# design 1

design_1/drive_strength.png
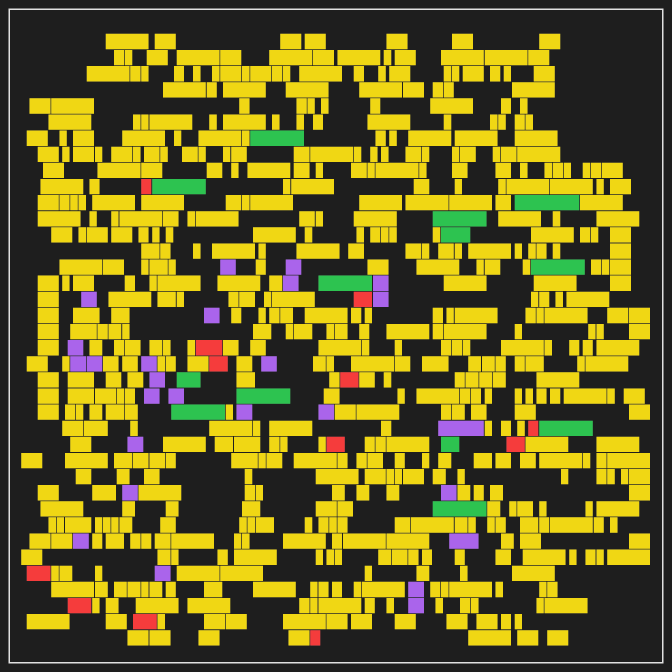

--- src/rtl/uart_hex_pixel_loader_pkg.sv ---
// Purpose : shared definitions for the UART hex pixel loader.
//           ASCII code points recognised by the decoder and the
//           loader FSM state encoding.
// Ports   : none (package)
package uart_hex_pixel_loader_pkg;

  localparam logic [7:0] ASC_0    = 8'h30;
  localparam logic [7:0] ASC_9    = 8'h39;
  localparam logic [7:0] ASC_A_LO = 8'h61;
  localparam logic [7:0] ASC_F_LO = 8'h66;
  localparam logic [7:0] ASC_A_UP = 8'h41;
  localparam logic [7:0] ASC_F_UP = 8'h46;
  localparam logic [7:0] ASC_SP   = 8'h20;
  localparam logic [7:0] ASC_CR   = 8'h0D;
  localparam logic [7:0] ASC_LF   = 8'h0A;
  localparam logic [7:0] ASC_TAB  = 8'h09;

  typedef enum logic [1:0] {
    ST_COLLECT = 2'd0,
    ST_EMIT    = 2'd1,
    ST_DONE    = 2'd2
  } state_t;

endpackage

--- src/rtl/uart_hex_pixel_loader_if.sv ---
// Purpose : byte stream from uart_rx plus the frame RAM write port.
// Signals : rx_data/rx_vld  byte and 1-cycle valid strobe from uart_rx
//           pix_data/pix_addr/pix_we  RAM write data, address, strobe
// Modports: master - the loader (consumes bytes, drives the RAM port)
//           slave  - the environment (drives bytes, observes writes)
interface uart_hex_pixel_loader_if #(
  parameter int PIX_W  = 24,
  parameter int ADDR_W = 17
);
  logic [7:0]        rx_data;
  logic              rx_vld;
  logic [PIX_W-1:0]  pix_data;
  logic [ADDR_W-1:0] pix_addr;
  logic              pix_we;

  modport master (
    input  rx_data, rx_vld,
    output pix_data, pix_addr, pix_we
  );

  modport slave (
    output rx_data, rx_vld,
    input  pix_data, pix_addr, pix_we
  );
endinterface

--- src/rtl/uart_hex_pixel_loader_hex_ascii_decode.sv ---
// Purpose : combinational ASCII-hex classifier.
// Ports   : i_data    [7:0] received byte
//           o_nib     [3:0] nibble value (0 when not hex)
//           o_is_hex        byte is 0-9, a-f or A-F
//           o_is_ws         byte is space, CR, LF or TAB
module hex_ascii_decode
  import uart_hex_pixel_loader_pkg::*;
(
  input  logic [7:0] i_data,
  output logic [3:0] o_nib,
  output logic       o_is_hex,
  output logic       o_is_ws
);

  always_comb begin
    o_nib    = 4'h0;
    o_is_hex = 1'b0;
    o_is_ws  = 1'b0;
    if (i_data >= ASC_0 && i_data <= ASC_9) begin
      o_nib    = i_data[3:0];
      o_is_hex = 1'b1;
    end else if ((i_data >= ASC_A_LO && i_data <= ASC_F_LO) ||
                 (i_data >= ASC_A_UP && i_data <= ASC_F_UP)) begin
      // 'a'/'A' have low nibble 1, so value = low nibble + 9
      o_nib    = i_data[3:0] + 4'd9;
      o_is_hex = 1'b1;
    end else if (i_data == ASC_SP || i_data == ASC_CR ||
                 i_data == ASC_LF || i_data == ASC_TAB) begin
      o_is_ws  = 1'b1;
    end
  end

endmodule

--- src/rtl/uart_hex_pixel_loader.sv ---
// Purpose : assembles ASCII-hex characters from uart_rx into NIBBLES-wide
//           pixels and writes FRAME_PIXELS words sequentially into frame RAM.
//           Illegal characters are flagged and counted, whitespace may be
//           skipped, and a restart switch aborts or re-arms a frame.
// Ports   : i_clk, i_rst      clock, synchronous active-high reset
//           bus (master)      rx byte stream in, RAM write port out
//           i_restart         level; leaves DONE or aborts current frame
//           o_frame_done      high from last write until restart
//           o_act_led         high for ACT_HOLD cycles after each write
//           o_byte_led  [7:0] last completed nibble pair
//           o_char_err        1-cycle pulse on illegal character
//           o_err_cnt   [7:0] saturating illegal-character count
//
// state      | meaning
// ST_COLLECT | gathering hex characters into the shift register
// ST_EMIT    | one cycle: register pixel, raise write strobe, advance address
// ST_DONE    | frame complete; characters ignored until restart
module uart_hex_pixel_loader
  import uart_hex_pixel_loader_pkg::*;
#(
  parameter int NIBBLES      = 6,
  parameter int FRAME_PIXELS = 129600,
  parameter int ADDR_W       = 17,
  parameter int SKIP_WS      = 1,
  parameter int ACT_HOLD     = 16
) (
  input  logic                    i_clk,
  input  logic                    i_rst,
  uart_hex_pixel_loader_if.master bus,
  input  logic                    i_restart,
  output logic                    o_frame_done,
  output logic                    o_act_led,
  output logic [7:0]              o_byte_led,
  output logic                    o_char_err,
  output logic [7:0]              o_err_cnt
);

  localparam int PIX_W = 4 * NIBBLES;
  localparam int IDX_W = (NIBBLES < 2) ? 1 : $clog2(NIBBLES);
  localparam int ACT_W = $clog2(ACT_HOLD + 1);
  localparam logic [ADDR_W-1:0] LAST_ADDR = ADDR_W'(FRAME_PIXELS - 1);
  localparam logic [IDX_W-1:0]  LAST_IDX  = IDX_W'(NIBBLES - 1);

  state_t             r_state;
  logic [IDX_W-1:0]   r_idx;
  logic [PIX_W-1:0]   r_shift;
  logic [ADDR_W-1:0]  r_addr;
  logic [ADDR_W-1:0]  r_pix_addr;
  logic [PIX_W-1:0]   r_pix_data;
  logic               r_pix_we;
  logic               r_frame_done;
  logic [ACT_W-1:0]   r_act_cnt;
  logic [7:0]         r_byte_led;
  logic               r_char_err;
  logic [7:0]         r_err_cnt;

  logic [3:0]         w_nib;
  logic               w_is_hex;
  logic               w_is_ws;
  logic               w_take;
  logic               w_illegal;
  logic               w_last_nib;
  logic               w_pix_full;
  logic [PIX_W-1:0]   w_shift_next;

  hex_ascii_decode u_dec (
    .i_data   (bus.rx_data),
    .o_nib    (w_nib),
    .o_is_hex (w_is_hex),
    .o_is_ws  (w_is_ws)
  );

  // A character is consumed in COLLECT (unless restart overrides it) and
  // also during EMIT, so a back-to-back strobe starts the next pixel.
  always_comb begin
    w_take       = 1'b0;
    w_illegal    = 1'b0;
    w_last_nib   = 1'b0;
    w_pix_full   = 1'b0;
    w_shift_next = (r_shift << 4) | PIX_W'(w_nib);
    w_take       = bus.rx_vld &&
                   ((r_state == ST_COLLECT && !i_restart) || r_state == ST_EMIT);
    w_illegal    = !w_is_hex && !(w_is_ws && (SKIP_WS != 0));
    w_last_nib   = (r_idx == LAST_IDX);
    w_pix_full   = w_take && w_is_hex && w_last_nib;
  end

  always_ff @(posedge i_clk) begin
    if (i_rst) begin
      r_state      <= ST_COLLECT;
      r_idx        <= '0;
      r_shift      <= '0;
      r_addr       <= '0;
      r_pix_addr   <= '0;
      r_pix_data   <= '0;
      r_pix_we     <= 1'b0;
      r_frame_done <= 1'b0;
      r_act_cnt    <= '0;
      r_byte_led   <= '0;
      r_char_err   <= 1'b0;
      r_err_cnt    <= '0;
    end else begin
      r_pix_we   <= 1'b0;
      r_char_err <= 1'b0;

      if (r_pix_we)
        r_act_cnt <= ACT_W'(ACT_HOLD);
      else if (r_act_cnt != '0)
        r_act_cnt <= r_act_cnt - ACT_W'(1);

      if (w_take) begin
        if (w_is_hex) begin
          r_shift <= w_shift_next;
          r_idx   <= w_last_nib ? '0 : r_idx + IDX_W'(1);
          // odd index before this char means a nibble pair just closed
          if (r_idx[0])
            r_byte_led <= {r_shift[3:0], w_nib};
          else if (w_last_nib)
            r_byte_led <= {4'h0, w_nib};
        end else if (w_illegal) begin
          r_char_err <= 1'b1;
          if (r_err_cnt != 8'hFF)
            r_err_cnt <= r_err_cnt + 8'd1;
          r_idx   <= '0;
          r_shift <= '0;
        end
      end

      case (r_state)
        ST_COLLECT: begin
          if (i_restart) begin
            r_idx   <= '0;
            r_addr  <= '0;
            r_shift <= '0;
          end else if (w_pix_full) begin
            r_state <= ST_EMIT;
          end
        end
        ST_EMIT: begin
          r_pix_data <= r_shift;
          r_pix_addr <= r_addr;
          r_pix_we   <= 1'b1;
          if (r_addr == LAST_ADDR) begin
            r_addr       <= '0;
            r_frame_done <= 1'b1;
            r_state      <= ST_DONE;
          end else begin
            r_addr  <= r_addr + ADDR_W'(1);
            // only reachable with single-nibble pixels
            r_state <= w_pix_full ? ST_EMIT : ST_COLLECT;
          end
        end
        ST_DONE: begin
          if (i_restart) begin
            r_state      <= ST_COLLECT;
            r_frame_done <= 1'b0;
            r_idx        <= '0;
            r_shift      <= '0;
          end
        end
        default: r_state <= ST_COLLECT;
      endcase
    end
  end

  assign bus.pix_data  = r_pix_data;
  assign bus.pix_addr  = r_pix_addr;
  assign bus.pix_we    = r_pix_we;
  assign o_frame_done  = r_frame_done;
  assign o_act_led     = (r_act_cnt != '0);
  assign o_byte_led    = r_byte_led;
  assign o_char_err    = r_char_err;
  assign o_err_cnt     = r_err_cnt;

endmodule

--- src/flat_wrapper.sv ---
// flat-port wrapper written by rule: the top's interface ports become plain ports
module uart_hex_pixel_loader_flat import uart_hex_pixel_loader_pkg::*;
#(
  parameter int NIBBLES      = 6,
  parameter int FRAME_PIXELS = 129600,
  parameter int ADDR_W       = 17,
  parameter int SKIP_WS      = 1,
  parameter int ACT_HOLD     = 16
)
  (i_clk, i_rst, i_restart, o_frame_done, o_act_led, o_byte_led, o_char_err, o_err_cnt, bus_rx_data, bus_rx_vld, bus_pix_data, bus_pix_addr, bus_pix_we);
  uart_hex_pixel_loader_if #(.PIX_W((4 * (6))), .ADDR_W(ADDR_W)) bus_i ();
  input  logic i_clk;
  input  logic i_rst;
  input  logic i_restart;
  output logic o_frame_done;
  output logic o_act_led;
  output logic [7:0] o_byte_led;
  output logic o_char_err;
  output logic [7:0] o_err_cnt;
  input wire logic [$bits(bus_i.rx_data)-1:0] bus_rx_data;
  input wire logic [$bits(bus_i.rx_vld)-1:0] bus_rx_vld;
  output wire logic [$bits(bus_i.pix_data)-1:0] bus_pix_data;
  output wire logic [$bits(bus_i.pix_addr)-1:0] bus_pix_addr;
  output wire logic [$bits(bus_i.pix_we)-1:0] bus_pix_we;
  assign bus_i.rx_data = bus_rx_data;
  assign bus_i.rx_vld = bus_rx_vld;
  assign bus_pix_data = bus_i.pix_data;
  assign bus_pix_addr = bus_i.pix_addr;
  assign bus_pix_we = bus_i.pix_we;
  uart_hex_pixel_loader #(.NIBBLES(NIBBLES), .FRAME_PIXELS(FRAME_PIXELS), .ADDR_W(ADDR_W), .SKIP_WS(SKIP_WS), .ACT_HOLD(ACT_HOLD)) u_core (.i_clk(i_clk), .i_rst(i_rst), .bus(bus_i), .i_restart(i_restart), .o_frame_done(o_frame_done), .o_act_led(o_act_led), .o_byte_led(o_byte_led), .o_char_err(o_char_err), .o_err_cnt(o_err_cnt));
endmodule
--- config.mk ---
export PLATFORM = sky130hd
export DESIGN_NAME = uart_hex_pixel_loader_flat
export DESIGN_NICKNAME = d
export VERILOG_FILES = /design/src/rtl/uart_hex_pixel_loader_pkg.sv /design/src/rtl/uart_hex_pixel_loader_if.sv /design/src/rtl/uart_hex_pixel_loader_hex_ascii_decode.sv /design/src/rtl/uart_hex_pixel_loader.sv /design/src/flat_wrapper.sv
export SDC_FILE = /design/constraint.sdc
export NUM_CORES = 1
export LEC_CHECK = 0
export ABC_CLOCK_PERIOD_IN_PS = 3050
export CELL_PAD_IN_SITES_DETAIL_PLACEMENT = 0
export CELL_PAD_IN_SITES_GLOBAL_PLACEMENT = 1
export CORE_MARGIN = 1.5
export CORE_UTILIZATION = 40
export DETAILED_ROUTE_END_ITERATION = 10
export PLACE_DENSITY_LB_ADDON = 0.1
export SYNTH_ARGS = -nofsm -noshare
export SYNTH_HDL_FRONTEND = slang
export SYNTH_SLANG_ARGS = --single-unit
--- constraint.sdc ---
create_clock -name i_clk -period 3.05 [get_ports i_clk]
set_input_delay 0.915 -clock i_clk [delete_from_list [all_inputs] [get_ports i_clk]]
set_output_delay 0.915 -clock i_clk [all_outputs]
set_load 0.01 [all_outputs]
# design 2

## src/rtl/instruction_cache.sv

```systemverilog
// instruction_cache: direct-mapped, read-only instruction cache.
// One-cycle hit responses, single-line refill over a request/beat interface,
// misalignment fault reporting and whole-cache flush.
// Optional build macro ICACHE_STATS_EN adds saturating hit_count/miss_count outputs.
module instruction_cache #(
   parameter int unsigned ADDR_WIDTH = 32,
   parameter int unsigned DATA_WIDTH = 32,
   parameter int unsigned LINE_WORDS = 4,
   parameter int unsigned NUM_LINES  = 16,
   parameter logic [DATA_WIDTH-1:0] NOP_WORD = 32'h00000013
) (
   input  logic                  clock,
   input  logic                  reset,
   input  logic                  fetch_valid,
   input  logic [ADDR_WIDTH-1:0] fetch_address,
   output logic                  fetch_ready,
   output logic                  resp_valid,
   output logic [DATA_WIDTH-1:0] resp_instruction,
   output logic                  resp_fault,
   input  logic                  flush,
   output logic                  mem_req_valid,
   output logic [ADDR_WIDTH-1:0] mem_req_address,
   input  logic                  mem_req_ready,
   input  logic                  mem_resp_valid,
   input  logic [DATA_WIDTH-1:0] mem_resp_data
`ifdef ICACHE_STATS_EN
   ,
   output logic [31:0]           hit_count,
   output logic [31:0]           miss_count
`endif
);

   localparam int unsigned WSEL_W = $clog2(LINE_WORDS);
   localparam int unsigned IDX_W  = $clog2(NUM_LINES);
   localparam int unsigned LOFF_W = 2 + WSEL_W;
   localparam int unsigned TAG_W  = ADDR_WIDTH - LOFF_W - IDX_W;

   typedef enum logic [1:0] {IDLE, REQ, FILL, RESP} state_t;

   state_t state_q, state_d;

   // Line storage: valid bits are reset, tag/data arrays are not.
   logic [NUM_LINES-1:0]  valid_q;
   logic [TAG_W-1:0]      tag_q  [NUM_LINES];
   logic [DATA_WIDTH-1:0] data_q [NUM_LINES][LINE_WORDS];

   // Outstanding miss context.
   logic [TAG_W-1:0]      m_tag_q;
   logic [IDX_W-1:0]      m_idx_q;
   logic [WSEL_W-1:0]     m_wsel_q;
   logic [WSEL_W-1:0]     beat_q;
   logic [ADDR_WIDTH-1:0] req_addr_q;
   logic                  flush_pend_q;
   logic                  block_q;

   logic                  resp_valid_q;
   logic                  resp_fault_q;
   logic [DATA_WIDTH-1:0] resp_instr_q;

   logic [1:0]            f_off;
   logic [WSEL_W-1:0]     f_wsel;
   logic [IDX_W-1:0]      f_idx;
   logic [TAG_W-1:0]      f_tag;
   logic                  accept;
   logic                  misaligned;
   logic                  hit;
   logic                  last_beat;

   assign f_off  = fetch_address[1:0];
   assign f_wsel = fetch_address[2 +: WSEL_W];
   assign f_idx  = fetch_address[LOFF_W +: IDX_W];
   assign f_tag  = fetch_address[ADDR_WIDTH-1 -: TAG_W];

   assign accept     = fetch_valid && fetch_ready;
   assign misaligned = (f_off != 2'b00);
   assign hit        = valid_q[f_idx] && (tag_q[f_idx] == f_tag);
   assign last_beat  = (state_q == FILL) && mem_resp_valid
                       && (beat_q == WSEL_W'(LINE_WORDS - 1));

   assign resp_valid       = resp_valid_q;
   assign resp_fault       = resp_fault_q;
   assign resp_instruction = resp_instr_q;
   assign mem_req_address  = req_addr_q;

   // FSM state register.
   always_ff @(posedge clock) begin
      if (reset) state_q <= IDLE;
      else       state_q <= state_d;
   end

   // Next-state and handshake outputs.
   always_comb begin
      state_d       = state_q;
      fetch_ready   = 1'b0;
      mem_req_valid = 1'b0;
      case (state_q)
         IDLE: begin
            fetch_ready = !block_q && !reset;
            if (accept && !misaligned && !hit) state_d = REQ;
         end
         REQ: begin
            mem_req_valid = !reset;
            if (mem_req_ready) state_d = FILL;
         end
         FILL: begin
            if (last_beat) state_d = RESP;
         end
         RESP: begin
            state_d = IDLE;
         end
         default: state_d = IDLE;
      endcase
   end

   // Lookup, miss capture, refill bookkeeping, flush and response registers.
   always_ff @(posedge clock) begin
      if (reset) begin
         valid_q      <= '0;
         m_tag_q      <= '0;
         m_idx_q      <= '0;
         m_wsel_q     <= '0;
         beat_q       <= '0;
         req_addr_q   <= '0;
         flush_pend_q <= 1'b0;
         block_q      <= 1'b0;
         resp_valid_q <= 1'b0;
         resp_fault_q <= 1'b0;
         resp_instr_q <= NOP_WORD;
      end else begin
         resp_valid_q <= 1'b0;
         block_q      <= 1'b0;
         case (state_q)
            IDLE: begin
               if (accept) begin
                  if (misaligned) begin
                     resp_valid_q <= 1'b1;
                     resp_fault_q <= 1'b1;
                     resp_instr_q <= NOP_WORD;
                  end else if (hit) begin
                     resp_valid_q <= 1'b1;
                     resp_fault_q <= 1'b0;
                     resp_instr_q <= data_q[f_idx][f_wsel];
                  end else begin
                     m_tag_q    <= f_tag;
                     m_idx_q    <= f_idx;
                     m_wsel_q   <= f_wsel;
                     req_addr_q <= {fetch_address[ADDR_WIDTH-1:LOFF_W], {LOFF_W{1'b0}}};
                     beat_q     <= '0;
                  end
               end
               // Lookup above used the pre-flush valid bits.
               if (flush) valid_q <= '0;
            end
            REQ: begin
               if (flush) flush_pend_q <= 1'b1;
            end
            FILL: begin
               if (flush) flush_pend_q <= 1'b1;
               if (mem_resp_valid) beat_q <= beat_q + 1'b1;
               if (last_beat) begin
                  valid_q[m_idx_q] <= 1'b1;
                  resp_valid_q     <= 1'b1;
                  resp_fault_q     <= 1'b0;
                  // The requested word may be the beat arriving right now.
                  resp_instr_q     <= (m_wsel_q == beat_q) ? mem_resp_data
                                                           : data_q[m_idx_q][m_wsel_q];
               end
            end
            RESP: begin
               if (flush || flush_pend_q) begin
                  valid_q      <= '0;
                  block_q      <= 1'b1;
                  flush_pend_q <= 1'b0;
               end
            end
            default: ;
         endcase
      end
   end

   // Refill data and tag writes (arrays are not reset).
   always_ff @(posedge clock) begin
      if (!reset && state_q == FILL && mem_resp_valid) begin
         data_q[m_idx_q][beat_q] <= mem_resp_data;
         if (last_beat) tag_q[m_idx_q] <= m_tag_q;
      end
   end

`ifdef ICACHE_STATS_EN
   logic [31:0] hit_cnt_q;
   logic [31:0] miss_cnt_q;

   // Saturating hit/miss counters over accepted aligned fetches.
   always_ff @(posedge clock) begin
      if (reset) begin
         hit_cnt_q  <= '0;
         miss_cnt_q <= '0;
      end else if (accept && !misaligned) begin
         if (hit) begin
            if (hit_cnt_q != '1) hit_cnt_q <= hit_cnt_q + 32'd1;
         end else begin
            if (miss_cnt_q != '1) miss_cnt_q <= miss_cnt_q + 32'd1;
         end
      end
   end

   assign hit_count  = hit_cnt_q;
   assign miss_count = miss_cnt_q;
`endif

endmodule

```

## config.mk

```make
export PLATFORM = sky130hd
export DESIGN_NAME = instruction_cache
export DESIGN_NICKNAME = d
export VERILOG_FILES = /design/src/rtl/instruction_cache.sv
export SDC_FILE = /design/constraint.sdc
export NUM_CORES = 2
export LEC_CHECK = 0
export CORE_ASPECT_RATIO = 0.7
export CORE_MARGIN = 5
export CORE_UTILIZATION = 60
export DETAILED_ROUTE_END_ITERATION = 6
export DONT_BUFFER_PORTS = 1
export PLACE_DENSITY_LB_ADDON = 0.05
export SETUP_SLACK_MARGIN = 0.02
export SYNTH_ARGS = -nofsm -noshare
export SYNTH_HDL_FRONTEND = slang
export SYNTH_SLANG_ARGS = --single-unit
```

## constraint.sdc

```tcl
create_clock -name clock -period 6.3 [get_ports clock]
set_input_delay 1.26 -clock clock [delete_from_list [all_inputs] [get_ports clock]]
set_output_delay 1.26 -clock clock [all_outputs]
set_load 0.005 [all_outputs]
```

# design 3

===== src/rtl/dmem_burst_copy_engine.sv =====
// rtl/dmem_burst_copy_engine.sv - chunked read-then-write burst DMA engine with internal FIFO
module dmem_burst_copy_engine #(
  parameter int AWIDTH = 32,
  parameter int DWIDTH = 32,
  parameter int CHUNK  = 16
) (
  input  logic              clk,
  input  logic              rst_n,
  input  logic              start,
  input  logic [AWIDTH-1:0] src_addr,
  input  logic [AWIDTH-1:0] dst_addr,
  input  logic [31:0]       len,
  output logic              busy,
  output logic              done,
  output logic              error,
  output logic [AWIDTH-1:0] req_read_addr,
  output logic              req_read_addr_valid,
  input  logic              req_read_addr_ready,
  output logic [31:0]       req_read_len,
  input  logic [DWIDTH-1:0] resp_read_data,
  input  logic              resp_read_data_valid,
  output logic              resp_read_data_ready,
  output logic [AWIDTH-1:0] req_write_addr,
  output logic              req_write_addr_valid,
  input  logic              req_write_addr_ready,
  output logic [31:0]       req_write_len,
  output logic [DWIDTH-1:0] req_write_data,
  output logic              req_write_data_valid,
  input  logic              req_write_data_ready,
  input  logic              resp_write_status,
  input  logic              resp_write_status_valid,
  output logic              resp_write_status_ready
);
  localparam int PW = $clog2(CHUNK);

  typedef enum logic [2:0] {IDLE, RD_REQ, RD_DATA, WR_REQ, WR_DATA, WR_RESP, DONE} state_e;

  state_e            state_q, state_d;
  logic [AWIDTH-1:0] src_q, dst_q;
  logic [31:0]       rem_q, chunk_q, beat_q;
  logic              error_q;
  logic [DWIDTH-1:0] fifo_mem [CHUNK];
  logic [PW:0]       wptr_q, rptr_q;

  logic        rd_addr_fire, rd_data_fire, wr_addr_fire, wr_data_fire, status_fire;
  logic        last_beat, fifo_empty;
  logic [31:0] rem_after;

  function automatic logic [31:0] chunk_of(input logic [31:0] n);
    return (n > 32'(CHUNK)) ? 32'(CHUNK) : n;
  endfunction

  assign rd_addr_fire = req_read_addr_valid & req_read_addr_ready;
  assign rd_data_fire = resp_read_data_valid & resp_read_data_ready;
  assign wr_addr_fire = req_write_addr_valid & req_write_addr_ready;
  assign wr_data_fire = req_write_data_valid & req_write_data_ready;
  assign status_fire  = resp_write_status_valid & resp_write_status_ready;
  assign last_beat    = (beat_q == chunk_q - 32'd1);
  assign fifo_empty   = (wptr_q == rptr_q);
  assign rem_after    = rem_q - chunk_q;

  always_ff @(posedge clk or negedge rst_n) begin
    if (!rst_n) state_q <= IDLE;
    else        state_q <= state_d;
  end

  always_comb begin
    state_d = state_q;
    case (state_q)
      IDLE:    if (start) state_d = (len == 32'd0) ? DONE : RD_REQ;
      RD_REQ:  if (rd_addr_fire) state_d = RD_DATA;
      RD_DATA: if (rd_data_fire && last_beat) state_d = WR_REQ;
      WR_REQ:  if (wr_addr_fire) state_d = WR_DATA;
      WR_DATA: if (wr_data_fire && last_beat) state_d = WR_RESP;
      WR_RESP: if (status_fire)
                 state_d = (!resp_write_status || rem_after == 32'd0) ? DONE : RD_REQ;
      DONE:    state_d = IDLE;
      default: state_d = IDLE;
    endcase
  end

  // The beat counter is shared by RD_DATA and WR_DATA; it returns to 0 on each chunk boundary.
  always_ff @(posedge clk or negedge rst_n) begin
    if (!rst_n) begin
      src_q   <= '0;
      dst_q   <= '0;
      rem_q   <= '0;
      chunk_q <= '0;
      beat_q  <= '0;
      error_q <= 1'b0;
      wptr_q  <= '0;
      rptr_q  <= '0;
    end else begin
      case (state_q)
        IDLE: if (start) begin
          src_q   <= src_addr;
          dst_q   <= dst_addr;
          rem_q   <= len;
          chunk_q <= chunk_of(len);
          beat_q  <= '0;
          error_q <= 1'b0;
        end
        RD_DATA: if (rd_data_fire) begin
          wptr_q <= wptr_q + 1'b1;
          beat_q <= last_beat ? 32'd0 : beat_q + 32'd1;
        end
        WR_DATA: if (wr_data_fire) begin
          rptr_q <= rptr_q + 1'b1;
          beat_q <= last_beat ? 32'd0 : beat_q + 32'd1;
        end
        WR_RESP: if (status_fire) begin
          if (!resp_write_status) begin
            error_q <= 1'b1;
          end else begin
            src_q   <= src_q + AWIDTH'(chunk_q);
            dst_q   <= dst_q + AWIDTH'(chunk_q);
            rem_q   <= rem_after;
            chunk_q <= chunk_of(rem_after);
          end
        end
        default: ;
      endcase
    end
  end

  always_ff @(posedge clk) begin
    if (rd_data_fire) fifo_mem[wptr_q[PW-1:0]] <= resp_read_data;
  end

  always_comb begin
    busy                    = (state_q != IDLE) && (state_q != DONE);
    done                    = (state_q == DONE);
    error                   = error_q;
    req_read_addr_valid     = (state_q == RD_REQ);
    req_read_addr           = req_read_addr_valid ? src_q : '0;
    req_read_len            = req_read_addr_valid ? chunk_q : '0;
    resp_read_data_ready    = (state_q == RD_DATA);
    req_write_addr_valid    = (state_q == WR_REQ);
    req_write_addr          = req_write_addr_valid ? dst_q : '0;
    req_write_len           = req_write_addr_valid ? chunk_q : '0;
    req_write_data_valid    = (state_q == WR_DATA) && !fifo_empty;
    req_write_data          = req_write_data_valid ? fifo_mem[rptr_q[PW-1:0]] : '0;
    resp_write_status_ready = (state_q == WR_RESP);
  end
endmodule


===== config.mk =====
export PLATFORM = sky130hd
export DESIGN_NAME = dmem_burst_copy_engine
export DESIGN_NICKNAME = d
export VERILOG_FILES = /design/src/rtl/dmem_burst_copy_engine.sv
export SDC_FILE = /design/constraint.sdc
export NUM_CORES = 1
export LEC_CHECK = 0
export ABC_AREA = 1
export CAP_MARGIN = 10
export CORE_MARGIN = 3
export CORE_UTILIZATION = 35
export CTS_CLUSTER_DIAMETER = 40
export DETAILED_ROUTE_END_ITERATION = 6
export MAX_ROUTING_LAYER = met4
export PLACE_DENSITY_LB_ADDON = 0.15
export SLEW_MARGIN = 10
export SYNTH_ARGS = -nofsm -noshare
export SYNTH_HDL_FRONTEND = slang
export SYNTH_SLANG_ARGS = --single-unit

===== constraint.sdc =====
create_clock -name clk -period 4.4 [get_ports clk]
set_input_delay 0.88 -clock clk [delete_from_list [all_inputs] [get_ports clk]]
set_output_delay 0.88 -clock clk [all_outputs]
set_load 0.05 [all_outputs]

design_3/wire_density.png
33 x 33 tiles, from dark blue (low) to red (high), scaled to the fullest tile. Values are wire area over tile area, all layers added.
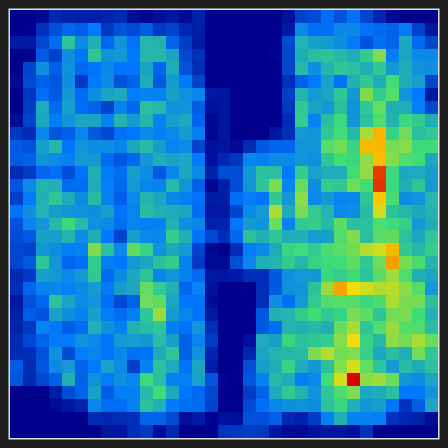
11% of the tiles are nearly empty. The emptiest ninth of the die: north. 11% of the tiles are over half the peak. The densest ninth of the die: east. The fullest tile reaches 0.65. The mean over all tiles is 0.18.

==> results.yml, design 3 <==
# yosys + openroad results
status:
  status: "finished, final reports clean"
power:
  p_sw_share_pct: 26.69
  p_sw_mw: 5.137
  worst_ir_drop_vdd_mv: 0.4428
timing:
  tightest_slew_ns: 0.9225
  setup_viol: 0
global_routing:
  met1_usage_pct: 29.87
  busiest_layer: "met2"
logic_synthesis:
  top_area_share_pct: 42.54
  muxShareOfSynthArea_pct: 0
  syn_avg_cell_area_um2: 9.108
  synth_warnings: 0
  aoi_share_pct: 14.21
  ys_seq_elements: 686
hold_path:
  hold_class: "in2async"
setup_path:
  crit_family: "buffers and inverters"
  worst_path_largest_cell_delay_ns: 0.88
  r2r_setup_slack_ns: 0.95
  path_buffers: 3
  crit_type: "reg2out"
finish:
  layout.nets: 4534
  fill_cells: 10040
  final-clk-cell-share_pct: 8.653
  drive_gt1_share_pct: 9.503
  n_all_buffers: 385
  comb_share_pct: 32.01
place:
  dpl.hpwl_um: 84990
  place_inst: 5549
routing:
  drc: 0
  routedWlPerCell_um: 21.25
  dr_wl_met2_um: 58540
  wl_met3_um: 6519
clocking:
  root_buffer: "clkbuf_16"
  cts_buffer_depth: 3
  htree_levels: 3
  insertion_delay_ns: 0.71
floorplan:
  num_io_pins: 305
design 3: worst paths after layout:
kind,from,endpoint,cells past startpoint
setup / recovery,state_q[2],req_read_len[24],5
hold / removal,rst_n,src_q[9],1
setup reg to reg,chunk_q[0],state_q[1],19
hold reg to reg,wptr_q[4],wptr_q[4],1
max in group asynchronous,rst_n,rem_q[15],2
min in group clk,wptr_q[4],wptr_q[4],1
design 3: flip-flops by register name, summed over array words and instances (netlist names):
signal and cells:
rem_q 32, fifo_mem 512, dst_q 32, src_q 32, state_q 3, rptr_q 5, beat_q 32, wptr_q 5
chunk_q 32, error 1
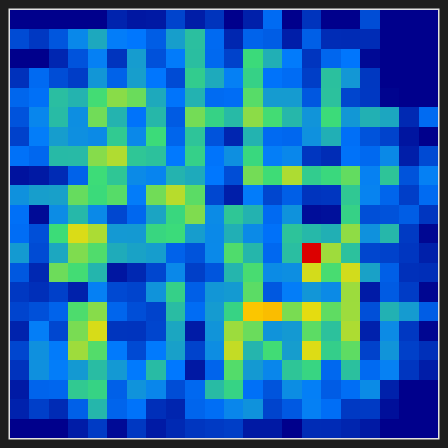
design_1/wire_density.png
22 x 22 tiles, from dark blue (low) to red (high), scaled to the fullest tile. Values are wire area over tile area, all layers added.
The fullest tile reaches 0.51. 12% of the tiles are over half the peak. The mean over all tiles is 0.14. The emptiest ninth of the die: north-east. 8.7% of the tiles are nearly empty.

Notes on design_1/drive_strength.png above:
Key: purple = drive 3 to 4 [cells 26, share 4.2%, most used buf_4]; green = drive 6 and up [cells 13, share 2.1%, most used clkbuf_16]; yellow = drive 1 or less [cells 573, share 92%, most used dfxtp_1]; red = drive 2 [cells 12, share 1.9%, most used mux2_2]

==> results.yml, design 1 <==
# yosys + openroad results
routing:
  firstDrtPassIters: 4
  vias: 4018
  top_layer_used: "met4"
  routedWlPerCell_um: 13.93
logic_synthesis:
  top_area_share_pct: 48.48
  simple_gate_share_pct: 24.11
  synth_nets: 564
  top_area_cell: "dfxtp_1"
  muxShareOfSynthArea_pct: 2.484
  ys_seq_share_pct: 48.48
  synthXorXnorAreaFrac_pct: 0.9555
global_routing:
  grt_pass1_wl_um: 17810
  use_met2_pct: 30.17
  grt_pass1_vias: 3782
setup_path:
  crit_type: "in2reg"
  crit_required_ns: 3.29
  crit_fanout: 9
  rr_worst_depth: 6
  endpoint: "u_core.o_err_cnt[6]"
  r2r_setup_slack_ns: 0.76
  reg2reg_from: "u_core.r_addr[0]"
timing:
  setup_viol: 0
  drv_slew: 0
finish:
  layout.area.comb_um2: 2185
  numSequentialCells: 111
  final-clk-cell-share_pct: 5.259
  layout_top_cells: "111 x dfxtp_1, 108 x nand2_1, 71 x clkdlybuf4s50_1"
  diodes: 0
  final_core_util_pct: 53.08
  final_area_um2: 5829
clocking:
  numCtsBuffers: 9
  cts_setup_buffers: 0
  path_clk_slew_ns: 0.07
  cts_tree: "yes"
floorplan:
  die_height_um: 110.0
  initial_core_util_pct: 41.73
power:
  pg_clk_mw: 1.21
  leakage_nw: 1.991
  pg_seq_mw: 1.52
  p_seq_share_pct: 50.0
  powerComb_mw: 0.305
  worst_ir_drop_vdd_mv: 0.3992
  clkPwrFrac_pct: 40.0
status:
  status: "finished, final reports clean"
hold_path:
  worstHoldStart: "u_core.bus.pix_data[18]"
  worstHoldEndpoint: "u_core.bus.pix_data[18]"
job:
  warning_count: 30
place:
  pre_cts_ws_ns: -0.1610
## design 1: tightest hold or removal path, stage by stage (launching register included)
cell	delay, ns
dfxtp_1	0.31
nand2_1	0.05
a21oi_1	0.05
## design 1: sequential cells by signal, summed over array words and instances, names as in the netlist
register and flops:
u_core.r_act_cnt 5, u_core.r_state 2, u_core.o_frame_done 1, u_core.r_idx 3, u_core.r_shift 24, u_core.r_addr 17, u_core.bus.pix_data 24, u_core.bus.pix_we 1
u_core.o_char_err 1, u_core.o_byte_led 8, u_core.bus.pix_addr 17, u_core.o_err_cnt 8
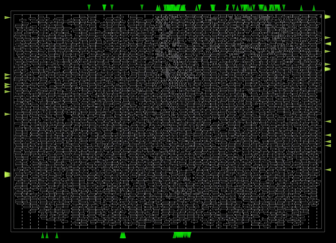
design_2/final_placement.png
final core utilization: 66.17%
fin cells: 7787
Seq area share: 60.26%
Cell Rows: 133
registers: 2522

==> results.yml, design 2 <==
# yosys + openroad results
clocking:
  cts.sinks: 2522
  root_buffer: "clkbuf_16"
logic_synthesis:
  yosysMostFrequentCell: "edfxtp_1"
  simple_gate_share_pct: 1.306
  syn_inst: 5097
timing:
  fmax_ghz: 0.1869
  layout_setup_ws_ns: 0.9498
  drv_slew: 84
  setup_viol: 0
routing:
  vias: 60100
global_routing:
  antenna_found_initial: 7
  grt_max_degree: 634
  grt_pass1_wl_um: 456300
setup_path:
  critPathLaunchType: "input port"
  worst_path_max_delay_cell: "nor2_1"
hold_path:
  worstHoldEndpoint: "valid_q[5]"
  hold_class: "reg2reg"
finish:
  final-clk-cell-share_pct: 5.967
  seqCellArea_um2: 74850
  layout_top_cells: "2432 x edfxtp_1, 1375 x mux4_2, 240 x clkbuf_16"
power:
  combinationalPowerShare_pct: 5.7
  clkPwrFrac_pct: 40.6
  p_per_area_nw_per_um2: 278.4
  p_sw_share_pct: 21.26
  maxPowerGroup: "sequential cells"
job:
  warning_count: 54
status:
  violations: "slew limit"
  status: "complete, but fails checks"
place:
  dpl.hpwl_um: 180200
floorplan:
  die_height_um: 373.4
-- design 2: metal layers --
layer | track usage, % | vias up | wire length (um) | share of wire [%]
met5 | 0 | - | 34 | 0.010
met4 | 9.289 | 4 | 10890 | 3.3
met3 | 9.869 | 618 | 44640 | 14
met2 | 48.39 | 4526 | 147800 | 45
met1 | 49.70 | 32310 | 122600 | 38
li1 | - | 22640 | - | -

==> gallery <==
Routed clock nets over the placement.
(a)
Scale bar: 100 um.
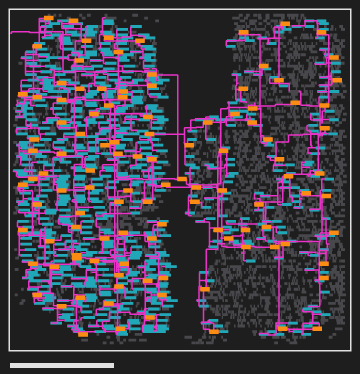
(b)
Scale bar: 20 um.
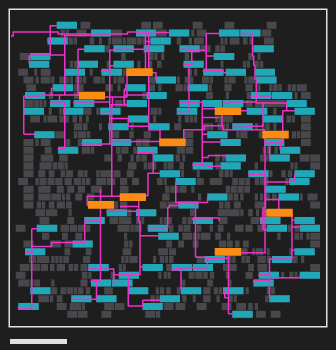
(c)
Scale bar: 200 um.
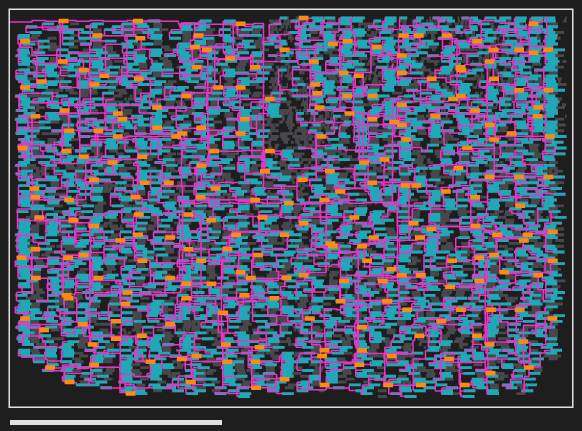
- design 3 = (a)
- design 1 = (b)
- design 2 = (c)
Of these, largest die: (c)
Of these, smallest die: (b)


# design 4

File: src/rtl/alu_bist_engine_pkg.sv
// Shared definitions for the ALU BIST engine.
// Holds the step polynomial taps, the counter width and the FSM state type.
// Every file of the block imports this package.
package alu_bist_engine_pkg;

  // Step polynomial x^32 + x^22 + x^2 + x + 1. The x^32 term is implied.
  localparam int          STEP_W      = 32;
  localparam logic [31:0] STEP_TAPS   = 32'h00400007;

  // Width of the vector counter. It also sets the upper limit of NUM_VECTORS.
  localparam int          VEC_COUNT_W = 16;

  typedef enum logic [1:0] {
    ST_IDLE   = 2'd0,
    ST_LOAD   = 2'd1,
    ST_RUN    = 2'd2,
    ST_FINISH = 2'd3
  } state_t;

endpackage

File: src/rtl/alu_bist_engine_lfsr_step_32.sv
// One combinational step of the left-shift Galois LFSR/MISR.
// The top instantiates it three times: once for LFSR-A, once for LFSR-B and
// once for the MISR.
//   value   : current register value
//   stepped : value shifted left by one, with the taps applied when the MSB
//             was set
module lfsr_step_32
  import alu_bist_engine_pkg::*;
(
  input  logic [STEP_W-1:0] value,
  output logic [STEP_W-1:0] stepped
);

  assign stepped = {value[STEP_W-2:0], 1'b0} ^ (value[STEP_W-1] ? STEP_TAPS : '0);

endmodule

File: src/rtl/alu_bist_engine.sv
// BIST initiator for the ALU operand/result interface.
// On an accepted start it loads two LFSRs with their seeds and drives them on
// A/B, one vector per cycle. Each R is folded into a MISR. At the end the
// signature is compared against GOLDEN_SIG.
// Ports:
//   clk, rst  : clock and synchronous active-high reset
//   start     : one-cycle run request; ignored while busy
//   A, B      : registered operands to the ALU; they hold their value when idle
//   R         : combinational ALU result for the current A/B
//   busy      : high from the accepted start until FINISH
//   done/pass : run complete / signature matched; held until the next start
//   signature : current MISR value
//   vec_count : vectors absorbed in this run
module alu_bist_engine
  import alu_bist_engine_pkg::*;
#(
  parameter int               WIDTH       = 32,
  parameter int               NUM_VECTORS = 256,
  parameter logic [WIDTH-1:0] SEED_A      = 32'h0F0F00FF,
  parameter logic [WIDTH-1:0] SEED_B      = 32'hF0FA00FF,
  parameter logic [WIDTH-1:0] GOLDEN_SIG  = 32'h00000000
) (
  input  logic                   clk,
  input  logic                   rst,
  input  logic                   start,
  output logic [WIDTH-1:0]       A,
  output logic [WIDTH-1:0]       B,
  input  logic [WIDTH-1:0]       R,
  output logic                   busy,
  output logic                   done,
  output logic                   pass,
  output logic [WIDTH-1:0]       signature,
  output logic [VEC_COUNT_W-1:0] vec_count
);

  // An all-zero seed locks the LFSR at zero, so that case stops the build.
  if (SEED_A == '0 || SEED_B == '0) begin : g_bad_seed
    $error("alu_bist_engine: LFSR seeds must be nonzero");
  end
  if (NUM_VECTORS < 1 || NUM_VECTORS > 65535) begin : g_bad_count
    $error("alu_bist_engine: NUM_VECTORS must be in 1..65535");
  end
  if (WIDTH != STEP_W) begin : g_bad_width
    $error("alu_bist_engine: WIDTH must match the 32-bit step polynomial");
  end

  localparam logic [VEC_COUNT_W-1:0] MAX_VEC  = VEC_COUNT_W'(NUM_VECTORS);
  localparam logic [VEC_COUNT_W-1:0] LAST_VEC = VEC_COUNT_W'(NUM_VECTORS - 1);

  state_t                 state_q, state_d;
  logic [WIDTH-1:0]       a_q, a_d, b_q, b_d, sig_q, sig_d;
  logic [VEC_COUNT_W-1:0] vc_q, vc_d;
  logic                   busy_q, busy_d, done_q, done_d, pass_q, pass_d;
  logic [WIDTH-1:0]       a_step, b_step, sig_step;

  lfsr_step_32 u_step_a   (.value(a_q),   .stepped(a_step));
  lfsr_step_32 u_step_b   (.value(b_q),   .stepped(b_step));
  lfsr_step_32 u_step_sig (.value(sig_q), .stepped(sig_step));

  // NOTE: every output of this block gets a default value first. Without
  // the default, an unassigned path through the case would infer a latch.
  always_comb begin
    state_d = state_q;
    a_d     = a_q;
    b_d     = b_q;
    sig_d   = sig_q;
    vc_d    = vc_q;
    busy_d  = busy_q;
    done_d  = done_q;
    pass_d  = pass_q;
    unique case (state_q)
      ST_IDLE: begin
        if (start) begin
          state_d = ST_LOAD;
          sig_d   = '0;
          vc_d    = '0;
          done_d  = 1'b0;
          pass_d  = 1'b0;
          busy_d  = 1'b1;
        end
      end
      ST_LOAD: begin
        a_d     = SEED_A;
        b_d     = SEED_B;
        state_d = ST_RUN;
      end
      ST_RUN: begin
        // R belongs to the A/B currently on the bus, so it is absorbed in
        // the same cycle as those operands.
        sig_d = sig_step ^ R;
        if (vc_q != MAX_VEC) begin
          vc_d = vc_q + 1'b1;
        end
        if (vc_q == LAST_VEC) begin
          // A/B keep the last vector so the ALU does not toggle after the run.
          state_d = ST_FINISH;
        end else begin
          a_d = a_step;
          b_d = b_step;
        end
      end
      ST_FINISH: begin
        busy_d  = 1'b0;
        done_d  = 1'b1;
        pass_d  = (sig_q == GOLDEN_SIG);
        state_d = ST_IDLE;
      end
      default: state_d = ST_IDLE;
    endcase
  end

  // NOTE: sequential state uses non-blocking assignments only. All registers
  // then update together on the edge, whatever order the statements are in.
  always_ff @(posedge clk) begin
    if (rst) begin
      state_q <= ST_IDLE;
      a_q     <= '0;
      b_q     <= '0;
      sig_q   <= '0;
      vc_q    <= '0;
      busy_q  <= 1'b0;
      done_q  <= 1'b0;
      pass_q  <= 1'b0;
    end else begin
      state_q <= state_d;
      a_q     <= a_d;
      b_q     <= b_d;
      sig_q   <= sig_d;
      vc_q    <= vc_d;
      busy_q  <= busy_d;
      done_q  <= done_d;
      pass_q  <= pass_d;
    end
  end

  assign A         = a_q;
  assign B         = b_q;
  assign busy      = busy_q;
  assign done      = done_q;
  assign pass      = pass_q;
  assign signature = sig_q;
  assign vec_count = vc_q;

endmodule

File: config.mk
export PLATFORM = sky130hd
export DESIGN_NAME = alu_bist_engine
export DESIGN_NICKNAME = d
export VERILOG_FILES = /design/src/rtl/alu_bist_engine_pkg.sv /design/src/rtl/alu_bist_engine_lfsr_step_32.sv /design/src/rtl/alu_bist_engine.sv
export SDC_FILE = /design/constraint.sdc
export NUM_CORES = 1
export LEC_CHECK = 0
export ABC_AREA = 1
export ABC_CLOCK_PERIOD_IN_PS = 3400
export CAP_MARGIN = 20
export CORE_MARGIN = 2
export CORE_UTILIZATION = 54
export CTS_CLUSTER_DIAMETER = 120
export DETAILED_ROUTE_END_ITERATION = 8
export PLACE_DENSITY = 0.86
export SYNTH_ARGS = -nofsm -noshare
export SYNTH_HDL_FRONTEND = slang
export SYNTH_HIERARCHICAL = 1
export SYNTH_SLANG_ARGS = --single-unit
export TNS_END_PERCENT = 50
File: constraint.sdc
create_clock -name clk -period 3.4 [get_ports clk]
set_clock_uncertainty 0.1 [all_clocks]
set_input_delay 0.51 -clock clk [delete_from_list [all_inputs] [get_ports clk]]
set_output_delay 0.51 -clock clk [all_outputs]
set_load 0.005 [all_outputs]
# design 5

`src/rtl/npu_chain_pkg.sv`:
```
`default_nettype none
// +----------------------------------------------------------------------+
// | npu_chain_pkg                                                        |
// | Shared state type and count-width helper for the chain loader.       |
// | Rev 1.0 - initial release                                            |
// +----------------------------------------------------------------------+
package npu_chain_pkg;

    typedef enum logic [0:0] {
        FILL = 1'b0,
        FULL = 1'b1
    } state_t;

    // Bits needed to hold 0..depth inclusive; never less than one.
    function automatic int count_width(input int depth);
        return (depth < 1) ? 1 : $clog2(depth + 1);
    endfunction

endpackage
`default_nettype wire

```
`src/rtl/chain_loader.sv`:
```
`default_nettype none
// +----------------------------------------------------------------------+
// | chain_loader                                                         |
// | Shifts input vectors into a DEPTH-stage chain and presents the whole |
// | chain as one batch snapshot with a valid/ready handshake.           |
// | Rev 1.0 - initial release                                            |
// +----------------------------------------------------------------------+
module chain_loader
    import npu_chain_pkg::*;
#(
    parameter int DWIDTH = 8,
    parameter int LANES  = 4,
    parameter int DEPTH  = 4
) (
    input  logic                                     clk,
    input  logic                                     rst,
    input  logic                                     i_valid,
    output logic                                     i_ready,
    input  logic                                     i_last,
    input  logic [0:LANES-1][DWIDTH-1:0]             i_data,
    output logic                                     o_valid,
    input  logic                                     o_ready,
    output logic [0:DEPTH-1][0:LANES-1][DWIDTH-1:0]  o_data,
    output logic [count_width(DEPTH)-1:0]            o_count,
    input  logic                                     i_flush
);

    localparam int            CW      = count_width(DEPTH);
    localparam logic [CW-1:0] c_depth = CW'(DEPTH);
    localparam logic [CW-1:0] c_one   = CW'(1);

    state_t                                     r_state;
    state_t                                     w_next_state;
    logic [CW-1:0]                              r_count;
    logic [CW-1:0]                              w_next_count;
    logic                                       r_run;
    logic                                       w_ready;
    logic                                       w_accept;
    logic [0:DEPTH-1][0:LANES-1][DWIDTH-1:0]    r_stage;

    always_ff @(posedge clk or negedge rst) begin
        if (!rst) begin
            r_state <= FILL;
            r_count <= '0;
            r_run   <= 1'b0;
        end else begin
            r_state <= w_next_state;
            r_count <= w_next_count;
            r_run   <= 1'b1;
        end
    end

    // r_run keeps i_ready low until the first edge after reset release.
    always_comb begin
        w_ready      = r_run && !i_flush && ((r_state == FILL) || o_ready);
        w_accept     = i_valid && w_ready;
        w_next_state = r_state;
        w_next_count = r_count;
        if (i_flush) begin
            w_next_state = FILL;
            w_next_count = '0;
        end else begin
            case (r_state)
                FILL: begin
                    if (w_accept) begin
                        w_next_count = r_count + c_one;
                        if ((w_next_count == c_depth) || i_last) begin
                            w_next_state = FULL;
                        end
                    end
                end
                FULL: begin
                    if (o_ready) begin
                        if (w_accept) begin
                            w_next_count = c_one;
                            w_next_state = ((c_depth == c_one) || i_last) ? FULL : FILL;
                        end else begin
                            w_next_count = '0;
                            w_next_state = FILL;
                        end
                    end
                end
                default: begin
                    w_next_state = FILL;
                    w_next_count = '0;
                end
            endcase
        end
    end

    // Stage 0 is the newest vector; older ones move toward DEPTH-1.
    always_ff @(posedge clk or negedge rst) begin
        if (!rst) begin
            r_stage <= '0;
        end else if (w_accept) begin
            r_stage[0] <= i_data;
            for (int k = 1; k < DEPTH; k++) begin
                r_stage[k] <= r_stage[k-1];
            end
        end
    end

    assign i_ready = w_ready;
    assign o_valid = (r_state == FULL);
    assign o_data  = r_stage;
    assign o_count = r_count;

endmodule
`default_nettype wire

```
`config.mk`:
```
export PLATFORM = sky130hd
export DESIGN_NAME = chain_loader
export DESIGN_NICKNAME = d
export VERILOG_FILES = /design/src/rtl/npu_chain_pkg.sv /design/src/rtl/chain_loader.sv
export SDC_FILE = /design/constraint.sdc
export NUM_CORES = 1
export LEC_CHECK = 0
export CORE_MARGIN = 8
export CORE_UTILIZATION = 42
export CTS_CLUSTER_DIAMETER = 60
export CTS_CLUSTER_SIZE = 24
export DETAILED_ROUTE_END_ITERATION = 6
export PLACE_DENSITY = 0.76
export REMOVE_ABC_BUFFERS = 1
export SLEW_MARGIN = 15
export SYNTH_ARGS = -nofsm -noshare
export SYNTH_HDL_FRONTEND = slang
export SYNTH_SLANG_ARGS = --single-unit
```
`constraint.sdc`:
```
create_clock -name clk -period 1.6 [get_ports clk]
set_clock_uncertainty 0.15 [all_clocks]
set_input_delay 0.32 -clock clk [delete_from_list [all_inputs] [get_ports clk]]
set_output_delay 0.32 -clock clk [all_outputs]
set_load 0.05 [all_outputs]
```
# design 6

**src/rtl/toggle_monitor_if.sv**
```systemverilog
// Signal bundle between a toggle source/consumer and the toggle_monitor.
// The master drives the monitored waveform and controls; the slave is the monitor.
interface toggle_monitor_if #(
  parameter int CNT_W = 8
) ();
  logic             en;
  logic             din;
  logic             clr;
  logic             locked;
  logic             stuck;
  logic             err_pulse;
  logic [CNT_W-1:0] err_cnt;
  logic [CNT_W-1:0] edge_cnt;

  modport master (
    output en, din, clr,
    input  locked, stuck, err_pulse, err_cnt, edge_cnt
  );

  modport slave (
    input  en, din, clr,
    output locked, stuck, err_pulse, err_cnt, edge_cnt
  );
endinterface

```
**src/rtl/toggle_monitor.sv**
```systemverilog
// Liveness/period monitor for a free-running toggle waveform: measures edge
// intervals, declares lock after a run of good intervals, flags period errors and stuck-at.
module toggle_monitor #(
  parameter int HALF_PERIOD = 2,
  parameter int TOL         = 0,
  parameter int LOCK_COUNT  = 4,
  parameter int CNT_W       = 8
) (
  input  logic            clk,
  input  logic            rst_n,
  toggle_monitor_if.slave mon
);

  localparam int STUCK_TH = 2 * HALF_PERIOD + TOL;
  localparam int RUN_MAX  = STUCK_TH + 1;
  localparam int RUN_W    = $clog2(RUN_MAX + 1);
  localparam int GOOD_W   = $clog2(LOCK_COUNT + 1);

  localparam logic [RUN_W-1:0]  RUN_MAX_V  = RUN_W'(RUN_MAX);
  localparam logic [RUN_W-1:0]  STUCK_TH_V = RUN_W'(STUCK_TH);
  localparam logic [RUN_W:0]    IV_MIN     = (RUN_W+1)'(HALF_PERIOD - TOL);
  localparam logic [RUN_W:0]    IV_MAX     = (RUN_W+1)'(HALF_PERIOD + TOL);
  localparam logic [GOOD_W-1:0] GOOD_LAST  = GOOD_W'(LOCK_COUNT - 1);
  localparam logic [GOOD_W-1:0] GOOD_FULL  = GOOD_W'(LOCK_COUNT);

  typedef enum logic [1:0] {IDLE, ACQUIRE, TRACK, LOCKED} state_e;

  state_e            state_q, state_d;
  logic              din_q, din_d;
  logic [RUN_W-1:0]  run_cnt_q, run_cnt_d;
  logic [GOOD_W-1:0] good_cnt_q, good_cnt_d;
  logic              stuck_q, stuck_d;
  logic              locked_q, locked_d;
  logic              err_pulse_q, err_pulse_d;
  logic [CNT_W-1:0]  err_cnt_q, err_cnt_d;
  logic [CNT_W-1:0]  edge_cnt_q, edge_cnt_d;

  logic             edge_det;
  logic             good_iv;
  logic             stuck_hit;
  logic             err_set;
  logic             stuck_set;
  logic [RUN_W:0]   interval;

  assign edge_det  = mon.en & (mon.din ^ din_q);
  assign interval  = {1'b0, run_cnt_q} + (RUN_W+1)'(1);
  assign good_iv   = (interval >= IV_MIN) && (interval <= IV_MAX);
  assign stuck_hit = (run_cnt_q >= STUCK_TH_V);

  // An edge always wins over the stuck threshold, so it is tested first.
  always_comb begin
    state_d    = state_q;
    good_cnt_d = good_cnt_q;
    err_set    = 1'b0;
    stuck_set  = 1'b0;
    din_d      = mon.din;

    if (!mon.en || state_q == IDLE || edge_det) begin
      run_cnt_d = '0;
    end else if (run_cnt_q != RUN_MAX_V) begin
      run_cnt_d = run_cnt_q + RUN_W'(1);
    end else begin
      run_cnt_d = run_cnt_q;
    end

    if (!mon.en) begin
      state_d    = IDLE;
      good_cnt_d = '0;
    end else begin
      case (state_q)
        IDLE: begin
          state_d    = ACQUIRE;
          good_cnt_d = '0;
        end
        ACQUIRE: begin
          if (edge_det) begin
            state_d    = TRACK;
            good_cnt_d = '0;
          end
        end
        TRACK: begin
          if (edge_det) begin
            if (!good_iv) begin
              good_cnt_d = '0;
            end else if (good_cnt_q == GOOD_LAST) begin
              good_cnt_d = GOOD_FULL;
              state_d    = LOCKED;
            end else begin
              good_cnt_d = good_cnt_q + GOOD_W'(1);
            end
          end else if (stuck_hit) begin
            stuck_set  = 1'b1;
            good_cnt_d = '0;
            state_d    = ACQUIRE;
          end
        end
        LOCKED: begin
          if (edge_det) begin
            if (!good_iv) begin
              err_set    = 1'b1;
              good_cnt_d = '0;
              state_d    = TRACK;
            end
          end else if (stuck_hit) begin
            stuck_set  = 1'b1;
            err_set    = 1'b1;
            good_cnt_d = '0;
            state_d    = ACQUIRE;
          end
        end
        default: state_d = IDLE;
      endcase
    end

    // A clear in the same cycle as a new error leaves exactly that error counted.
    if (mon.clr) begin
      err_cnt_d = CNT_W'(err_set);
    end else if (err_set && (err_cnt_q != {CNT_W{1'b1}})) begin
      err_cnt_d = err_cnt_q + CNT_W'(1);
    end else begin
      err_cnt_d = err_cnt_q;
    end

    if (mon.clr) begin
      edge_cnt_d = '0;
    end else if (edge_det) begin
      edge_cnt_d = edge_cnt_q + CNT_W'(1);
    end else begin
      edge_cnt_d = edge_cnt_q;
    end

    stuck_d     = mon.clr ? 1'b0 : (stuck_q | stuck_set);
    locked_d    = (state_d == LOCKED);
    err_pulse_d = err_set;
  end

  always_ff @(posedge clk or negedge rst_n) begin
    if (!rst_n) begin
      state_q     <= IDLE;
      din_q       <= 1'b0;
      run_cnt_q   <= '0;
      good_cnt_q  <= '0;
      stuck_q     <= 1'b0;
      locked_q    <= 1'b0;
      err_pulse_q <= 1'b0;
      err_cnt_q   <= '0;
      edge_cnt_q  <= '0;
    end else begin
      state_q     <= state_d;
      din_q       <= din_d;
      run_cnt_q   <= run_cnt_d;
      good_cnt_q  <= good_cnt_d;
      stuck_q     <= stuck_d;
      locked_q    <= locked_d;
      err_pulse_q <= err_pulse_d;
      err_cnt_q   <= err_cnt_d;
      edge_cnt_q  <= edge_cnt_d;
    end
  end

  assign mon.locked    = locked_q;
  assign mon.stuck     = stuck_q;
  assign mon.err_pulse = err_pulse_q;
  assign mon.err_cnt   = err_cnt_q;
  assign mon.edge_cnt  = edge_cnt_q;

endmodule

```
**src/flat_wrapper.sv**
```systemverilog
// flat-port wrapper written by rule: the top's interface ports become plain ports
module toggle_monitor_flat 
#(
  parameter int HALF_PERIOD = 2,
  parameter int TOL         = 0,
  parameter int LOCK_COUNT  = 4,
  parameter int CNT_W       = 8
)
  (clk, rst_n, mon_en, mon_din, mon_clr, mon_locked, mon_stuck, mon_err_pulse, mon_err_cnt, mon_edge_cnt);
  toggle_monitor_if #(.CNT_W(CNT_W)) mon_i ();
  input  logic clk;
  input  logic rst_n;
  input wire logic [$bits(mon_i.en)-1:0] mon_en;
  input wire logic [$bits(mon_i.din)-1:0] mon_din;
  input wire logic [$bits(mon_i.clr)-1:0] mon_clr;
  output wire logic [$bits(mon_i.locked)-1:0] mon_locked;
  output wire logic [$bits(mon_i.stuck)-1:0] mon_stuck;
  output wire logic [$bits(mon_i.err_pulse)-1:0] mon_err_pulse;
  output wire logic [$bits(mon_i.err_cnt)-1:0] mon_err_cnt;
  output wire logic [$bits(mon_i.edge_cnt)-1:0] mon_edge_cnt;
  assign mon_i.en = mon_en;
  assign mon_i.din = mon_din;
  assign mon_i.clr = mon_clr;
  assign mon_locked = mon_i.locked;
  assign mon_stuck = mon_i.stuck;
  assign mon_err_pulse = mon_i.err_pulse;
  assign mon_err_cnt = mon_i.err_cnt;
  assign mon_edge_cnt = mon_i.edge_cnt;
  toggle_monitor #(.HALF_PERIOD(HALF_PERIOD), .TOL(TOL), .LOCK_COUNT(LOCK_COUNT), .CNT_W(CNT_W)) u_core (.clk(clk), .rst_n(rst_n), .mon(mon_i));
endmodule
```
**config.mk**
```make
export PLATFORM = sky130hd
export DESIGN_NAME = toggle_monitor_flat
export DESIGN_NICKNAME = d
export VERILOG_FILES = /design/src/rtl/toggle_monitor_if.sv /design/src/rtl/toggle_monitor.sv /design/src/flat_wrapper.sv
export SDC_FILE = /design/constraint.sdc
export NUM_CORES = 1
export LEC_CHECK = 0
export CAP_MARGIN = 20
export CORE_MARGIN = 8
export CORE_UTILIZATION = 25
export DETAILED_ROUTE_END_ITERATION = 7
export PLACE_DENSITY = 0.43
export RECOVER_POWER = 50
export SYNTH_ARGS = -nofsm -noshare
export SYNTH_HDL_FRONTEND = slang
export SYNTH_SLANG_ARGS = --single-unit
```
**constraint.sdc**
```tcl
create_clock -name clk -period 2.55 [get_ports clk]
set_input_delay 0.51 -clock clk [delete_from_list [all_inputs] [get_ports clk]]
set_output_delay 0.51 -clock clk [all_outputs]
set_load 0.1 [all_outputs]
```
# design 7

File: config.mk
export PLATFORM = sky130hd
export DESIGN_NAME = mem_stage
export DESIGN_NICKNAME = d
export VERILOG_FILES = /design/src/rtl/mips_pkg.sv /design/src/rtl/mem_bus_ctrl.sv /design/src/rtl/mem_stage.sv
export SDC_FILE = /design/constraint.sdc
export NUM_CORES = 1
export LEC_CHECK = 0
export CAP_MARGIN = 10
export CORE_ASPECT_RATIO = 0.9
export CORE_MARGIN = 8
export CORE_UTILIZATION = 43
export CTS_CLUSTER_DIAMETER = 150
export DETAILED_ROUTE_END_ITERATION = 16
export GPL_TIMING_DRIVEN = 0
export PLACE_DENSITY_LB_ADDON = 0.2
export SLEW_MARGIN = 5
export SYNTH_ARGS = -nofsm -noshare
export SYNTH_HDL_FRONTEND = slang
export SYNTH_SLANG_ARGS = --single-unit
File: constraint.sdc
create_clock -name Clk -period 5.14 [get_ports Clk]
set_clock_uncertainty 0.1 [all_clocks]
set_input_delay 0.771 -clock Clk [delete_from_list [all_inputs] [get_ports Clk]]
set_output_delay 0.771 -clock Clk [all_outputs]
set_load 0.05 [all_outputs]
File: src/rtl/mips_pkg.sv
// Shared MIPS definitions: memory opcodes, access-size encoding and the
// load/store decode helpers used by the memory stage.
package mips_pkg;

    localparam logic [5:0] OP_LB  = 6'h20;
    localparam logic [5:0] OP_LH  = 6'h21;
    localparam logic [5:0] OP_LW  = 6'h23;
    localparam logic [5:0] OP_LBU = 6'h24;
    localparam logic [5:0] OP_LHU = 6'h25;
    localparam logic [5:0] OP_SB  = 6'h28;
    localparam logic [5:0] OP_SH  = 6'h29;
    localparam logic [5:0] OP_SW  = 6'h2B;

    typedef enum logic [1:0] {
        SZ_B = 2'd0,
        SZ_H = 2'd1,
        SZ_W = 2'd2
    } acc_size_e;

    typedef struct packed {
        logic      load;
        logic      store;
        acc_size_e size;
    } mem_op_t;

    typedef struct packed {
        logic        we;
        logic [31:0] addr;
        logic [3:0]  be;
        logic [31:0] wdata;
    } bus_req_t;

    function automatic mem_op_t decode_op(input logic [5:0] op);
        mem_op_t d;
        d = '{load: 1'b0, store: 1'b0, size: SZ_W};
        case (op)
            OP_LB, OP_LBU: begin d.load  = 1'b1; d.size = SZ_B; end
            OP_LH, OP_LHU: begin d.load  = 1'b1; d.size = SZ_H; end
            OP_LW:         begin d.load  = 1'b1; d.size = SZ_W; end
            OP_SB:         begin d.store = 1'b1; d.size = SZ_B; end
            OP_SH:         begin d.store = 1'b1; d.size = SZ_H; end
            OP_SW:         begin d.store = 1'b1; d.size = SZ_W; end
            default:       ;
        endcase
        return d;
    endfunction

    function automatic logic is_aligned(input acc_size_e sz, input logic [1:0] a);
        case (sz)
            SZ_B:    return 1'b1;
            SZ_H:    return ~a[0];
            default: return a == 2'b00;
        endcase
    endfunction

endpackage

File: src/rtl/mem_bus_ctrl.sv
// Request/acknowledge sequencer for the data bus: IDLE/BUSY FSM with a
// wait-state counter that abandons the access after TIMEOUT busy cycles.
module mem_bus_ctrl #(
    parameter int TIMEOUT = 16
) (
    input  logic Clk,
    input  logic Rst,
    input  logic access,
    input  logic Ack,
    output logic req,
    output logic stall,
    output logic done,
    output logic timeout,
    output logic bus_err
);

    typedef enum logic {IDLE, BUSY} state_e;

    localparam logic [7:0] TO_CNT = 8'(TIMEOUT);

    state_e     state, state_nxt;
    logic [7:0] cnt, cnt_nxt;

    always_ff @(posedge Clk or negedge Rst) begin
        if (!Rst) begin
            state <= IDLE;
            cnt   <= '0;
        end else begin
            state <= state_nxt;
            cnt   <= cnt_nxt;
        end
    end

    // Ack beats timeout in the final busy cycle, so req stays up there
    always_comb begin
        state_nxt = state;
        cnt_nxt   = cnt;
        req       = 1'b0;
        timeout   = 1'b0;
        case (state)
            IDLE: begin
                req = access;
                if (access && !Ack) begin
                    state_nxt = BUSY;
                    cnt_nxt   = 8'd1;
                end
            end
            BUSY: begin
                if (Ack) begin
                    req       = 1'b1;
                    state_nxt = IDLE;
                    cnt_nxt   = '0;
                end else if (cnt == TO_CNT) begin
                    timeout   = 1'b1;
                    state_nxt = IDLE;
                    cnt_nxt   = '0;
                end else begin
                    req     = 1'b1;
                    cnt_nxt = cnt + 8'd1;
                end
            end
            default: state_nxt = IDLE;
        endcase
    end

    assign done    = req && Ack;
    assign stall   = req && !Ack;
    assign bus_err = timeout;

endmodule

File: src/rtl/mem_stage.sv
// MIPS MEM stage: EX/MEM register, load/store decode, byte-lane steering
// and the data-bus handshake that freezes the upstream pipeline.
module mem_stage
    import mips_pkg::*;
#(
    parameter int          TIMEOUT  = 16,
    parameter logic [31:0] ERR_DATA = 32'h0000_0000
) (
    input  logic        Clk,
    input  logic        Rst,
    input  logic [31:0] PC_in,
    input  logic [31:0] instr_in,
    input  logic [31:0] Res_in,
    input  logic [31:0] WData_in,
    output logic        Req,
    output logic        We,
    output logic [31:0] Addr,
    output logic [3:0]  BE,
    output logic [31:0] WData,
    input  logic [31:0] RData,
    input  logic        Ack,
    output logic        Stall,
    output logic        AddrErr,
    output logic        BusErr,
    output logic [31:0] Res,
    output logic [31:0] MemRData,
    output logic [31:0] PC,
    output logic [31:0] instr
);

    logic [31:0] pc_q, instr_q, res_q, wdata_q;
    mem_op_t     dec;
    logic        mem_op, misalign, access;
    logic        req, stall, done, timeout, bus_err;
    logic [3:0]  be_raw;
    logic [31:0] lanes;
    bus_req_t    breq;

    always_ff @(posedge Clk or negedge Rst) begin
        if (!Rst) begin
            pc_q    <= '0;
            instr_q <= '0;
            res_q   <= '0;
            wdata_q <= '0;
        end else if (!Stall) begin
            pc_q    <= PC_in;
            instr_q <= instr_in;
            res_q   <= Res_in;
            wdata_q <= WData_in;
        end
    end

    assign dec      = decode_op(instr_q[31:26]);
    assign mem_op   = dec.load || dec.store;
    assign misalign = mem_op && !is_aligned(dec.size, res_q[1:0]);
    assign access   = mem_op && !misalign;

    mem_bus_ctrl #(.TIMEOUT(TIMEOUT)) u_bus_ctrl (
        .Clk     (Clk),
        .Rst     (Rst),
        .access  (access),
        .Ack     (Ack),
        .req     (req),
        .stall   (stall),
        .done    (done),
        .timeout (timeout),
        .bus_err (bus_err)
    );

    // Store data is replicated across lanes; BE selects the live bytes
    always_comb begin
        be_raw = 4'b1111;
        lanes  = wdata_q;
        case (dec.size)
            SZ_B: begin
                be_raw = 4'b0001 << res_q[1:0];
                lanes  = {4{wdata_q[7:0]}};
            end
            SZ_H: begin
                be_raw = 4'b0011 << {res_q[1], 1'b0};
                lanes  = {2{wdata_q[15:0]}};
            end
            default: ;
        endcase
    end

    always_comb begin
        breq = '0;
        if (req) begin
            breq.we    = dec.store;
            breq.addr  = {res_q[31:2], 2'b00};
            breq.be    = be_raw;
            breq.wdata = dec.store ? lanes : '0;
        end
    end

    assign Req     = req;
    assign We      = breq.we;
    assign Addr    = breq.addr;
    assign BE      = breq.be;
    assign WData   = breq.wdata;
    assign Stall   = stall;
    assign AddrErr = misalign;
    assign BusErr  = bus_err;

    assign Res      = res_q;
    assign PC       = pc_q;
    assign instr    = (Stall || misalign) ? '0 : instr_q;
    assign MemRData = (dec.load && done)    ? RData    :
                      (dec.load && timeout) ? ERR_DATA : '0;

endmodule


==> gallery <==
Placement view.
shot_01.png
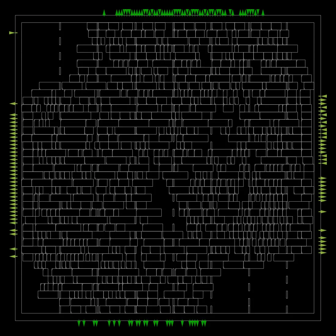
shot_02.png
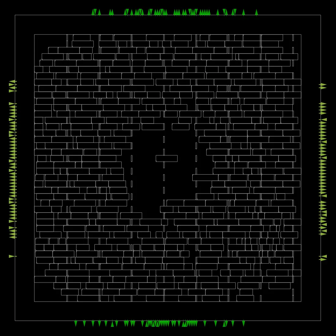
shot_03.png
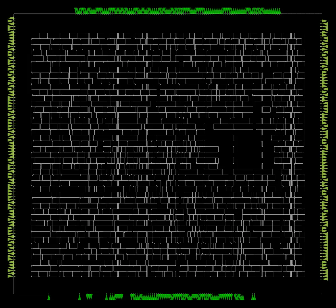
shot_04.png
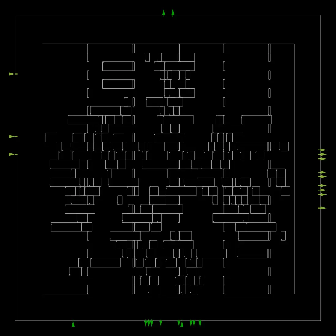
- lowest utilization: shot_04.png
| from | picture |
|---|---|
| design 5 | shot_02.png |
| design 7 | shot_03.png |
| design 4 | shot_01.png |
| design 6 | shot_04.png |

design_6/drive_strength.png
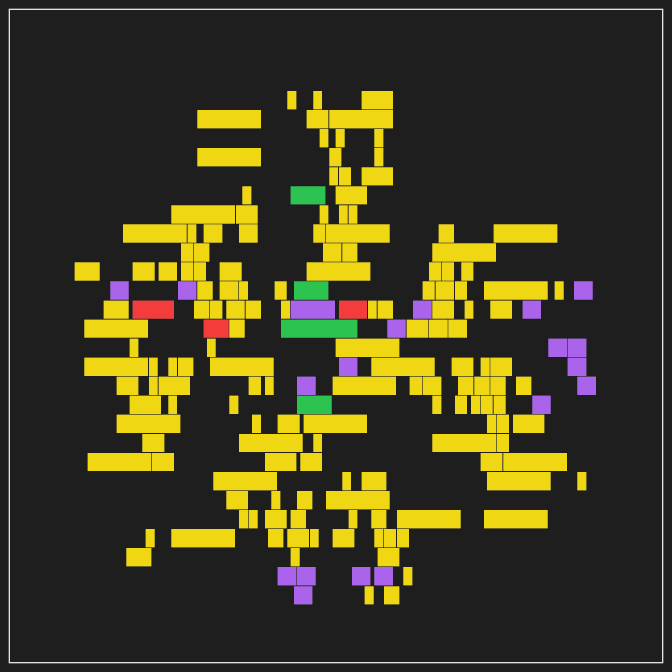
Key: yellow = drive 1 or less [cells 152, share 85%, most used dfrtp_1]; red = drive 2 [cells 3, share 1.7%]; purple = drive 3 to 4 [cells 19, share 11%, most used buf_4]; green = drive 6 and up [cells 4, share 2.2%, most used clkbuf_8]

==> results.yml, design 6 <==
# yosys + openroad results
finish:
  final_core_util_pct: 31.07
  area_growth_syn_to_layout_pct: 22.31
  diodes: 0
logic_synthesis:
  synth_cell_types: 40
  muxShareOfSynthArea_pct: 0.7576
  syn_avg_cell_area_um2: 9.844
  top_area_share_pct: 47.14
  edf_count: 0
  aoi_share_pct: 16.33
  yosysCellCount: 151
  top_logic_kind: "simple AND/OR/NAND/NOR gates"
  synth_warnings: 0
clocking:
  hold_buffers: 0
  htree_levels: 1
  path_clk_slew_ns: 0.10
job:
  warning_count: 29
  drv_cap: 1
timing:
  skew_ns: 0.006819
  drv_slew: 29
  layout_setup_ws_ns: 0.2508
  hold_viol_final: 0
  fmax_ghz: 0.4349
  finalCritPeriodShare_pct: 90.17
routing:
  routed_wl_um: 3621
  routedWlPerCell_um: 14.31
  firstDrtPassIters: 4
  vias_per_cell: 4.814
  vias: 1218
  dr_wl_met2_um: 1792
  antenna_left: 0
setup_path:
  worst_path_max_delay_cell: "clkdlybuf4s50_1"
  endpoint_kind: "flip-flop"
  rr_worst_depth: 6
  r2r_setup_slack_ns: 0.51
  path_buffers: 1
  crit_path_cell_trace: "clkdlybuf4s50_1 > xor2_2 > o2111ai_1 > a31o_4 > nor4b_1 > mux2_2"
  worst_path_largest_cell_delay_ns: 0.52
global_routing:
  antenna_found_initial: 0
  use_met2_pct: 15.50
  met3_usage_pct: 2.003
  grt_pass1_vias: 1361
  grt_max_degree: 29
  busiest_layer: "met2"
floorplan:
  die_x_um: 93.11
  num_io_pins: 24
  die-area_um2: 8669
  core_area_um2: 5851
place:
  placed_area_um2: 1777
  pre_cts_ws_ns: -0.05131
  gp_congestion: 0.7555
power:
  p_seq_share_pct: 49.3
  worst_ir_drop_vdd_mv: 0.1853
  p_sw_mw: 0.2525
hold_path:
  worstHoldStart: "u_core.good_cnt_q[0]"
status:
  violations: "capacitance limit, slew limit"
  status: "complete, but fails checks"
-- design 6: layout make-up --
cell class	instances	area (um2)	area share, %
multi-input combinational	110	724.4	39.85
timing repair buffer	30	205.2	11.29
clock inverter	1	30.03	1.652
tap	75	93.84	5.162
inverter	6	22.52	1.239
sequential	28	700.7	38.54
clock buffer	3	41.29	2.271
-- design 6: power groups by stage --
stage,Sequential [mW],Combinational (mW),Clock [mW]
after floorplan,0.509,0.0584,0
final,0.471,0.129,0.357
after CTS,0.471,0.133,0.372
after global routing,0.474,0.143,0.394
after detailed placement,0.480,0.133,0
after global placement,0.480,0.131,0
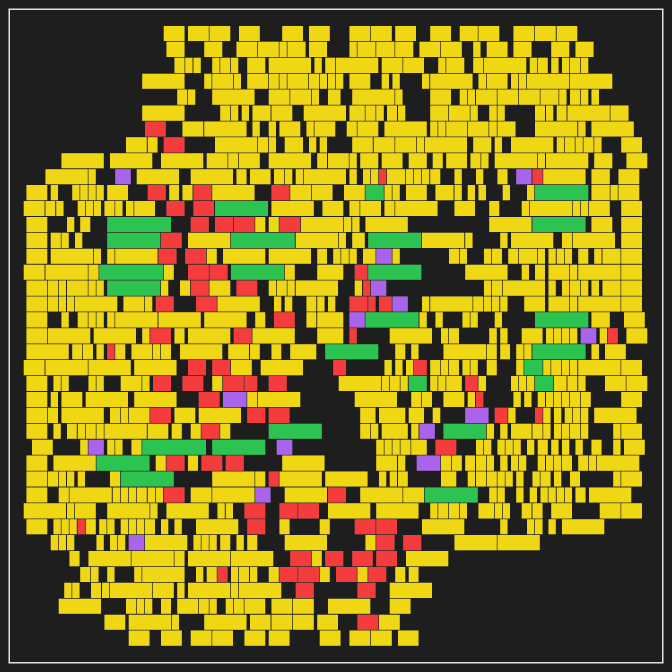
design_4/drive_strength.png
Key: green = drive 6 and up [cells 26, share 2.9%, most used clkbuf_16]; purple = drive 3 to 4 [cells 15, share 1.7%, most used buf_4]; red = drive 2 [cells 79, share 8.9%, most used nand3_2]; yellow = drive 1 or less [cells 770, share 87%, most used nand2_1]

==> results.yml, design 4 <==
# yosys + openroad results
status:
  status: "finished, final reports clean"
finish:
  final-clk-cell-share_pct: 8.121
  logic_gates: 539
  buf_share_pct: 20.07
  drive_gt1_share_pct: 13.48
power:
  p_seq_share_pct: 33.6
  leakage_nw: 2.948
  intPower_mw: 3.583
  p_sw_share_pct: 34.00
  powerComb_mw: 1.71
  maxPowerGroup: "clock"
setup_path:
  r2r_end: "B[31]"
  critPathLaunchType: "flip-flop"
  endpoint: "B[31]"
  cp.depth: 8
  crit_path_cell_trace: "ha_1 > nand3_2 > nor2_8 > nand2_4 > nand2_4 > nand2_2 > nor2_1 > nor2_1"
clocking:
  path_clk_slew_ns: 0.05
  cts_resized: 0
  cts_tree: "yes"
logic_synthesis:
  aoi_share_pct: 11.66
  edf_count: 0
  synthXorXnorAreaFrac_pct: 4.354
  syn_inst: 828
  yosys_area_um2: 6236
  adder_share_pct: 1.204
floorplan:
  core_area_um2: 11320
  die-area_um2: 12420
global_routing:
  antenna_found_initial: 0
  grt_pass1_vias: 4975
  busiest_layer: "met2"
routing:
  first_iter_violations: 457
  vias_per_cell: 5.169
  routed_wl_um: 14630
  routedWlPerCell_um: 14.16
  antenna_left: 0
hold_path:
  worstHoldStart: "done"
timing:
  setup_viol: 0
  finalCriticalPeriod_ns: 2.601
  fmax_ghz: 0.3844
design 4: through the flow:
step,utilization [%],cells,cell area [um2],setup slack (ns),total power [mW]
6_report,68.05,1033,7704,0.7986,5.429
5_1_grt,68.05,1033,7704,0.5886,5.738
4_1_cts,68.05,1033,7704,0.7816,5.448
3_5_place_dp,62.52,1001,7078,0.8201,3.539
3_3_place_gp,62.52,1001,7078,0.9087,3.506
2_1_floorplan,-,828,6236,1.657,3.121
design 4: sequential cells by signal, indices dropped and copies added, names as in the netlist:
name / cells
vec_count: 16
A: 32
signature: 32
B: 32
busy: 1
pass: 1
done: 1
state_q: 2
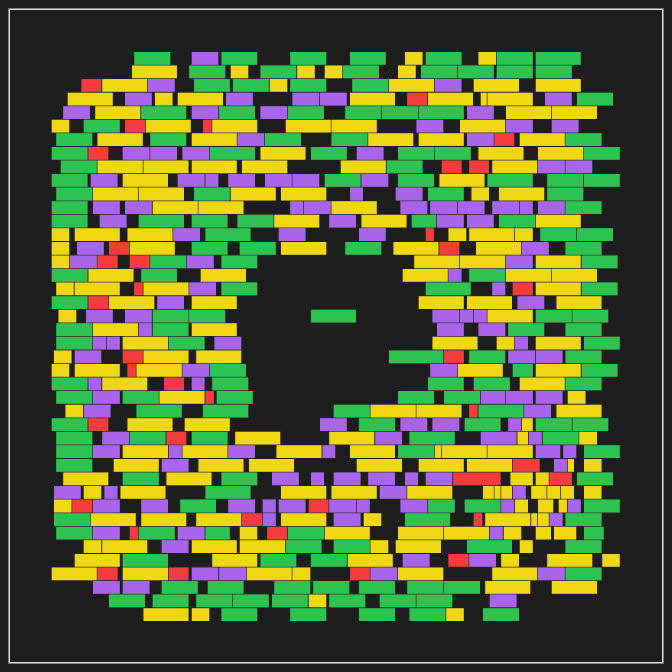
design_5/drive_strength.png
Key: red = drive 2 [cells 37, share 7.0%, most used mux2_2]; purple = drive 3 to 4 [cells 136, share 26%, most used mux2_4]; green = drive 6 and up [cells 164, share 31%, most used buf_12]; yellow = drive 1 or less [cells 191, share 36%, most used dfrtp_1]

==> results.yml, design 5 <==
# yosys + openroad results
status:
  status: "complete, but fails checks"
  violations: "setup timing"
routing:
  dr_wl_met2_um: 6581
logic_synthesis:
  top_logic_kind: "multiplexers"
  ys_seq_share_pct: 60.19
  syn_avg_cell_area_um2: 18.31
  yosysMostFrequentCell: "dfrtp_1"
  muxShareOfSynthArea_pct: 33.17
  adder_share_pct: 0.4526
timing:
  rsz0062_at_grt: "true"
  layout_setup_ws_ns: -0.2167
  setup_viol: 111
  finalCriticalPeriod_ns: 1.817
power:
  pg_clk_mw: 3.57
  combinationalPowerShare_pct: 54.1
  clkPwrFrac_pct: 16.8
finish:
  layout.nets: 556
  largest_reg_flops: 128
setup_path:
  cp.depth: 5
  worst_path_max_delay_cell: "clkdlybuf4s50_1"
  critPathLaunchType: "input port"
  crit_family: "buffers and inverters"
  crit_fanout: 3
clocking:
  cts_buffer_depth: 2
floorplan:
  initial_core_util_pct: 42.43
design 5: cell type report:
class | instances | area share, %
clock buffer | 20 | 4.763
clock inverter | 11 | 0.8873
tap | 176 | 2.296
sequential | 133 | 34.72
timing repair buffer | 210 | 35.95
multi-input combinational | 154 | 21.39
design 5: metrics by stage:
step	hold slack, ns	setup TNS (ns)	std cells	area, um2
after floorplan	-0.1256	-169.23	287	5360
after global placement	0.07915	-51.45	670	8992
after detailed placement	0.07851	-55.11	670	8992
after CTS	0.2040	-6.388	704	9575
after global routing	0.2361	-13.70	704	9589
final	0.2121	-8.694	704	9589
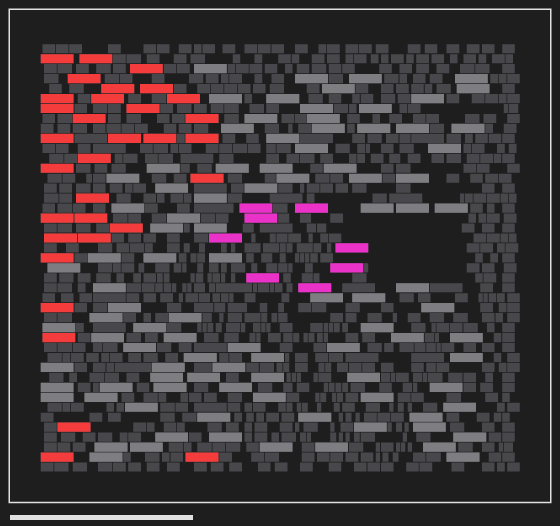
design_7/registers.png
Scale bar: 50 um. Other sequential cells in the stronger grey, the rest of the logic in the fainter grey.
Key: magenta = u_bus_ctrl.cnt [sequential cells 8, where centre]; red = PC [sequential cells 32]
Another 97 sequential cells are not coloured.

==> results.yml, design 7 <==
# yosys + openroad results
clocking:
  numCtsBuffers: 17
  cts_tree: "yes"
  root_buffer: "clkbuf_16"
  cts.sinks: 137
  hold_buffers: 0
floorplan:
  die_x_um: 147.5
  num_io_pins: 364
  core_area_um2: 15330
  tap_cells: 202
power:
  intPower_mw: 2.318
  worst_ir_drop_vdd_mv: 0.4198
  clkPwrFrac_pct: 33.3
  p_seq_share_pct: 35.5
  combinationalPowerShare_pct: 31.2
global_routing:
  grt_pass1_wl_um: 36070
  grt_usage_pct: 23.79
  met1_usage_pct: 24.83
  met3_usage_pct: 10.37
  antenna_found_initial: 0
  grt_max_degree: 77
place:
  placed_area_um2: 10590
  place_inst: 1128
  gp_congestion: 0.8578
logic_synthesis:
  yosysCellCount: 563
  top_area_share_pct: 51.22
  adder_share_pct: 0.3739
  synthXorXnorAreaFrac_pct: 0.1309
  syn_inst: 563
  synthFlopType: "dfrtp_1"
  synth_cell_types: 48
  ys_seq_share_pct: 51.22
  simple_gate_share_pct: 14.60
  aoi_share_pct: 6.805
  edf_count: 0
setup_path:
  r2r_setup_slack_ns: 2.52
  worstPathArrival_ns: 3.88
  path_buffers: 4
  reg2reg_from: "Res[1]"
  critPathLaunchType: "flip-flop"
  crit_fanout: 10
finish:
  layout.nets: 1110
  seq_share_pct: 30.69
  fill_cells: 1140
  layout.area.comb_um2: 3002
  final_core_util_pct: 72.86
  drive_gt1_share_pct: 11.80
timing:
  finalCriticalPeriod_ns: 4.749
  setup_viol: 0
  fmax_ghz: 0.2106
  drv_slew: 0
  setup_tns_ns: 0
  slew_headroom_pct: 28.87
routing:
  wl_met3_um: 2409
  antenna_left: 0
  drc: 0
status:
  status: "finished, final reports clean"
hold_path:
  hold_class: "in2async"
[design 7: logic make-up after synthesis]
family | count (synthesis)
compound gates | 65
mux | 136
fa+ha+maj | 2
other cells | 1
buf+inv | 50
flops | 137
xor+xnor | 1
simple gates | 171
[design 7: cells in the mapped netlist, types with 3 or more instances]
cell type,count
a211oi_1,8
and2_1,93
mux2_1,76
dfrtp_1,137
nand2_1,29
nor2_1,12
mux2_2,52
a21oi_1,20
nand2b_1,3
buf_6,9
buf_2,8
and3_1,12
mux2i_1,8
a211o_1,4
inv_1,8
o21ai_0,13
clkbuf_1,23
nor3_1,5

# design 8

design_8/final_placement.png
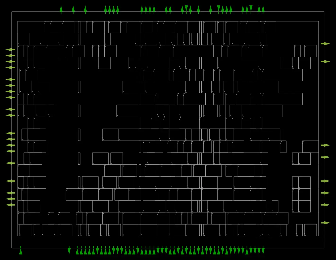

File: src/rtl/hazard_stall_controller_pkg.sv
// hazard_stall_controller_pkg: opcodes, FSM state encoding and register-address width shared by the hazard controller
`ifndef RSIZE
`define RSIZE 5
`endif

package hazard_stall_controller_pkg;
  localparam logic [3:0] OP_LW = 4'd8;
  localparam logic [3:0] OP_SW = 4'd9;
  typedef enum logic [1:0] {
    S_RUN      = 2'd0,
    S_MEM_WAIT = 2'd1,
    S_ERR      = 2'd2
  } state_t;
endpackage

File: src/rtl/hazard_perf_counter.sv
// hazard_perf_counter: saturating event counter with synchronous clear
module hazard_perf_counter #(
  parameter int CNT_W = 32
) (
  input  logic             clk,
  input  logic             rst_n,
  input  logic             clr,
  input  logic             inc,
  output logic [CNT_W-1:0] cnt
);
  // count events, sticking at all-ones instead of wrapping
  always_ff @(posedge clk or negedge rst_n)
    if (!rst_n) cnt <= '0;
    else if (clr) cnt <= '0;
    else if (inc && !(&cnt)) cnt <= cnt + 1'b1;
endmodule

File: src/rtl/hazard_stall_controller.sv
// hazard_stall_controller: load-use bubble, branch squash and data-memory freeze/timeout sequencing for the 5-stage core
// HAZARD_PERF_CNT_EN builds the stall/flush performance counters; otherwise both ports read zero.
module hazard_stall_controller
  import hazard_stall_controller_pkg::*;
#(
  parameter int MEM_TIMEOUT = 16,
  parameter int CNT_W       = 32
) (
  input  logic              clk,
  input  logic              rst_n,
  input  logic [`RSIZE-1:0] ID_RAddr1,
  input  logic [`RSIZE-1:0] ID_RAddr2,
  input  logic              ID_Use1,
  input  logic              ID_Use2,
  input  logic [3:0]        EX_opCode,
  input  logic [`RSIZE-1:0] EX_WAddr,
  input  logic              EX_BrTaken,
  input  logic [3:0]        MEM_opCode,
  input  logic              dmem_ready,
  output logic              PC_en,
  output logic              IFID_en,
  output logic              IDEX_en,
  output logic              EXMEM_en,
  output logic              MEMWB_en,
  output logic              IFID_flush,
  output logic              IDEX_flush,
  output logic              MEMWB_flush,
  output logic              dmem_req,
  output logic              mem_err,
  output logic [CNT_W-1:0]  stall_cycles,
  output logic [CNT_W-1:0]  flush_count
);
  state_t     state, state_n;
  logic [7:0] wcnt, wcnt_n;
  logic       memop, lu, br_flush;

  assign memop = (MEM_opCode == OP_LW) || (MEM_opCode == OP_SW);
  assign lu    = (EX_opCode == OP_LW) && (EX_WAddr != '0) &&
                 ((ID_Use1 && ID_RAddr1 == EX_WAddr) || (ID_Use2 && ID_RAddr2 == EX_WAddr));

  // state and wait-cycle counter registers
  always_ff @(posedge clk or negedge rst_n)
    if (!rst_n) begin
      state <= S_RUN;
      wcnt  <= '0;
    end else begin
      state <= state_n;
      wcnt  <= wcnt_n;
    end

  // Mealy outputs and next state; a pending memory access outranks branch, which outranks load-use
  always_comb begin
    state_n     = state;
    wcnt_n      = wcnt;
    PC_en       = 1'b1;
    IFID_en     = 1'b1;
    IDEX_en     = 1'b1;
    EXMEM_en    = 1'b1;
    MEMWB_en    = 1'b1;
    IFID_flush  = 1'b0;
    IDEX_flush  = 1'b0;
    MEMWB_flush = 1'b0;
    dmem_req    = 1'b0;
    mem_err     = 1'b0;
    br_flush    = 1'b0;
    case (state)
      S_RUN: begin
        wcnt_n   = '0;
        dmem_req = memop;
        if (memop && !dmem_ready) begin
          {PC_en, IFID_en, IDEX_en, EXMEM_en} = 4'b0000;
          MEMWB_flush = 1'b1;
          state_n     = S_MEM_WAIT;
          wcnt_n      = 8'd1;
        end else if (EX_BrTaken) begin
          IFID_flush = 1'b1;
          IDEX_flush = 1'b1;
          br_flush   = 1'b1;
        end else if (lu) begin
          PC_en      = 1'b0;
          IFID_en    = 1'b0;
          IDEX_flush = 1'b1;
        end
      end
      S_MEM_WAIT: begin
        dmem_req = 1'b1;
        if (dmem_ready) state_n = S_RUN;
        else begin
          {PC_en, IFID_en, IDEX_en, EXMEM_en} = 4'b0000;
          MEMWB_flush = 1'b1;
          if (wcnt == 8'(MEM_TIMEOUT)) state_n = S_ERR;
          else wcnt_n = wcnt + 8'd1;
        end
      end
      S_ERR: begin
        {PC_en, IFID_en, IDEX_en, EXMEM_en, MEMWB_en} = 5'b00000;
        MEMWB_flush = 1'b1;
        mem_err     = 1'b1;
      end
      default: state_n = S_RUN;
    endcase
  end

`ifdef HAZARD_PERF_CNT_EN
  hazard_perf_counter #(.CNT_W(CNT_W)) u_stall_cnt (
    .clk(clk), .rst_n(rst_n), .clr(1'b0),
    .inc(!PC_en && state != S_ERR), .cnt(stall_cycles)
  );
  hazard_perf_counter #(.CNT_W(CNT_W)) u_flush_cnt (
    .clk(clk), .rst_n(rst_n), .clr(1'b0),
    .inc(br_flush), .cnt(flush_count)
  );
`else
  assign stall_cycles = '0;
  assign flush_count  = '0;
`endif
endmodule

File: config.mk
export PLATFORM = sky130hd
export DESIGN_NAME = hazard_stall_controller
export DESIGN_NICKNAME = d
export VERILOG_FILES = /design/src/rtl/hazard_stall_controller_pkg.sv /design/src/rtl/hazard_perf_counter.sv /design/src/rtl/hazard_stall_controller.sv
export SDC_FILE = /design/constraint.sdc
export NUM_CORES = 1
export LEC_CHECK = 0
export CAP_MARGIN = 20
export CORE_ASPECT_RATIO = 0.75
export CORE_UTILIZATION = 35
export DETAILED_ROUTE_END_ITERATION = 8
export GPL_TIMING_DRIVEN = 0
export PLACE_DENSITY = 0.86
export SYNTH_ARGS = -nofsm -noshare
export SYNTH_HDL_FRONTEND = slang
export SYNTH_SLANG_ARGS = --single-unit
File: constraint.sdc
create_clock -name clk -period 4 [get_ports clk]
set_input_delay 0.6 -clock clk [delete_from_list [all_inputs] [get_ports clk]]
set_output_delay 0.6 -clock clk [all_outputs]
set_load 0.01 [all_outputs]
# design 9

## src/rtl/mem_stream_pkg.sv

```systemverilog
// Shared field layout and sel->destination map for the tagged 52-bit memory stream.
// Used by both the transmit-side port mux and the receive-side demux.
package mem_stream_pkg;

  localparam int NDEST    = 12;
  localparam int STREAM_W = 52;
  localparam int DAT_W    = 45;
  localparam int BX_MSB   = 51;
  localparam int BX_LSB   = 49;
  localparam int SEL_MSB  = 48;
  localparam int SEL_LSB  = 45;

  // Returns {valid, index[3:0]}; 1010 and 1101..1111 have no destination.
  function automatic logic [4:0] sel2dest(input logic [3:0] sel);
    logic [4:0] r;
    r = 5'b0;
    if (sel <= 4'd9) begin
      r = {1'b1, sel};
    end else if (sel == 4'd11) begin
      r = {1'b1, 4'd10};
    end else if (sel == 4'd12) begin
      r = {1'b1, 4'd11};
    end
    return r;
  endfunction

endpackage

```

## src/rtl/mem_wr_counter.sv

```systemverilog
// Per-destination saturating write counter with sticky overflow, cleared at BX change.
// Updates on the edge that accepts the word; no backpressure (drops at saturation).
module mem_wr_counter #(
  parameter int ADDR_W = 6
) (
  input  logic              clk,
  input  logic              reset_n,
  input  logic              clr,
  input  logic              inc,
  output logic [ADDR_W:0]   cnt,
  output logic              ovf
);

  localparam logic [ADDR_W:0] FULL = {1'b1, {ADDR_W{1'b0}}};
  localparam logic [ADDR_W:0] ONE  = {{ADDR_W{1'b0}}, 1'b1};

  logic [ADDR_W:0] cnt_q, cnt_d, cnt_base;
  logic            ovf_q, ovf_d;

  // Clear applies first so a word arriving with a BX change counts from zero.
  always_comb begin
    cnt_base = clr ? '0 : cnt_q;
    cnt_d    = cnt_base;
    ovf_d    = clr ? 1'b0 : ovf_q;
    if (inc) begin
      if (cnt_base == FULL) begin
        ovf_d = 1'b1;
      end else begin
        cnt_d = cnt_base + ONE;
      end
    end
  end

  always_ff @(posedge clk or negedge reset_n) begin
    if (!reset_n) begin
      cnt_q <= '0;
      ovf_q <= 1'b0;
    end else begin
      cnt_q <= cnt_d;
      ovf_q <= ovf_d;
    end
  end

  assign cnt = cnt_q;
  assign ovf = ovf_q;

endmodule

```

## src/rtl/mem_demux.sv

```systemverilog
// Receive-side demux: routes tagged words to 12 memories, tracks BX boundaries.
// One-cycle latency, one word per cycle; never stalls (full destinations drop words).
module mem_demux
  import mem_stream_pkg::*;
#(
  parameter int ADDR_W = 6
) (
  input  logic                          clk,
  input  logic                          reset_n,
  input  logic                          stream_valid,
  input  logic [STREAM_W-1:0]           mem_dat_stream,
  output logic [NDEST-1:0]              wr_en,
  output logic [NDEST*ADDR_W-1:0]       wr_addr,
  output logic [DAT_W-1:0]              wr_dat,
  output logic [2:0]                    wr_bx,
  output logic                          bx_new,
  output logic [NDEST*(ADDR_W+1)-1:0]   nent_prev,
  output logic [NDEST-1:0]              ovf,
  output logic                          err_sel
);

  localparam int              CW   = ADDR_W + 1;
  localparam logic [CW-1:0]   FULL = {1'b1, {ADDR_W{1'b0}}};

  logic [2:0]          bx_in;
  logic [3:0]          sel_in;
  logic [DAT_W-1:0]    dat_in;
  logic [4:0]          dec;
  logic                sel_ok;
  logic [3:0]          dest;
  logic                bx_chg;
  logic [NDEST-1:0]    inc;
  logic [NDEST*CW-1:0] cnt_flat;

  logic [2:0]                cur_bx_q, cur_bx_d;
  logic [NDEST-1:0]          wr_en_q, wr_en_d;
  logic [NDEST*ADDR_W-1:0]   wr_addr_q, wr_addr_d;
  logic [DAT_W-1:0]          wr_dat_q, wr_dat_d;
  logic [2:0]                wr_bx_q, wr_bx_d;
  logic                      bx_new_q, bx_new_d;
  logic [NDEST*CW-1:0]       nent_prev_q, nent_prev_d;
  logic                      err_sel_q, err_sel_d;

  assign bx_in  = mem_dat_stream[BX_MSB:BX_LSB];
  assign sel_in = mem_dat_stream[SEL_MSB:SEL_LSB];
  assign dat_in = mem_dat_stream[DAT_W-1:0];
  assign dec    = sel2dest(sel_in);
  assign sel_ok = dec[4];
  assign dest   = dec[3:0];
  assign bx_chg = stream_valid && (bx_in != cur_bx_q);

  always_comb begin
    inc = '0;
    for (int i = 0; i < NDEST; i++) begin
      inc[i] = stream_valid && sel_ok && (dest == 4'(i));
    end
  end

  for (genvar g = 0; g < NDEST; g++) begin : g_cnt
    mem_wr_counter #(.ADDR_W(ADDR_W)) u_cnt (
      .clk     (clk),
      .reset_n (reset_n),
      .clr     (bx_chg),
      .inc     (inc[g]),
      .cnt     (cnt_flat[g*CW +: CW]),
      .ovf     (ovf[g])
    );
  end

  always_comb begin
    cur_bx_d    = bx_chg ? bx_in : cur_bx_q;
    wr_en_d     = '0;
    wr_addr_d   = wr_addr_q;
    wr_dat_d    = wr_dat_q;
    wr_bx_d     = wr_bx_q;
    bx_new_d    = bx_chg;
    err_sel_d   = stream_valid && !sel_ok;
    nent_prev_d = bx_chg ? cnt_flat : nent_prev_q;
    if (stream_valid) begin
      wr_dat_d = dat_in;
      wr_bx_d  = bx_in;
    end
    // A BX change empties the target counter before the word is placed.
    for (int i = 0; i < NDEST; i++) begin
      if (inc[i] && (bx_chg || (cnt_flat[i*CW +: CW] != FULL))) begin
        wr_en_d[i] = 1'b1;
        wr_addr_d[i*ADDR_W +: ADDR_W] = bx_chg ? '0 : cnt_flat[i*CW +: ADDR_W];
      end
    end
  end

  always_ff @(posedge clk or negedge reset_n) begin
    if (!reset_n) begin
      cur_bx_q    <= '0;
      wr_en_q     <= '0;
      wr_addr_q   <= '0;
      wr_dat_q    <= '0;
      wr_bx_q     <= '0;
      bx_new_q    <= 1'b0;
      nent_prev_q <= '0;
      err_sel_q   <= 1'b0;
    end else begin
      cur_bx_q    <= cur_bx_d;
      wr_en_q     <= wr_en_d;
      wr_addr_q   <= wr_addr_d;
      wr_dat_q    <= wr_dat_d;
      wr_bx_q     <= wr_bx_d;
      bx_new_q    <= bx_new_d;
      nent_prev_q <= nent_prev_d;
      err_sel_q   <= err_sel_d;
    end
  end

  assign wr_en     = wr_en_q;
  assign wr_addr   = wr_addr_q;
  assign wr_dat    = wr_dat_q;
  assign wr_bx     = wr_bx_q;
  assign bx_new    = bx_new_q;
  assign nent_prev = nent_prev_q;
  assign err_sel   = err_sel_q;

endmodule

```

## config.mk

```make
export PLATFORM = sky130hd
export DESIGN_NAME = mem_demux
export DESIGN_NICKNAME = d
export VERILOG_FILES = /design/src/rtl/mem_stream_pkg.sv /design/src/rtl/mem_wr_counter.sv /design/src/rtl/mem_demux.sv
export SDC_FILE = /design/constraint.sdc
export NUM_CORES = 1
export LEC_CHECK = 0
export ABC_CLOCK_PERIOD_IN_PS = 3550
export CAP_MARGIN = 10
export CORE_UTILIZATION = 35
export CTS_BUF_LIST = sky130_fd_sc_hd__clkbuf_16
export DETAILED_ROUTE_END_ITERATION = 6
export PLACE_DENSITY_LB_ADDON = 0.12
export SLEW_MARGIN = 5
export SYNTH_ARGS = -nofsm -noshare
export SYNTH_HDL_FRONTEND = slang
export SYNTH_SLANG_ARGS = --single-unit
```

## constraint.sdc

```tcl
create_clock -name clk -period 3.55 [get_ports clk]
set_clock_uncertainty 0.1 [all_clocks]
set_input_delay 0.71 -clock clk [delete_from_list [all_inputs] [get_ports clk]]
set_output_delay 0.71 -clock clk [all_outputs]
set_load 0.02 [all_outputs]
```

design_9/drive_strength.png
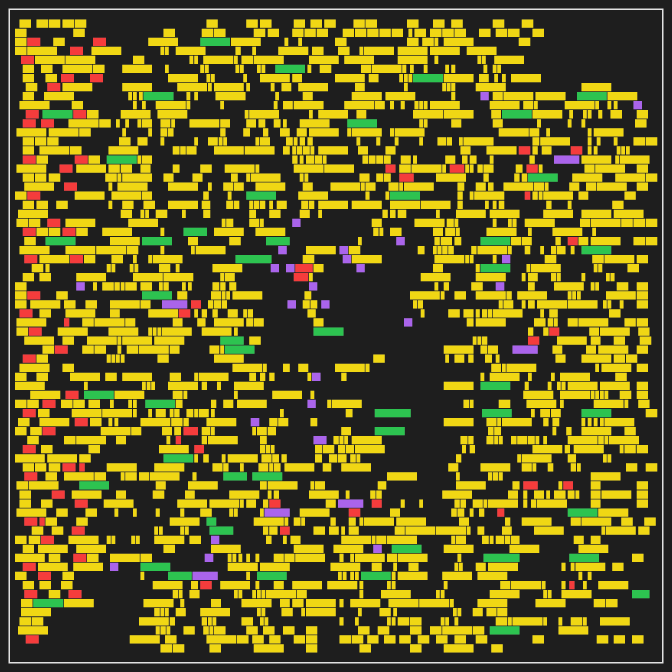
Key: purple = drive 3 to 4 [cells 31, share 2.0%, most used buf_4]; green = drive 6 and up [cells 48, share 3.2%, most used clkbuf_16]; yellow = drive 1 or less [cells 1360, share 90%, most used dfrtp_1]; red = drive 2 [cells 74, share 4.9%, most used mux2_2]

==> results.yml, design 9 <==
# yosys + openroad results
floorplan:
  num_io_pins: 285
  tap_cells: 468
  die_height_um: 195.9
  initial_core_util_pct: 35.77
  die-area_um2: 38370
timing:
  drv_slew: 0
  finalCritPeriodShare_pct: 73.36
  setup_tns_ns: 0
  setup_viol: 0
  whs_ns: 0.1348
  fmax_ghz: 0.3840
  slew_headroom_pct: 45.30
  layout_setup_ws_ns: 0.9457
clocking:
  cts.sinks: 317
  cts_buffer_depth: 3
  insertion_delay_ns: 0.51
  hold_buffers: 0
  root_buffer: "clkbuf_16"
  htree_levels: 2
  cts_setup_buffers: 0
finish:
  final_area_um2: 17620
  area_growth_syn_to_layout_pct: 33.92
  stdcell_count: 1982
  final_core_util_pct: 47.90
  lay_top_count: "dfrtp_1"
  numSequentialCells: 317
  seq_share_pct: 45.02
  final-clk-cell-share_pct: 6.292
  clkbuf_count: 37
  fill_cells: 3467
power:
  pg_seq_mw: 3.76
  p_total_mw: 8.040
  intPower_mw: 6.088
  p_sw_mw: 1.953
  combinationalPowerShare_pct: 9.1
  maxPowerGroup: "sequential cells"
  leakage_nw: 8.003
  powerComb_mw: 0.734
logic_synthesis:
  top_area_cell: "dfrtp_1"
  ys_seq_elements: 317
  syn_area_um2: 13160
  top_area_share_pct: 60.29
  synth_warnings: 0
  yosysCellCount: 1215
  yosys_area_um2: 13160
  yosysMostFrequentCell: "dfrtp_1"
setup_path:
  crit_fanout: 10
  crit_required_ns: 3.90
  crit_path_cell_trace: "clkdlybuf4s50_1 > nor2_1 > nand2_1 > nor3_1 > a22o_1"
  crit_type: "in2reg"
  crit_family: "simple AND/OR/NAND/NOR gates"
  reg2reg_from: "cur_bx_q[1]"
  path_buffers: 1
  cp.depth: 5
  cp-startpoint: "mem_dat_stream[46]"
  worst_path_largest_cell_delay_ns: 0.75
job:
  drv_cap: 0
hold_path:
  hold_class: "in2async"
routing:
  first_iter_violations: 500
  vias: 9832
  antenna_left: 0
place:
  gp_congestion: 0.7609
  io_buffers: 284
  placed_area_um2: 16510
  pre_cts_ws_ns: 0.4223
global_routing:
  antenna_found_initial: 0
  grt_pass1_wl_um: 57020
status:
  status: "finished, final reports clean"
==> design 9: routing by layer <==
metal | track usage [%] | routed length, um | part of all wire (%)
met5 | 0 | 0 | 0
met4 | 4.745 | 643 | 1.8
met3 | 6.017 | 2760 | 7.7
met2 | 29.27 | 16200 | 45
met1 | 25.12 | 16110 | 45
==> design 9: logic make-up (layout without fill, tap and decap cells) <==
group	count (synthesis)	count (layout)	synth area share (%)
other cells	0	1	0
mux	47	47	4.004
flops	317	317	60.29
xor+xnor	69	69	4.593
buf+inv	112	410	3.985
compound gates	151	151	8.474
simple gates	519	519	18.65
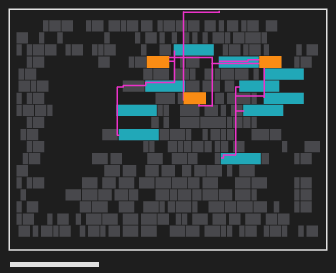
design_8/clock_map.png
Scale bar: 20 um.
Key: magenta = clock wires [length 161 um]; orange = cells driving clock nets [count 3]; cyan = flip-flops [count 10]
There are 4 routed clock nets.

About design_8/final_placement.png:
Seq area share: 12.71%
Cell Rows: 18

==> results.yml, design 8 <==
# yosys + openroad results
timing:
  setup_viol: 0
  fmax_ghz: 0.3295
  skew_ns: 0.004446
  hold_viol_final: 0
  rsz0062_at_grt: "false"
  layout_setup_ws_ns: 0.9652
  finalCriticalPeriod_ns: 3.035
clocking:
  path_clk_slew_ns: 0.05
  root_buffer: "clkbuf_8"
  insertion_delay_ns: 0.24
  cts_buffer_depth: 2
  htree_levels: 1
  cts.sinks: 10
hold_path:
  hold_class: "reg2reg"
logic_synthesis:
  syn_avg_cell_area_um2: 8.105
  ys_seq_share_pct: 19.92
  yosys_area_um2: 1256
  top_area_share_pct: 40.04
  syn_area_um2: 1256
finish:
  fill_cells: 302
  n_all_buffers: 105
  inv_count: 7
  area_growth_syn_to_layout_pct: 56.67
  layout_top_cells: "67 x buf_4, 64 x conb_1, 37 x clkdlybuf4s50_1"
routing:
  antenna_left: 0
  routed_wl_um: 2674
  firstDrtPassIters: 5
  first_iter_violations: 58
  top_layer_used: "met4"
global_routing:
  met3_usage_pct: 2.996
  grt_pass1_vias: 884
place:
  pre_cts_ws_ns: 0.9667
  io_buffers: 37
  gp_congestion: 0.8279
setup_path:
  worst_path_largest_cell_delay_ns: 0.48
  reg2reg_from: "wcnt[0]"
  r2r_setup_slack_ns: 2.36
  crit_type: "in2out"
  endpoint_kind: "output pin"
power:
  worst_ir_drop_vdd_mv: 0.1441
job:
  warning_count: 28
status:
  status: "finished, final reports clean"
## design 8: registers in the layout (all words and copies together), names as in the netlist
name   cells
state      2
wcnt       8
## design 8: report_power, final
part | switching, mW | internal [mW]
combinational | 0.165 | 0.198
sequential | 0.00802 | 0.112
clock | 0.0408 | 0.0866
## design 8: per-stage QoR
step                      utilization, %  hold slack (ns)  power, mW
after floorplan                        -           0.3044     0.3349
after detailed placement           57.01           0.5587     0.4835
after CTS                          58.65           0.5784     0.6119
after global routing               58.65           0.6290     0.6523
after global placement             57.01           0.5443     0.4752
final                              58.65           0.5776     0.6103

# design 10

design_10/final_placement.png
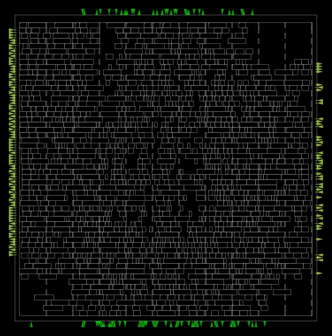

--- src/rtl/amo_unit.sv ---
// amo_unit: RV32A read-modify-write AMO engine (SWAP/ADD/XOR/AND/OR/MIN/MAX/MINU/MAXU.W).
// Runs IDLE -> READ -> WRITE against a 1-cycle-latency BRAM and stalls the pipeline for 3 cycles.
// Returns the old memory value with a one-cycle write-enable pulse and clears matching LR reservations.
// o_stall, o_misaligned and o_mem_addr (IDLE) are combinational; the rest come from registers.
// Only XLEN = 32 is supported.
module amo_unit #(
  parameter int unsigned XLEN = 32
) (
  input  logic            i_clk,
  input  logic            i_rst_n,
  input  logic            i_start,
  input  logic [4:0]      i_funct5,
  input  logic [XLEN-1:0] i_addr,
  input  logic [XLEN-1:0] i_rs2,
  input  logic [XLEN-1:0] i_mem_rd_data,
  output logic            o_stall,
  output logic            o_busy,
  output logic [XLEN-1:0] o_mem_addr,
  output logic [XLEN-1:0] o_mem_wr_data,
  output logic [3:0]      o_mem_byte_en,
  output logic [XLEN-1:0] o_amo_result,
  output logic            o_amo_write_enable,
  output logic            o_reservation_clear,
  output logic            o_misaligned
);

  localparam int unsigned BE_W = 4;

  // AMO opcodes (instr[31:27])
  localparam logic [4:0] F5_ADD  = 5'b00000;
  localparam logic [4:0] F5_SWAP = 5'b00001;
  localparam logic [4:0] F5_XOR  = 5'b00100;
  localparam logic [4:0] F5_OR   = 5'b01000;
  localparam logic [4:0] F5_AND  = 5'b01100;
  localparam logic [4:0] F5_MIN  = 5'b10000;
  localparam logic [4:0] F5_MAX  = 5'b10100;
  localparam logic [4:0] F5_MINU = 5'b11000;
  localparam logic [4:0] F5_MAXU = 5'b11100;

  typedef enum logic [1:0] {
    S_IDLE  = 2'd0,
    S_READ  = 2'd1,
    S_WRITE = 2'd2
  } state_t;

  state_t             r_state;
  state_t             w_next_state;

  logic [XLEN-1:0]    r_addr;
  logic [4:0]         r_funct5;
  logic [XLEN-1:0]    r_rs2;
  logic [XLEN-1:0]    r_new;
  logic [XLEN-1:0]    r_result;
  logic [BE_W-1:0]    r_byte_en;
  logic               r_write_enable;
  logic               r_reservation_clear;

  logic               w_aligned;
  logic               w_accept;
  logic               w_stall;
  logic               w_misaligned;
  logic [XLEN-1:0]    w_mem_addr;
  logic [XLEN-1:0]    w_new;
  logic               w_op_valid;

  assign w_aligned = (i_addr[1:0] == 2'b00);

  // State register
  always_ff @(posedge i_clk or negedge i_rst_n) begin
    if (!i_rst_n) begin
      r_state <= S_IDLE;
    end else begin
      r_state <= w_next_state;
    end
  end

  // Next-state and combinational control outputs
  always_comb begin
    w_next_state = r_state;
    w_stall      = 1'b0;
    w_misaligned = 1'b0;
    w_accept     = 1'b0;
    w_mem_addr   = r_addr;
    case (r_state)
      S_IDLE: begin
        w_mem_addr = {i_addr[XLEN-1:2], 2'b00};
        if (i_start) begin
          if (w_aligned) begin
            w_stall      = 1'b1;
            w_accept     = 1'b1;
            w_next_state = S_READ;
          end else begin
            w_misaligned = 1'b1;
          end
        end
      end
      S_READ: begin
        w_stall      = 1'b1;
        w_next_state = S_WRITE;
      end
      S_WRITE: begin
        w_stall      = 1'b1;
        w_next_state = S_IDLE;
      end
      default: begin
        w_next_state = S_IDLE;
      end
    endcase
  end

  // Recognise the nine supported AMO opcodes; anything else leaves memory untouched
  always_comb begin
    w_op_valid = 1'b0;
    case (r_funct5)
      F5_ADD, F5_SWAP, F5_XOR, F5_OR, F5_AND,
      F5_MIN, F5_MAX, F5_MINU, F5_MAXU: w_op_valid = 1'b1;
      default:                          w_op_valid = 1'b0;
    endcase
  end

  // new = f(old, rs2); on ties the old value is kept, unknown ops pass old through
  always_comb begin
    w_new = i_mem_rd_data;
    case (r_funct5)
      F5_SWAP: w_new = r_rs2;
      F5_ADD:  w_new = XLEN'(i_mem_rd_data + r_rs2);
      F5_XOR:  w_new = i_mem_rd_data ^ r_rs2;
      F5_AND:  w_new = i_mem_rd_data & r_rs2;
      F5_OR:   w_new = i_mem_rd_data | r_rs2;
      F5_MIN:  w_new = ($signed(r_rs2) < $signed(i_mem_rd_data)) ? r_rs2 : i_mem_rd_data;
      F5_MAX:  w_new = ($signed(r_rs2) > $signed(i_mem_rd_data)) ? r_rs2 : i_mem_rd_data;
      F5_MINU: w_new = (r_rs2 < i_mem_rd_data) ? r_rs2 : i_mem_rd_data;
      F5_MAXU: w_new = (r_rs2 > i_mem_rd_data) ? r_rs2 : i_mem_rd_data;
      default: w_new = i_mem_rd_data;
    endcase
  end

  // Latch the request when an aligned AMO is accepted in IDLE
  always_ff @(posedge i_clk or negedge i_rst_n) begin
    if (!i_rst_n) begin
      r_addr   <= '0;
      r_funct5 <= '0;
      r_rs2    <= '0;
    end else if (w_accept) begin
      r_addr   <= {i_addr[XLEN-1:2], 2'b00};
      r_funct5 <= i_funct5;
      r_rs2    <= i_rs2;
    end
  end

  // Capture old value and new value at the end of READ; WRITE-cycle strobes last one cycle
  always_ff @(posedge i_clk or negedge i_rst_n) begin
    if (!i_rst_n) begin
      r_result            <= '0;
      r_new               <= '0;
      r_byte_en           <= '0;
      r_write_enable      <= 1'b0;
      r_reservation_clear <= 1'b0;
    end else begin
      r_byte_en           <= '0;
      r_write_enable      <= 1'b0;
      r_reservation_clear <= 1'b0;
      if (r_state == S_READ) begin
        r_result            <= i_mem_rd_data;
        r_new               <= w_new;
        r_byte_en           <= w_op_valid ? {BE_W{1'b1}} : {BE_W{1'b0}};
        r_write_enable      <= 1'b1;
        r_reservation_clear <= 1'b1;
      end
    end
  end

  // Combinational outputs are forced low while reset is asserted
  assign o_stall             = i_rst_n & w_stall;
  assign o_misaligned        = i_rst_n & w_misaligned;
  assign o_mem_addr          = {XLEN{i_rst_n}} & w_mem_addr;
  assign o_busy              = (r_state != S_IDLE);
  assign o_mem_wr_data       = r_new;
  assign o_mem_byte_en       = r_byte_en;
  assign o_amo_result        = r_result;
  assign o_amo_write_enable  = r_write_enable;
  assign o_reservation_clear = r_reservation_clear;

endmodule
--- config.mk ---
export PLATFORM = sky130hd
export DESIGN_NAME = amo_unit
export DESIGN_NICKNAME = d
export VERILOG_FILES = /design/src/rtl/amo_unit.sv
export SDC_FILE = /design/constraint.sdc
export NUM_CORES = 1
export LEC_CHECK = 0
export CAP_MARGIN = 20
export CORE_AREA = 2 2 155 157
export DETAILED_ROUTE_END_ITERATION = 16
export DIE_AREA = 0 0 157 159
export GPL_TIMING_DRIVEN = 0
export PLACE_DENSITY = 0.71
export SETUP_SLACK_MARGIN = 0.1
export SLEW_MARGIN = 20
export SYNTH_ARGS = -nofsm -noshare
export SYNTH_HDL_FRONTEND = slang
export SYNTH_SLANG_ARGS = --single-unit
--- constraint.sdc ---
create_clock -name i_clk -period 3.44 [get_ports i_clk]
set_input_delay 1.032 -clock i_clk [delete_from_list [all_inputs] [get_ports i_clk]]
set_output_delay 1.032 -clock i_clk [all_outputs]
set_load 0.01 [all_outputs]
# design 11

`config.mk`:
```
export PLATFORM = sky130hd
export DESIGN_NAME = fetch_seq
export DESIGN_NICKNAME = d
export VERILOG_FILES = /design/src/rtl/fetch_pkg.sv /design/src/rtl/fetch_redir_buf.sv /design/src/rtl/fetch_seq.sv
export SDC_FILE = /design/constraint.sdc
export NUM_CORES = 1
export LEC_CHECK = 0
export CAP_MARGIN = 20
export CORE_UTILIZATION = 55
export DETAILED_ROUTE_END_ITERATION = 12
export PLACE_DENSITY = 0.92
export SYNTH_ARGS = -nofsm -noshare
export SYNTH_HDL_FRONTEND = slang
export SYNTH_SLANG_ARGS = --single-unit
```
`constraint.sdc`:
```
create_clock -name clk -period 9 [get_ports clk]
set_input_delay 1.35 -clock clk [delete_from_list [all_inputs] [get_ports clk]]
set_output_delay 1.35 -clock clk [all_outputs]
set_load 0.005 [all_outputs]
```
`src/rtl/fetch_pkg.sv`:
```
// Shared types and helpers for the fetch PC sequencer: state encoding,
// default memory map and the fetch-address legality check.
package fetch_pkg;

  localparam int               PC_W         = 32;
  localparam logic [PC_W-1:0]  RESET_PC_DEF = 32'h0000_3000;
  localparam int               IM_WORDS_DEF = 1024;

  typedef enum logic [1:0] {
    RUN   = 2'd0,
    STALL = 2'd1,
    FAULT = 2'd2
  } state_e;

  // Word-aligned and inside [base, last] with an unsigned compare.
  function automatic logic addr_legal(input logic [PC_W-1:0] a,
                                      input logic [PC_W-1:0] base,
                                      input logic [PC_W-1:0] last);
    return (a[1:0] == 2'b00) && (a >= base) && (a <= last);
  endfunction

endpackage

```
`src/rtl/fetch_redir_buf.sv`:
```
// One-entry pending-redirect register: holds the newest redirect seen while
// fetch is frozen, released when the stall lifts, flushed on reset.
module fetch_redir_buf
  import fetch_pkg::*;
(
  input  logic            clk,
  input  logic            reset,
  input  logic            i_capture,
  input  logic [PC_W-1:0] i_target,
  input  logic            i_consume,
  output logic            o_pend_v,
  output logic [PC_W-1:0] o_pend_pc
);

  logic            r_pend_v;
  logic [PC_W-1:0] r_pend_pc;

  always_ff @(posedge clk) begin
    if (reset) begin
      r_pend_v  <= 1'b0;
      r_pend_pc <= '0;
    end else if (i_capture) begin
      // Newest redirect overwrites any older one still waiting.
      r_pend_v  <= 1'b1;
      r_pend_pc <= i_target;
    end else if (i_consume) begin
      r_pend_v  <= 1'b0;
    end
  end

  assign o_pend_v  = r_pend_v;
  assign o_pend_pc = r_pend_pc;

endmodule

```
`src/rtl/fetch_seq.sv`:
```
// Next-PC sequencer owning the architectural fetch PC: sequential advance,
// stall hold, redirects and a sticky fault trap on illegal fetch addresses.
// Optional performance counters are enabled with `define FETCH_SEQ_PERF_EN.
module fetch_seq
  import fetch_pkg::*;
#(
  parameter logic [31:0] RESET_PC = RESET_PC_DEF,
  parameter int          IM_WORDS = IM_WORDS_DEF
) (
  input  logic        clk,
  input  logic        reset,
  input  logic        stall,
  input  logic        redir_valid,
  input  logic [31:0] redir_target,
  output logic [31:0] pc,
  output logic [31:0] npc,
  output logic        fetch_valid,
  output logic        fault,
  output logic [31:0] fault_pc
`ifdef FETCH_SEQ_PERF_EN
  ,
  output logic [31:0] stall_cnt,
  output logic [31:0] redir_cnt
`endif
);

  localparam logic [PC_W-1:0] LAST_PC = RESET_PC + PC_W'(4 * IM_WORDS) - PC_W'(4);

  state_e          r_state;
  state_e          w_state_next;
  logic [PC_W-1:0] r_pc;
  logic            r_fault;
  logic [PC_W-1:0] r_fault_pc;

  logic [PC_W-1:0] w_npc;
  logic            w_in_fault;
  logic            w_hold;
  logic            w_trap;
  logic            w_pend_v;
  logic [PC_W-1:0] w_pend_pc;
  logic            w_capture;
  logic            w_consume;

  assign w_in_fault = (r_state == FAULT);
  assign w_hold     = w_in_fault | stall;
  // A stall holds the PC, so a same-cycle redirect must be parked.
  assign w_capture  = !w_in_fault && stall && redir_valid;
  assign w_consume  = !w_hold && w_pend_v;

  fetch_redir_buf u_redir_buf (
    .clk       (clk),
    .reset     (reset),
    .i_capture (w_capture),
    .i_target  (redir_target),
    .i_consume (w_consume),
    .o_pend_v  (w_pend_v),
    .o_pend_pc (w_pend_pc)
  );

  always_comb begin
    w_npc        = r_pc + PC_W'(4);
    w_trap       = 1'b0;
    w_state_next = r_state;

    if (w_hold) begin
      w_npc = r_pc;
    end else if (w_pend_v) begin
      w_npc = w_pend_pc;
    end else if (redir_valid) begin
      w_npc = redir_target;
    end

    w_trap = !w_hold && !addr_legal(w_npc, RESET_PC, LAST_PC);

    if (w_in_fault || w_trap) begin
      w_state_next = FAULT;
    end else if (stall) begin
      w_state_next = STALL;
    end else begin
      w_state_next = RUN;
    end
  end

  always_ff @(posedge clk) begin
    if (reset) begin
      r_state    <= RUN;
      r_pc       <= RESET_PC;
      r_fault    <= 1'b0;
      r_fault_pc <= '0;
    end else begin
      r_state <= w_state_next;
      r_pc    <= w_npc;
      if (w_trap) begin
        r_fault    <= 1'b1;
        r_fault_pc <= w_npc;
      end
    end
  end

  assign pc          = r_pc;
  assign npc         = w_npc;
  assign fetch_valid = !w_in_fault;
  assign fault       = r_fault;
  assign fault_pc    = r_fault_pc;

`ifdef FETCH_SEQ_PERF_EN
  logic [31:0] r_stall_cnt;
  logic [31:0] r_redir_cnt;
  logic        w_redir_applied;

  assign w_redir_applied = !w_hold && (w_pend_v || redir_valid);

  always_ff @(posedge clk) begin
    if (reset) begin
      r_stall_cnt <= '0;
      r_redir_cnt <= '0;
    end else begin
      if (r_state == STALL && r_stall_cnt != 32'hFFFF_FFFF) begin
        r_stall_cnt <= r_stall_cnt + 32'd1;
      end
      if (w_redir_applied && r_redir_cnt != 32'hFFFF_FFFF) begin
        r_redir_cnt <= r_redir_cnt + 32'd1;
      end
    end
  end

  assign stall_cnt = r_stall_cnt;
  assign redir_cnt = r_redir_cnt;
`endif

endmodule

```
# design 12

### src/rtl/dragon_pkg.sv
// Shared constants and encodings for the dragon body trail: tile geometry,
// facing directions and the collision-scan FSM states.
package dragon_pkg;

    localparam int LOC_W   = 8;
    localparam int MAX_SEG = 16;
    localparam int IDX_W   = 4;

    typedef enum logic [1:0] {
        UP    = 2'd0,
        RIGHT = 2'd1,
        DOWN  = 2'd2,
        LEFT  = 2'd3
    } dir_t;

    typedef enum logic [1:0] {
        IDLE = 2'd0,
        SCAN = 2'd1,
        DONE = 2'd2
    } state_t;

endpackage

### src/rtl/dragon_trail_scanner.sv
// Collision scanner: walks the trail one entry per cycle after each head move
// and publishes self/player hit flags in a single DONE cycle.
module dragon_trail_scanner
    import dragon_pkg::*;
#(
    parameter int SEG_LOC_W = LOC_W
) (
    input  logic                 i_clk,
    input  logic                 i_rst_n,
    input  logic                 i_head_valid,
    input  logic [IDX_W-1:0]     i_len,
    input  logic [SEG_LOC_W-1:0] i_head_loc,
    input  logic [SEG_LOC_W-1:0] i_ply_loc,
    input  logic [SEG_LOC_W-1:0] i_seg_loc,
    input  logic                 i_seg_vld,
    output state_t               o_state,
    output logic [IDX_W-1:0]     o_idx,
    output logic                 o_self_hit,
    output logic                 o_player_hit,
    output logic                 o_overrun
);

    localparam logic [IDX_W-1:0] LAST_IDX = IDX_W'(MAX_SEG - 1);

    state_t           r_state;
    state_t           w_next;
    logic [IDX_W-1:0] r_idx;
    logic             r_acc_self;
    logic             r_acc_ply;
    logic             r_self_hit;
    logic             r_player_hit;
    logic             r_overrun;
    logic             w_active;
    logic             w_self_now;
    logic             w_ply_now;

    assign w_active   = (r_idx < i_len) && i_seg_vld;
    assign w_self_now = w_active && (i_seg_loc == i_head_loc);
    assign w_ply_now  = w_active && (i_seg_loc == i_ply_loc);

    always_comb begin
        w_next = r_state;
        case (r_state)
            IDLE:    if (i_head_valid) w_next = SCAN;
            SCAN:    if (r_idx == LAST_IDX) w_next = DONE;
            DONE:    w_next = IDLE;
            default: w_next = IDLE;
        endcase
    end

    always_ff @(posedge i_clk or negedge i_rst_n) begin
        if (!i_rst_n) begin
            r_state      <= IDLE;
            r_idx        <= '0;
            r_acc_self   <= 1'b0;
            r_acc_ply    <= 1'b0;
            r_self_hit   <= 1'b0;
            r_player_hit <= 1'b0;
            r_overrun    <= 1'b0;
        end else begin
            r_state <= w_next;
            // Any move request outside IDLE is dropped but remembered.
            if (i_head_valid && (r_state != IDLE)) r_overrun <= 1'b1;
            case (r_state)
                IDLE: begin
                    if (i_head_valid) begin
                        r_idx      <= '0;
                        r_acc_self <= 1'b0;
                        r_acc_ply  <= 1'b0;
                    end
                end
                SCAN: begin
                    if (r_idx == LAST_IDX) begin
                        r_self_hit   <= r_acc_self | w_self_now;
                        r_player_hit <= r_acc_ply | w_ply_now;
                        r_idx        <= '0;
                    end else begin
                        r_acc_self <= r_acc_self | w_self_now;
                        r_acc_ply  <= r_acc_ply | w_ply_now;
                        r_idx      <= r_idx + 1'b1;
                    end
                end
                default: ;
            endcase
        end
    end

    assign o_state      = r_state;
    assign o_idx        = r_idx;
    assign o_self_hit   = r_self_hit;
    assign o_player_hit = r_player_hit;
    assign o_overrun    = r_overrun;

endmodule

### src/rtl/dragon_body_trail.sv
// Dragon body trail: a shift register of past head positions with a
// renderer read port and a background collision scan after every move.
module dragon_body_trail #(
    parameter int MAX_SEG = dragon_pkg::MAX_SEG,
    parameter int LOC_W   = dragon_pkg::LOC_W
) (
    input  logic             frame_clk,
    input  logic             rst_n,
    input  logic             head_valid,
    input  logic [LOC_W-1:0] head_location,
    input  logic [1:0]       head_direction,
    input  logic [3:0]       body_length,
    input  logic [LOC_W-1:0] player_location,
    input  logic             rd_req,
    input  logic [3:0]       rd_index,
    output logic             rd_valid,
    output logic [LOC_W-1:0] rd_location,
    output logic [1:0]       rd_direction,
    output logic             rd_active,
    output logic             busy,
    output logic             scan_done,
    output logic             self_hit,
    output logic             player_hit,
    output logic             overrun
);
    import dragon_pkg::*;

    logic [LOC_W-1:0]   r_seg_loc [MAX_SEG];
    dir_t               r_seg_dir [MAX_SEG];
    logic [MAX_SEG-1:0] r_seg_vld;
    logic [LOC_W-1:0]   r_head_q;
    dir_t               r_hdir_q;
    logic               r_head_vld;
    logic [3:0]         r_len_q;
    logic [LOC_W-1:0]   r_ply_q;

    logic               r_rd_valid;
    logic [LOC_W-1:0]   r_rd_location;
    logic [1:0]         r_rd_direction;
    logic               r_rd_active;

    state_t             w_state;
    logic [IDX_W-1:0]   w_idx;
    logic               w_shift;

    assign w_shift = head_valid && (w_state == IDLE);

    // seg[0] receives the previous head, so the new head is never in the trail.
    always_ff @(posedge frame_clk or negedge rst_n) begin
        if (!rst_n) begin
            for (int i = 0; i < MAX_SEG; i++) begin
                r_seg_loc[i] <= '0;
                r_seg_dir[i] <= UP;
            end
            r_seg_vld  <= '0;
            r_head_q   <= '0;
            r_hdir_q   <= UP;
            r_head_vld <= 1'b0;
            r_len_q    <= '0;
            r_ply_q    <= '0;
        end else if (w_shift) begin
            for (int i = MAX_SEG - 1; i > 0; i--) begin
                r_seg_loc[i] <= r_seg_loc[i-1];
                r_seg_dir[i] <= r_seg_dir[i-1];
            end
            r_seg_loc[0] <= r_head_q;
            r_seg_dir[0] <= r_hdir_q;
            r_seg_vld    <= {r_seg_vld[MAX_SEG-2:0], r_head_vld};
            r_head_q     <= head_location;
            r_hdir_q     <= dir_t'(head_direction);
            r_head_vld   <= 1'b1;
            r_len_q      <= body_length;
            r_ply_q      <= player_location;
        end
    end

    always_ff @(posedge frame_clk or negedge rst_n) begin
        if (!rst_n) begin
            r_rd_valid     <= 1'b0;
            r_rd_location  <= '0;
            r_rd_direction <= '0;
            r_rd_active    <= 1'b0;
        end else begin
            r_rd_valid <= rd_req;
            if (rd_req) begin
                r_rd_location  <= r_seg_loc[rd_index];
                r_rd_direction <= r_seg_dir[rd_index];
                r_rd_active    <= (rd_index < r_len_q) && r_seg_vld[rd_index];
            end
        end
    end

    dragon_trail_scanner #(
        .SEG_LOC_W (LOC_W)
    ) u_scanner (
        .i_clk        (frame_clk),
        .i_rst_n      (rst_n),
        .i_head_valid (head_valid),
        .i_len        (r_len_q),
        .i_head_loc   (r_head_q),
        .i_ply_loc    (r_ply_q),
        .i_seg_loc    (r_seg_loc[w_idx]),
        .i_seg_vld    (r_seg_vld[w_idx]),
        .o_state      (w_state),
        .o_idx        (w_idx),
        .o_self_hit   (self_hit),
        .o_player_hit (player_hit),
        .o_overrun    (overrun)
    );

    assign busy         = (w_state != IDLE);
    assign scan_done    = (w_state == DONE);
    assign rd_valid     = r_rd_valid;
    assign rd_location  = r_rd_location;
    assign rd_direction = r_rd_direction;
    assign rd_active    = r_rd_active;

endmodule

### config.mk
export PLATFORM = sky130hd
export DESIGN_NAME = dragon_body_trail
export DESIGN_NICKNAME = d
export VERILOG_FILES = /design/src/rtl/dragon_pkg.sv /design/src/rtl/dragon_trail_scanner.sv /design/src/rtl/dragon_body_trail.sv
export SDC_FILE = /design/constraint.sdc
export NUM_CORES = 1
export LEC_CHECK = 0
export ABC_AREA = 1
export CORE_ASPECT_RATIO = 0.6
export CORE_MARGIN = 4
export CORE_UTILIZATION = 55
export DETAILED_ROUTE_END_ITERATION = 16
export PLACE_DENSITY = 0.73
export SYNTH_ARGS = -nofsm -noshare
export SYNTH_HDL_FRONTEND = slang
export SYNTH_SLANG_ARGS = --single-unit
### constraint.sdc
create_clock -name frame_clk -period 5 [get_ports frame_clk]
set_clock_uncertainty 0.2 [all_clocks]
set_input_delay 1 -clock frame_clk [delete_from_list [all_inputs] [get_ports frame_clk]]
set_output_delay 1 -clock frame_clk [all_outputs]
set_load 0.02 [all_outputs]
# design 13

<file path="config.mk">
export PLATFORM = sky130hd
export DESIGN_NAME = uart_rx_param
export DESIGN_NICKNAME = d
export VERILOG_FILES = /design/src/rtl/uart_rx_param.sv
export SDC_FILE = /design/constraint.sdc
export NUM_CORES = 1
export LEC_CHECK = 0
export CORE_MARGIN = 4
export CORE_UTILIZATION = 50
export CTS_CLUSTER_DIAMETER = 120
export CTS_CLUSTER_SIZE = 14
export DETAILED_ROUTE_END_ITERATION = 10
export PLACE_DENSITY_LB_ADDON = 0.2
export SLEW_MARGIN = 20
export SYNTH_ARGS = -nofsm -noshare
export SYNTH_HDL_FRONTEND = slang
export SYNTH_SLANG_ARGS = --single-unit
</file>
<file path="constraint.sdc">
create_clock -name clk_in -period 2.3 [get_ports clk_in]
set_input_delay 0.46 -clock clk_in [delete_from_list [all_inputs] [get_ports clk_in]]
set_output_delay 0.46 -clock clk_in [all_outputs]
set_load 0.05 [all_outputs]
</file>
<file path="src/rtl/uart_rx_param.sv">
// uart_rx_param: parametrised UART receiver (start + DATA_BITS LSB-first + optional parity + STOP_BITS).
// Latency: rx_valid rises 2 + HALF + (DATA_BITS+P+STOP_BITS)*CLKS_PER_BIT + 1 clk_in cycles after the start edge.
// Backpressure: one holding register; a good frame ending while it is full and not drained is dropped (overrun_err).
// Ports: clk_in/rst_in (async, active-high); data_in serial line (idle high);
//        rx_data/rx_valid/rx_ready payload handshake; framing_err/overrun_err/parity_err one-cycle pulses;
//        busy high whenever the receiver FSM is not idle.
// Optional feature: define UART_RX_PARITY_EN to expect one parity bit (sense PARITY_ODD) between data and stop.
module uart_rx_param #(
  parameter int CLKS_PER_BIT = 868,
  parameter int DATA_BITS    = 8,
  parameter int STOP_BITS    = 1,
  parameter int PARITY_ODD   = 0
) (
  input  logic                 clk_in,
  input  logic                 rst_in,
  input  logic                 data_in,
  output logic [DATA_BITS-1:0] rx_data,
  output logic                 rx_valid,
  input  logic                 rx_ready,
  output logic                 framing_err,
  output logic                 overrun_err,
  output logic                 parity_err,
  output logic                 busy
);

  localparam int CNT_W = $clog2(CLKS_PER_BIT);
  localparam int BIT_W = $clog2(DATA_BITS + 1);
  localparam logic [CNT_W-1:0] HALF_C  = CNT_W'((CLKS_PER_BIT - 1) / 2);
  localparam logic [CNT_W-1:0] LAST_C  = CNT_W'(CLKS_PER_BIT - 1);
  localparam logic [BIT_W-1:0] DLAST_C = BIT_W'(DATA_BITS - 1);
  localparam logic [BIT_W-1:0] SLAST_C = BIT_W'(STOP_BITS - 1);

  typedef enum logic [2:0] {S_IDLE, S_START, S_DATA, S_PARITY, S_STOP} state_t;

  state_t               state_q, state_d;
  logic [CNT_W-1:0]     clk_cnt_q, clk_cnt_d;
  logic [BIT_W-1:0]     bit_cnt_q, bit_cnt_d;
  logic [DATA_BITS-1:0] shift_q, shift_d;
  logic                 stop_bad_q, stop_bad_d;
  logic                 sync1_q, sync2_q;
  logic                 line;
  logic                 frame_done;
  logic                 framing_hit, frame_good, load;
  logic [DATA_BITS-1:0] rx_data_q, rx_data_d;
  logic                 rx_valid_q, rx_valid_d;
  logic                 framing_q, overrun_q, overrun_d;
`ifdef UART_RX_PARITY_EN
  localparam logic ODD_C = (PARITY_ODD != 0);
  logic                 par_bad_q, par_bad_d;
  logic                 parity_hit;
  logic                 parity_q;
`endif

  // Two-flop synchroniser; resets to the idle-high line level.
  always_ff @(posedge clk_in or posedge rst_in) begin
    if (rst_in) begin
      sync1_q <= 1'b1;
      sync2_q <= 1'b1;
    end else begin
      sync1_q <= data_in;
      sync2_q <= sync1_q;
    end
  end
  assign line = sync2_q;

  always_ff @(posedge clk_in or posedge rst_in) begin
    if (rst_in) begin
      state_q    <= S_IDLE;
      clk_cnt_q  <= '0;
      bit_cnt_q  <= '0;
      shift_q    <= '0;
      stop_bad_q <= 1'b0;
`ifdef UART_RX_PARITY_EN
      par_bad_q  <= 1'b0;
`endif
    end else begin
      state_q    <= state_d;
      clk_cnt_q  <= clk_cnt_d;
      bit_cnt_q  <= bit_cnt_d;
      shift_q    <= shift_d;
      stop_bad_q <= stop_bad_d;
`ifdef UART_RX_PARITY_EN
      par_bad_q  <= par_bad_d;
`endif
    end
  end

  always_comb begin
    state_d    = state_q;
    clk_cnt_d  = clk_cnt_q + CNT_W'(1);
    bit_cnt_d  = bit_cnt_q;
    shift_d    = shift_q;
    stop_bad_d = stop_bad_q;
    frame_done = 1'b0;
`ifdef UART_RX_PARITY_EN
    par_bad_d  = par_bad_q;
`endif
    case (state_q)
      S_IDLE: begin
        clk_cnt_d = '0;
        if (!line) state_d = S_START;
      end
      // Re-check the line at mid start bit; a high line here was a glitch.
      S_START: begin
        if (clk_cnt_q == HALF_C) begin
          clk_cnt_d = '0;
          bit_cnt_d = '0;
          state_d   = line ? S_IDLE : S_DATA;
        end
      end
      // clk_cnt restarts at mid start bit, so wrapping at LAST_C lands mid-bit.
      S_DATA: begin
        if (clk_cnt_q == LAST_C) begin
          clk_cnt_d = '0;
          shift_d   = {line, shift_q[DATA_BITS-1:1]};
          if (bit_cnt_q == DLAST_C) begin
            bit_cnt_d  = '0;
            stop_bad_d = 1'b0;
`ifdef UART_RX_PARITY_EN
            par_bad_d  = 1'b0;
            state_d    = S_PARITY;
`else
            state_d    = S_STOP;
`endif
          end else begin
            bit_cnt_d = bit_cnt_q + BIT_W'(1);
          end
        end
      end
`ifdef UART_RX_PARITY_EN
      S_PARITY: begin
        if (clk_cnt_q == LAST_C) begin
          clk_cnt_d = '0;
          par_bad_d = ((^shift_q) ^ line) != ODD_C;
          state_d   = S_STOP;
        end
      end
`endif
      // Leave on the last stop sample so a back-to-back start bit is not missed.
      S_STOP: begin
        if (clk_cnt_q == LAST_C) begin
          clk_cnt_d = '0;
          if (!line) stop_bad_d = 1'b1;
          if (bit_cnt_q == SLAST_C) begin
            bit_cnt_d  = '0;
            frame_done = 1'b1;
            state_d    = S_IDLE;
          end else begin
            bit_cnt_d = bit_cnt_q + BIT_W'(1);
          end
        end
      end
      default: begin
        clk_cnt_d = '0;
        state_d   = S_IDLE;
      end
    endcase
  end

  // Frame commit: the current stop sample is folded in directly, earlier ones via stop_bad_q.
  always_comb begin
    framing_hit = frame_done & (stop_bad_q | ~line);
`ifdef UART_RX_PARITY_EN
    parity_hit  = frame_done & par_bad_q;
    frame_good  = frame_done & ~framing_hit & ~parity_hit;
`else
    frame_good  = frame_done & ~framing_hit;
`endif
    // A same-cycle accept frees the holding register, so the new frame may load.
    load       = frame_good & (~rx_valid_q | rx_ready);
    rx_data_d  = load ? shift_q : rx_data_q;
    rx_valid_d = load | (rx_valid_q & ~rx_ready);
    overrun_d  = frame_good & rx_valid_q & ~rx_ready;
  end

  always_ff @(posedge clk_in or posedge rst_in) begin
    if (rst_in) begin
      rx_data_q  <= '0;
      rx_valid_q <= 1'b0;
      framing_q  <= 1'b0;
      overrun_q  <= 1'b0;
`ifdef UART_RX_PARITY_EN
      parity_q   <= 1'b0;
`endif
    end else begin
      rx_data_q  <= rx_data_d;
      rx_valid_q <= rx_valid_d;
      framing_q  <= framing_hit;
      overrun_q  <= overrun_d;
`ifdef UART_RX_PARITY_EN
      parity_q   <= parity_hit;
`endif
    end
  end

  assign rx_data     = rx_data_q;
  assign rx_valid    = rx_valid_q;
  assign framing_err = framing_q;
  assign overrun_err = overrun_q;
`ifdef UART_RX_PARITY_EN
  assign parity_err  = parity_q;
`else
  assign parity_err  = 1'b0;
`endif
  assign busy        = (state_q != S_IDLE);

endmodule

</file>
design_13/drive_strength.png
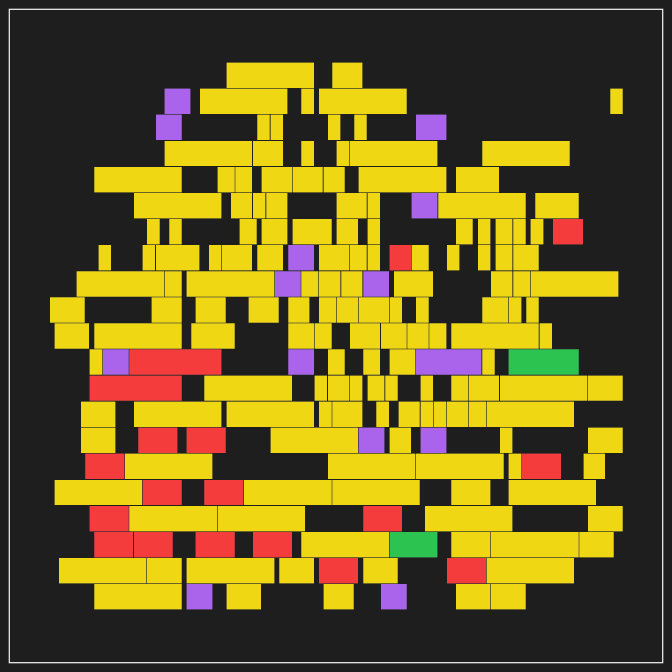
Key: yellow = drive 1 or less [cells 154, share 82%, most used dfrtp_1]; red = drive 2 [cells 18, share 9.6%, most used mux2_2]; purple = drive 3 to 4 [cells 14, share 7.4%, most used buf_4]; green = drive 6 and up [cells 2, share 1.1%]

==> results.yml, design 13 <==
# yosys + openroad results
status:
  status: "finished, final reports clean"
power:
  pg_seq_mw: 0.690
  worst_ir_drop_vdd_mv: 0.4735
global_routing:
  grt_max_degree: 40
routing:
  firstDrtPassIters: 4
  drc: 0
  vias_per_cell: 5.500
logic_synthesis:
  syn_inst: 163
  aoi_share_pct: 6.324
  ys_seq_elements: 39
  yosys_area_um2: 1800
finish:
  logic_gates: 111
  final-clk-cell-share_pct: 3.195
  final_area_um2: 2115
floorplan:
  initial_core_util_pct: 52.71
setup_path:
  crit_fanout: 9
  critPathLaunchType: "flip-flop"
clocking:
  hold_buffers: 0
  cts.sinks: 39
  path_clk_slew_ns: 0.12
hold_path:
  holdPathStages: 0
timing:
  drv_slew: 0
design 13: what timing repair did:
item | in CTS | in global routing
pin swaps | 0 | 1
setup endpoints to repair | 1 | 8
endpoints found under the hold margin | 0 | 0
gates resized | 1 | 0
buffers inserted | 0 | 1
design 13: worst reg2reg max path, stage by stage (launching register included):
cell	delay, ns
dfrtp_1	0.44
or3b_1	0.38
or3_1	0.50
inv_1	0.11
nand2_1	0.26
mux2_2	0.38
design 13: layer usage:
metal	vias to the layer above	track usage, %
met5	-	0
met4	0	7.444
met3	5	5.419
met2	19	27.44
met1	650	20.47
li1	613	-
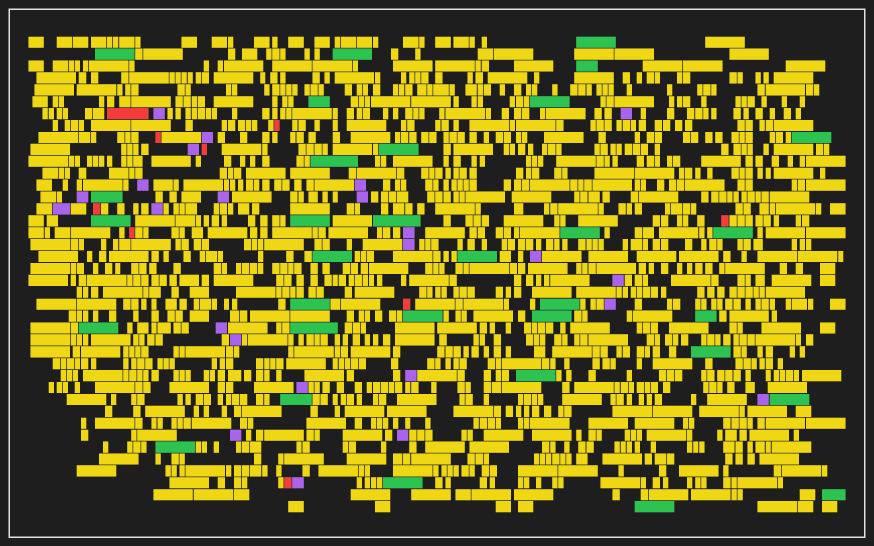
design_12/drive_strength.png
Key: yellow = drive 1 or less [cells 1497, share 96%, most used nand2_1]; purple = drive 3 to 4 [cells 24, share 1.5%, most used buf_4]; red = drive 2 [cells 9, share 0.58%]; green = drive 6 and up [cells 32, share 2.0%, most used clkbuf_16]

==> results.yml, design 12 <==
# yosys + openroad results
status:
  status: "finished, final reports clean"
power:
  powerComb_mw: 3.20
  p_per_area_nw_per_um2: 626.5
  worst_ir_drop_vdd_mv: 0.4609
  p_sw_share_pct: 42.27
  p_total_mw: 8.036
  combinationalPowerShare_pct: 39.9
  intPower_mw: 4.639
logic_synthesis:
  adder_share_pct: 0.7585
  edf_count: 0
  simple_gate_share_pct: 21.41
  muxShareOfSynthArea_pct: 0
  synthFlopType: "dfrtp_1"
  top_logic_kind: "simple AND/OR/NAND/NOR gates"
  synth_warnings: 0
  top_area_share_pct: 48.11
setup_path:
  r2r_setup_slack_ns: 1.99
  rr_worst_depth: 13
  worst_path_largest_cell_delay_ns: 0.71
  cpMostUsedCell: "nand2_1"
  worst_path_max_delay_cell: "buf_4"
  crit_fanout: 84
  critPathLaunchType: "flip-flop"
  reg2reg_from: "u_scanner.o_idx[0]"
  crit_type: "reg2reg"
  crit_path_cell_trace: "buf_4 > nand2_1 > o21ai_0 > nand2_1 > nand3_1 > nand3_1 > nand2_1 > nor2_1 > nor3_1 > nand3_1 > nand2_1 > nand2_1 > nand2_1"
finish:
  lay_top_count: "nand2_1"
  largest_register: "r_seg_loc"
  stdcell_count: 1835
  dominant_cells: "registers"
  final-clk-cell-share_pct: 5.862
  fill_cells: 1784
  final_area_um2: 12830
  layout.area.comb_um2: 4856
  largestRegisters: "r_seg_loc (128), r_seg_dir (32), r_seg_vld (16)"
  seq_share_pct: 43.32
job:
  warning_count: 30
  drv_cap: 0
floorplan:
  die-area_um2: 23450
  num_io_pins: 47
  rows: 40
timing:
  drv_slew: 0
  setup_viol: 0
global_routing:
  grt_usage_pct: 26.30
  antenna_found_initial: 0
  grt_max_degree: 259
place:
  pre_cts_ws_ns: 1.673
routing:
  met1Wirelength_um: 14620
  drc: 0
  vias: 10380
  wl_met3_um: 2531
clocking:
  hold_buffers: 0
  htree_levels: 1
  insertion_delay_ns: 0.51
  cts.sinks: 222
  cts_resized: 0
hold_path:
  hold_class: "reg2reg"
  holdPathStages: 2
  worstHoldStart: "r_head_vld"
-- design 12: worst max path at each step --
stage	startpoint	endpoint	slack [ns]	depth (start not counted)
final	u_scanner.o_idx[0]	u_scanner.o_self_hit	1.99	13
after global routing	u_scanner.o_idx[0]	u_scanner.o_self_hit	1.81	13
after CTS	u_scanner.o_idx[0]	u_scanner.o_self_hit	2.05	13
after detailed placement	head_valid	r_seg_loc[103]	1.67	5
after global placement	head_valid	r_seg_loc[91]	1.76	6
after floorplan	rd_index[0]	rd_location[1]	2.59	8
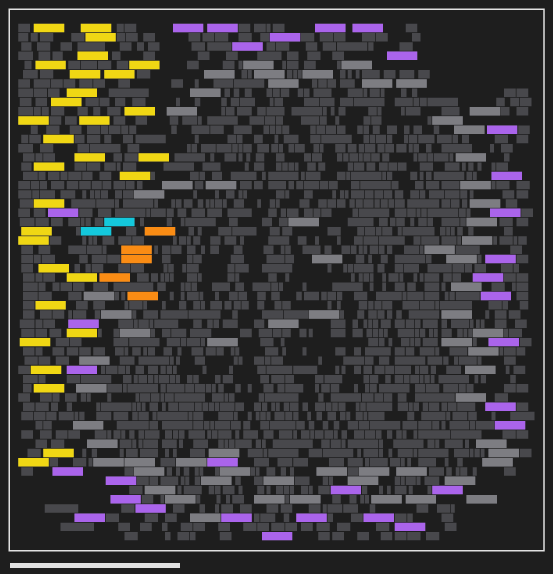
design_10/registers.png
Scale bar: 50 um. Other sequential cells in the stronger grey, the rest of the logic in the fainter grey.
Key: cyan = r_state [sequential cells 2]; orange = r_funct5 [sequential cells 5, where west]; yellow = r_addr [sequential cells 30]; purple = o_amo_result [sequential cells 32, where all over the die]
Another 66 sequential cells are not coloured.

## Picture notes: design_10/final_placement.png
# Taps: 319
fin cells: 1808
Cell Rows: 56
CORE AREA: 23190 um2

==> results.yml, design 10 <==
# yosys + openroad results
power:
  p_sw_share_pct: 45.30
  pg_clk_mw: 1.81
  maxPowerGroup: "combinational logic"
clocking:
  numCtsBuffers: 17
  cts.sinks: 135
place:
  dpl.hpwl_um: 25990
  gp_congestion: 0.9746
floorplan:
  initial_core_util_pct: 44.75
  die_x_um: 157
logic_synthesis:
  synth_warnings: 0
  adder_share_pct: 12.13
  muxShareOfSynthArea_pct: 10.67
  synthArstFlopShare_pct: 100.0
status:
  violations: "setup timing"
  status: "complete, but fails checks"
global_routing:
  use_met2_pct: 49.00
  grt_pass1_wl_um: 59600
routing:
  dr_wl_met2_um: 17960
setup_path:
  worstPathArrival_ns: 3.96
  crit_family: "simple AND/OR/NAND/NOR gates"
  crit_path_cell_trace: "buf_12 > inv_12 > ha_4 > buf_8 > nor4_4 > nand4_1 > o221ai_2 > o31ai_4 > buf_4 > nand4_1 > nand3_2 > or3_4 > buf_12 > buf_8 > a221oi_2 > a221oi_1"
timing:
  layout_setup_ws_ns: -0.2526
  setup_viol: 31
finish:
  seqCellArea_um2: 3378
  clkbuf_count: 19
design 10: path summary, 6_finish.rpt:
kind	from	endpoint	slack, ns	depth (start not counted)
setup / recovery	i_mem_rd_data[14]	o_mem_wr_data[25]	-0.25	16
max in group asynchronous	i_rst_n	r_addr[11]	2.46	2
hold reg to reg	o_amo_result[21]	o_amo_result[21]	0.51	1
min in group i_clk	o_amo_result[21]	o_amo_result[21]	0.51	1
setup reg to reg	r_rs2[27]	o_mem_wr_data[25]	-0.11	14
hold / removal	i_rst_n	r_rs2[24]	0.42	1
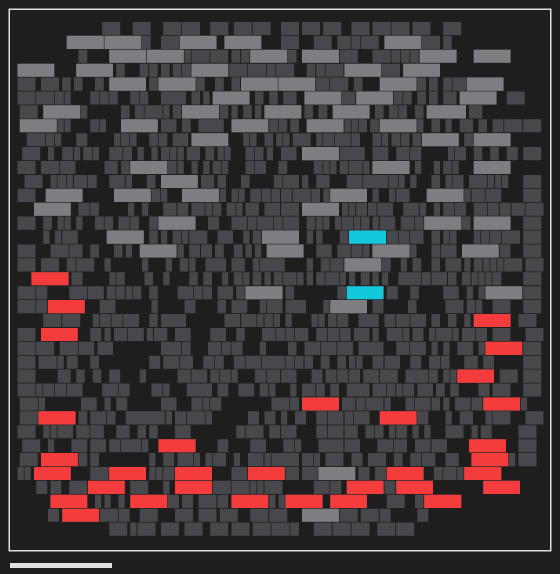
design_11/registers.png
Scale bar: 20 um. Other sequential cells in the stronger grey, the rest of the logic in the fainter grey.
Key: red = pc [sequential cells 32]; cyan = r_state [sequential cells 2]
Another 66 sequential cells are not coloured.

==> results.yml, design 11 <==
# yosys + openroad results
logic_synthesis:
  simple_gate_share_pct: 29.82
  top_area_share_pct: 33.91
  muxShareOfSynthArea_pct: 0.8688
  syn_avg_cell_area_um2: 7.236
  yosys_area_um2: 5904
floorplan:
  core_area_um2: 10370
  initial_core_util_pct: 56.94
setup_path:
  cp-startpoint: "stall"
  crit_path_cell_trace: "clkdlybuf4s50_1 > inv_1 > nand2_1 > buf_4 > a21oi_1 > a211oi_1 > clkdlybuf4s50_1"
  worst_path_largest_cell_delay_ns: 0.76
place:
  placed_area_um2: 7207
clocking:
  insertion_delay_ns: 0.39
  hold_buffers: 0
routing:
  antenna_left: 0
  first_iter_violations: 619
global_routing:
  grt_max_degree: 76
status:
  status: "finished, final reports clean"
power:
  leakage_nw: 2.631
[design 11: report_power, final]
group | leakage, nW | internal, mW | switching, mW
combinational | 1.72 | 0.141 | 0.155
sequential | 0.821 | 0.472 | 0.0341
clock | 0.0897 | 0.105 | 0.182
[design 11: flip-flops by register name, summed over array words and instances (netlist names)]
name / count
pc: 32
fault: 1
u_redir_buf.o_pend_v: 1
fault_pc: 32
r_state: 2
u_redir_buf.o_pend_pc: 32

==> gallery <==
Routed clock nets over the placement.
image #1
Scale bar: 50 um.
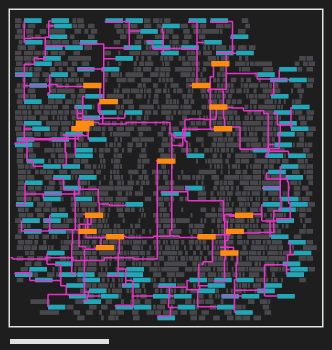
image #2
Scale bar: 20 um.
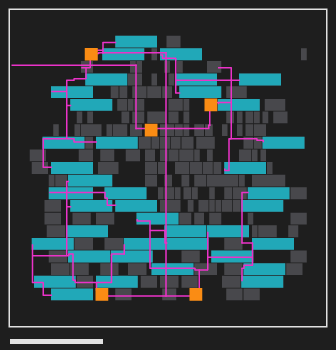
image #3
Scale bar: 20 um.
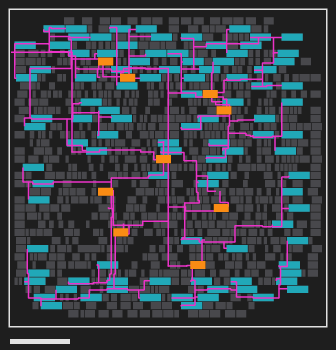
image #4
Scale bar: 50 um.
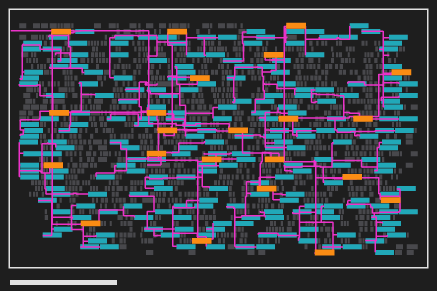
The one with the smallest die is image #2.
The one with the most sequential cells is image #4.
design 13: image #2
design 11: image #3
design 12: image #4
design 10: image #1

Key to image #3:
Key: cyan = flip-flops [count 100]; orange = cells driving clock nets [count 9]; magenta = clock wires [length 1310 um]
There are 10 routed clock nets.


# design 14

==> config.mk <==
export PLATFORM = sky130hd
export DESIGN_NAME = alu_result_stage
export DESIGN_NICKNAME = d
export VERILOG_FILES = /design/src/rtl/alu_pkg.sv /design/src/rtl/alu_flags.sv /design/src/rtl/alu_result_stage.sv
export SDC_FILE = /design/constraint.sdc
export NUM_CORES = 1
export LEC_CHECK = 0
export CAP_MARGIN = 20
export CORE_UTILIZATION = 45
export DETAILED_ROUTE_END_ITERATION = 7
export PLACE_DENSITY = 0.82
export SETUP_SLACK_MARGIN = 0.05
export SYNTH_ARGS = -nofsm -noshare
export SYNTH_HDL_FRONTEND = slang
export SYNTH_SLANG_ARGS = --single-unit
==> constraint.sdc <==
create_clock -name clk -period 1.7 [get_ports clk]
set_input_delay 0.17 -clock clk [delete_from_list [all_inputs] [get_ports clk]]
set_output_delay 0.17 -clock clk [all_outputs]
set_load 0.02 [all_outputs]
==> src/rtl/alu_pkg.sv <==
// Shared definitions for the ALU result path: widths, select encodings and
// the entry record carried through the result stage.
package alu_pkg;

  localparam int unsigned ALU_WIDTH = 16;
  localparam int unsigned ALU_SEL_W = 2;

  typedef enum logic [ALU_SEL_W-1:0] {
    SEL_A = 2'd0,
    SEL_B = 2'd1,
    SEL_C = 2'd2,
    SEL_D = 2'd3
  } alu_sel_e;

  typedef struct packed {
    logic [ALU_WIDTH-1:0] result;
    logic [ALU_SEL_W-1:0] sel;
    logic                 zero;
    logic                 neg;
  } alu_entry_t;

endpackage

==> src/rtl/alu_flags.sv <==
// Combinational zero/negative flag derivation for a WIDTH-bit result.
module alu_flags #(
  parameter int unsigned WIDTH = 16
) (
  input  logic [WIDTH-1:0] value,
  output logic             zero,
  output logic             neg
);

  assign zero = (value == '0);
  assign neg  = value[WIDTH-1];

endmodule

==> src/rtl/alu_result_stage.sv <==
// Registered output stage for the ALU result mux: captures result, select tag and
// flags into a two-entry skid buffer with a registered in_ready.
module alu_result_stage
  import alu_pkg::*;
#(
  // WIDTH and SEL_W must match the alu_pkg entry layout.
  parameter int unsigned WIDTH = ALU_WIDTH,
  parameter int unsigned SEL_W = ALU_SEL_W,
  parameter int unsigned CNT_W = 8
) (
  input  logic             clk,
  input  logic             rst,
  input  logic             in_valid,
  output logic             in_ready,
  input  logic [WIDTH-1:0] in_result,
  input  logic [SEL_W-1:0] in_sel,
  output logic             out_valid,
  input  logic             out_ready,
  output logic [WIDTH-1:0] out_result,
  output logic [SEL_W-1:0] out_sel,
  output logic             out_zero,
  output logic             out_neg,
  output logic [CNT_W-1:0] acc_count
);

  alu_entry_t main_q, main_d;
  alu_entry_t skid_q, skid_d;
  alu_entry_t in_entry;
  logic       main_vld_q, main_vld_d;
  logic       skid_vld_q, skid_vld_d;
  logic [CNT_W-1:0] cnt_q, cnt_d;
  logic       in_zero, in_neg;
  logic       in_xfer, out_xfer;

  alu_flags #(
    .WIDTH (WIDTH)
  ) u_flags (
    .value (in_result),
    .zero  (in_zero),
    .neg   (in_neg)
  );

  always_comb begin
    in_entry        = '0;
    in_entry.result = in_result;
    in_entry.sel    = in_sel;
    in_entry.zero   = in_zero;
    in_entry.neg    = in_neg;
  end

  // in_ready comes straight from the skid valid flop: no path from out_ready.
  assign in_ready = ~skid_vld_q;
  assign in_xfer  = in_valid & in_ready;
  assign out_xfer = main_vld_q & out_ready;

  always_comb begin
    main_d     = main_q;
    skid_d     = skid_q;
    main_vld_d = main_vld_q;
    skid_vld_d = skid_vld_q;
    cnt_d      = cnt_q;

    if (in_xfer) begin
      cnt_d = cnt_q + 1'b1;
    end

    if (out_xfer) begin
      if (skid_vld_q) begin
        // FULL drains into ONE; in_ready is low so nothing new arrives.
        main_d     = skid_q;
        skid_vld_d = 1'b0;
      end else if (in_xfer) begin
        main_d = in_entry;
      end else begin
        main_vld_d = 1'b0;
      end
    end else if (in_xfer) begin
      if (main_vld_q) begin
        skid_d     = in_entry;
        skid_vld_d = 1'b1;
      end else begin
        main_d     = in_entry;
        main_vld_d = 1'b1;
      end
    end
  end

  always_ff @(posedge clk or posedge rst) begin
    if (rst) begin
      main_q     <= '0;
      skid_q     <= '0;
      main_vld_q <= 1'b0;
      skid_vld_q <= 1'b0;
      cnt_q      <= '0;
    end else begin
      main_q     <= main_d;
      skid_q     <= skid_d;
      main_vld_q <= main_vld_d;
      skid_vld_q <= skid_vld_d;
      cnt_q      <= cnt_d;
    end
  end

  assign out_valid  = main_vld_q;
  assign out_result = main_q.result;
  assign out_sel    = main_q.sel;
  assign out_zero   = main_q.zero;
  assign out_neg    = main_q.neg;
  assign acc_count  = cnt_q;

endmodule

# design 15

### src/rtl/seg_scan_driver.sv
// seg_scan_driver: 8-digit common-anode seven-segment scan controller with frame-synchronous content load.
// Define SCAN_BLANK_EN to blank the anodes for the first BLANK_CYC cycles of every digit slot.
module seg_scan_driver #(
  parameter int DIV_CNT   = 50000,
  parameter int BLANK_CYC = 4
) (
  input  logic        clk,
  input  logic        rst_n,
  input  logic        load,
  input  logic [31:0] data_in,
  input  logic [7:0]  mask_in,
  input  logic [7:0]  dp_in,
  output logic [3:0]  code,
  output logic [7:0]  an,
  output logic        dp_n,
  output logic        pending,
  output logic        frame_done
);

  localparam int CW = $clog2(DIV_CNT);
  localparam logic [CW-1:0] CNT_LAST = CW'(DIV_CNT - 1);

  if (DIV_CNT < 2) begin : g_bad_div
    $error("seg_scan_driver: DIV_CNT must be at least 2");
  end
  if (BLANK_CYC < 1 || BLANK_CYC >= DIV_CNT) begin : g_bad_blank
    $error("seg_scan_driver: BLANK_CYC must satisfy 1 <= BLANK_CYC < DIV_CNT");
  end

  logic [CW-1:0] cnt_q, cnt_d;
  logic [2:0]    idx_q, idx_d;
  logic          tick, wrap;

  logic [31:0]   stage_data_q, stage_data_d;
  logic [7:0]    stage_mask_q, stage_mask_d;
  logic [7:0]    stage_dp_q, stage_dp_d;
  logic          pending_q, pending_d;

  logic [31:0]   data_sh_q, data_sh_d;
  logic [7:0]    mask_sh_q, mask_sh_d;
  logic [7:0]    dp_sh_q, dp_sh_d;

  logic [3:0]    code_q, code_d;
  logic [7:0]    an_q, an_d;
  logic          dp_n_q, dp_n_d;
  logic          frame_done_q;

  always_comb begin
    tick  = (cnt_q == CNT_LAST);
    wrap  = tick && (idx_q == 3'd7);
    cnt_d = tick ? '0 : cnt_q + CW'(1);
    idx_d = tick ? idx_q + 3'd1 : idx_q;
  end

  // A load coinciding with the wrap bypasses staging so it is shown in the very next frame.
  always_comb begin
    stage_data_d = stage_data_q;
    stage_mask_d = stage_mask_q;
    stage_dp_d   = stage_dp_q;
    pending_d    = pending_q;
    data_sh_d    = data_sh_q;
    mask_sh_d    = mask_sh_q;
    dp_sh_d      = dp_sh_q;

    if (load) begin
      stage_data_d = data_in;
      stage_mask_d = mask_in;
      stage_dp_d   = dp_in;
      pending_d    = 1'b1;
    end

    if (wrap) begin
      pending_d = 1'b0;
      if (load) begin
        data_sh_d = data_in;
        mask_sh_d = mask_in;
        dp_sh_d   = dp_in;
      end else if (pending_q) begin
        data_sh_d = stage_data_q;
        mask_sh_d = stage_mask_q;
        dp_sh_d   = stage_dp_q;
      end
    end
  end

  // Outputs are registered from next-state values so a slot change appears on the tick edge.
  always_comb begin
    code_d = data_sh_d[{idx_d, 2'b00} +: 4];
    an_d   = 8'hFF;
    if (mask_sh_d[idx_d]) begin
      an_d[idx_d] = 1'b0;
    end
    dp_n_d = ~(dp_sh_d[idx_d] & mask_sh_d[idx_d]);
`ifdef SCAN_BLANK_EN
    if (cnt_d < CW'(BLANK_CYC)) begin
      an_d   = 8'hFF;
      dp_n_d = 1'b1;
    end
`endif
  end

  always_ff @(posedge clk or negedge rst_n) begin
    if (!rst_n) begin
      cnt_q        <= '0;
      idx_q        <= 3'd0;
      stage_data_q <= 32'h0;
      stage_mask_q <= 8'h00;
      stage_dp_q   <= 8'h00;
      pending_q    <= 1'b0;
      data_sh_q    <= 32'h0;
      mask_sh_q    <= 8'h00;
      dp_sh_q      <= 8'h00;
      code_q       <= 4'h0;
      an_q         <= 8'hFF;
      dp_n_q       <= 1'b1;
      frame_done_q <= 1'b0;
    end else begin
      cnt_q        <= cnt_d;
      idx_q        <= idx_d;
      stage_data_q <= stage_data_d;
      stage_mask_q <= stage_mask_d;
      stage_dp_q   <= stage_dp_d;
      pending_q    <= pending_d;
      data_sh_q    <= data_sh_d;
      mask_sh_q    <= mask_sh_d;
      dp_sh_q      <= dp_sh_d;
      code_q       <= code_d;
      an_q         <= an_d;
      dp_n_q       <= dp_n_d;
      frame_done_q <= wrap;
    end
  end

  assign code       = code_q;
  assign an         = an_q;
  assign dp_n       = dp_n_q;
  assign pending    = pending_q;
  assign frame_done = frame_done_q;

endmodule
### config.mk
export PLATFORM = sky130hd
export DESIGN_NAME = seg_scan_driver
export DESIGN_NICKNAME = d
export VERILOG_FILES = /design/src/rtl/seg_scan_driver.sv
export SDC_FILE = /design/constraint.sdc
export NUM_CORES = 1
export LEC_CHECK = 0
export CORE_MARGIN = 2
export CORE_UTILIZATION = 26
export DETAILED_ROUTE_END_ITERATION = 8
export PLACE_DENSITY_LB_ADDON = 0.05
export SKIP_CTS_REPAIR_TIMING = 1
export SYNTH_ARGS = -nofsm -noshare
export SYNTH_HDL_FRONTEND = slang
export SYNTH_SLANG_ARGS = --single-unit
### constraint.sdc
create_clock -name clk -period 2.55 [get_ports clk]
set_input_delay 0.51 -clock clk [delete_from_list [all_inputs] [get_ports clk]]
set_output_delay 0.51 -clock clk [all_outputs]
set_load 0.02 [all_outputs]
# design 16

===== config.mk =====
export PLATFORM = sky130hd
export DESIGN_NAME = reaction_stats
export DESIGN_NICKNAME = d
export VERILOG_FILES = /design/src/rtl/react_pkg.sv /design/src/rtl/stats_div.sv /design/src/rtl/reaction_stats.sv
export SDC_FILE = /design/constraint.sdc
export NUM_CORES = 1
export LEC_CHECK = 0
export ABC_AREA = 1
export CAP_MARGIN = 20
export CELL_PAD_IN_SITES_DETAIL_PLACEMENT = 0
export CELL_PAD_IN_SITES_GLOBAL_PLACEMENT = 1
export CORE_MARGIN = 2
export CORE_UTILIZATION = 40
export DETAILED_ROUTE_END_ITERATION = 8
export GPL_ROUTABILITY_DRIVEN = 0
export GPL_TIMING_DRIVEN = 0
export MAX_ROUTING_LAYER = met4
export PLACE_DENSITY = 0.87
export SETUP_SLACK_MARGIN = 0.4
export SLEW_MARGIN = 20
export SYNTH_ARGS = -nofsm -noshare
export SYNTH_HDL_FRONTEND = slang
export SYNTH_SLANG_ARGS = --single-unit

===== constraint.sdc =====
create_clock -name clk_50M -period 1.9 [get_ports clk_50M]
set_input_delay 0.38 -clock clk_50M [delete_from_list [all_inputs] [get_ports clk_50M]]
set_output_delay 0.38 -clock clk_50M [all_outputs]
set_load 0.05 [all_outputs]

===== src/rtl/react_pkg.sv =====
// Shared widths, limits, view encodings and divider states for reaction_stats.
package react_pkg;
  localparam int TIME_W   = 10;
  localparam int SUM_W    = 14;
  localparam int CNT_W    = 4;
  localparam int MAX_TIME = 999;

  localparam logic [1:0] SEL_LAST = 2'b00;
  localparam logic [1:0] SEL_MIN  = 2'b01;
  localparam logic [1:0] SEL_MAX  = 2'b10;
  localparam logic [1:0] SEL_AVG  = 2'b11;

  typedef enum logic [1:0] {
    ST_IDLE = 2'b00,
    ST_DIV  = 2'b01,
    ST_DONE = 2'b10
  } div_state_e;

  function automatic logic [TIME_W-1:0] clamp_time(input logic [TIME_W-1:0] t,
                                                  input logic [TIME_W-1:0] ceil);
    return (t > ceil) ? ceil : t;
  endfunction
endpackage


===== src/rtl/stats_div.sv =====
// Restoring divider, one quotient bit per cycle; a new start restarts from iteration 0.
// state   | meaning
// ST_IDLE | waiting for start
// ST_DIV  | SUM_W iterations, iter counts down to 0
// ST_DONE | quotient final, done high for this cycle
module stats_div
  import react_pkg::*;
(
  input  logic              clk_50M,
  input  logic              rst_n,
  input  logic              start,
  input  logic              abort,
  input  logic [SUM_W-1:0]  dividend,
  input  logic [CNT_W-1:0]  divisor,
  output logic [TIME_W-1:0] quotient,
  output logic              done,
  output logic              busy
);
  div_state_e       state, state_nxt;
  logic [SUM_W-1:0] dvd;
  logic [CNT_W-1:0] dvs, rem, iter;
  logic [CNT_W:0]   trial;
  logic             fits;

  always_ff @(posedge clk_50M or negedge rst_n) begin
    if (!rst_n) state <= ST_IDLE;
    else        state <= state_nxt;
  end

  always_comb begin
    state_nxt = state;
    if (abort)      state_nxt = ST_IDLE;
    else if (start) state_nxt = ST_DIV;
    else begin
      case (state)
        ST_DIV:  if (iter == '0) state_nxt = ST_DONE;
        ST_DONE: state_nxt = ST_IDLE;
        default: state_nxt = state;
      endcase
    end
  end

  always_comb begin
    busy = (state != ST_IDLE);
    done = (state == ST_DONE);
  end

  assign trial = {rem, dvd[SUM_W-1]};
  assign fits  = (trial >= {1'b0, dvs});

  // Only the low TIME_W quotient bits are kept; the average never exceeds MAX_TIME.
  always_ff @(posedge clk_50M or negedge rst_n) begin
    if (!rst_n) begin
      dvd      <= '0;
      dvs      <= '0;
      rem      <= '0;
      iter     <= '0;
      quotient <= '0;
    end else if (start && !abort) begin
      dvd      <= dividend;
      dvs      <= divisor;
      rem      <= '0;
      iter     <= CNT_W'(SUM_W - 1);
      quotient <= '0;
    end else if (state == ST_DIV) begin
      dvd      <= dvd << 1;
      rem      <= fits ? CNT_W'(trial - {1'b0, dvs}) : trial[CNT_W-1:0];
      quotient <= {quotient[TIME_W-2:0], fits};
      iter     <= iter - CNT_W'(1);
    end
  end
endmodule


===== src/rtl/reaction_stats.sv =====
// Reaction-time statistics: last/min/max/average of accepted results plus a foul counter.
// Define REACT_STATS_ROUND_EN to round the average half-up instead of truncating it.
module reaction_stats #(
  parameter int MAX_TIME = react_pkg::MAX_TIME,
  parameter int CNT_MAX  = 15
) (
  input  logic                          clk_50M,
  input  logic                          rst_n,
  input  logic                          clear,
  input  logic                          res_valid,
  input  logic [react_pkg::TIME_W-1:0]  res_time,
  input  logic                          res_foul,
  input  logic [1:0]                    sel,
  output logic [react_pkg::TIME_W-1:0]  stat_out,
  output logic                          stat_valid,
  output logic [react_pkg::CNT_W-1:0]   count,
  output logic [react_pkg::CNT_W-1:0]   foul_cnt,
  output logic                          busy
);
  import react_pkg::*;

  localparam logic [TIME_W-1:0] TIME_CEIL = TIME_W'(MAX_TIME);
  localparam logic [CNT_W-1:0]  CNT_LIM   = CNT_W'(CNT_MAX);

  logic [TIME_W-1:0] last_r, min_r, max_r, avg_r, clamped, div_q;
  logic [SUM_W-1:0]  sum_r, sum_nxt, dividend;
  logic [CNT_W-1:0]  cnt_nxt;
  logic              accept, foul, upd, div_done;

  assign accept  = res_valid && !res_foul && !clear;
  assign foul    = res_valid &&  res_foul && !clear;
  assign upd     = accept && (count != CNT_LIM);
  assign clamped = clamp_time(res_time, TIME_CEIL);
  assign sum_nxt = sum_r + SUM_W'(clamped);
  assign cnt_nxt = count + CNT_W'(1);

`ifdef REACT_STATS_ROUND_EN
  assign dividend = sum_nxt + SUM_W'(cnt_nxt >> 1);
`else
  assign dividend = sum_nxt;
`endif

  always_ff @(posedge clk_50M or negedge rst_n) begin
    if (!rst_n) begin
      last_r   <= '0;
      min_r    <= TIME_CEIL;
      max_r    <= '0;
      sum_r    <= '0;
      count    <= '0;
      foul_cnt <= '0;
      avg_r    <= '0;
    end else if (clear) begin
      last_r   <= '0;
      min_r    <= TIME_CEIL;
      max_r    <= '0;
      sum_r    <= '0;
      count    <= '0;
      foul_cnt <= '0;
      avg_r    <= '0;
    end else begin
      if (accept) last_r <= clamped;
      if (upd) begin
        if (count == '0 || clamped <= min_r) min_r <= clamped;
        if (count == '0 || clamped >= max_r) max_r <= clamped;
        sum_r <= sum_nxt;
        count <= cnt_nxt;
      end
      if (foul && foul_cnt != '1) foul_cnt <= foul_cnt + CNT_W'(1);
      // A restart landing on the DONE cycle supersedes the finishing division.
      if (div_done && !upd) avg_r <= div_q;
    end
  end

  stats_div u_div (
    .clk_50M  (clk_50M),
    .rst_n    (rst_n),
    .start    (upd),
    .abort    (clear),
    .dividend (dividend),
    .divisor  (cnt_nxt),
    .quotient (div_q),
    .done     (div_done),
    .busy     (busy)
  );

  always_comb begin
    stat_out   = '0;
    stat_valid = 1'b0;
    if (count != '0) begin
      stat_valid = 1'b1;
      case (sel)
        SEL_LAST: stat_out = last_r;
        SEL_MIN:  stat_out = min_r;
        SEL_MAX:  stat_out = max_r;
        default: begin
          stat_out   = avg_r;
          stat_valid = !busy;
        end
      endcase
    end
  end
endmodule


design_14/final_placement.png
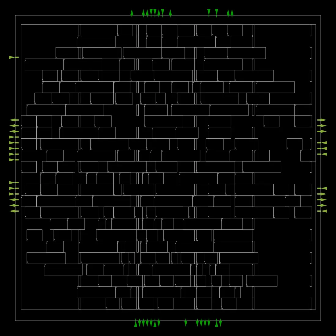
# Taps: 67
final core utilization: 62.25%
fin cells: 281
registers: 48

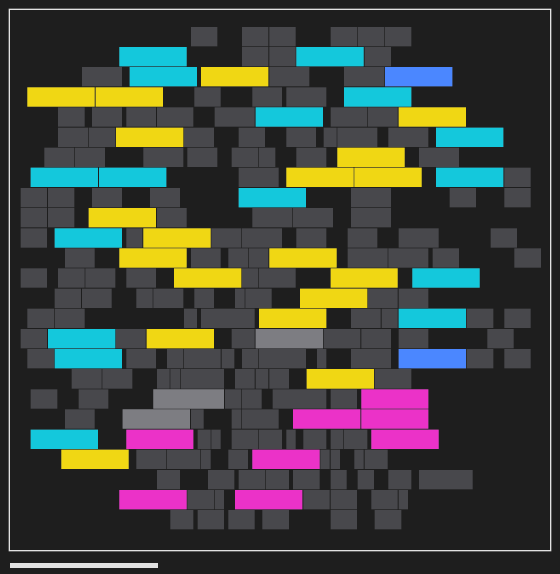
design_14/registers.png
Scale bar: 20 um. Other sequential cells in the stronger grey, the rest of the logic in the fainter grey.
Key: magenta = acc_count [sequential cells 8]; cyan = out_result [sequential cells 16]; blue = out_sel [sequential cells 2]; yellow = skid_q [sequential cells 19]

==> results.yml, design 14 <==
# yosys + openroad results
clocking:
  root_buffer: "clkbuf_8"
floorplan:
  die_height_um: 72.94
  num_io_pins: 52
  die-area_um2: 5320
logic_synthesis:
  yosysCellCount: 153
  syn_inst: 153
  muxShareOfSynthArea_pct: 30.94
  top_cells_by_count: "48 x dfrtp_1, 36 x mux2_2, 19 x mux2_4, 6 x nand2_1, 5 x xnor2_1"
  synthArstFlopShare_pct: 100.0
setup_path:
  rr_worst_depth: 4
  r2r_setup_slack_ns: 0.13
timing:
  finalCriticalPeriod_ns: 1.574
  drv_slew: 0
routing:
  vias_per_cell: 5.025
  first_iter_violations: 89
  firstDrtPassIters: 4
power:
  worst_ir_drop_vdd_mv: 1.034
finish:
  layout.nets: 236
global_routing:
  met3_usage_pct: 5.801
status:
  status: "finished, final reports clean"
[design 14: metrics by stage]
step / TNS (ns) / utilization [%] / instance area [um2] / hold slack [ns]
finish: 0 / 62.25 / 2979 / 0.05126
global route: 0 / 62.25 / 2979 / 0.05567
CTS: 0 / 61.83 / 2959 / 0.04573
detailed placement: -3.089 / 59.92 / 2868 / 0.3697
global placement: -3.054 / 59.92 / 2868 / 0.3659
floorplan: 0 / - / 2268 / 0.2599
[design 14: state kept, by name (all words and copies together) (netlist names)]
signal / flops
skid_q: 19
out_result: 16
acc_count: 8
out_sel: 2
out_valid: 1
out_zero: 1
skid_vld_q: 1
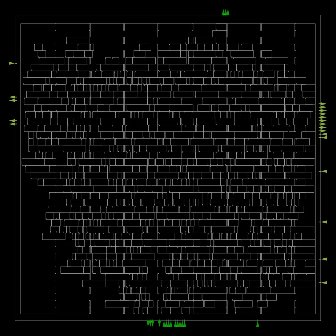
design_16/final_placement.png
# Taps: 180
Cell Rows: 43

==> results.yml, design 16 <==
# yosys + openroad results
routing:
  first_iter_violations: 428
  drc: 0
  routedWlPerCell_um: 18.47
timing:
  finalCriticalPeriod_ns: 2.383
  skew_ns: 0.005474
  layout_setup_ws_ns: -0.4829
  setup_viol: 85
  finalCritPeriodShare_pct: 125.4
  drv_slew: 0
  setup_tns_ns: -19.03
  tightest_slew_ns: 0.6186
  slew_headroom_pct: 58.61
logic_synthesis:
  top_cells_by_count: "151 x nand2_1, 113 x inv_1, 92 x dfrtp_1, 58 x nor2_1, 50 x nand3_1"
  syn_area_um2: 5679
  ys_seq_share_pct: 44.24
  synthFlopType: "dfrtp_1"
  top_logic_kind: "simple AND/OR/NAND/NOR gates"
  ys_seq_elements: 100
  yosys_area_um2: 5679
  simple_gate_share_pct: 22.56
setup_path:
  path_buffers: 6
  worstPathArrival_ns: 2.68
  rr_worst_depth: 14
  cp-startpoint: "res_time[6]"
  reg2reg_from: "sum_r[0]"
  cpMostUsedCell: "nand2_4"
  endpoint: "max_r[9]"
  worst_path_largest_cell_delay_ns: 0.23
place:
  placed_area_um2: 6700
  place_inst: 926
finish:
  layout_top_cells: "102 x nand2_1, 86 x dfrtp_1, 76 x inv_1"
  lay_top_count: "nand2_1"
  stdcell_count: 1032
  layout.area.comb_um2: 3824
  inv_count: 115
clocking:
  cts_tree: "yes"
  cts.sinks: 100
  path_clk_slew_ns: 0.07
  cts_buffer_depth: 2
  cts_resized: 304
power:
  worst_ir_drop_vdd_mv: 0.5045
  pg_clk_mw: 1.93
status:
  status: "complete, but fails checks"
  violations: "setup timing"
[design 16: per-layer routing]
metal | global-route usage [%] | share of wire (%) | vias to the layer above
met5 | - | 0 | -
met1 | 29.31 | 41 | 2778
met2 | 42.17 | 52 | 177
li1 | - | - | 2625
met4 | 8.523 | 3.1 | 0
met3 | 3.413 | 4.3 | 48
[design 16: sequential cells by signal, indices dropped and copies added (netlist names)]
signal	cells
u_div.dvs	4
foul_cnt	4
min_r	10
avg_r	10
count	4
u_div.quotient	10
u_div.dvd	14
u_div.rem	4
sum_r	14
last_r	10
max_r	10
u_div.iter	4
u_div.state	2
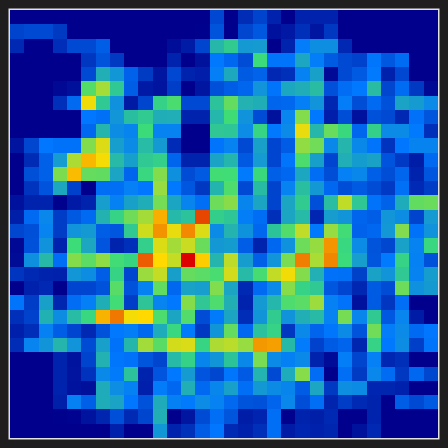
design_15/wire_density.png
30 x 30 tiles, from dark blue (low) to red (high), scaled to the fullest tile. Values are wire area over tile area, all layers added.
17% of the tiles are nearly empty. 12% of the tiles are over half the peak. The densest ninth of the die: centre. The fullest tile reaches 0.39.

==> results.yml, design 15 <==
# yosys + openroad results
status:
  status: "complete, but fails checks"
  violations: "setup timing"
routing:
  first_iter_violations: 136
  firstDrtPassIters: 4
  routedWlPerCell_um: 16.38
  met1Wirelength_um: 6685
logic_synthesis:
  ys_seq_elements: 130
  yosys_area_um2: 5577
  synthArstFlopShare_pct: 100.0
  muxShareOfSynthArea_pct: 16.98
job:
  warning_count: 29
  drv_cap: 0
timing:
  layout_setup_ws_ns: -0.009778
  setup_viol: 2
  finalCritPeriodShare_pct: 100.4
setup_path:
  crit_fanout: 6
  worst_path_max_delay_cell: "or4b_1"
  r2r_end: "code[3]"
  worstPathArrival_ns: 2.85
  rr_worst_depth: 8
finish:
  lay_top_count: "dfrtp_1"
  layout_top_cells: "121 x dfrtp_1, 65 x buf_4, 63 x clkdlybuf4s50_1"
power:
  p_total_mw: 4.946
place:
  io_buffers: 65
==> design 15: power by group through the flow <==
stage	sequential [mW]	clock, mW	combinational [mW]
finish	2.16	2.53	0.264
global route	2.16	2.72	0.299
global placement	2.19	0	0.273
floorplan	2.19	0	0.108
detailed placement	2.19	0	0.273
CTS	2.16	2.62	0.274
==> design 15: worst max-delay path: cells and delay by family (launching register included) <==
| family | cells | cell delay [ns] |
|---|---|---|
| and+or+nand+nor | 4 | 1.26 |
| DFF | 1 | 0.41 |
| AOI/OAI and AO/OA | 1 | 0.28 |
| buffers and inverters | 2 | 0.27 |
| muxes | 1 | 0.22 |

# design 17

design_17/final_placement.png
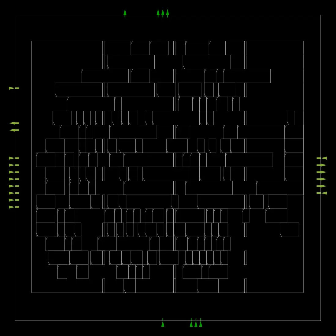

--- src/rtl/v_black_box_arbiter.sv ---
// Round-robin arbiter that time-shares one fixed-latency two-input core
// between 2**IDW requesters and returns each result tagged with its ID.
module v_black_box_arbiter #(
  parameter int IDW = 2,
  parameter int LAT = 2
) (
  input  logic              CLK,
  input  logic              CLR,
  input  logic [2**IDW-1:0] REQ,
  input  logic [2**IDW-1:0] A,
  input  logic [2**IDW-1:0] B,
  output logic [2**IDW-1:0] GNT,
  output logic              CORE_IN1,
  output logic              CORE_IN2,
  input  logic              CORE_DOUT,
  output logic              RES,
  output logic [IDW-1:0]    RES_ID,
  output logic              RES_VLD
);

  localparam int N = 2**IDW;

  localparam logic [0:0] S_IDLE = 1'b0;
  localparam logic [0:0] S_BUSY = 1'b1;

  logic [0:0]     state_q, state_d;
  logic [IDW-1:0] ptr_q, ptr_d;
  logic [3:0]     cnt_q, cnt_d;
  logic [N-1:0]   gnt_q, gnt_d;
  logic           in1_q, in1_d;
  logic           in2_q, in2_d;
  logic           res_q, res_d;
  logic [IDW-1:0] rid_q, rid_d;
  logic           vld_q, vld_d;

  logic           hit;
  logic [IDW-1:0] sel;
  logic [IDW-1:0] idx;

  // Search starts just past the last grant; IDW-bit add wraps modulo N.
  always_comb begin
    hit = 1'b0;
    sel = ptr_q;
    idx = '0;
    for (int i = 1; i <= N; i++) begin
      idx = ptr_q + IDW'(i);
      if (!hit && REQ[idx]) begin
        hit = 1'b1;
        sel = idx;
      end
    end
  end

  always_comb begin
    state_d = state_q;
    ptr_d   = ptr_q;
    cnt_d   = cnt_q;
    gnt_d   = '0;
    in1_d   = in1_q;
    in2_d   = in2_q;
    res_d   = res_q;
    rid_d   = rid_q;
    vld_d   = 1'b0;
    case (state_q)
      S_IDLE: begin
        if (hit) begin
          gnt_d[sel] = 1'b1;
          in1_d      = A[sel];
          in2_d      = B[sel];
          ptr_d      = sel;
          cnt_d      = 4'(LAT);
          state_d    = S_BUSY;
        end
      end
      S_BUSY: begin
        // cnt_q==1 marks the last of LAT cycles with stable core inputs.
        if (cnt_q == 4'd1) begin
          res_d   = CORE_DOUT;
          rid_d   = ptr_q;
          vld_d   = 1'b1;
          cnt_d   = '0;
          state_d = S_IDLE;
        end else begin
          cnt_d = cnt_q - 4'd1;
        end
      end
      default: state_d = S_IDLE;
    endcase
  end

  always_ff @(posedge CLK or posedge CLR) begin
    if (CLR) begin
      state_q <= S_IDLE;
      ptr_q   <= '1;
      cnt_q   <= '0;
      gnt_q   <= '0;
      in1_q   <= 1'b0;
      in2_q   <= 1'b0;
      res_q   <= 1'b0;
      rid_q   <= '0;
      vld_q   <= 1'b0;
    end else begin
      state_q <= state_d;
      ptr_q   <= ptr_d;
      cnt_q   <= cnt_d;
      gnt_q   <= gnt_d;
      in1_q   <= in1_d;
      in2_q   <= in2_d;
      res_q   <= res_d;
      rid_q   <= rid_d;
      vld_q   <= vld_d;
    end
  end

  assign GNT      = gnt_q;
  assign CORE_IN1 = in1_q;
  assign CORE_IN2 = in2_q;
  assign RES      = res_q;
  assign RES_ID   = rid_q;
  assign RES_VLD  = vld_q;

endmodule

--- config.mk ---
export PLATFORM = sky130hd
export DESIGN_NAME = v_black_box_arbiter
export DESIGN_NICKNAME = d
export VERILOG_FILES = /design/src/rtl/v_black_box_arbiter.sv
export SDC_FILE = /design/constraint.sdc
export NUM_CORES = 1
export LEC_CHECK = 0
export ABC_AREA = 1
export CORE_MARGIN = 3
export CORE_UTILIZATION = 37
export CTS_CLUSTER_DIAMETER = 60
export DETAILED_ROUTE_END_ITERATION = 8
export PLACE_DENSITY = 0.67
export SYNTH_ARGS = -nofsm -noshare
export SYNTH_HDL_FRONTEND = slang
export SYNTH_SLANG_ARGS = --single-unit
export TNS_END_PERCENT = 50
--- constraint.sdc ---
create_clock -name CLK -period 2.11 [get_ports CLK]
set_input_delay 0.3165 -clock CLK [delete_from_list [all_inputs] [get_ports CLK]]
set_output_delay 0.3165 -clock CLK [all_outputs]
set_load 0.02 [all_outputs]
# design 18

## src/rtl/bky_serial_loader.sv

```systemverilog
`default_nettype none
// ============================================================================
//  Module   : bky_serial_loader
//  Purpose  : Word FIFO feeding an LSB-first serial shifter with readback.
//             Words are queued through WR_EN/WR_DATA. A START request shifts
//             the whole FIFO out on SCK/SDATA towards the one-hot selected
//             channel, capturing SDI into RB_DATA for every word sent.
//  Revision : 1.0  initial release
// ----------------------------------------------------------------------------
//  Ports
//    CLK40     in   1            system clock, rising edge
//    RST       in   1            asynchronous active-high reset
//    WR_EN     in   1            push WR_DATA into the FIFO
//    WR_DATA   in   DATA_W       word to queue
//    START     in   1            request to shift out the FIFO contents
//    CH_SEL    in   NCHAN        one-hot channel, latched on accepted START
//    ABORT     in   1            stop the transfer and flush the FIFO
//    CLR_DONE  in   1            clear the DONE and OVF flags
//    SDI       in   1            serial readback data
//    SCK       out  1            serial clock, idles low
//    SDATA     out  1            serial data, LSB first, idles low
//    CH_ENA    out  NCHAN        latched channel select while BUSY
//    BUSY      out  1            transfer in progress
//    DONE      out  1            sticky transfer-complete flag
//    OVF       out  1            sticky write-while-full flag
//    RB_DATA   out  DATA_W       last word captured from SDI
//    RB_VALID  out  1            one-cycle strobe when RB_DATA updates
//    WCOUNT    out  CNT_W        words currently held in the FIFO
// ============================================================================
module bky_serial_loader #(
    parameter int  DATA_W  = 16,
    parameter int  DEPTH   = 64,
    parameter int  SCK_DIV = 40,
    parameter int  NCHAN   = 6,
    localparam int CNT_W   = $clog2(DEPTH) + 1
) (
    input  logic              CLK40,
    input  logic              RST,
    input  logic              WR_EN,
    input  logic [DATA_W-1:0] WR_DATA,
    input  logic              START,
    input  logic [NCHAN-1:0]  CH_SEL,
    input  logic              ABORT,
    input  logic              CLR_DONE,
    input  logic              SDI,
    output logic              SCK,
    output logic              SDATA,
    output logic [NCHAN-1:0]  CH_ENA,
    output logic              BUSY,
    output logic              DONE,
    output logic              OVF,
    output logic [DATA_W-1:0] RB_DATA,
    output logic              RB_VALID,
    output logic [CNT_W-1:0]  WCOUNT
);

    localparam int PTR_W = $clog2(DEPTH);
    localparam int DIV_W = $clog2(SCK_DIV);
    localparam int BIT_W = $clog2(DATA_W);

    // Divider positions: the SCK rise happens on the edge that ends the low
    // half, the fall (and bit advance) on the edge that ends the high half.
    localparam logic [DIV_W-1:0] DIV_RISE = DIV_W'(SCK_DIV / 2 - 1);
    localparam logic [DIV_W-1:0] DIV_LAST = DIV_W'(SCK_DIV - 1);
    localparam logic [BIT_W-1:0] BIT_LAST = BIT_W'(DATA_W - 1);
    localparam logic [CNT_W-1:0] CNT_FULL = CNT_W'(DEPTH);
    localparam logic [CNT_W-1:0] CNT_ZERO = '0;

    typedef enum logic [1:0] {
        S_IDLE  = 2'd0,
        S_LOAD  = 2'd1,
        S_SHIFT = 2'd2,
        S_FIN   = 2'd3
    } state_t;

    // ------------------------------------------------------------------
    // Registers
    // ------------------------------------------------------------------
    state_t              state_q;
    logic [DATA_W-1:0]   shift_q;
    logic [DATA_W-1:0]   rb_shift_q;
    logic [DATA_W-1:0]   rb_data_q;
    logic [DIV_W-1:0]    div_q;
    logic [BIT_W-1:0]    bit_q;
    logic [NCHAN-1:0]    chan_q;
    logic                sck_q;
    logic                sdata_q;
    logic                busy_q;
    logic                done_q;
    logic                ovf_q;
    logic                rb_valid_q;

    logic [DATA_W-1:0]   mem_q [DEPTH];
    logic [PTR_W-1:0]    wr_ptr_q, wr_ptr_d;
    logic [PTR_W-1:0]    rd_ptr_q, rd_ptr_d;
    logic [CNT_W-1:0]    count_q,  count_d;

    // ------------------------------------------------------------------
    // FIFO control
    // ------------------------------------------------------------------
    logic                fifo_full;
    logic                fifo_push;
    logic                fifo_pop;
    logic [DATA_W-1:0]   fifo_head;

    assign fifo_full = (count_q == CNT_FULL);
    // ABORT flushes the FIFO, so a write in the same cycle is discarded.
    assign fifo_push = WR_EN && !ABORT && !fifo_full;
    // LOAD is only entered with at least one word queued.
    assign fifo_pop  = (state_q == S_LOAD) && !ABORT;
    assign fifo_head = mem_q[rd_ptr_q];

    always_comb begin
        wr_ptr_d = wr_ptr_q;
        rd_ptr_d = rd_ptr_q;
        count_d  = count_q;
        if (ABORT) begin
            wr_ptr_d = '0;
            rd_ptr_d = '0;
            count_d  = '0;
        end else begin
            if (fifo_push) begin
                wr_ptr_d = wr_ptr_q + PTR_W'(1);
            end
            if (fifo_pop) begin
                rd_ptr_d = rd_ptr_q + PTR_W'(1);
            end
            if (fifo_push && !fifo_pop) begin
                count_d = count_q + CNT_W'(1);
            end else if (fifo_pop && !fifo_push) begin
                count_d = count_q - CNT_W'(1);
            end
        end
    end

    always_ff @(posedge CLK40 or posedge RST) begin
        if (RST) begin
            wr_ptr_q <= '0;
            rd_ptr_q <= '0;
            count_q  <= '0;
        end else begin
            wr_ptr_q <= wr_ptr_d;
            rd_ptr_q <= rd_ptr_d;
            count_q  <= count_d;
        end
    end

    // Storage has no reset; the pointers define which entries are valid.
    always_ff @(posedge CLK40) begin
        if (fifo_push) begin
            mem_q[wr_ptr_q] <= WR_DATA;
        end
    end

    // ------------------------------------------------------------------
    // Transfer state machine with registered outputs
    // ------------------------------------------------------------------
    always_ff @(posedge CLK40 or posedge RST) begin
        if (RST) begin
            state_q    <= S_IDLE;
            shift_q    <= '0;
            rb_shift_q <= '0;
            rb_data_q  <= '0;
            div_q      <= '0;
            bit_q      <= '0;
            chan_q     <= '0;
            sck_q      <= 1'b0;
            sdata_q    <= 1'b0;
            busy_q     <= 1'b0;
            done_q     <= 1'b0;
            ovf_q      <= 1'b0;
            rb_valid_q <= 1'b0;
        end else begin
            rb_valid_q <= 1'b0;

            // Clear first so that a coinciding set below takes precedence.
            if (CLR_DONE) begin
                done_q <= 1'b0;
                ovf_q  <= 1'b0;
            end
            if (WR_EN && !ABORT && fifo_full) begin
                ovf_q <= 1'b1;
            end

            if (ABORT) begin
                state_q <= S_IDLE;
                busy_q  <= 1'b0;
                sck_q   <= 1'b0;
                sdata_q <= 1'b0;
            end else begin
                case (state_q)
                    S_IDLE: begin
                        if (START) begin
                            if (count_q != CNT_ZERO) begin
                                chan_q  <= CH_SEL;
                                busy_q  <= 1'b1;
                                state_q <= S_LOAD;
                            end else begin
                                state_q <= S_FIN;
                            end
                        end
                    end

                    S_LOAD: begin
                        shift_q <= fifo_head;
                        sdata_q <= fifo_head[0];
                        div_q   <= '0;
                        bit_q   <= '0;
                        sck_q   <= 1'b0;
                        state_q <= S_SHIFT;
                    end

                    S_SHIFT: begin
                        if (div_q == DIV_RISE) begin
                            // Rising SCK: capture SDI, MSB in, shift right.
                            sck_q      <= 1'b1;
                            rb_shift_q <= {SDI, rb_shift_q[DATA_W-1:1]};
                            div_q      <= div_q + DIV_W'(1);
                        end else if (div_q == DIV_LAST) begin
                            // Falling SCK: advance to the next data bit.
                            sck_q   <= 1'b0;
                            div_q   <= '0;
                            bit_q   <= bit_q + BIT_W'(1);
                            shift_q <= {1'b0, shift_q[DATA_W-1:1]};
                            sdata_q <= shift_q[1];
                            if (bit_q == BIT_LAST) begin
                                // Word finished; the readback capture is
                                // already complete since the last rise.
                                rb_data_q  <= rb_shift_q;
                                rb_valid_q <= 1'b1;
                                sdata_q    <= 1'b0;
                                if (count_q != CNT_ZERO) begin
                                    state_q <= S_LOAD;
                                end else begin
                                    busy_q  <= 1'b0;
                                    state_q <= S_FIN;
                                end
                            end
                        end else begin
                            div_q <= div_q + DIV_W'(1);
                        end
                    end

                    S_FIN: begin
                        done_q  <= 1'b1;
                        state_q <= S_IDLE;
                    end

                    default: begin
                        state_q <= S_IDLE;
                    end
                endcase
            end
        end
    end

    // ------------------------------------------------------------------
    // Outputs
    // ------------------------------------------------------------------
    assign SCK      = sck_q;
    assign SDATA    = sdata_q;
    assign CH_ENA   = busy_q ? chan_q : '0;
    assign BUSY     = busy_q;
    assign DONE     = done_q;
    assign OVF      = ovf_q;
    assign RB_DATA  = rb_data_q;
    assign RB_VALID = rb_valid_q;
    assign WCOUNT   = count_q;

endmodule
`default_nettype wire

```

## config.mk

```make
export PLATFORM = sky130hd
export DESIGN_NAME = bky_serial_loader
export DESIGN_NICKNAME = d
export VERILOG_FILES = /design/src/rtl/bky_serial_loader.sv
export SDC_FILE = /design/constraint.sdc
export NUM_CORES = 1
export LEC_CHECK = 0
export CAP_MARGIN = 20
export CORE_MARGIN = 5
export CORE_UTILIZATION = 55
export CTS_BUF_LIST = sky130_fd_sc_hd__clkbuf_8
export DETAILED_ROUTE_END_ITERATION = 6
export GPL_TIMING_DRIVEN = 0
export PLACE_DENSITY = 0.71
export SLEW_MARGIN = 10
export SYNTH_ARGS = -nofsm -noshare
export SYNTH_HDL_FRONTEND = slang
export SYNTH_SLANG_ARGS = --single-unit
```

## constraint.sdc

```tcl
create_clock -name CLK40 -period 3.15 [get_ports CLK40]
set_clock_uncertainty 0.05 [all_clocks]
set_input_delay 0.4725 -clock CLK40 [delete_from_list [all_inputs] [get_ports CLK40]]
set_output_delay 0.4725 -clock CLK40 [all_outputs]
set_load 0.01 [all_outputs]
```

# design 19

File: config.mk
export PLATFORM = sky130hd
export DESIGN_NAME = cdb_arbiter
export DESIGN_NICKNAME = d
export VERILOG_FILES = /design/src/rtl/cdb_arbiter.sv
export SDC_FILE = /design/constraint.sdc
export NUM_CORES = 1
export LEC_CHECK = 0
export CAP_MARGIN = 20
export CORE_MARGIN = 5
export CORE_UTILIZATION = 38
export CTS_CLUSTER_DIAMETER = 120
export DETAILED_ROUTE_END_ITERATION = 10
export GPL_ROUTABILITY_DRIVEN = 1
export PLACE_DENSITY = 0.87
export REMOVE_ABC_BUFFERS = 1
export SLEW_MARGIN = 40
export SYNTH_ARGS = -nofsm -noshare
export SYNTH_HDL_FRONTEND = slang
export SYNTH_SLANG_ARGS = --single-unit
File: constraint.sdc
create_clock -name clk -period 6.31 [get_ports clk]
set_input_delay 1.893 -clock clk [delete_from_list [all_inputs] [get_ports clk]]
set_output_delay 1.893 -clock clk [all_outputs]
set_load 0.005 [all_outputs]
File: src/rtl/cdb_arbiter.sv
// cdb_arbiter: round-robin CDB transmit arbiter with a registered one-result-per-cycle broadcast.
// Define CDB_PRIO0_EN to give port 0 (load/store) absolute priority over the round-robin ports.
module cdb_arbiter #(
  parameter int NUM_SRC = 4,
  parameter int TAG_W   = 6,
  parameter int DATA_W  = 32
) (
  input  logic                       clk,
  input  logic                       rst_n,
  input  logic                       flush,
  input  logic [NUM_SRC-1:0]         src_valid,
  input  logic [NUM_SRC*TAG_W-1:0]   src_tag,
  input  logic [NUM_SRC*DATA_W-1:0]  src_data,
  output logic [NUM_SRC-1:0]         src_ready,
  output logic                       cdb_valid,
  output logic [TAG_W-1:0]           cdb_tag,
  output logic [DATA_W-1:0]          cdb_data,
  output logic [$clog2(NUM_SRC)-1:0] cdb_src
);
  localparam int SRC_W = $clog2(NUM_SRC);
  logic [SRC_W-1:0]  rr_ptr_q, rr_ptr_d, gnt_idx, idx, rr_nxt;
  logic              gnt_vld;
  logic              cdb_valid_q;
  logic [TAG_W-1:0]  cdb_tag_q;
  logic [DATA_W-1:0] cdb_data_q;
  logic [SRC_W-1:0]  cdb_src_q;
  int                j;
  always_comb begin
    gnt_vld = 1'b0;
    gnt_idx = '0;
    idx     = '0;
    j       = 0;
    // Walk from the farthest offset down so the port nearest rr_ptr wins last.
    for (int k = NUM_SRC - 1; k >= 0; k--) begin
      j = int'(rr_ptr_q) + k;
      j = (j >= NUM_SRC) ? j - NUM_SRC : j;
      idx = SRC_W'(j);
      if (src_valid[idx]) begin
        gnt_vld = 1'b1;
        gnt_idx = idx;
      end
    end
`ifdef CDB_PRIO0_EN
    if (src_valid[0]) begin
      gnt_vld = 1'b1;
      gnt_idx = '0;
    end
`endif
    gnt_vld   = gnt_vld & rst_n & ~flush;
    src_ready = '0;
    src_ready[gnt_idx] = gnt_vld;
  end
`ifdef CDB_PRIO0_EN
  assign rr_nxt = (gnt_idx == '0) ? rr_ptr_q :
                  (gnt_idx == SRC_W'(NUM_SRC - 1)) ? SRC_W'(1) : gnt_idx + 1'b1;
`else
  assign rr_nxt = (gnt_idx == SRC_W'(NUM_SRC - 1)) ? '0 : gnt_idx + 1'b1;
`endif
  assign rr_ptr_d = flush ? '0 : gnt_vld ? rr_nxt : rr_ptr_q;
  always_ff @(posedge clk or negedge rst_n) begin
    if (!rst_n) begin
      rr_ptr_q    <= '0;
      cdb_valid_q <= 1'b0;
      cdb_tag_q   <= '0;
      cdb_data_q  <= '0;
      cdb_src_q   <= '0;
    end else begin
      rr_ptr_q    <= rr_ptr_d;
      cdb_valid_q <= gnt_vld;
      if (gnt_vld) begin
        cdb_tag_q  <= src_tag[gnt_idx*TAG_W +: TAG_W];
        cdb_data_q <= src_data[gnt_idx*DATA_W +: DATA_W];
        cdb_src_q  <= gnt_idx;
      end
    end
  end
  assign cdb_valid = cdb_valid_q;
  assign cdb_tag   = cdb_tag_q;
  assign cdb_data  = cdb_data_q;
  assign cdb_src   = cdb_src_q;
endmodule

# design 20

## config.mk

```make
export PLATFORM = sky130hd
export DESIGN_NAME = wb_pipe_skid
export DESIGN_NICKNAME = d
export VERILOG_FILES = /design/src/rtl/wb_pipe_skid.sv
export SDC_FILE = /design/constraint.sdc
export NUM_CORES = 1
export LEC_CHECK = 0
export CAP_MARGIN = 20
export CORE_MARGIN = 4
export CORE_UTILIZATION = 54
export DETAILED_ROUTE_END_ITERATION = 16
export GPL_ROUTABILITY_DRIVEN = 0
export PLACE_DENSITY = 0.92
export SKIP_LAST_GASP = 1
export SLEW_MARGIN = 30
export SYNTH_ARGS = -nofsm -noshare
export SYNTH_HDL_FRONTEND = slang
export SYNTH_SLANG_ARGS = --single-unit
export TNS_END_PERCENT = 30
```

## constraint.sdc

```tcl
create_clock -name clk -period 4.15 [get_ports clk]
set_input_delay 0.6225 -clock clk [delete_from_list [all_inputs] [get_ports clk]]
set_output_delay 0.6225 -clock clk [all_outputs]
set_load 0.02 [all_outputs]
```

## src/rtl/wb_pipe_skid.sv

```systemverilog
// Pipeline stage register with valid/ready handshake and a two-entry skid buffer.
// in_ready is taken straight from a flop, so it has no combinational path from out_ready.
module wb_pipe_skid #(
  parameter int DATA_W        = 104,
  parameter bit ZERO_ON_FLUSH = 1'b0
) (
  input  logic              clk,
  input  logic              rst,
  input  logic              in_valid,
  output logic              in_ready,
  input  logic              in_we,
  input  logic [DATA_W-1:0] in_data,
  input  logic              flush,
  output logic              out_valid,
  input  logic              out_ready,
  output logic              out_we,
  output logic [DATA_W-1:0] out_data,
  output logic [1:0]        occupancy
);

  logic              m_valid, m_we, s_valid, s_we, ready_q;
  logic [DATA_W-1:0] m_data, s_data;

  logic              m_valid_n, m_we_n, s_valid_n, s_we_n;
  logic [DATA_W-1:0] m_data_n, s_data_n;
  logic              accept, consume;

  assign accept  = in_valid & ready_q;
  assign consume = m_valid & out_ready;

  // Next-state selection; flush wins over every datapath move.
  always_comb begin
    m_valid_n = m_valid;
    m_we_n    = m_we;
    m_data_n  = m_data;
    s_valid_n = s_valid;
    s_we_n    = s_we;
    s_data_n  = s_data;
    if (flush) begin
      m_valid_n = 1'b0;
      m_we_n    = 1'b0;
      s_valid_n = 1'b0;
      s_we_n    = 1'b0;
      if (ZERO_ON_FLUSH) begin
        m_data_n = '0;
        s_data_n = '0;
      end
    end else if (!m_valid || consume) begin
      if (s_valid) begin
        m_valid_n = 1'b1;
        m_we_n    = s_we;
        m_data_n  = s_data;
        s_valid_n = 1'b0;
        s_we_n    = 1'b0;
      end else if (accept) begin
        m_valid_n = 1'b1;
        m_we_n    = in_we;
        m_data_n  = in_data;
      end else begin
        m_valid_n = 1'b0;
        m_we_n    = 1'b0;
      end
    end else if (accept) begin
      s_valid_n = 1'b1;
      s_we_n    = in_we;
      s_data_n  = in_data;
    end
  end

  always_ff @(posedge clk) begin
    if (!rst) begin
      m_valid <= 1'b0;
      m_we    <= 1'b0;
      m_data  <= '0;
      s_valid <= 1'b0;
      s_we    <= 1'b0;
      s_data  <= '0;
      ready_q <= 1'b1;
    end else begin
      m_valid <= m_valid_n;
      m_we    <= m_we_n;
      m_data  <= m_data_n;
      s_valid <= s_valid_n;
      s_we    <= s_we_n;
      s_data  <= s_data_n;
      ready_q <= !s_valid_n;
    end
  end

  // m_we is cleared whenever main empties, so out_we is already 0 when out_valid is 0.
  assign in_ready  = ready_q;
  assign out_valid = m_valid;
  assign out_we    = m_we;
  assign out_data  = m_data;
  assign occupancy = {1'b0, m_valid} + {1'b0, s_valid};

endmodule

```

# design 21

$ cat src/rtl/id_ex_pipeline_reg.sv
// ID/EX stage register: one-cycle capture of decoded fields, held on EX stall, bubbled on flush or invalid ID.
// Held operands are refreshed from the WB write port so EX never sees stale register data.
module id_ex_pipeline_reg #(
    parameter int unsigned           DATA_WIDTH = 32,
    parameter logic [DATA_WIDTH-1:0] RESET_PC   = '0
) (
    input  logic                  clk,
    input  logic                  rst_n,
    input  logic                  ID_valid,
    input  logic [DATA_WIDTH-1:0] ID_pc,
    input  logic [DATA_WIDTH-1:0] ID_imm,
    input  logic [4:0]            ID_rs1,
    input  logic [4:0]            ID_rs2,
    input  logic [4:0]            ID_rd,
    input  logic [DATA_WIDTH-1:0] ID_rs1_data,
    input  logic [DATA_WIDTH-1:0] ID_rs2_data,
    input  logic [6:0]            ID_opcode,
    input  logic [2:0]            ID_funct3,
    input  logic [6:0]            ID_funct7,
    input  logic                  ID_regwrite,
    input  logic                  ID_memread,
    input  logic                  ID_memwrite,
    input  logic                  ID_memtoreg,
    input  logic                  ID_alusrc,
    input  logic                  ID_branch,
    input  logic                  ID_jump,
    input  logic                  WB_regwrite,
    input  logic [4:0]            WB_rd,
    input  logic [DATA_WIDTH-1:0] WB_data,
    input  logic                  EX_stall,
    input  logic                  EX_flush,
    output logic                  ID_EX_valid,
    output logic [DATA_WIDTH-1:0] ID_EX_pc,
    output logic [DATA_WIDTH-1:0] ID_EX_imm,
    output logic [4:0]            ID_EX_rs1,
    output logic [4:0]            ID_EX_rs2,
    output logic [4:0]            ID_EX_rd,
    output logic [DATA_WIDTH-1:0] ID_EX_rs1_data,
    output logic [DATA_WIDTH-1:0] ID_EX_rs2_data,
    output logic [6:0]            ID_EX_opcode,
    output logic [2:0]            ID_EX_funct3,
    output logic [6:0]            ID_EX_funct7,
    output logic                  ID_EX_regwrite,
    output logic                  ID_EX_memread,
    output logic                  ID_EX_memwrite,
    output logic                  ID_EX_memtoreg,
    output logic                  ID_EX_alusrc,
    output logic                  ID_EX_branch,
    output logic                  ID_EX_jump,
    output logic                  ID_hold,
    output logic [15:0]           stall_count
);

    typedef struct packed {
        logic                  valid;
        logic [DATA_WIDTH-1:0] pc;
        logic [DATA_WIDTH-1:0] imm;
        logic [4:0]            rs1;
        logic [4:0]            rs2;
        logic [4:0]            rd;
        logic [DATA_WIDTH-1:0] rs1_data;
        logic [DATA_WIDTH-1:0] rs2_data;
        logic [6:0]            opcode;
        logic [2:0]            funct3;
        logic [6:0]            funct7;
        logic                  regwrite;
        logic                  memread;
        logic                  memwrite;
        logic                  memtoreg;
        logic                  alusrc;
        logic                  branch;
        logic                  jump;
    } stage_t;

    stage_t      stage_q, stage_d, bubble;
    logic [15:0] cnt_q, cnt_d;
    logic        wb_ok;

    // x0 writes never count as a refresh source
    assign wb_ok   = WB_regwrite && (WB_rd != 5'd0);
    assign ID_hold = EX_stall & ~EX_flush;

    always_comb begin
        bubble    = '0;
        bubble.pc = RESET_PC;
    end

    always_comb begin
        stage_d = stage_q;
        cnt_d   = cnt_q;
        if (EX_flush) begin
            stage_d = bubble;
        end else if (EX_stall) begin
            if (wb_ok && (WB_rd == stage_q.rs1)) stage_d.rs1_data = WB_data;
            if (wb_ok && (WB_rd == stage_q.rs2)) stage_d.rs2_data = WB_data;
            if (cnt_q != 16'hFFFF) cnt_d = cnt_q + 16'd1;
        end else if (!ID_valid) begin
            stage_d = bubble;
        end else begin
            stage_d.valid    = 1'b1;
            stage_d.pc       = ID_pc;
            stage_d.imm      = ID_imm;
            stage_d.rs1      = ID_rs1;
            stage_d.rs2      = ID_rs2;
            stage_d.rd       = ID_rd;
            stage_d.rs1_data = (wb_ok && (WB_rd == ID_rs1)) ? WB_data : ID_rs1_data;
            stage_d.rs2_data = (wb_ok && (WB_rd == ID_rs2)) ? WB_data : ID_rs2_data;
            stage_d.opcode   = ID_opcode;
            stage_d.funct3   = ID_funct3;
            stage_d.funct7   = ID_funct7;
            stage_d.regwrite = ID_regwrite;
            stage_d.memread  = ID_memread;
            stage_d.memwrite = ID_memwrite;
            stage_d.memtoreg = ID_memtoreg;
            stage_d.alusrc   = ID_alusrc;
            stage_d.branch   = ID_branch;
            stage_d.jump     = ID_jump;
        end
    end

    always_ff @(posedge clk or negedge rst_n) begin
        if (!rst_n) begin
            stage_q    <= '0;
            stage_q.pc <= RESET_PC;
            cnt_q      <= 16'd0;
        end else begin
            stage_q <= stage_d;
            cnt_q   <= cnt_d;
        end
    end

    assign ID_EX_valid    = stage_q.valid;
    assign ID_EX_pc       = stage_q.pc;
    assign ID_EX_imm      = stage_q.imm;
    assign ID_EX_rs1      = stage_q.rs1;
    assign ID_EX_rs2      = stage_q.rs2;
    assign ID_EX_rd       = stage_q.rd;
    assign ID_EX_rs1_data = stage_q.rs1_data;
    assign ID_EX_rs2_data = stage_q.rs2_data;
    assign ID_EX_opcode   = stage_q.opcode;
    assign ID_EX_funct3   = stage_q.funct3;
    assign ID_EX_funct7   = stage_q.funct7;
    assign ID_EX_regwrite = stage_q.regwrite;
    assign ID_EX_memread  = stage_q.memread;
    assign ID_EX_memwrite = stage_q.memwrite;
    assign ID_EX_memtoreg = stage_q.memtoreg;
    assign ID_EX_alusrc   = stage_q.alusrc;
    assign ID_EX_branch   = stage_q.branch;
    assign ID_EX_jump     = stage_q.jump;
    assign stall_count    = cnt_q;

endmodule
$ cat config.mk
export PLATFORM = sky130hd
export DESIGN_NAME = id_ex_pipeline_reg
export DESIGN_NICKNAME = d
export VERILOG_FILES = /design/src/rtl/id_ex_pipeline_reg.sv
export SDC_FILE = /design/constraint.sdc
export NUM_CORES = 1
export LEC_CHECK = 0
export CELL_PAD_IN_SITES_DETAIL_PLACEMENT = 1
export CELL_PAD_IN_SITES_GLOBAL_PLACEMENT = 2
export CORE_MARGIN = 2
export CORE_UTILIZATION = 27
export CTS_CLUSTER_SIZE = 16
export DETAILED_ROUTE_END_ITERATION = 12
export PLACE_DENSITY = 0.83
export SETUP_SLACK_MARGIN = 0.5
export SKIP_CTS_REPAIR_TIMING = 1
export SYNTH_ARGS = -nofsm -noshare
export SYNTH_HDL_FRONTEND = slang
export SYNTH_SLANG_ARGS = --single-unit
$ cat constraint.sdc
create_clock -name clk -period 5.2 [get_ports clk]
set_input_delay 1.56 -clock clk [delete_from_list [all_inputs] [get_ports clk]]
set_output_delay 1.56 -clock clk [all_outputs]
set_load 0.02 [all_outputs]
design_21/drive_strength.png
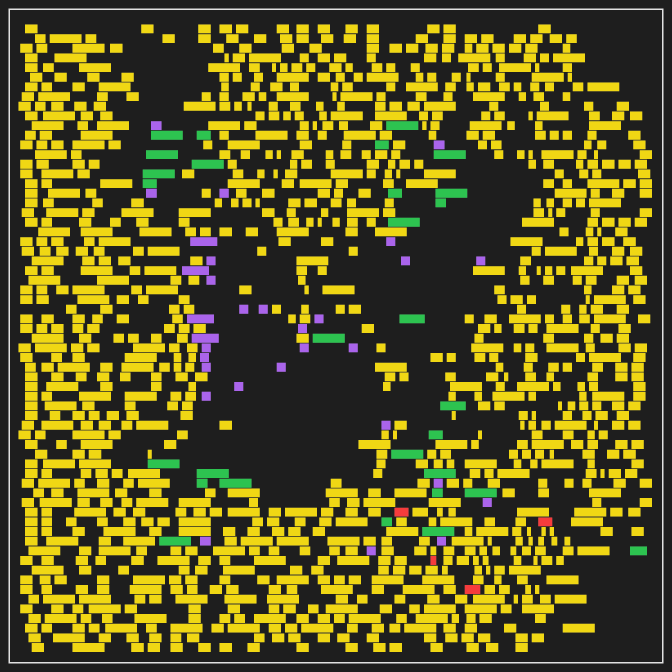
Key: red = drive 2 [cells 4, share 0.36%, most used mux2_2]; yellow = drive 1 or less [cells 1053, share 94%, most used clkdlybuf4s50_1]; green = drive 6 and up [cells 29, share 2.6%, most used clkbuf_16]; purple = drive 3 to 4 [cells 31, share 2.8%, most used buf_4]

==> results.yml, design 21 <==
# yosys + openroad results
global_routing:
  met3_usage_pct: 5.824
  antenna_found_initial: 6
  grt_pass1_vias: 9000
finish:
  stdcell_count: 1525
  drive_gt1_share_pct: 5.730
  clkbuf_count: 18
  layout.nets: 1315
  dominant_cells: "registers"
  seq_share_pct: 34.06
  n_all_buffers: 418
  diodes: 6
logic_synthesis:
  yosysMostFrequentCell: "dfrtp_1"
  top_logic_kind: "AND-OR/OR-AND gates"
floorplan:
  core_area_um2: 31640
  die-area_um2: 33670
  tap_cells: 402
power:
  p_total_mw: 3.628
  p_sw_share_pct: 31.41
  maxPowerGroup: "sequential cells"
routing:
  routedWlPerCell_um: 24.89
  wl_met3_um: 2747
setup_path:
  cpMostUsedCell: "clkdlybuf4s50_1"
  reg2reg_from: "ID_EX_rs1[3]"
  crit_type: "in2out"
  path_buffers: 3
  endpoint: "ID_hold"
  cp.depth: 4
timing:
  setup_viol: 0
  finalCritPeriodShare_pct: 89.06
  drv_slew: 0
  setup_tns_ns: 0
status:
  status: "finished, final reports clean"
place:
  place_inst: 1487
  gp_congestion: 0.8356
job:
  drv_cap: 0
## design 21: flip-flops by register name, summed over array words and instances, names as in the netlist
name,cells
ID_EX_regwrite,1
ID_EX_jump,1
ID_EX_rd,5
ID_EX_valid,1
ID_EX_pc,32
ID_EX_imm,32
ID_EX_opcode,7
ID_EX_rs2,5
ID_EX_memtoreg,1
ID_EX_memwrite,1
ID_EX_alusrc,1
ID_EX_funct3,3
stall_count,16
ID_EX_funct7,7
ID_EX_rs2_data,32
ID_EX_rs1_data,32
ID_EX_branch,1
ID_EX_rs1,5
ID_EX_memread,1
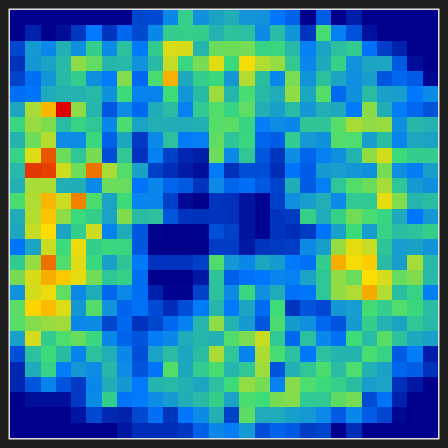
design_20/wire_density.png
28 x 28 tiles, from dark blue (low) to red (high), scaled to the fullest tile. Values are wire area over tile area, all layers added.
The mean over all tiles is 0.19. The fullest tile reaches 0.55. 20% of the tiles are over half the peak. The densest ninth of the die: west. 8.4% of the tiles are nearly empty.

==> results.yml, design 20 <==
# yosys + openroad results
timing:
  drv_slew: 0
  layout_setup_ws_ns: 1.224
  setup_viol: 0
  finalCritPeriodShare_pct: 70.50
setup_path:
  worst_path_max_delay_cell: "dfxtp_4"
  cp.depth: 2
  r2r_setup_slack_ns: 1.72
status:
  status: "finished, final reports clean"
power:
  worst_ir_drop_vdd_mv: 0.2974
global_routing:
  antenna_found_initial: 0
  grt_max_degree: 159
clocking:
  hold_buffers: 0
job:
  drv_cap: 0
  warning_count: 32
finish:
  dominant_cells: "logic gates"
  final_area_um2: 12530
  numSequentialCells: 213
place:
  dpl.hpwl_um: 14580
logic_synthesis:
  yosysMostFrequentCell: "nand2_1"
  syn_inst: 1041
  topCellsByArea: "dfxtp_1 44%, mux2i_1 22%, nand2_1 16%"
floorplan:
  core_area_um2: 17360
  die-area_um2: 19980
routing:
  dr_wl_met2_um: 11080
==> design 20: layout by cell type (no fill, tap or decap), types with 2 or more instances in the layout <==
cell,netlist,final
clkbuf_1,54,4
buf_12,0,6
nand2b_1,2,2
dfxtp_1,213,212
nand2_1,417,417
clkbuf_8,0,4
clkinv_2,0,5
clkinvlp_4,0,2
mux2_2,104,104
a21oi_1,3,3
mux2i_1,208,208
clkbuf_16,0,23
clkdlybuf4s50_1,0,217
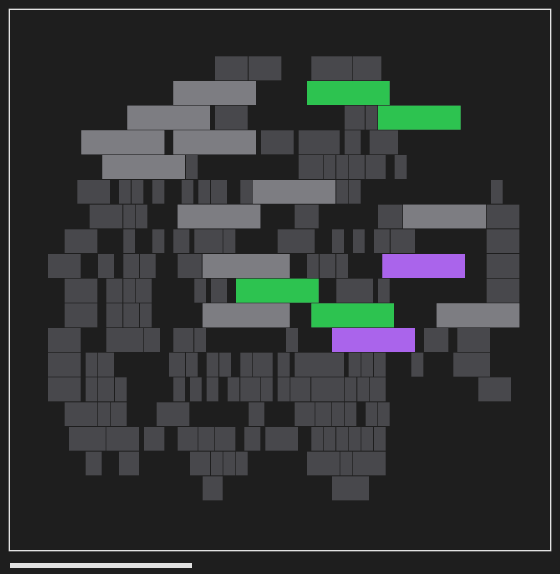
design_17/registers.png
Scale bar: 20 um. Other sequential cells in the stronger grey, the rest of the logic in the fainter grey.
Key: green = cnt_q [sequential cells 4]; purple = RES_ID [sequential cells 2]
Another 11 sequential cells are not coloured.

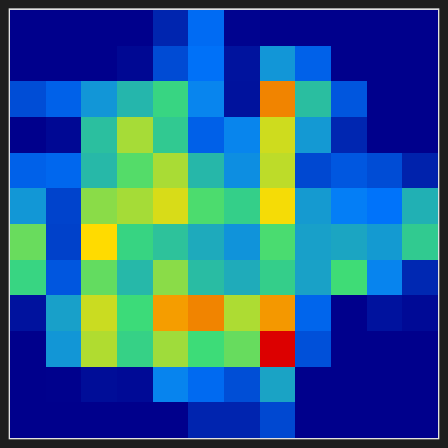
design_17/wire_density.png
12 x 12 tiles, from dark blue (low) to red (high), scaled to the fullest tile. Values are wire area over tile area, all layers added.
The emptiest ninth of the die: south-east. The fullest tile reaches 0.36. 19% of the tiles are over half the peak. 30% of the tiles are nearly empty. The densest ninth of the die: centre. The mean over all tiles is 0.092.

About design_17/final_placement.png:
final core utilization: 52.17%
Seq area share: 31.67%
registers: 17

==> results.yml, design 17 <==
# yosys + openroad results
status:
  status: "finished, final reports clean"
power:
  pg_clk_mw: 0.169
  intPower_mw: 1.127
  powerComb_mw: 1.45
  p_sw_share_pct: 49.30
  leakage_nw: 0.6563
routing:
  routed_wl_um: 2083
  first_iter_violations: 19
  vias_per_cell: 4.803
  vias: 927
  top_layer_used: "met3"
  antenna_left: 0
logic_synthesis:
  top_area_cell: "dfrtp_1"
  top_cells_by_count: "42 x nand2_1, 17 x nand3_1, 15 x dfrtp_1, 12 x inv_1, 8 x nand2_2"
  top_area_share_pct: 35.50
  synth_warnings: 0
  yosys_area_um2: 1057
finish:
  drive_gt1_share_pct: 17.18
  comb_share_pct: 40.46
  logic_gates: 101
  dominant_cells: "logic gates"
  layout_top_cells: "42 x nand2_1, 24 x clkdlybuf4s50_1, 17 x nand3_1"
  n_all_buffers: 24
  diodes: 0
  inv_count: 17
timing:
  rsz0062_at_grt: "false"
  finalCritPeriodShare_pct: 88.63
  skew_ns: 0.004556
  finalCriticalPeriod_ns: 1.870
  slew_headroom_pct: 58.10
  layout_setup_ws_ns: 0.2400
setup_path:
  crit_family: "simple AND/OR/NAND/NOR gates"
  worst_path_max_delay_cell: "dfstp_2"
  endpoint_kind: "flip-flop"
  worstPathArrival_ns: 2.06
  r2r_end: "CORE_IN2"
  endpoint: "CORE_IN2"
  crit_fanout: 12
global_routing:
  grt-ovfl-total: 0
  grt_pass1_vias: 888
clocking:
  cts.sinks: 17
  hold_buffers: 0
  cts_setup_buffers: 0
place:
  gp_congestion: 0.7500
  dpl.hpwl_um: 1715
  place_inst: 189
job:
  drv_cap: 0
floorplan:
  die_height_um: 59.46
  die-area_um2: 3535
  rows: 18
design 17: worst min path at each step:
stage	end	cells past startpoint
6_report	state_q	2
5_1_grt	state_q	2
4_1_cts	state_q	2
3_5_place_dp	CORE_IN2	2
3_3_place_gp	RES_ID[0]	1
2_1_floorplan	CORE_IN1	1
design 17: cells by family (layout without fill, tap and decap cells):
logic type	count (synthesis)	in the layout	synth area share, %
DFF	17	17	40.47
and+or+nand+nor	84	84	39.05
adders and majority gates	2	2	2.366
AOI/OAI and AO/OA	12	12	7.573
buffers and inverters	18	45	7.811
xor gates and xnor gates	2	2	1.657
muxes	1	1	1.065
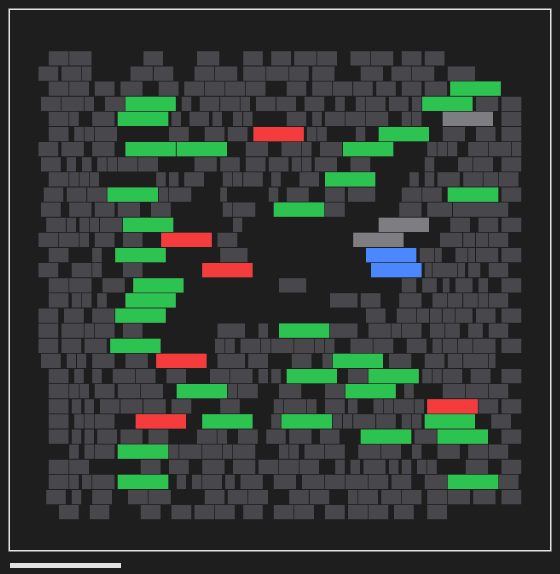
design_19/registers.png
Scale bar: 20 um. Other sequential cells in the stronger grey, the rest of the logic in the fainter grey.
Key: green = cdb_data [sequential cells 32]; red = cdb_tag [sequential cells 6]; blue = rr_ptr_q [sequential cells 2]
Another 3 sequential cells are not coloured.

==> results.yml, design 19 <==
# yosys + openroad results
global_routing:
  antenna_found_initial: 0
  grt_pass1_wl_um: 17910
routing:
  vias: 3256
  dr_wl_met2_um: 5872
  antenna_left: 0
  wl_met3_um: 862
status:
  status: "finished, final reports clean"
timing:
  fmax_ghz: 0.1732
  finalCritPeriodShare_pct: 91.49
power:
  pg_clk_mw: 0.190
  pg_seq_mw: 0.374
logic_synthesis:
  synthFlopType: "dfrtp_1"
  syn_area_um2: 2884
  syn_inst: 297
  ys_seq_share_pct: 37.31
finish:
  clkbuf_count: 8
  inv_count: 2
  seq_share_pct: 21.16
  largest_reg_flops: 32
setup_path:
  cpMostUsedCell: "clkdlybuf4s50_1"
  worst_path_largest_cell_delay_ns: 0.54
clocking:
  cts.sinks: 43
hold_path:
  holdPathStages: 1
design 19: placed cells by master, fill, tap and decap left out:
master           count
o41a_1               1
ha_1                 2
and2_1               2
o221a_1             20
nand3_1             76
nor2b_4              1
nand2b_1             2
nand2_2              1
o22ai_2              1
buf_4               10
clkdlybuf4s50_1    202
mux2_1               5
mux2i_1              1
o21ai_1              4
or2_2                1
a21boi_1             1
dfrtp_1             43
nor2_1               4
o21ai_0             34
o221a_2             19
buf_16               1
mux2_2              35
buf_2                1
clkbuf_8             7
o22a_1               2
clkbuf_1             1
nor2_2               1
a211oi_1             2
a21oi_1              2
o21a_1               1
inv_1                2
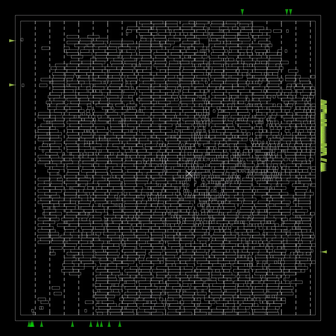
design_18/final_placement.png
fin cells: 3663
# Taps: 1050
final core utilization: 63.94%
registers: 1114
Cell Rows: 103

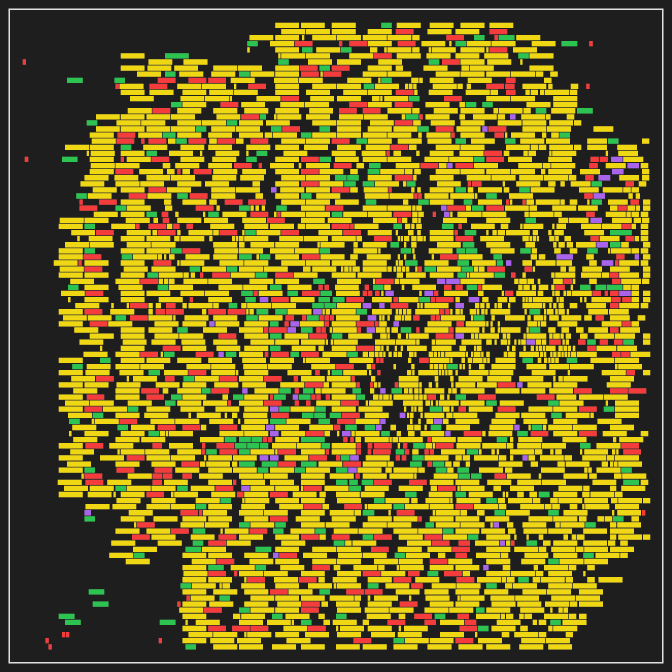
design_18/drive_strength.png
Key: purple = drive 3 to 4 [cells 62, share 2.4%, most used nor2_4]; green = drive 6 and up [cells 284, share 11%, most used clkbuf_8]; yellow = drive 1 or less [cells 1863, share 71%, most used edfxtp_1]; red = drive 2 [cells 402, share 15%, most used mux4_2]

==> results.yml, design 18 <==
# yosys + openroad results
status:
  status: "complete, but fails checks"
  violations: "DRC, setup timing"
logic_synthesis:
  top_area_cell: "edfxtp_1"
  simple_gate_share_pct: 2.737
  top_area_share_pct: 70.73
  aoi_share_pct: 4.087
  topCellsByArea: "edfxtp_1 71%, mux4_2 11%, dfrtp_1 5.2%"
  yosysMostFrequentCell: "edfxtp_1"
  syn_inst: 2158
timing:
  layout_setup_ws_ns: -0.1089
  tightest_slew_ns: 1.042
  setup_viol: 2
finish:
  largest_reg_flops: 1024
  final-clk-cell-share_pct: 6.178
  fill_cells: 5232
  lay_top_count: "edfxtp_1"
  seq_share_pct: 65.55
  layout.nets: 2520
floorplan:
  die-area_um2: 84760
setup_path:
  cp-startpoint: "rd_ptr_q[3]"
  cpMostUsedCell: "clkbuf_1"
  critPathLaunchType: "flip-flop"
  crit_type: "reg2reg"
hold_path:
  hold_class: "in2reg"
clocking:
  path_clk_slew_ns: 0.06
routing:
  drc: 2
-- design 18: path summary, 6_finish.rpt --
path	endpoint	slack, ns	cells after the start
worst max-delay path	shift_q[3]	-0.11	7
worst min-delay path	mem_q[13][5]	0.1	1
worst max register to register	shift_q[3]	-0.11	7
worst min register to register	chan_q[1]	0.46	1
max in group asynchronous	rd_ptr_q[3]	1.91	4
min in group asynchronous	WCOUNT[2]	0.48	3
-- design 18: per-layer routing --
| layer | part of all wire (%) | wire, um |
|---|---|---|
| met1 | 40 | 41860 |
| met2 | 46 | 49070 |
| met3 | 11 | 11640 |
| met4 | 3.2 | 3395 |
| met5 | 0 | 0 |

# design 22

## config.mk

```make
export PLATFORM = sky130hd
export DESIGN_NAME = control_fsm
export DESIGN_NICKNAME = d
export VERILOG_FILES = /design/src/rtl/cpu_pkg.sv /design/src/rtl/opcode_decode.sv /design/src/rtl/control_fsm.sv
export SDC_FILE = /design/constraint.sdc
export NUM_CORES = 1
export LEC_CHECK = 0
export CORE_MARGIN = 2
export CORE_UTILIZATION = 35
export CTS_CLUSTER_DIAMETER = 120
export DETAILED_ROUTE_END_ITERATION = 8
export HOLD_SLACK_MARGIN = 0.1
export REMOVE_ABC_BUFFERS = 1
export SLEW_MARGIN = 30
export SYNTH_ARGS = -nofsm -noshare
export SYNTH_HDL_FRONTEND = slang
export SYNTH_HIERARCHICAL = 1
export SYNTH_SLANG_ARGS = --single-unit
```

## constraint.sdc

```tcl
create_clock -name clk -period 3.8 [get_ports clk]
set_clock_uncertainty 0.05 [all_clocks]
set_input_delay 0.57 -clock clk [delete_from_list [all_inputs] [get_ports clk]]
set_output_delay 0.57 -clock clk [all_outputs]
set_load 0.1 [all_outputs]
```

## src/rtl/cpu_pkg.sv

```systemverilog
// Shared multicycle-CPU control definitions: FSM states, opcodes, class decode, select encodings.
// Latency: pure declarations and combinational helpers.
// Backpressure: none.
package cpu_pkg;

    typedef enum logic [3:0] {
        ST_FETCH,
        ST_DECODE,
        ST_MEMADR,
        ST_MEMRD,
        ST_MEMWB,
        ST_MEMWR,
        ST_EXEC_R,
        ST_EXEC_I,
        ST_ALUWB,
        ST_BRANCH,
        ST_JUMP,
        ST_HALT
    } state_t;

    localparam logic [3:0] OP_LW   = 4'b0001;
    localparam logic [3:0] OP_SW   = 4'b0010;
    localparam logic [3:0] OP_JUMP = 4'b0011;
    localparam logic [3:0] OP_ADDI = 4'b0100;
    localparam logic [3:0] OP_BEQ  = 4'b1000;
    localparam logic [3:0] OP_BNE  = 4'b1011;
    localparam logic [3:0] OP_HALT = 4'b1100;

    // One-hot instruction class; exactly one field is set for any opcode.
    typedef struct packed {
        logic ralu;
        logic ilogic;
        logic addi;
        logic lw;
        logic sw;
        logic jump;
        logic beq;
        logic bne;
        logic halt;
        logic undef;
    } op_class_t;

    function automatic op_class_t classify(input logic [3:0] op);
        op_class_t c;
        c = '0;
        case (op)
            4'b0000, 4'b0110, 4'b0111, 4'b1001, 4'b1101: c.ralu   = 1'b1;
            4'b1010, 4'b1110:                            c.ilogic = 1'b1;
            OP_ADDI: c.addi = 1'b1;
            OP_LW:   c.lw   = 1'b1;
            OP_SW:   c.sw   = 1'b1;
            OP_JUMP: c.jump = 1'b1;
            OP_BEQ:  c.beq  = 1'b1;
            OP_BNE:  c.bne  = 1'b1;
            OP_HALT: c.halt = 1'b1;
            default: c.undef = 1'b1;
        endcase
        return c;
    endfunction

    // Immediate extension: 00 zero-extend (logic ops), 10 jump target, 01 sign-extend.
    function automatic logic [1:0] ext_sel(input op_class_t c);
        if (c.ilogic)    return 2'b00;
        else if (c.jump) return 2'b10;
        else             return 2'b01;
    endfunction

    function automatic logic [1:0] reg1_sel(input op_class_t c);
        if (c.lw || c.sw)                                     return 2'b01;
        else if (c.addi || c.beq || c.bne || c.halt || c.undef) return 2'b10;
        else                                                  return 2'b00;
    endfunction

endpackage

```

## src/rtl/opcode_decode.sv

```systemverilog
// Opcode to one-hot instruction class.
// Latency: combinational.
// Backpressure: none.
module opcode_decode
    import cpu_pkg::*;
(
    input  logic [3:0] opcode,
    output op_class_t  op_class
);

    assign op_class = classify(opcode);

endmodule

```

## src/rtl/control_fsm.sv

```systemverilog
// Moore control FSM for the multicycle CPU datapath.
// Latency: 3-5 cycles per instruction plus one per memory wait cycle.
// Backpressure: FETCH/MEMRD/MEMWR hold while mem_ready is low.
module control_fsm
    import cpu_pkg::*;
(
    input  logic       clk,
    input  logic       reset,
    input  logic [3:0] opcode,
    input  logic       zero,
    input  logic       mem_ready,
    output logic       IorD,
    output logic       MemRead,
    output logic       MemWrite,
    output logic       IRWrite,
    output logic       PCWrite,
    output logic       PCWriteCond,
    output logic       BranchNe,
    output logic       RegWrite,
    output logic       RegDst,
    output logic       MemtoReg,
    output logic       ALUSrcA,
    output logic       PCSrc,
    output logic       Reg3Sel,
    output logic [1:0] ALUSrcB,
    output logic [1:0] ExtSel,
    output logic [1:0] Reg1Sel,
    output logic [1:0] ALUOp,
    output logic       halted,
    output logic       illegal
);

    state_t     state, next_state;
    logic [3:0] op_q;
    logic [3:0] eff_op;
    logic       illegal_q;
    op_class_t  cls;

    // The zero flag is combined with PCWriteCond/BranchNe in the datapath.
    logic unused_zero;
    assign unused_zero = zero;

    // IR is stable during DECODE, so use it live there; later states see the latched copy.
    assign eff_op = (state == ST_DECODE) ? opcode : op_q;

    opcode_decode u_decode (
        .opcode   (eff_op),
        .op_class (cls)
    );

    always_ff @(posedge clk) begin
        if (reset) begin
            state     <= ST_FETCH;
            op_q      <= 4'b0000;
            illegal_q <= 1'b0;
        end else begin
            state <= next_state;
            if (state == ST_DECODE) begin
                op_q <= opcode;
                if (cls.undef)
                    illegal_q <= 1'b1;
            end
        end
    end

    always_comb begin
        next_state  = state;
        IorD        = 1'b0;
        MemRead     = 1'b0;
        MemWrite    = 1'b0;
        IRWrite     = 1'b0;
        PCWrite     = 1'b0;
        PCWriteCond = 1'b0;
        BranchNe    = 1'b0;
        RegWrite    = 1'b0;
        RegDst      = 1'b0;
        MemtoReg    = 1'b0;
        ALUSrcA     = 1'b0;
        PCSrc       = 1'b0;
        ALUSrcB     = 2'b00;
        ALUOp       = 2'b00;
        halted      = 1'b0;
        ExtSel      = ext_sel(cls);
        Reg1Sel     = reg1_sel(cls);
        Reg3Sel     = ~eff_op[2];

        case (state)
            ST_FETCH: begin
                MemRead = 1'b1;
                IRWrite = mem_ready;
                PCWrite = mem_ready;
                ALUSrcB = 2'b01;
                if (mem_ready)
                    next_state = ST_DECODE;
            end
            ST_DECODE: begin
                ALUSrcB = 2'b11;
                if (cls.lw || cls.sw)           next_state = ST_MEMADR;
                else if (cls.ralu)              next_state = ST_EXEC_R;
                else if (cls.ilogic || cls.addi) next_state = ST_EXEC_I;
                else if (cls.beq || cls.bne)    next_state = ST_BRANCH;
                else if (cls.jump)              next_state = ST_JUMP;
                else if (cls.halt || cls.undef) next_state = ST_HALT;
            end
            ST_MEMADR: begin
                ALUSrcA    = 1'b1;
                ALUSrcB    = 2'b10;
                next_state = cls.lw ? ST_MEMRD : ST_MEMWR;
            end
            ST_MEMRD: begin
                MemRead = 1'b1;
                IorD    = 1'b1;
                if (mem_ready)
                    next_state = ST_MEMWB;
            end
            ST_MEMWB: begin
                RegWrite   = 1'b1;
                MemtoReg   = 1'b1;
                next_state = ST_FETCH;
            end
            ST_MEMWR: begin
                MemWrite = 1'b1;
                IorD     = 1'b1;
                if (mem_ready)
                    next_state = ST_FETCH;
            end
            ST_EXEC_R: begin
                ALUSrcA    = 1'b1;
                ALUOp      = 2'b10;
                next_state = ST_ALUWB;
            end
            ST_EXEC_I: begin
                ALUSrcA    = 1'b1;
                ALUSrcB    = 2'b10;
                ALUOp      = 2'b11;
                next_state = ST_ALUWB;
            end
            ST_ALUWB: begin
                RegWrite   = 1'b1;
                RegDst     = cls.ralu;
                next_state = ST_FETCH;
            end
            ST_BRANCH: begin
                ALUSrcA     = 1'b1;
                ALUOp       = 2'b01;
                PCWriteCond = 1'b1;
                PCSrc       = 1'b1;
                BranchNe    = cls.bne;
                next_state  = ST_FETCH;
            end
            ST_JUMP: begin
                PCWrite    = 1'b1;
                PCSrc      = 1'b1;
                next_state = ST_FETCH;
            end
            ST_HALT: begin
                halted = 1'b1;
            end
            default: next_state = ST_FETCH;
        endcase

        // No memory or architectural writes may escape while reset is held.
        if (reset) begin
            MemRead     = 1'b0;
            MemWrite    = 1'b0;
            IRWrite     = 1'b0;
            PCWrite     = 1'b0;
            PCWriteCond = 1'b0;
            RegWrite    = 1'b0;
        end
    end

    assign illegal = illegal_q;

endmodule
```

# design 23

===== config.mk =====
export PLATFORM = sky130hd
export DESIGN_NAME = rom_access_arbiter
export DESIGN_NICKNAME = d
export VERILOG_FILES = /design/src/rtl/rom_access_arbiter.sv
export SDC_FILE = /design/constraint.sdc
export NUM_CORES = 1
export LEC_CHECK = 0
export ABC_AREA = 1
export CAP_MARGIN = 20
export CORE_MARGIN = 5
export CORE_UTILIZATION = 44
export DETAILED_ROUTE_END_ITERATION = 7
export PLACE_DENSITY_LB_ADDON = 0.2
export REMOVE_ABC_BUFFERS = 1
export SYNTH_ARGS = -nofsm -noshare
export SYNTH_HDL_FRONTEND = slang
export SYNTH_SLANG_ARGS = --single-unit

===== constraint.sdc =====
create_clock -name clk -period 1.4 [get_ports clk]
set_input_delay 0.35 -clock clk [delete_from_list [all_inputs] [get_ports clk]]
set_output_delay 0.35 -clock clk [all_outputs]
set_load 0.02 [all_outputs]

===== src/rtl/rom_access_arbiter.sv =====
// Purpose: round-robin arbiter sharing one program ROM between port A (fetch) and port B (debug).
// Latency: grant edge + WAIT_STATES + 1 edges to the ack cycle; one access every 3 + WAIT_STATES cycles.
// Backpressure: requests are levels held until ack; requesters simply wait while the other port is served.
//
// Ports:
//   clk, low_rst             clock, async active-low reset
//   req_a/addr_a/ack_a       port A request level, address, one-cycle ack pulse
//   req_b/addr_b/ack_b       port B request level, address, one-cycle ack pulse
//   data_out                 latched ROM data, valid in the ack cycle, held until next capture
//   busy                     high whenever a transaction is in flight
//   rom_addr/rom_low_o_en    ROM address and active-low output enable (sole driver)
//   rom_data                 ROM read data
module rom_access_arbiter #(
    parameter int ADDR_W      = 4,
    parameter int DATA_W      = 8,
    parameter int WAIT_STATES = 0
) (
    input  logic              clk,
    input  logic              low_rst,
    input  logic              req_a,
    input  logic [ADDR_W-1:0] addr_a,
    output logic              ack_a,
    input  logic              req_b,
    input  logic [ADDR_W-1:0] addr_b,
    output logic              ack_b,
    output logic [DATA_W-1:0] data_out,
    output logic              busy,
    output logic [ADDR_W-1:0] rom_addr,
    output logic              rom_low_o_en,
    input  logic [DATA_W-1:0] rom_data
);

    typedef enum logic [1:0] {
        IDLE  = 2'd0,
        DRIVE = 2'd1,
        RESP  = 2'd2
    } state_t;

    localparam int               CNT_W     = 3;
    localparam logic [CNT_W-1:0] WAIT_INIT = CNT_W'(WAIT_STATES);

    state_t           state;
    logic [CNT_W-1:0] wait_cnt;
    logic             last_b;     // port served most recently (1 = B)
    logic             serving_b;  // port owning the current transaction
    logic             grant_b;

    // B wins when it is the only requester, or when both request and A was served last.
    assign grant_b = req_b & (~req_a | ~last_b);

    always_ff @(posedge clk or negedge low_rst) begin
        if (!low_rst) begin
            state        <= IDLE;
            wait_cnt     <= '0;
            last_b       <= 1'b1;   // A takes the first tie after reset
            serving_b    <= 1'b0;
            ack_a        <= 1'b0;
            ack_b        <= 1'b0;
            data_out     <= '0;
            busy         <= 1'b0;
            rom_addr     <= '0;
            rom_low_o_en <= 1'b1;
        end else begin
            case (state)
                IDLE: begin
                    if (req_a || req_b) begin
                        serving_b    <= grant_b;
                        last_b       <= grant_b;
                        rom_addr     <= grant_b ? addr_b : addr_a;
                        rom_low_o_en <= 1'b0;
                        wait_cnt     <= WAIT_INIT;
                        busy         <= 1'b1;
                        state        <= DRIVE;
                    end
                end
                DRIVE: begin
                    if (wait_cnt != '0) begin
                        wait_cnt <= wait_cnt - CNT_W'(1);
                    end else begin
                        // Capture and release the ROM; rom_addr is left as is.
                        data_out     <= rom_data;
                        ack_a        <= ~serving_b;
                        ack_b        <= serving_b;
                        rom_low_o_en <= 1'b1;
                        state        <= RESP;
                    end
                end
                RESP: begin
                    // Requests are deliberately not sampled here, giving the
                    // requester this cycle to change its address.
                    ack_a <= 1'b0;
                    ack_b <= 1'b0;
                    busy  <= 1'b0;
                    state <= IDLE;
                end
                default: begin
                    state <= IDLE;
                end
            endcase
        end
    end

endmodule


# design 24

**src/rtl/ov7670_capture_pkg.sv**
```systemverilog
// Shared types and constants for the OV7670 frame capture block: the FSM state
// enum, the camera input format encodings and the legal stored pixel widths.
package ov7670_capture_pkg;

  typedef enum logic [1:0] {
    ST_IDLE,
    ST_WAIT_VS,
    ST_CAPTURE,
    ST_DONE
  } cap_state_t;

  localparam logic FMT_RGB565 = 1'b0;
  localparam logic FMT_RGB444 = 1'b1;

  localparam int PIX_W_RGB332 = 8;
  localparam int PIX_W_RGB444 = 12;
  localparam int PIX_W_RGB565 = 16;

  function automatic bit pix_w_legal(input int w);
    return (w == PIX_W_RGB332) || (w == PIX_W_RGB444) || (w == PIX_W_RGB565);
  endfunction

endpackage

```
**src/rtl/ov7670_px_pack.sv**
```systemverilog
// Combinational pixel converter: two camera bytes (RGB565 or RGB444) are
// expanded to 5/6/5 and then truncated to the stored PIX_W format.
module ov7670_px_pack
  import ov7670_capture_pkg::*;
#(
  parameter int PIX_W = 8
) (
  input  logic [7:0]       hi_byte,
  input  logic [7:0]       lo_byte,
  input  logic             in_fmt,
  output logic [PIX_W-1:0] pixel
);

  logic [4:0] r5;
  logic [5:0] g6;
  logic [4:0] b5;

  // RGB444 channels are widened by replicating their top bits
  always_comb begin
    if (in_fmt == FMT_RGB444) begin
      r5 = {hi_byte[3:0], hi_byte[3]};
      g6 = {lo_byte[7:4], lo_byte[7:6]};
      b5 = {lo_byte[3:0], lo_byte[3]};
    end else begin
      r5 = hi_byte[7:3];
      g6 = {hi_byte[2:0], lo_byte[7:5]};
      b5 = lo_byte[4:0];
    end
  end

  generate
    if (PIX_W == PIX_W_RGB565) begin : gen_565
      assign pixel = PIX_W'({r5, g6, b5});
    end else if (PIX_W == PIX_W_RGB444) begin : gen_444
      logic unused_lsbs;
      assign unused_lsbs = ^{r5[0], g6[1:0], b5[0]};
      assign pixel = PIX_W'({r5[4:1], g6[5:2], b5[4:1]});
    end else begin : gen_332
      logic unused_lsbs;
      assign unused_lsbs = ^{r5[1:0], g6[2:0], b5[2:0]};
      assign pixel = PIX_W'({r5[4:2], g6[5:3], b5[4:3]});
    end
  endgenerate

endmodule

```
**src/rtl/ov7670_frame_capture.sv**
```systemverilog
// OV7670 frame grabber: arms on start, captures one frame per Vsync period into
// a pixel RAM. Optional 2x2 decimation is built only with OV7670_CAPTURE_DECIM_EN.
module ov7670_frame_capture
  import ov7670_capture_pkg::*;
#(
  parameter int H_RES  = 160,
  parameter int V_RES  = 120,
  parameter int PIX_W  = 8,
  parameter int ADDR_W = 15
) (
  input  logic              Pclk,
  input  logic              RESET,
  input  logic              Vsync,
  input  logic              Href,
  input  logic [7:0]        Datos,
  input  logic              start,
  input  logic              single,
  input  logic              in_fmt,
  input  logic              decim,
  output logic [ADDR_W-1:0] addr,
  output logic [PIX_W-1:0]  datos,
  output logic              Write,
  output logic              busy,
  output logic              frame_done,
  output logic              overflow,
  output logic              line_err,
  output logic [7:0]        frame_cnt
);

  localparam int CNT_W = 16;
  localparam logic [ADDR_W:0]  DEPTH_FULL = (ADDR_W+1)'(H_RES * V_RES);
  localparam logic [CNT_W-1:0] LINE_FULL  = CNT_W'(H_RES);

  cap_state_t        state;
  logic              vsync_q, href_q, phase, end_pend;
  logic [7:0]        hi_byte;
  logic [ADDR_W:0]   px_idx;
  logic [CNT_W-1:0]  col;
  logic [PIX_W-1:0]  pixel;

  logic              vs_fall, vs_rise, href_fall, low_byte;
  logic              cap_start, frame_end_now, line_end;
  logic              keep;
  logic [ADDR_W:0]   depth;
  logic [CNT_W-1:0]  line_cnt, line_exp;

  assign vs_fall   = vsync_q & ~Vsync;
  assign vs_rise   = ~vsync_q & Vsync;
  assign href_fall = href_q & ~Href;
  assign low_byte  = Href & phase;
  assign cap_start = (state == ST_WAIT_VS) && vs_fall;
  // A frame end that lands on a low byte is deferred one cycle so the pixel goes out first
  assign frame_end_now = (state == ST_CAPTURE) && (end_pend || (vs_rise && !low_byte));
  assign line_end  = (state == ST_CAPTURE) && !frame_end_now && href_fall;

  ov7670_px_pack #(.PIX_W(PIX_W)) u_px_pack (
    .hi_byte (hi_byte),
    .lo_byte (Datos),
    .in_fmt  (in_fmt),
    .pixel   (pixel)
  );

`ifdef OV7670_CAPTURE_DECIM_EN
  localparam logic [ADDR_W:0]  DEPTH_DEC = (ADDR_W+1)'((H_RES / 2) * (V_RES / 2));
  localparam logic [CNT_W-1:0] LINE_DEC  = CNT_W'(H_RES / 2);

  logic decim_q, row_odd;

  // Decimated lines are judged on how many even-column pixels they carried
  assign keep     = ~decim_q | (~col[0] & ~row_odd);
  assign depth    = decim_q ? DEPTH_DEC : DEPTH_FULL;
  assign line_cnt = decim_q ? ((col >> 1) + {{(CNT_W-1){1'b0}}, col[0]}) : col;
  assign line_exp = decim_q ? LINE_DEC : LINE_FULL;

  always_ff @(posedge Pclk) begin
    if (RESET) begin
      decim_q <= 1'b0;
      row_odd <= 1'b0;
    end else if (cap_start) begin
      decim_q <= decim;
      row_odd <= 1'b0;
    end else if (line_end) begin
      row_odd <= ~row_odd;
    end
  end
`else
  logic unused_decim;

  assign unused_decim = decim;
  assign keep     = 1'b1;
  assign depth    = DEPTH_FULL;
  assign line_cnt = col;
  assign line_exp = LINE_FULL;
`endif

  always_ff @(posedge Pclk) begin
    if (RESET) begin
      state      <= ST_IDLE;
      addr       <= '0;
      datos      <= '0;
      Write      <= 1'b0;
      busy       <= 1'b0;
      frame_done <= 1'b0;
      overflow   <= 1'b0;
      line_err   <= 1'b0;
      frame_cnt  <= 8'd0;
      vsync_q    <= 1'b0;
      href_q     <= 1'b0;
      phase      <= 1'b0;
      end_pend   <= 1'b0;
      hi_byte    <= 8'd0;
      px_idx     <= '0;
      col        <= '0;
    end else begin
      vsync_q    <= Vsync;
      href_q     <= Href;
      Write      <= 1'b0;
      frame_done <= 1'b0;
      unique case (state)
        ST_IDLE, ST_DONE: begin
          if (start) begin
            state    <= ST_WAIT_VS;
            busy     <= 1'b1;
            overflow <= 1'b0;
            line_err <= 1'b0;
          end
        end
        ST_WAIT_VS: begin
          if (vs_fall) begin
            state    <= ST_CAPTURE;
            addr     <= '0;
            px_idx   <= '0;
            phase    <= 1'b0;
            col      <= '0;
            end_pend <= 1'b0;
          end
        end
        ST_CAPTURE: begin
          if (frame_end_now) begin
            end_pend   <= 1'b0;
            frame_done <= 1'b1;
            frame_cnt  <= frame_cnt + 8'd1;
            if (single) begin
              state <= ST_DONE;
              busy  <= 1'b0;
            end else begin
              state <= ST_WAIT_VS;
            end
          end else begin
            if (vs_rise) end_pend <= 1'b1;
            if (Href) begin
              phase <= ~phase;
              if (!phase) begin
                hi_byte <= Datos;
              end else begin
                col <= col + 1'b1;
                // Past the frame depth the pixel is dropped and addr parks on the last slot
                if (keep) begin
                  if (px_idx < depth) begin
                    Write  <= 1'b1;
                    addr   <= px_idx[ADDR_W-1:0];
                    datos  <= pixel;
                    px_idx <= px_idx + 1'b1;
                  end else begin
                    overflow <= 1'b1;
                    addr     <= ADDR_W'(depth - 1'b1);
                  end
                end
              end
            end else if (line_end) begin
              phase <= 1'b0;
              col   <= '0;
              if (line_cnt != line_exp) line_err <= 1'b1;
            end
          end
        end
        default: state <= ST_IDLE;
      endcase
    end
  end

endmodule
```
**config.mk**
```make
export PLATFORM = sky130hd
export DESIGN_NAME = ov7670_frame_capture
export DESIGN_NICKNAME = d
export VERILOG_FILES = /design/src/rtl/ov7670_capture_pkg.sv /design/src/rtl/ov7670_px_pack.sv /design/src/rtl/ov7670_frame_capture.sv
export SDC_FILE = /design/constraint.sdc
export NUM_CORES = 1
export LEC_CHECK = 0
export CORE_MARGIN = 2
export CORE_UTILIZATION = 45
export CTS_CLUSTER_DIAMETER = 100
export CTS_CLUSTER_SIZE = 16
export DETAILED_ROUTE_END_ITERATION = 6
export GPL_TIMING_DRIVEN = 0
export PLACE_DENSITY = 0.73
export REMOVE_ABC_BUFFERS = 1
export SLEW_MARGIN = 40
export SYNTH_ARGS = -nofsm -noshare
export SYNTH_HDL_FRONTEND = slang
export SYNTH_SLANG_ARGS = --single-unit
export TNS_END_PERCENT = 5
```
**constraint.sdc**
```tcl
create_clock -name Pclk -period 4.47 [get_ports Pclk]
set_input_delay 1.341 -clock Pclk [delete_from_list [all_inputs] [get_ports Pclk]]
set_output_delay 1.341 -clock Pclk [all_outputs]
set_load 0.05 [all_outputs]
```
# design 25

===== config.mk =====
export PLATFORM = sky130hd
export DESIGN_NAME = leaf_nn_scanner
export DESIGN_NICKNAME = d
export VERILOG_FILES = /design/src/rtl/leaf_nn_scanner.sv
export SDC_FILE = /design/constraint.sdc
export NUM_CORES = 2
export LEC_CHECK = 0
export CAP_MARGIN = 20
export CELL_PAD_IN_SITES_DETAIL_PLACEMENT = 0
export CELL_PAD_IN_SITES_GLOBAL_PLACEMENT = 2
export CORE_MARGIN = 1
export CORE_UTILIZATION = 42
export CTS_CLUSTER_DIAMETER = 60
export DETAILED_ROUTE_END_ITERATION = 10
export GPL_TIMING_DRIVEN = 0
export PLACE_DENSITY = 0.9
export REMOVE_ABC_BUFFERS = 1
export SETUP_SLACK_MARGIN = 0.4
export SLEW_MARGIN = 20
export SYNTH_ARGS = -nofsm -noshare
export SYNTH_HDL_FRONTEND = slang
export SYNTH_SLANG_ARGS = --single-unit

===== constraint.sdc =====
create_clock -name clk -period 20.3 [get_ports clk]
set_input_delay 4.06 -clock clk [delete_from_list [all_inputs] [get_ports clk]]
set_output_delay 4.06 -clock clk [all_outputs]
set_load 0.05 [all_outputs]

===== src/rtl/leaf_nn_scanner.sv =====
// leaf_nn_scanner: scans every candidate patch in one leaf and returns the
// nearest one by squared L2 distance. The leaf memory is external and has a
// one-cycle synchronous read. The distance is computed over a two-stage
// pipeline (squares, then sum). A third stage compares the sum against the
// running minimum.
module leaf_nn_scanner #(
  parameter int DSIZE         = 11,
  parameter int NUM_DIMS      = 5,
  parameter int ADDRESS_WIDTH = 8,
  parameter int LEAF_SIZE     = 8,
  parameter int IDX_WIDTH     = 16,
  parameter int DIST_WIDTH    = 26
) (
  input  logic                                       clk,
  input  logic                                       rst,
  input  logic                                       in_valid,
  output logic                                       in_ready,
  input  logic [DSIZE*NUM_DIMS-1:0]                  patch_in,
  input  logic [ADDRESS_WIDTH-1:0]                   leaf_index,
  output logic                                       mem_ren,
  output logic [ADDRESS_WIDTH+$clog2(LEAF_SIZE)-1:0] mem_addr,
  input  logic [DSIZE*NUM_DIMS+IDX_WIDTH-1:0]        mem_rdata,
  output logic                                       out_valid,
  input  logic                                       out_ready,
  output logic [IDX_WIDTH-1:0]                       best_index,
  output logic [DIST_WIDTH-1:0]                      best_dist
);

  localparam int PATCH_WIDTH = DSIZE * NUM_DIMS;
  localparam int SLOT_W      = $clog2(LEAF_SIZE);
  localparam int DIFF_W      = DSIZE + 1;
  localparam int SQ_W        = 2 * DIFF_W;
  localparam logic [SLOT_W-1:0] LAST_SLOT = SLOT_W'(LEAF_SIZE - 1);

  typedef enum logic [1:0] {IDLE, FETCH, DRAIN, DONE} state_t;

  state_t                     state_q, state_d;
  logic [SLOT_W-1:0]          slot_q, slot_d;
  logic [ADDRESS_WIDTH-1:0]   leaf_q, leaf_d;
  logic [PATCH_WIDTH-1:0]     query_q, query_d;
  logic                       accept;

  // Stage valid/last flags. A flag is set for a cycle that carries a real
  // candidate. The last flag marks the final slot of the leaf.
  logic                       rd_v_q, rd_last_q;
  logic                       sq_v_q, sq_last_q;
  logic                       sum_v_q, sum_last_q;

  // Stage 1: per-component squares, plus the index and empty flag of the candidate.
  logic [DIFF_W-1:0]          diff_c [NUM_DIMS];
  logic [DIFF_W-1:0]          mag_c  [NUM_DIMS];
  logic [SQ_W-1:0]            sq_d   [NUM_DIMS];
  logic [SQ_W-1:0]            sq_q   [NUM_DIMS];
  logic [IDX_WIDTH-1:0]       rd_idx, sq_idx_q;
  logic                       rd_empty, sq_empty_q;

  // Stage 2: summed distance.
  logic [DIST_WIDTH-1:0]      sum_d, sum_q;
  logic [IDX_WIDTH-1:0]       sum_idx_q;
  logic                       sum_empty_q;

  // Running best.
  logic [DIST_WIDTH-1:0]      best_dist_q, best_dist_d;
  logic [IDX_WIDTH-1:0]       best_idx_q, best_idx_d;

  // Next-state logic and outputs of the FSM.
  always_comb begin
    // NOTE: every variable driven here gets a default first, so no path leaves
    // one unassigned and no latch is inferred.
    state_d   = state_q;
    slot_d    = slot_q;
    leaf_d    = leaf_q;
    query_d   = query_q;
    in_ready  = 1'b0;
    mem_ren   = 1'b0;
    out_valid = 1'b0;
    accept    = 1'b0;
    unique case (state_q)
      IDLE: begin
        in_ready = !rst;
        if (in_valid && !rst) begin
          accept  = 1'b1;
          query_d = patch_in;
          leaf_d  = leaf_index;
          slot_d  = '0;
          state_d = FETCH;
        end
      end
      FETCH: begin
        mem_ren = 1'b1;
        slot_d  = slot_q + SLOT_W'(1);
        if (slot_q == LAST_SLOT) state_d = DRAIN;
      end
      DRAIN: begin
        if (sum_v_q && sum_last_q) state_d = DONE;
      end
      DONE: begin
        out_valid = 1'b1;
        if (out_ready) state_d = IDLE;
      end
      default: state_d = IDLE;
    endcase
  end

  // The address is driven only while a read is issued and sits at zero otherwise.
  assign mem_addr   = mem_ren ? {leaf_q, slot_q} : '0;
  assign best_index = best_idx_q;
  assign best_dist  = best_dist_q;

  // Stage 1 math: sign-extend both operands, subtract, take the magnitude, then square it.
  always_comb begin
    for (int i = 0; i < NUM_DIMS; i++) begin
      diff_c[i] = {mem_rdata[i*DSIZE+DSIZE-1], mem_rdata[i*DSIZE +: DSIZE]}
                - {query_q[i*DSIZE+DSIZE-1],   query_q[i*DSIZE +: DSIZE]};
      mag_c[i]  = diff_c[i][DIFF_W-1] ? -diff_c[i] : diff_c[i];
      sq_d[i]   = SQ_W'(mag_c[i]) * SQ_W'(mag_c[i]);
    end
  end

  assign rd_idx   = mem_rdata[PATCH_WIDTH +: IDX_WIDTH];
  assign rd_empty = &rd_idx;

  // Stage 2 math: DIST_WIDTH already holds NUM_DIMS full-scale squares.
  always_comb begin
    sum_d = '0;
    for (int i = 0; i < NUM_DIMS; i++) begin
      sum_d = sum_d + DIST_WIDTH'(sq_q[i]);
    end
  end

  // Stage 3: a strict less-than compare, so on a tie the earlier slot wins.
  // Empty slots never update the best.
  always_comb begin
    best_dist_d = best_dist_q;
    best_idx_d  = best_idx_q;
    if (accept) begin
      best_dist_d = '1;
      best_idx_d  = '1;
    end else if (sum_v_q && !sum_empty_q && (sum_q < best_dist_q)) begin
      best_dist_d = sum_q;
      best_idx_d  = sum_idx_q;
    end
  end

  // Control state, valid flags and the running best. Reset discards in-flight candidates.
  always_ff @(posedge clk) begin
    // NOTE: sequential state uses non-blocking assignments, so every register
    // samples its pre-edge value and ordering between blocks cannot matter.
    if (rst) begin
      state_q     <= IDLE;
      slot_q      <= '0;
      leaf_q      <= '0;
      query_q     <= '0;
      rd_v_q      <= 1'b0;
      rd_last_q   <= 1'b0;
      sq_v_q      <= 1'b0;
      sq_last_q   <= 1'b0;
      sum_v_q     <= 1'b0;
      sum_last_q  <= 1'b0;
      best_dist_q <= '1;
      best_idx_q  <= '1;
    end else begin
      state_q     <= state_d;
      slot_q      <= slot_d;
      leaf_q      <= leaf_d;
      query_q     <= query_d;
      rd_v_q      <= mem_ren;
      rd_last_q   <= mem_ren && (slot_q == LAST_SLOT);
      sq_v_q      <= rd_v_q;
      sq_last_q   <= rd_last_q;
      sum_v_q     <= sq_v_q;
      sum_last_q  <= sq_last_q;
      best_dist_q <= best_dist_d;
      best_idx_q  <= best_idx_d;
    end
  end

  // Pipeline datapath registers.
  always_ff @(posedge clk) begin
    // NOTE: these data registers have no reset. The valid flags above decide
    // whether their contents are ever used, so stale data is harmless.
    sq_q        <= sq_d;
    sq_idx_q    <= rd_idx;
    sq_empty_q  <= rd_empty;
    sum_q       <= sum_d;
    sum_idx_q   <= sq_idx_q;
    sum_empty_q <= sq_empty_q;
  end

endmodule


design_25/final_placement.png
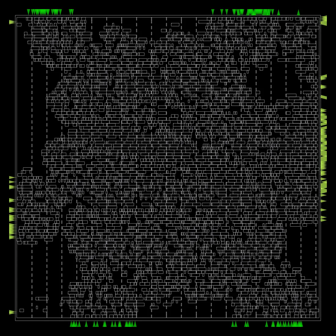
final core utilization: 48.85%
Seq area share: 15.39%
Fillers: 7513
Cell Rows: 102

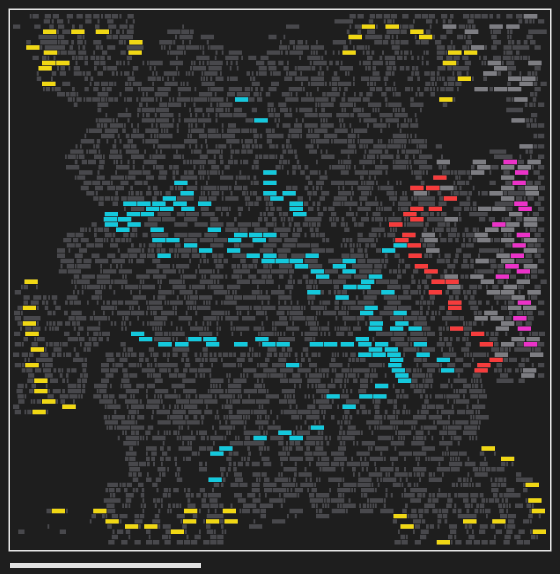
design_25/registers.png
Scale bar: 100 um. Other sequential cells in the stronger grey, the rest of the logic in the fainter grey.
Key: red = sum_q [sequential cells 26, where east]; cyan = sq_q [sequential cells 115]; magenta = sum_idx_q [sequential cells 16, where east]; yellow = query_q [sequential cells 55, where all over the die]
Another 79 sequential cells are not coloured.

==> results.yml, design 25 <==
# yosys + openroad results
finish:
  drive_gt1_share_pct: 4.790
  clkbuf_count: 53
  logic_gates: 2541
  dominant_cells: "logic gates"
  inv_count: 750
status:
  status: "finished, final reports clean"
setup_path:
  r2r_end: "sq_q[119]"
  path_buffers: 5
  crit_type: "in2reg"
  crit_required_ns: 20.76
  cpMostUsedCell: "fa_1"
floorplan:
  die_x_um: 282.0
  tap_cells: 1040
logic_synthesis:
  topCellsByArea: "fa_1 28%, dfxtp_1 18%, ha_1 15%"
  syn_avg_cell_area_um2: 9.106
  syn_inst: 3617
  synthFlopType: "dfxtp_1"
timing:
  fmax_ghz: 0.07987
  finalCriticalPeriod_ns: 12.52
  skew_ns: 0.02877
place:
  gp_congestion: 0.8404
routing:
  top_layer_used: "met5"
hold_path:
  worstHoldStart: "sq_idx_q[10]"
  holdPathStages: 0
global_routing:
  grt_pass1_vias: 24530
job:
  warning_count: 30
-- design 25: cell usage in the layout, fill, tap and decap left out, types with 34 or more instances in the layout --
cell type	count
a21o_1	48
clkdlybuf4s50_1	192
inv_1	737
dfxtp_1	291
nand2_1	249
or2_2	34
nor2_1	322
ha_1	391
a31oi_1	41
clkbuf_16	45
o31ai_1	56
xnor2_1	147
a21oi_1	111
fa_1	465
nor2b_1	41
conb_1	37
and2_1	34
nor3_1	45
xor2_1	52
o21a_1	39
nand2b_1	63
o21ai_0	86
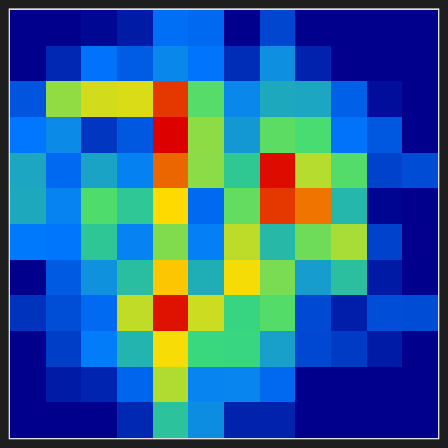
design_23/wire_density.png
12 x 12 tiles, from dark blue (low) to red (high), scaled to the fullest tile. Values are wire area over tile area, all layers added.
The densest ninth of the die: centre. The fullest tile reaches 0.37. The mean over all tiles is 0.11. 22% of the tiles are over half the peak.

==> results.yml, design 23 <==
# yosys + openroad results
logic_synthesis:
  syn_area_um2: 1084
  adder_share_pct: 2.309
  top_logic_kind: "simple AND/OR/NAND/NOR gates"
  synth_cell_types: 17
  simple_gate_share_pct: 32.56
  synthArstFlopShare_pct: 100.0
setup_path:
  worst_path_max_delay_cell: "dfrtp_1"
  cp-startpoint: "ack_b"
  crit_fanout: 2
  rr_worst_depth: 8
  r2r_end: "data_out[2]"
finish:
  lay_top_count: "nand2_1"
  area_growth_syn_to_layout_pct: 36.61
  seqCellArea_um2: 578.1
  diodes: 0
  dominant_cells: "registers"
  inv_count: 22
floorplan:
  die_height_um: 59.63
  num_io_pins: 36
  rows: 18
  tap_cells: 30
timing:
  whs_ns: 0.3721
global_routing:
  use_met2_pct: 25.12
  grt_max_degree: 24
  antenna_found_initial: 0
routing:
  routedWlPerCell_um: 11.88
  antenna_left: 0
  dr_wl_met2_um: 1250
  routed_wl_um: 2412
place:
  place_inst: 198
  io_buffers: 35
  placed_area_um2: 1484
job:
  warning_count: 26
clocking:
  cts_tree: "yes"
  hold_buffers: 0
status:
  status: "finished, final reports clean"
## design 23: logic make-up after synthesis
group / count (synthesis)
and+or+nand+nor: 80
buffers and inverters: 24
DFF: 23
AOI/OAI and AO/OA: 2
adders and majority gates: 2
xor gates and xnor gates: 1
## design 23: timing repair
item | CTS | global route
pin swaps | 0 | 2
setup buffers | 0 | 0
setup endpoints to repair | 16 | 25
gates resized | 22 | 27
cloned | 0 | 1
endpoints found under the hold margin | 0 | 0
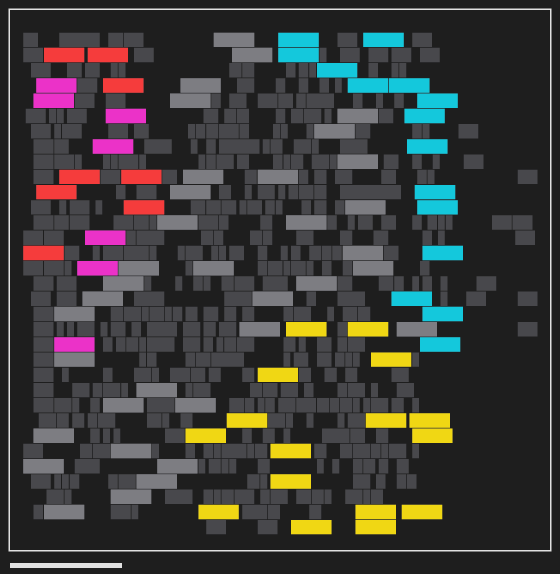
design_24/registers.png
Scale bar: 20 um. Other sequential cells in the stronger grey, the rest of the logic in the fainter grey.
Key: cyan = addr [sequential cells 15]; magenta = hi_byte [sequential cells 7]; yellow = col [sequential cells 16]; red = datos [sequential cells 8]

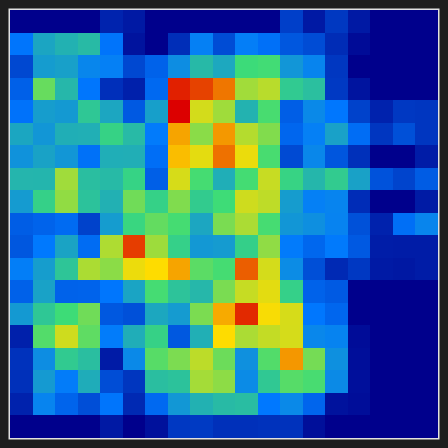
design_24/wire_density.png
19 x 19 tiles, from dark blue (low) to red (high), scaled to the fullest tile. Values are wire area over tile area, all layers added.
The fullest tile reaches 0.51. 16% of the tiles are nearly empty. 22% of the tiles are over half the peak.

==> results.yml, design 24 <==
# yosys + openroad results
setup_path:
  worst_path_largest_cell_delay_ns: 0.61
  path_buffers: 1
  crit_path_cell_trace: "clkdlybuf4s50_1 > nand2b_1 > a21oi_2 > o21ai_1 > or4_1 > o211ai_1"
  cp.depth: 6
  endpoint: "col[8]"
  cp-startpoint: "Vsync"
  crit_family: "AND-OR/OR-AND gates"
floorplan:
  tap_cells: 105
  die_height_um: 96.45
  rows: 33
  initial_core_util_pct: 46.58
finish:
  layout.area.comb_um2: 2085
  final-clk-cell-share_pct: 4.243
  seqCellArea_um2: 1622
  buf_share_pct: 11.53
  dominant_cells: "logic gates"
  inv_count: 10
timing:
  setup_viol: 0
  finalCriticalPeriod_ns: 3.433
  fmax_ghz: 0.2913
  slew_headroom_pct: 53.67
logic_synthesis:
  aoi_share_pct: 17.63
  synth_warnings: 0
  synthArstFlopShare_pct: 0
  yosys_area_um2: 3846
  adder_share_pct: 1.952
  ys_seq_share_pct: 42.16
place:
  pre_cts_ws_ns: 0.4926
  place_inst: 587
routing:
  first_iter_violations: 197
  firstDrtPassIters: 5
  dr_wl_met2_um: 4049
clocking:
  root_buffer: "clkbuf_8"
  cts.sinks: 81
  numCtsBuffers: 9
global_routing:
  met3_usage_pct: 4.500
job:
  drv_cap: 0
status:
  status: "finished, final reports clean"
## design 24: flip-flops by register name, summed over array words and instances (netlist names)
name	flops
col	16
px_idx	16
addr	15
datos	8
frame_cnt	8
hi_byte	7
state	2
Write	1
busy	1
end_pend	1
frame_done	1
href_q	1
line_err	1
overflow	1
phase	1
vsync_q	1
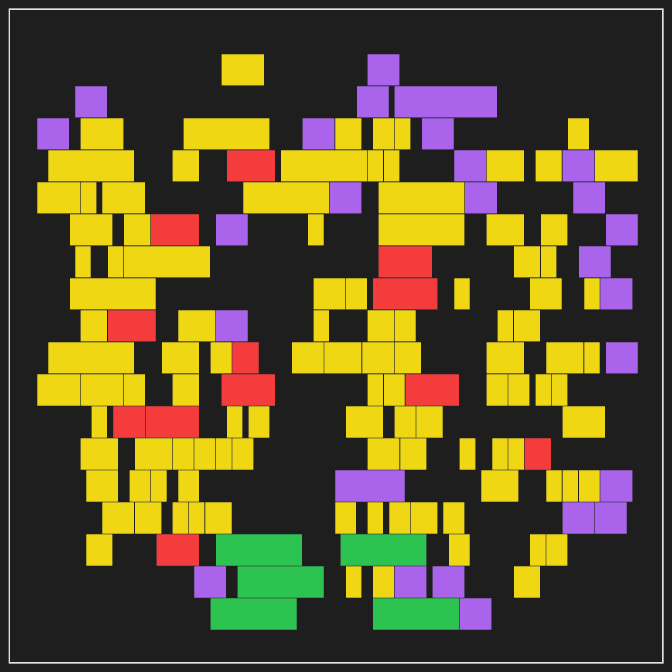
design_22/drive_strength.png
Key: green = drive 6 and up [cells 5, share 3.3%, most used buf_12]; red = drive 2 [cells 12, share 8.0%, most used mux2_2]; yellow = drive 1 or less [cells 107, share 71%, most used nor3_1]; purple = drive 3 to 4 [cells 26, share 17%, most used buf_4]

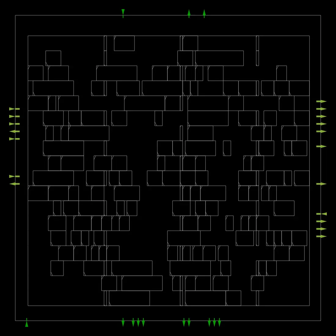
design_22/final_placement.png
Seq area share: 14.46%
CORE AREA: 2500 um2
registers: 9
Fillers: 244

==> results.yml, design 22 <==
# yosys + openroad results
finish:
  layout.nets: 159
  final_area_um2: 1246
  dominant_cells: "logic gates"
  final-clk-cell-share_pct: 2.108
  buf_share_pct: 27.11
  n_all_buffers: 34
  seqCellArea_um2: 180.2
  layout_top_cells: "21 x buf_4, 13 x nor3_1, 12 x nand2_1, 12 x nor2_1, 9 x dfxtp_1"
global_routing:
  met3_usage_pct: 3.981
  antenna_found_initial: 0
  busiest_layer: "met2"
  grt_pass1_wl_um: 3753
routing:
  routedWlPerCell_um: 12.66
  vias_per_cell: 5.456
  top_layer_used: "met4"
  dr_wl_met2_um: 1123
  firstDrtPassIters: 4
  antenna_left: 0
hold_path:
  hold_class: "reg2reg"
logic_synthesis:
  synth_warnings: 6
  ys_seq_share_pct: 19.49
  yosysMostFrequentCell: "nor3_1"
  top_area_cell: "dfxtp_1"
  edf_count: 0
  synth_cell_types: 44
  top_cells_by_count: "13 x nor3_1, 12 x nand2_1, 12 x nor2_1, 9 x dfxtp_1, 7 x a21oi_1"
  yosysCellCount: 125
  synthFlopType: "dfxtp_1"
  synthArstFlopShare_pct: 0
timing:
  layout_setup_ws_ns: 0.2282
  whs_ns: 0.4306
  setup_viol: 0
  tightest_slew_ns: 0.9620
  finalCriticalPeriod_ns: 3.572
floorplan:
  rows: 18
clocking:
  cts.sinks: 9
  htree_levels: 1
  insertion_delay_ns: 0.25
  cts_setup_buffers: 0
  cts_buffer_depth: 2
place:
  gp_congestion: 0.8524
  placed_area_um2: 1220
  dpl.hpwl_um: 1659
setup_path:
  crit_required_ns: 3.18
  path_buffers: 2
  crit_fanout: 9
  worstPathArrival_ns: 2.95
  worst_path_max_delay_cell: "nor4b_4"
status:
  status: "finished, final reports clean"
job:
  drv_cap: 0
==> design 22: cell families after synthesis <==
| family | after synthesis | share of synthesized area, % |
|---|---|---|
| xor gates and xnor gates | 4 | 3.790 |
| and+or+nand+nor | 69 | 44.11 |
| buffers and inverters | 18 | 10.69 |
| DFF | 9 | 19.49 |
| AOI/OAI and AO/OA | 21 | 17.19 |
| muxes | 4 | 4.736 |
==> design 22: final timing paths <==
check | from | to | depth (start not counted)
max | state[3] | RegDst | 8
max reg2reg | state[3] | state[0] | 10
min | illegal | illegal | 2
min reg2reg | illegal | illegal | 2

==> layout pictures side by side <==
Routed clock nets over the placement.
picture 1
Scale bar: 20 um.
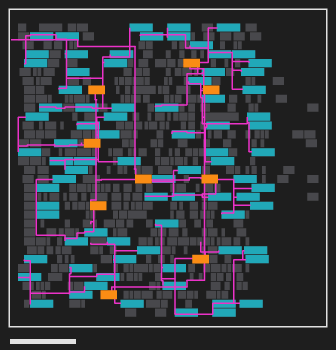
picture 2
Scale bar: 20 um.
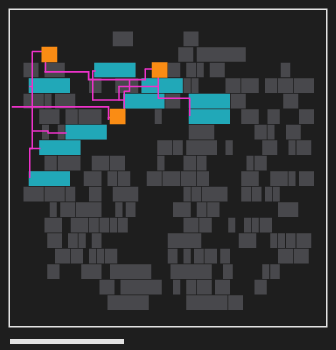
picture 3
Scale bar: 100 um.
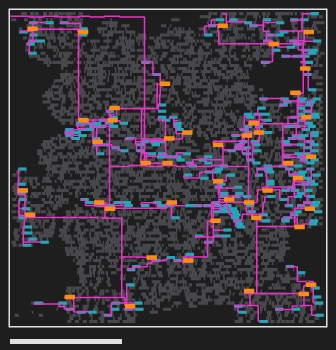
picture 4
Scale bar: 20 um.
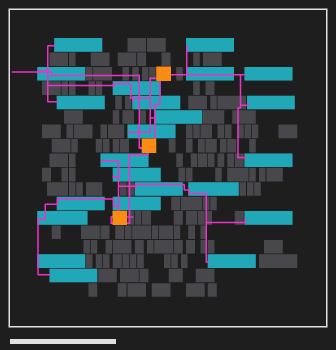
picture 3 -> design 25
picture 2 -> design 22
picture 1 -> design 24
picture 4 -> design 23
Of these, smallest die: picture 2
Of these, largest die: picture 3



==> screenshots <==
Routed metal per tile.
Plate I
22 x 22 tiles, from dark blue (low) to red (high), scaled to the fullest tile. Values are wire area over tile area, all layers added.
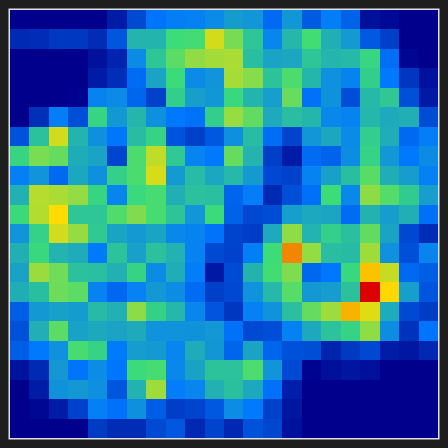
Plate II
15 x 15 tiles, from dark blue (low) to red (high), scaled to the fullest tile. Values are wire area over tile area, all layers added.
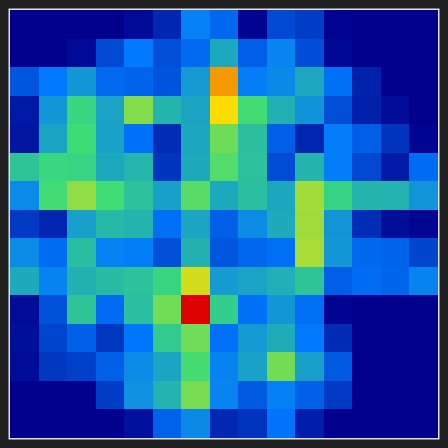
Plate III
14 x 14 tiles, from dark blue (low) to red (high), scaled to the fullest tile. Values are wire area over tile area, all layers added.
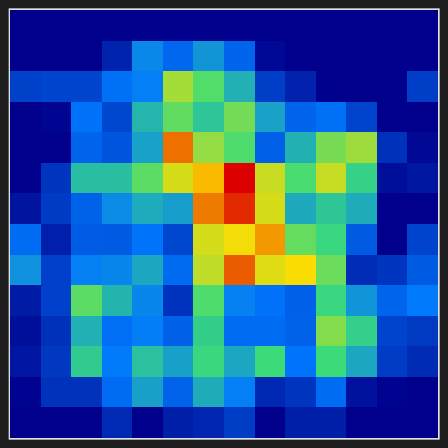
Plate IV
11 x 11 tiles, from dark blue (low) to red (high), scaled to the fullest tile. Values are wire area over tile area, all layers added.
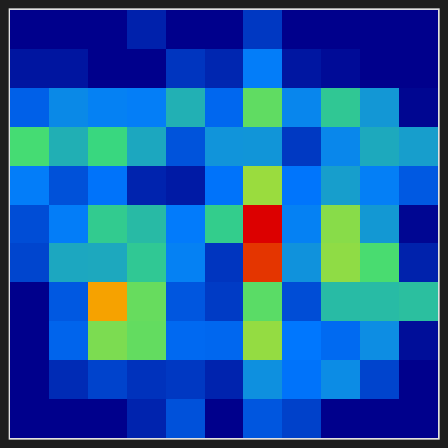
Plate V
19 x 19 tiles, from dark blue (low) to red (high), scaled to the fullest tile. Values are wire area over tile area, all layers added.
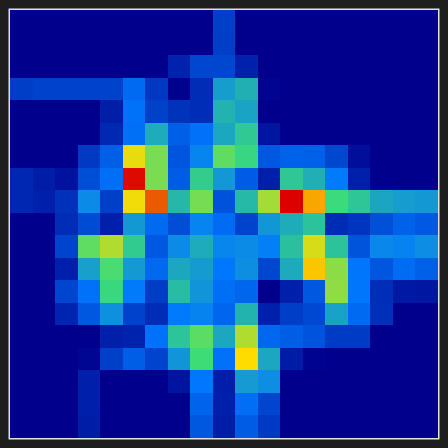
Plate VI
31 x 32 tiles, from dark blue (low) to red (high), scaled to the fullest tile. Values are wire area over tile area, all layers added.
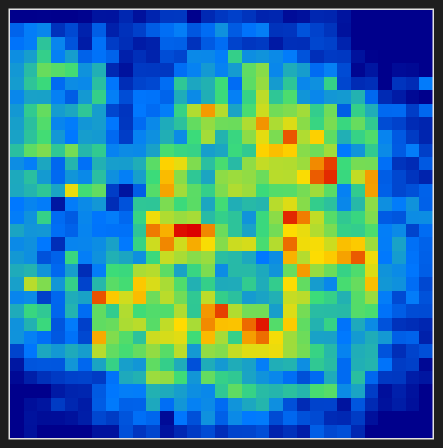
- design 22 = Plate IV
- design 14 = Plate II
- design 4 = Plate I
- design 10 = Plate VI
- design 6 = Plate V
- design 13 = Plate III


==> layout pictures side by side <==
Routed metal per tile.
panel A
37 x 37 tiles, from dark blue (low) to red (high), scaled to the fullest tile. Values are wire area over tile area, all layers added.
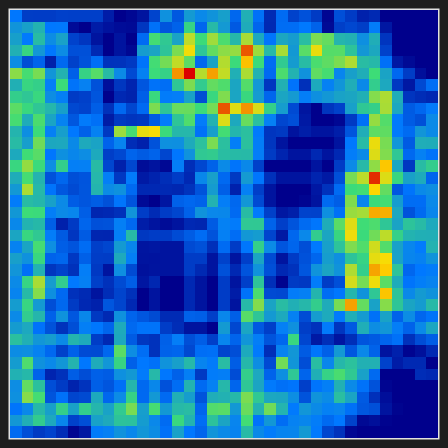
panel B
39 x 24 tiles, from dark blue (low) to red (high), scaled to the fullest tile. Values are wire area over tile area, all layers added.
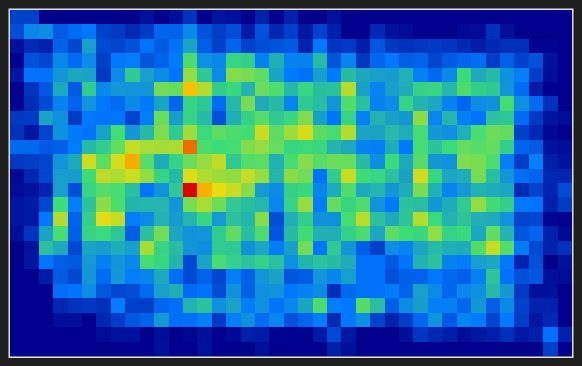
panel C
21 x 21 tiles, from dark blue (low) to red (high), scaled to the fullest tile. Values are wire area over tile area, all layers added.
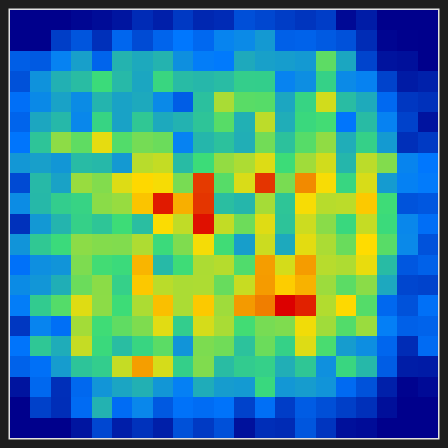
panel D
26 x 19 tiles, from dark blue (low) to red (high), scaled to the fullest tile. Values are wire area over tile area, all layers added.
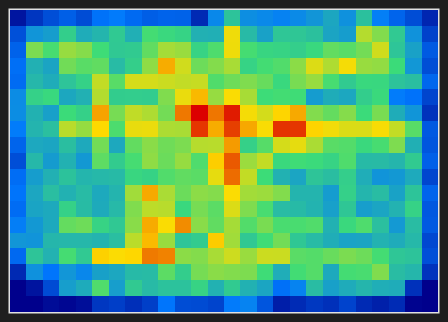
panel E
14 x 11 tiles, from dark blue (low) to red (high), scaled to the fullest tile. Values are wire area over tile area, all layers added.
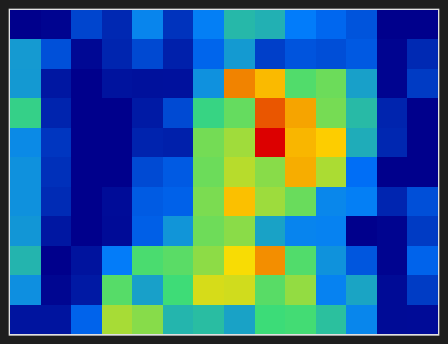
panel F
19 x 19 tiles, from dark blue (low) to red (high), scaled to the fullest tile. Values are wire area over tile area, all layers added.
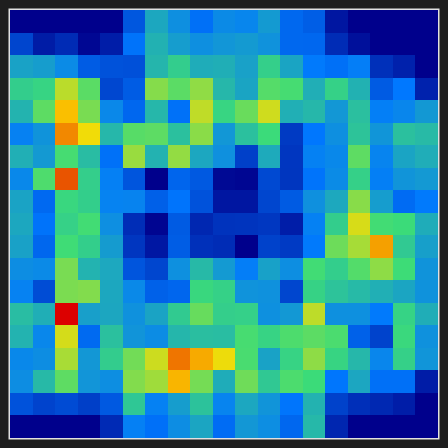
- design 2 = panel D
- design 8 = panel E
- design 19 = panel F
- design 12 = panel B
- design 11 = panel C
- design 21 = panel A

Key to panel E:
26% of the tiles are over half the peak. The mean over all tiles is 0.11. The fullest tile reaches 0.38. 16% of the tiles are nearly empty.

Power figures rest on the tool's default switching activity, not on a simulated workload.
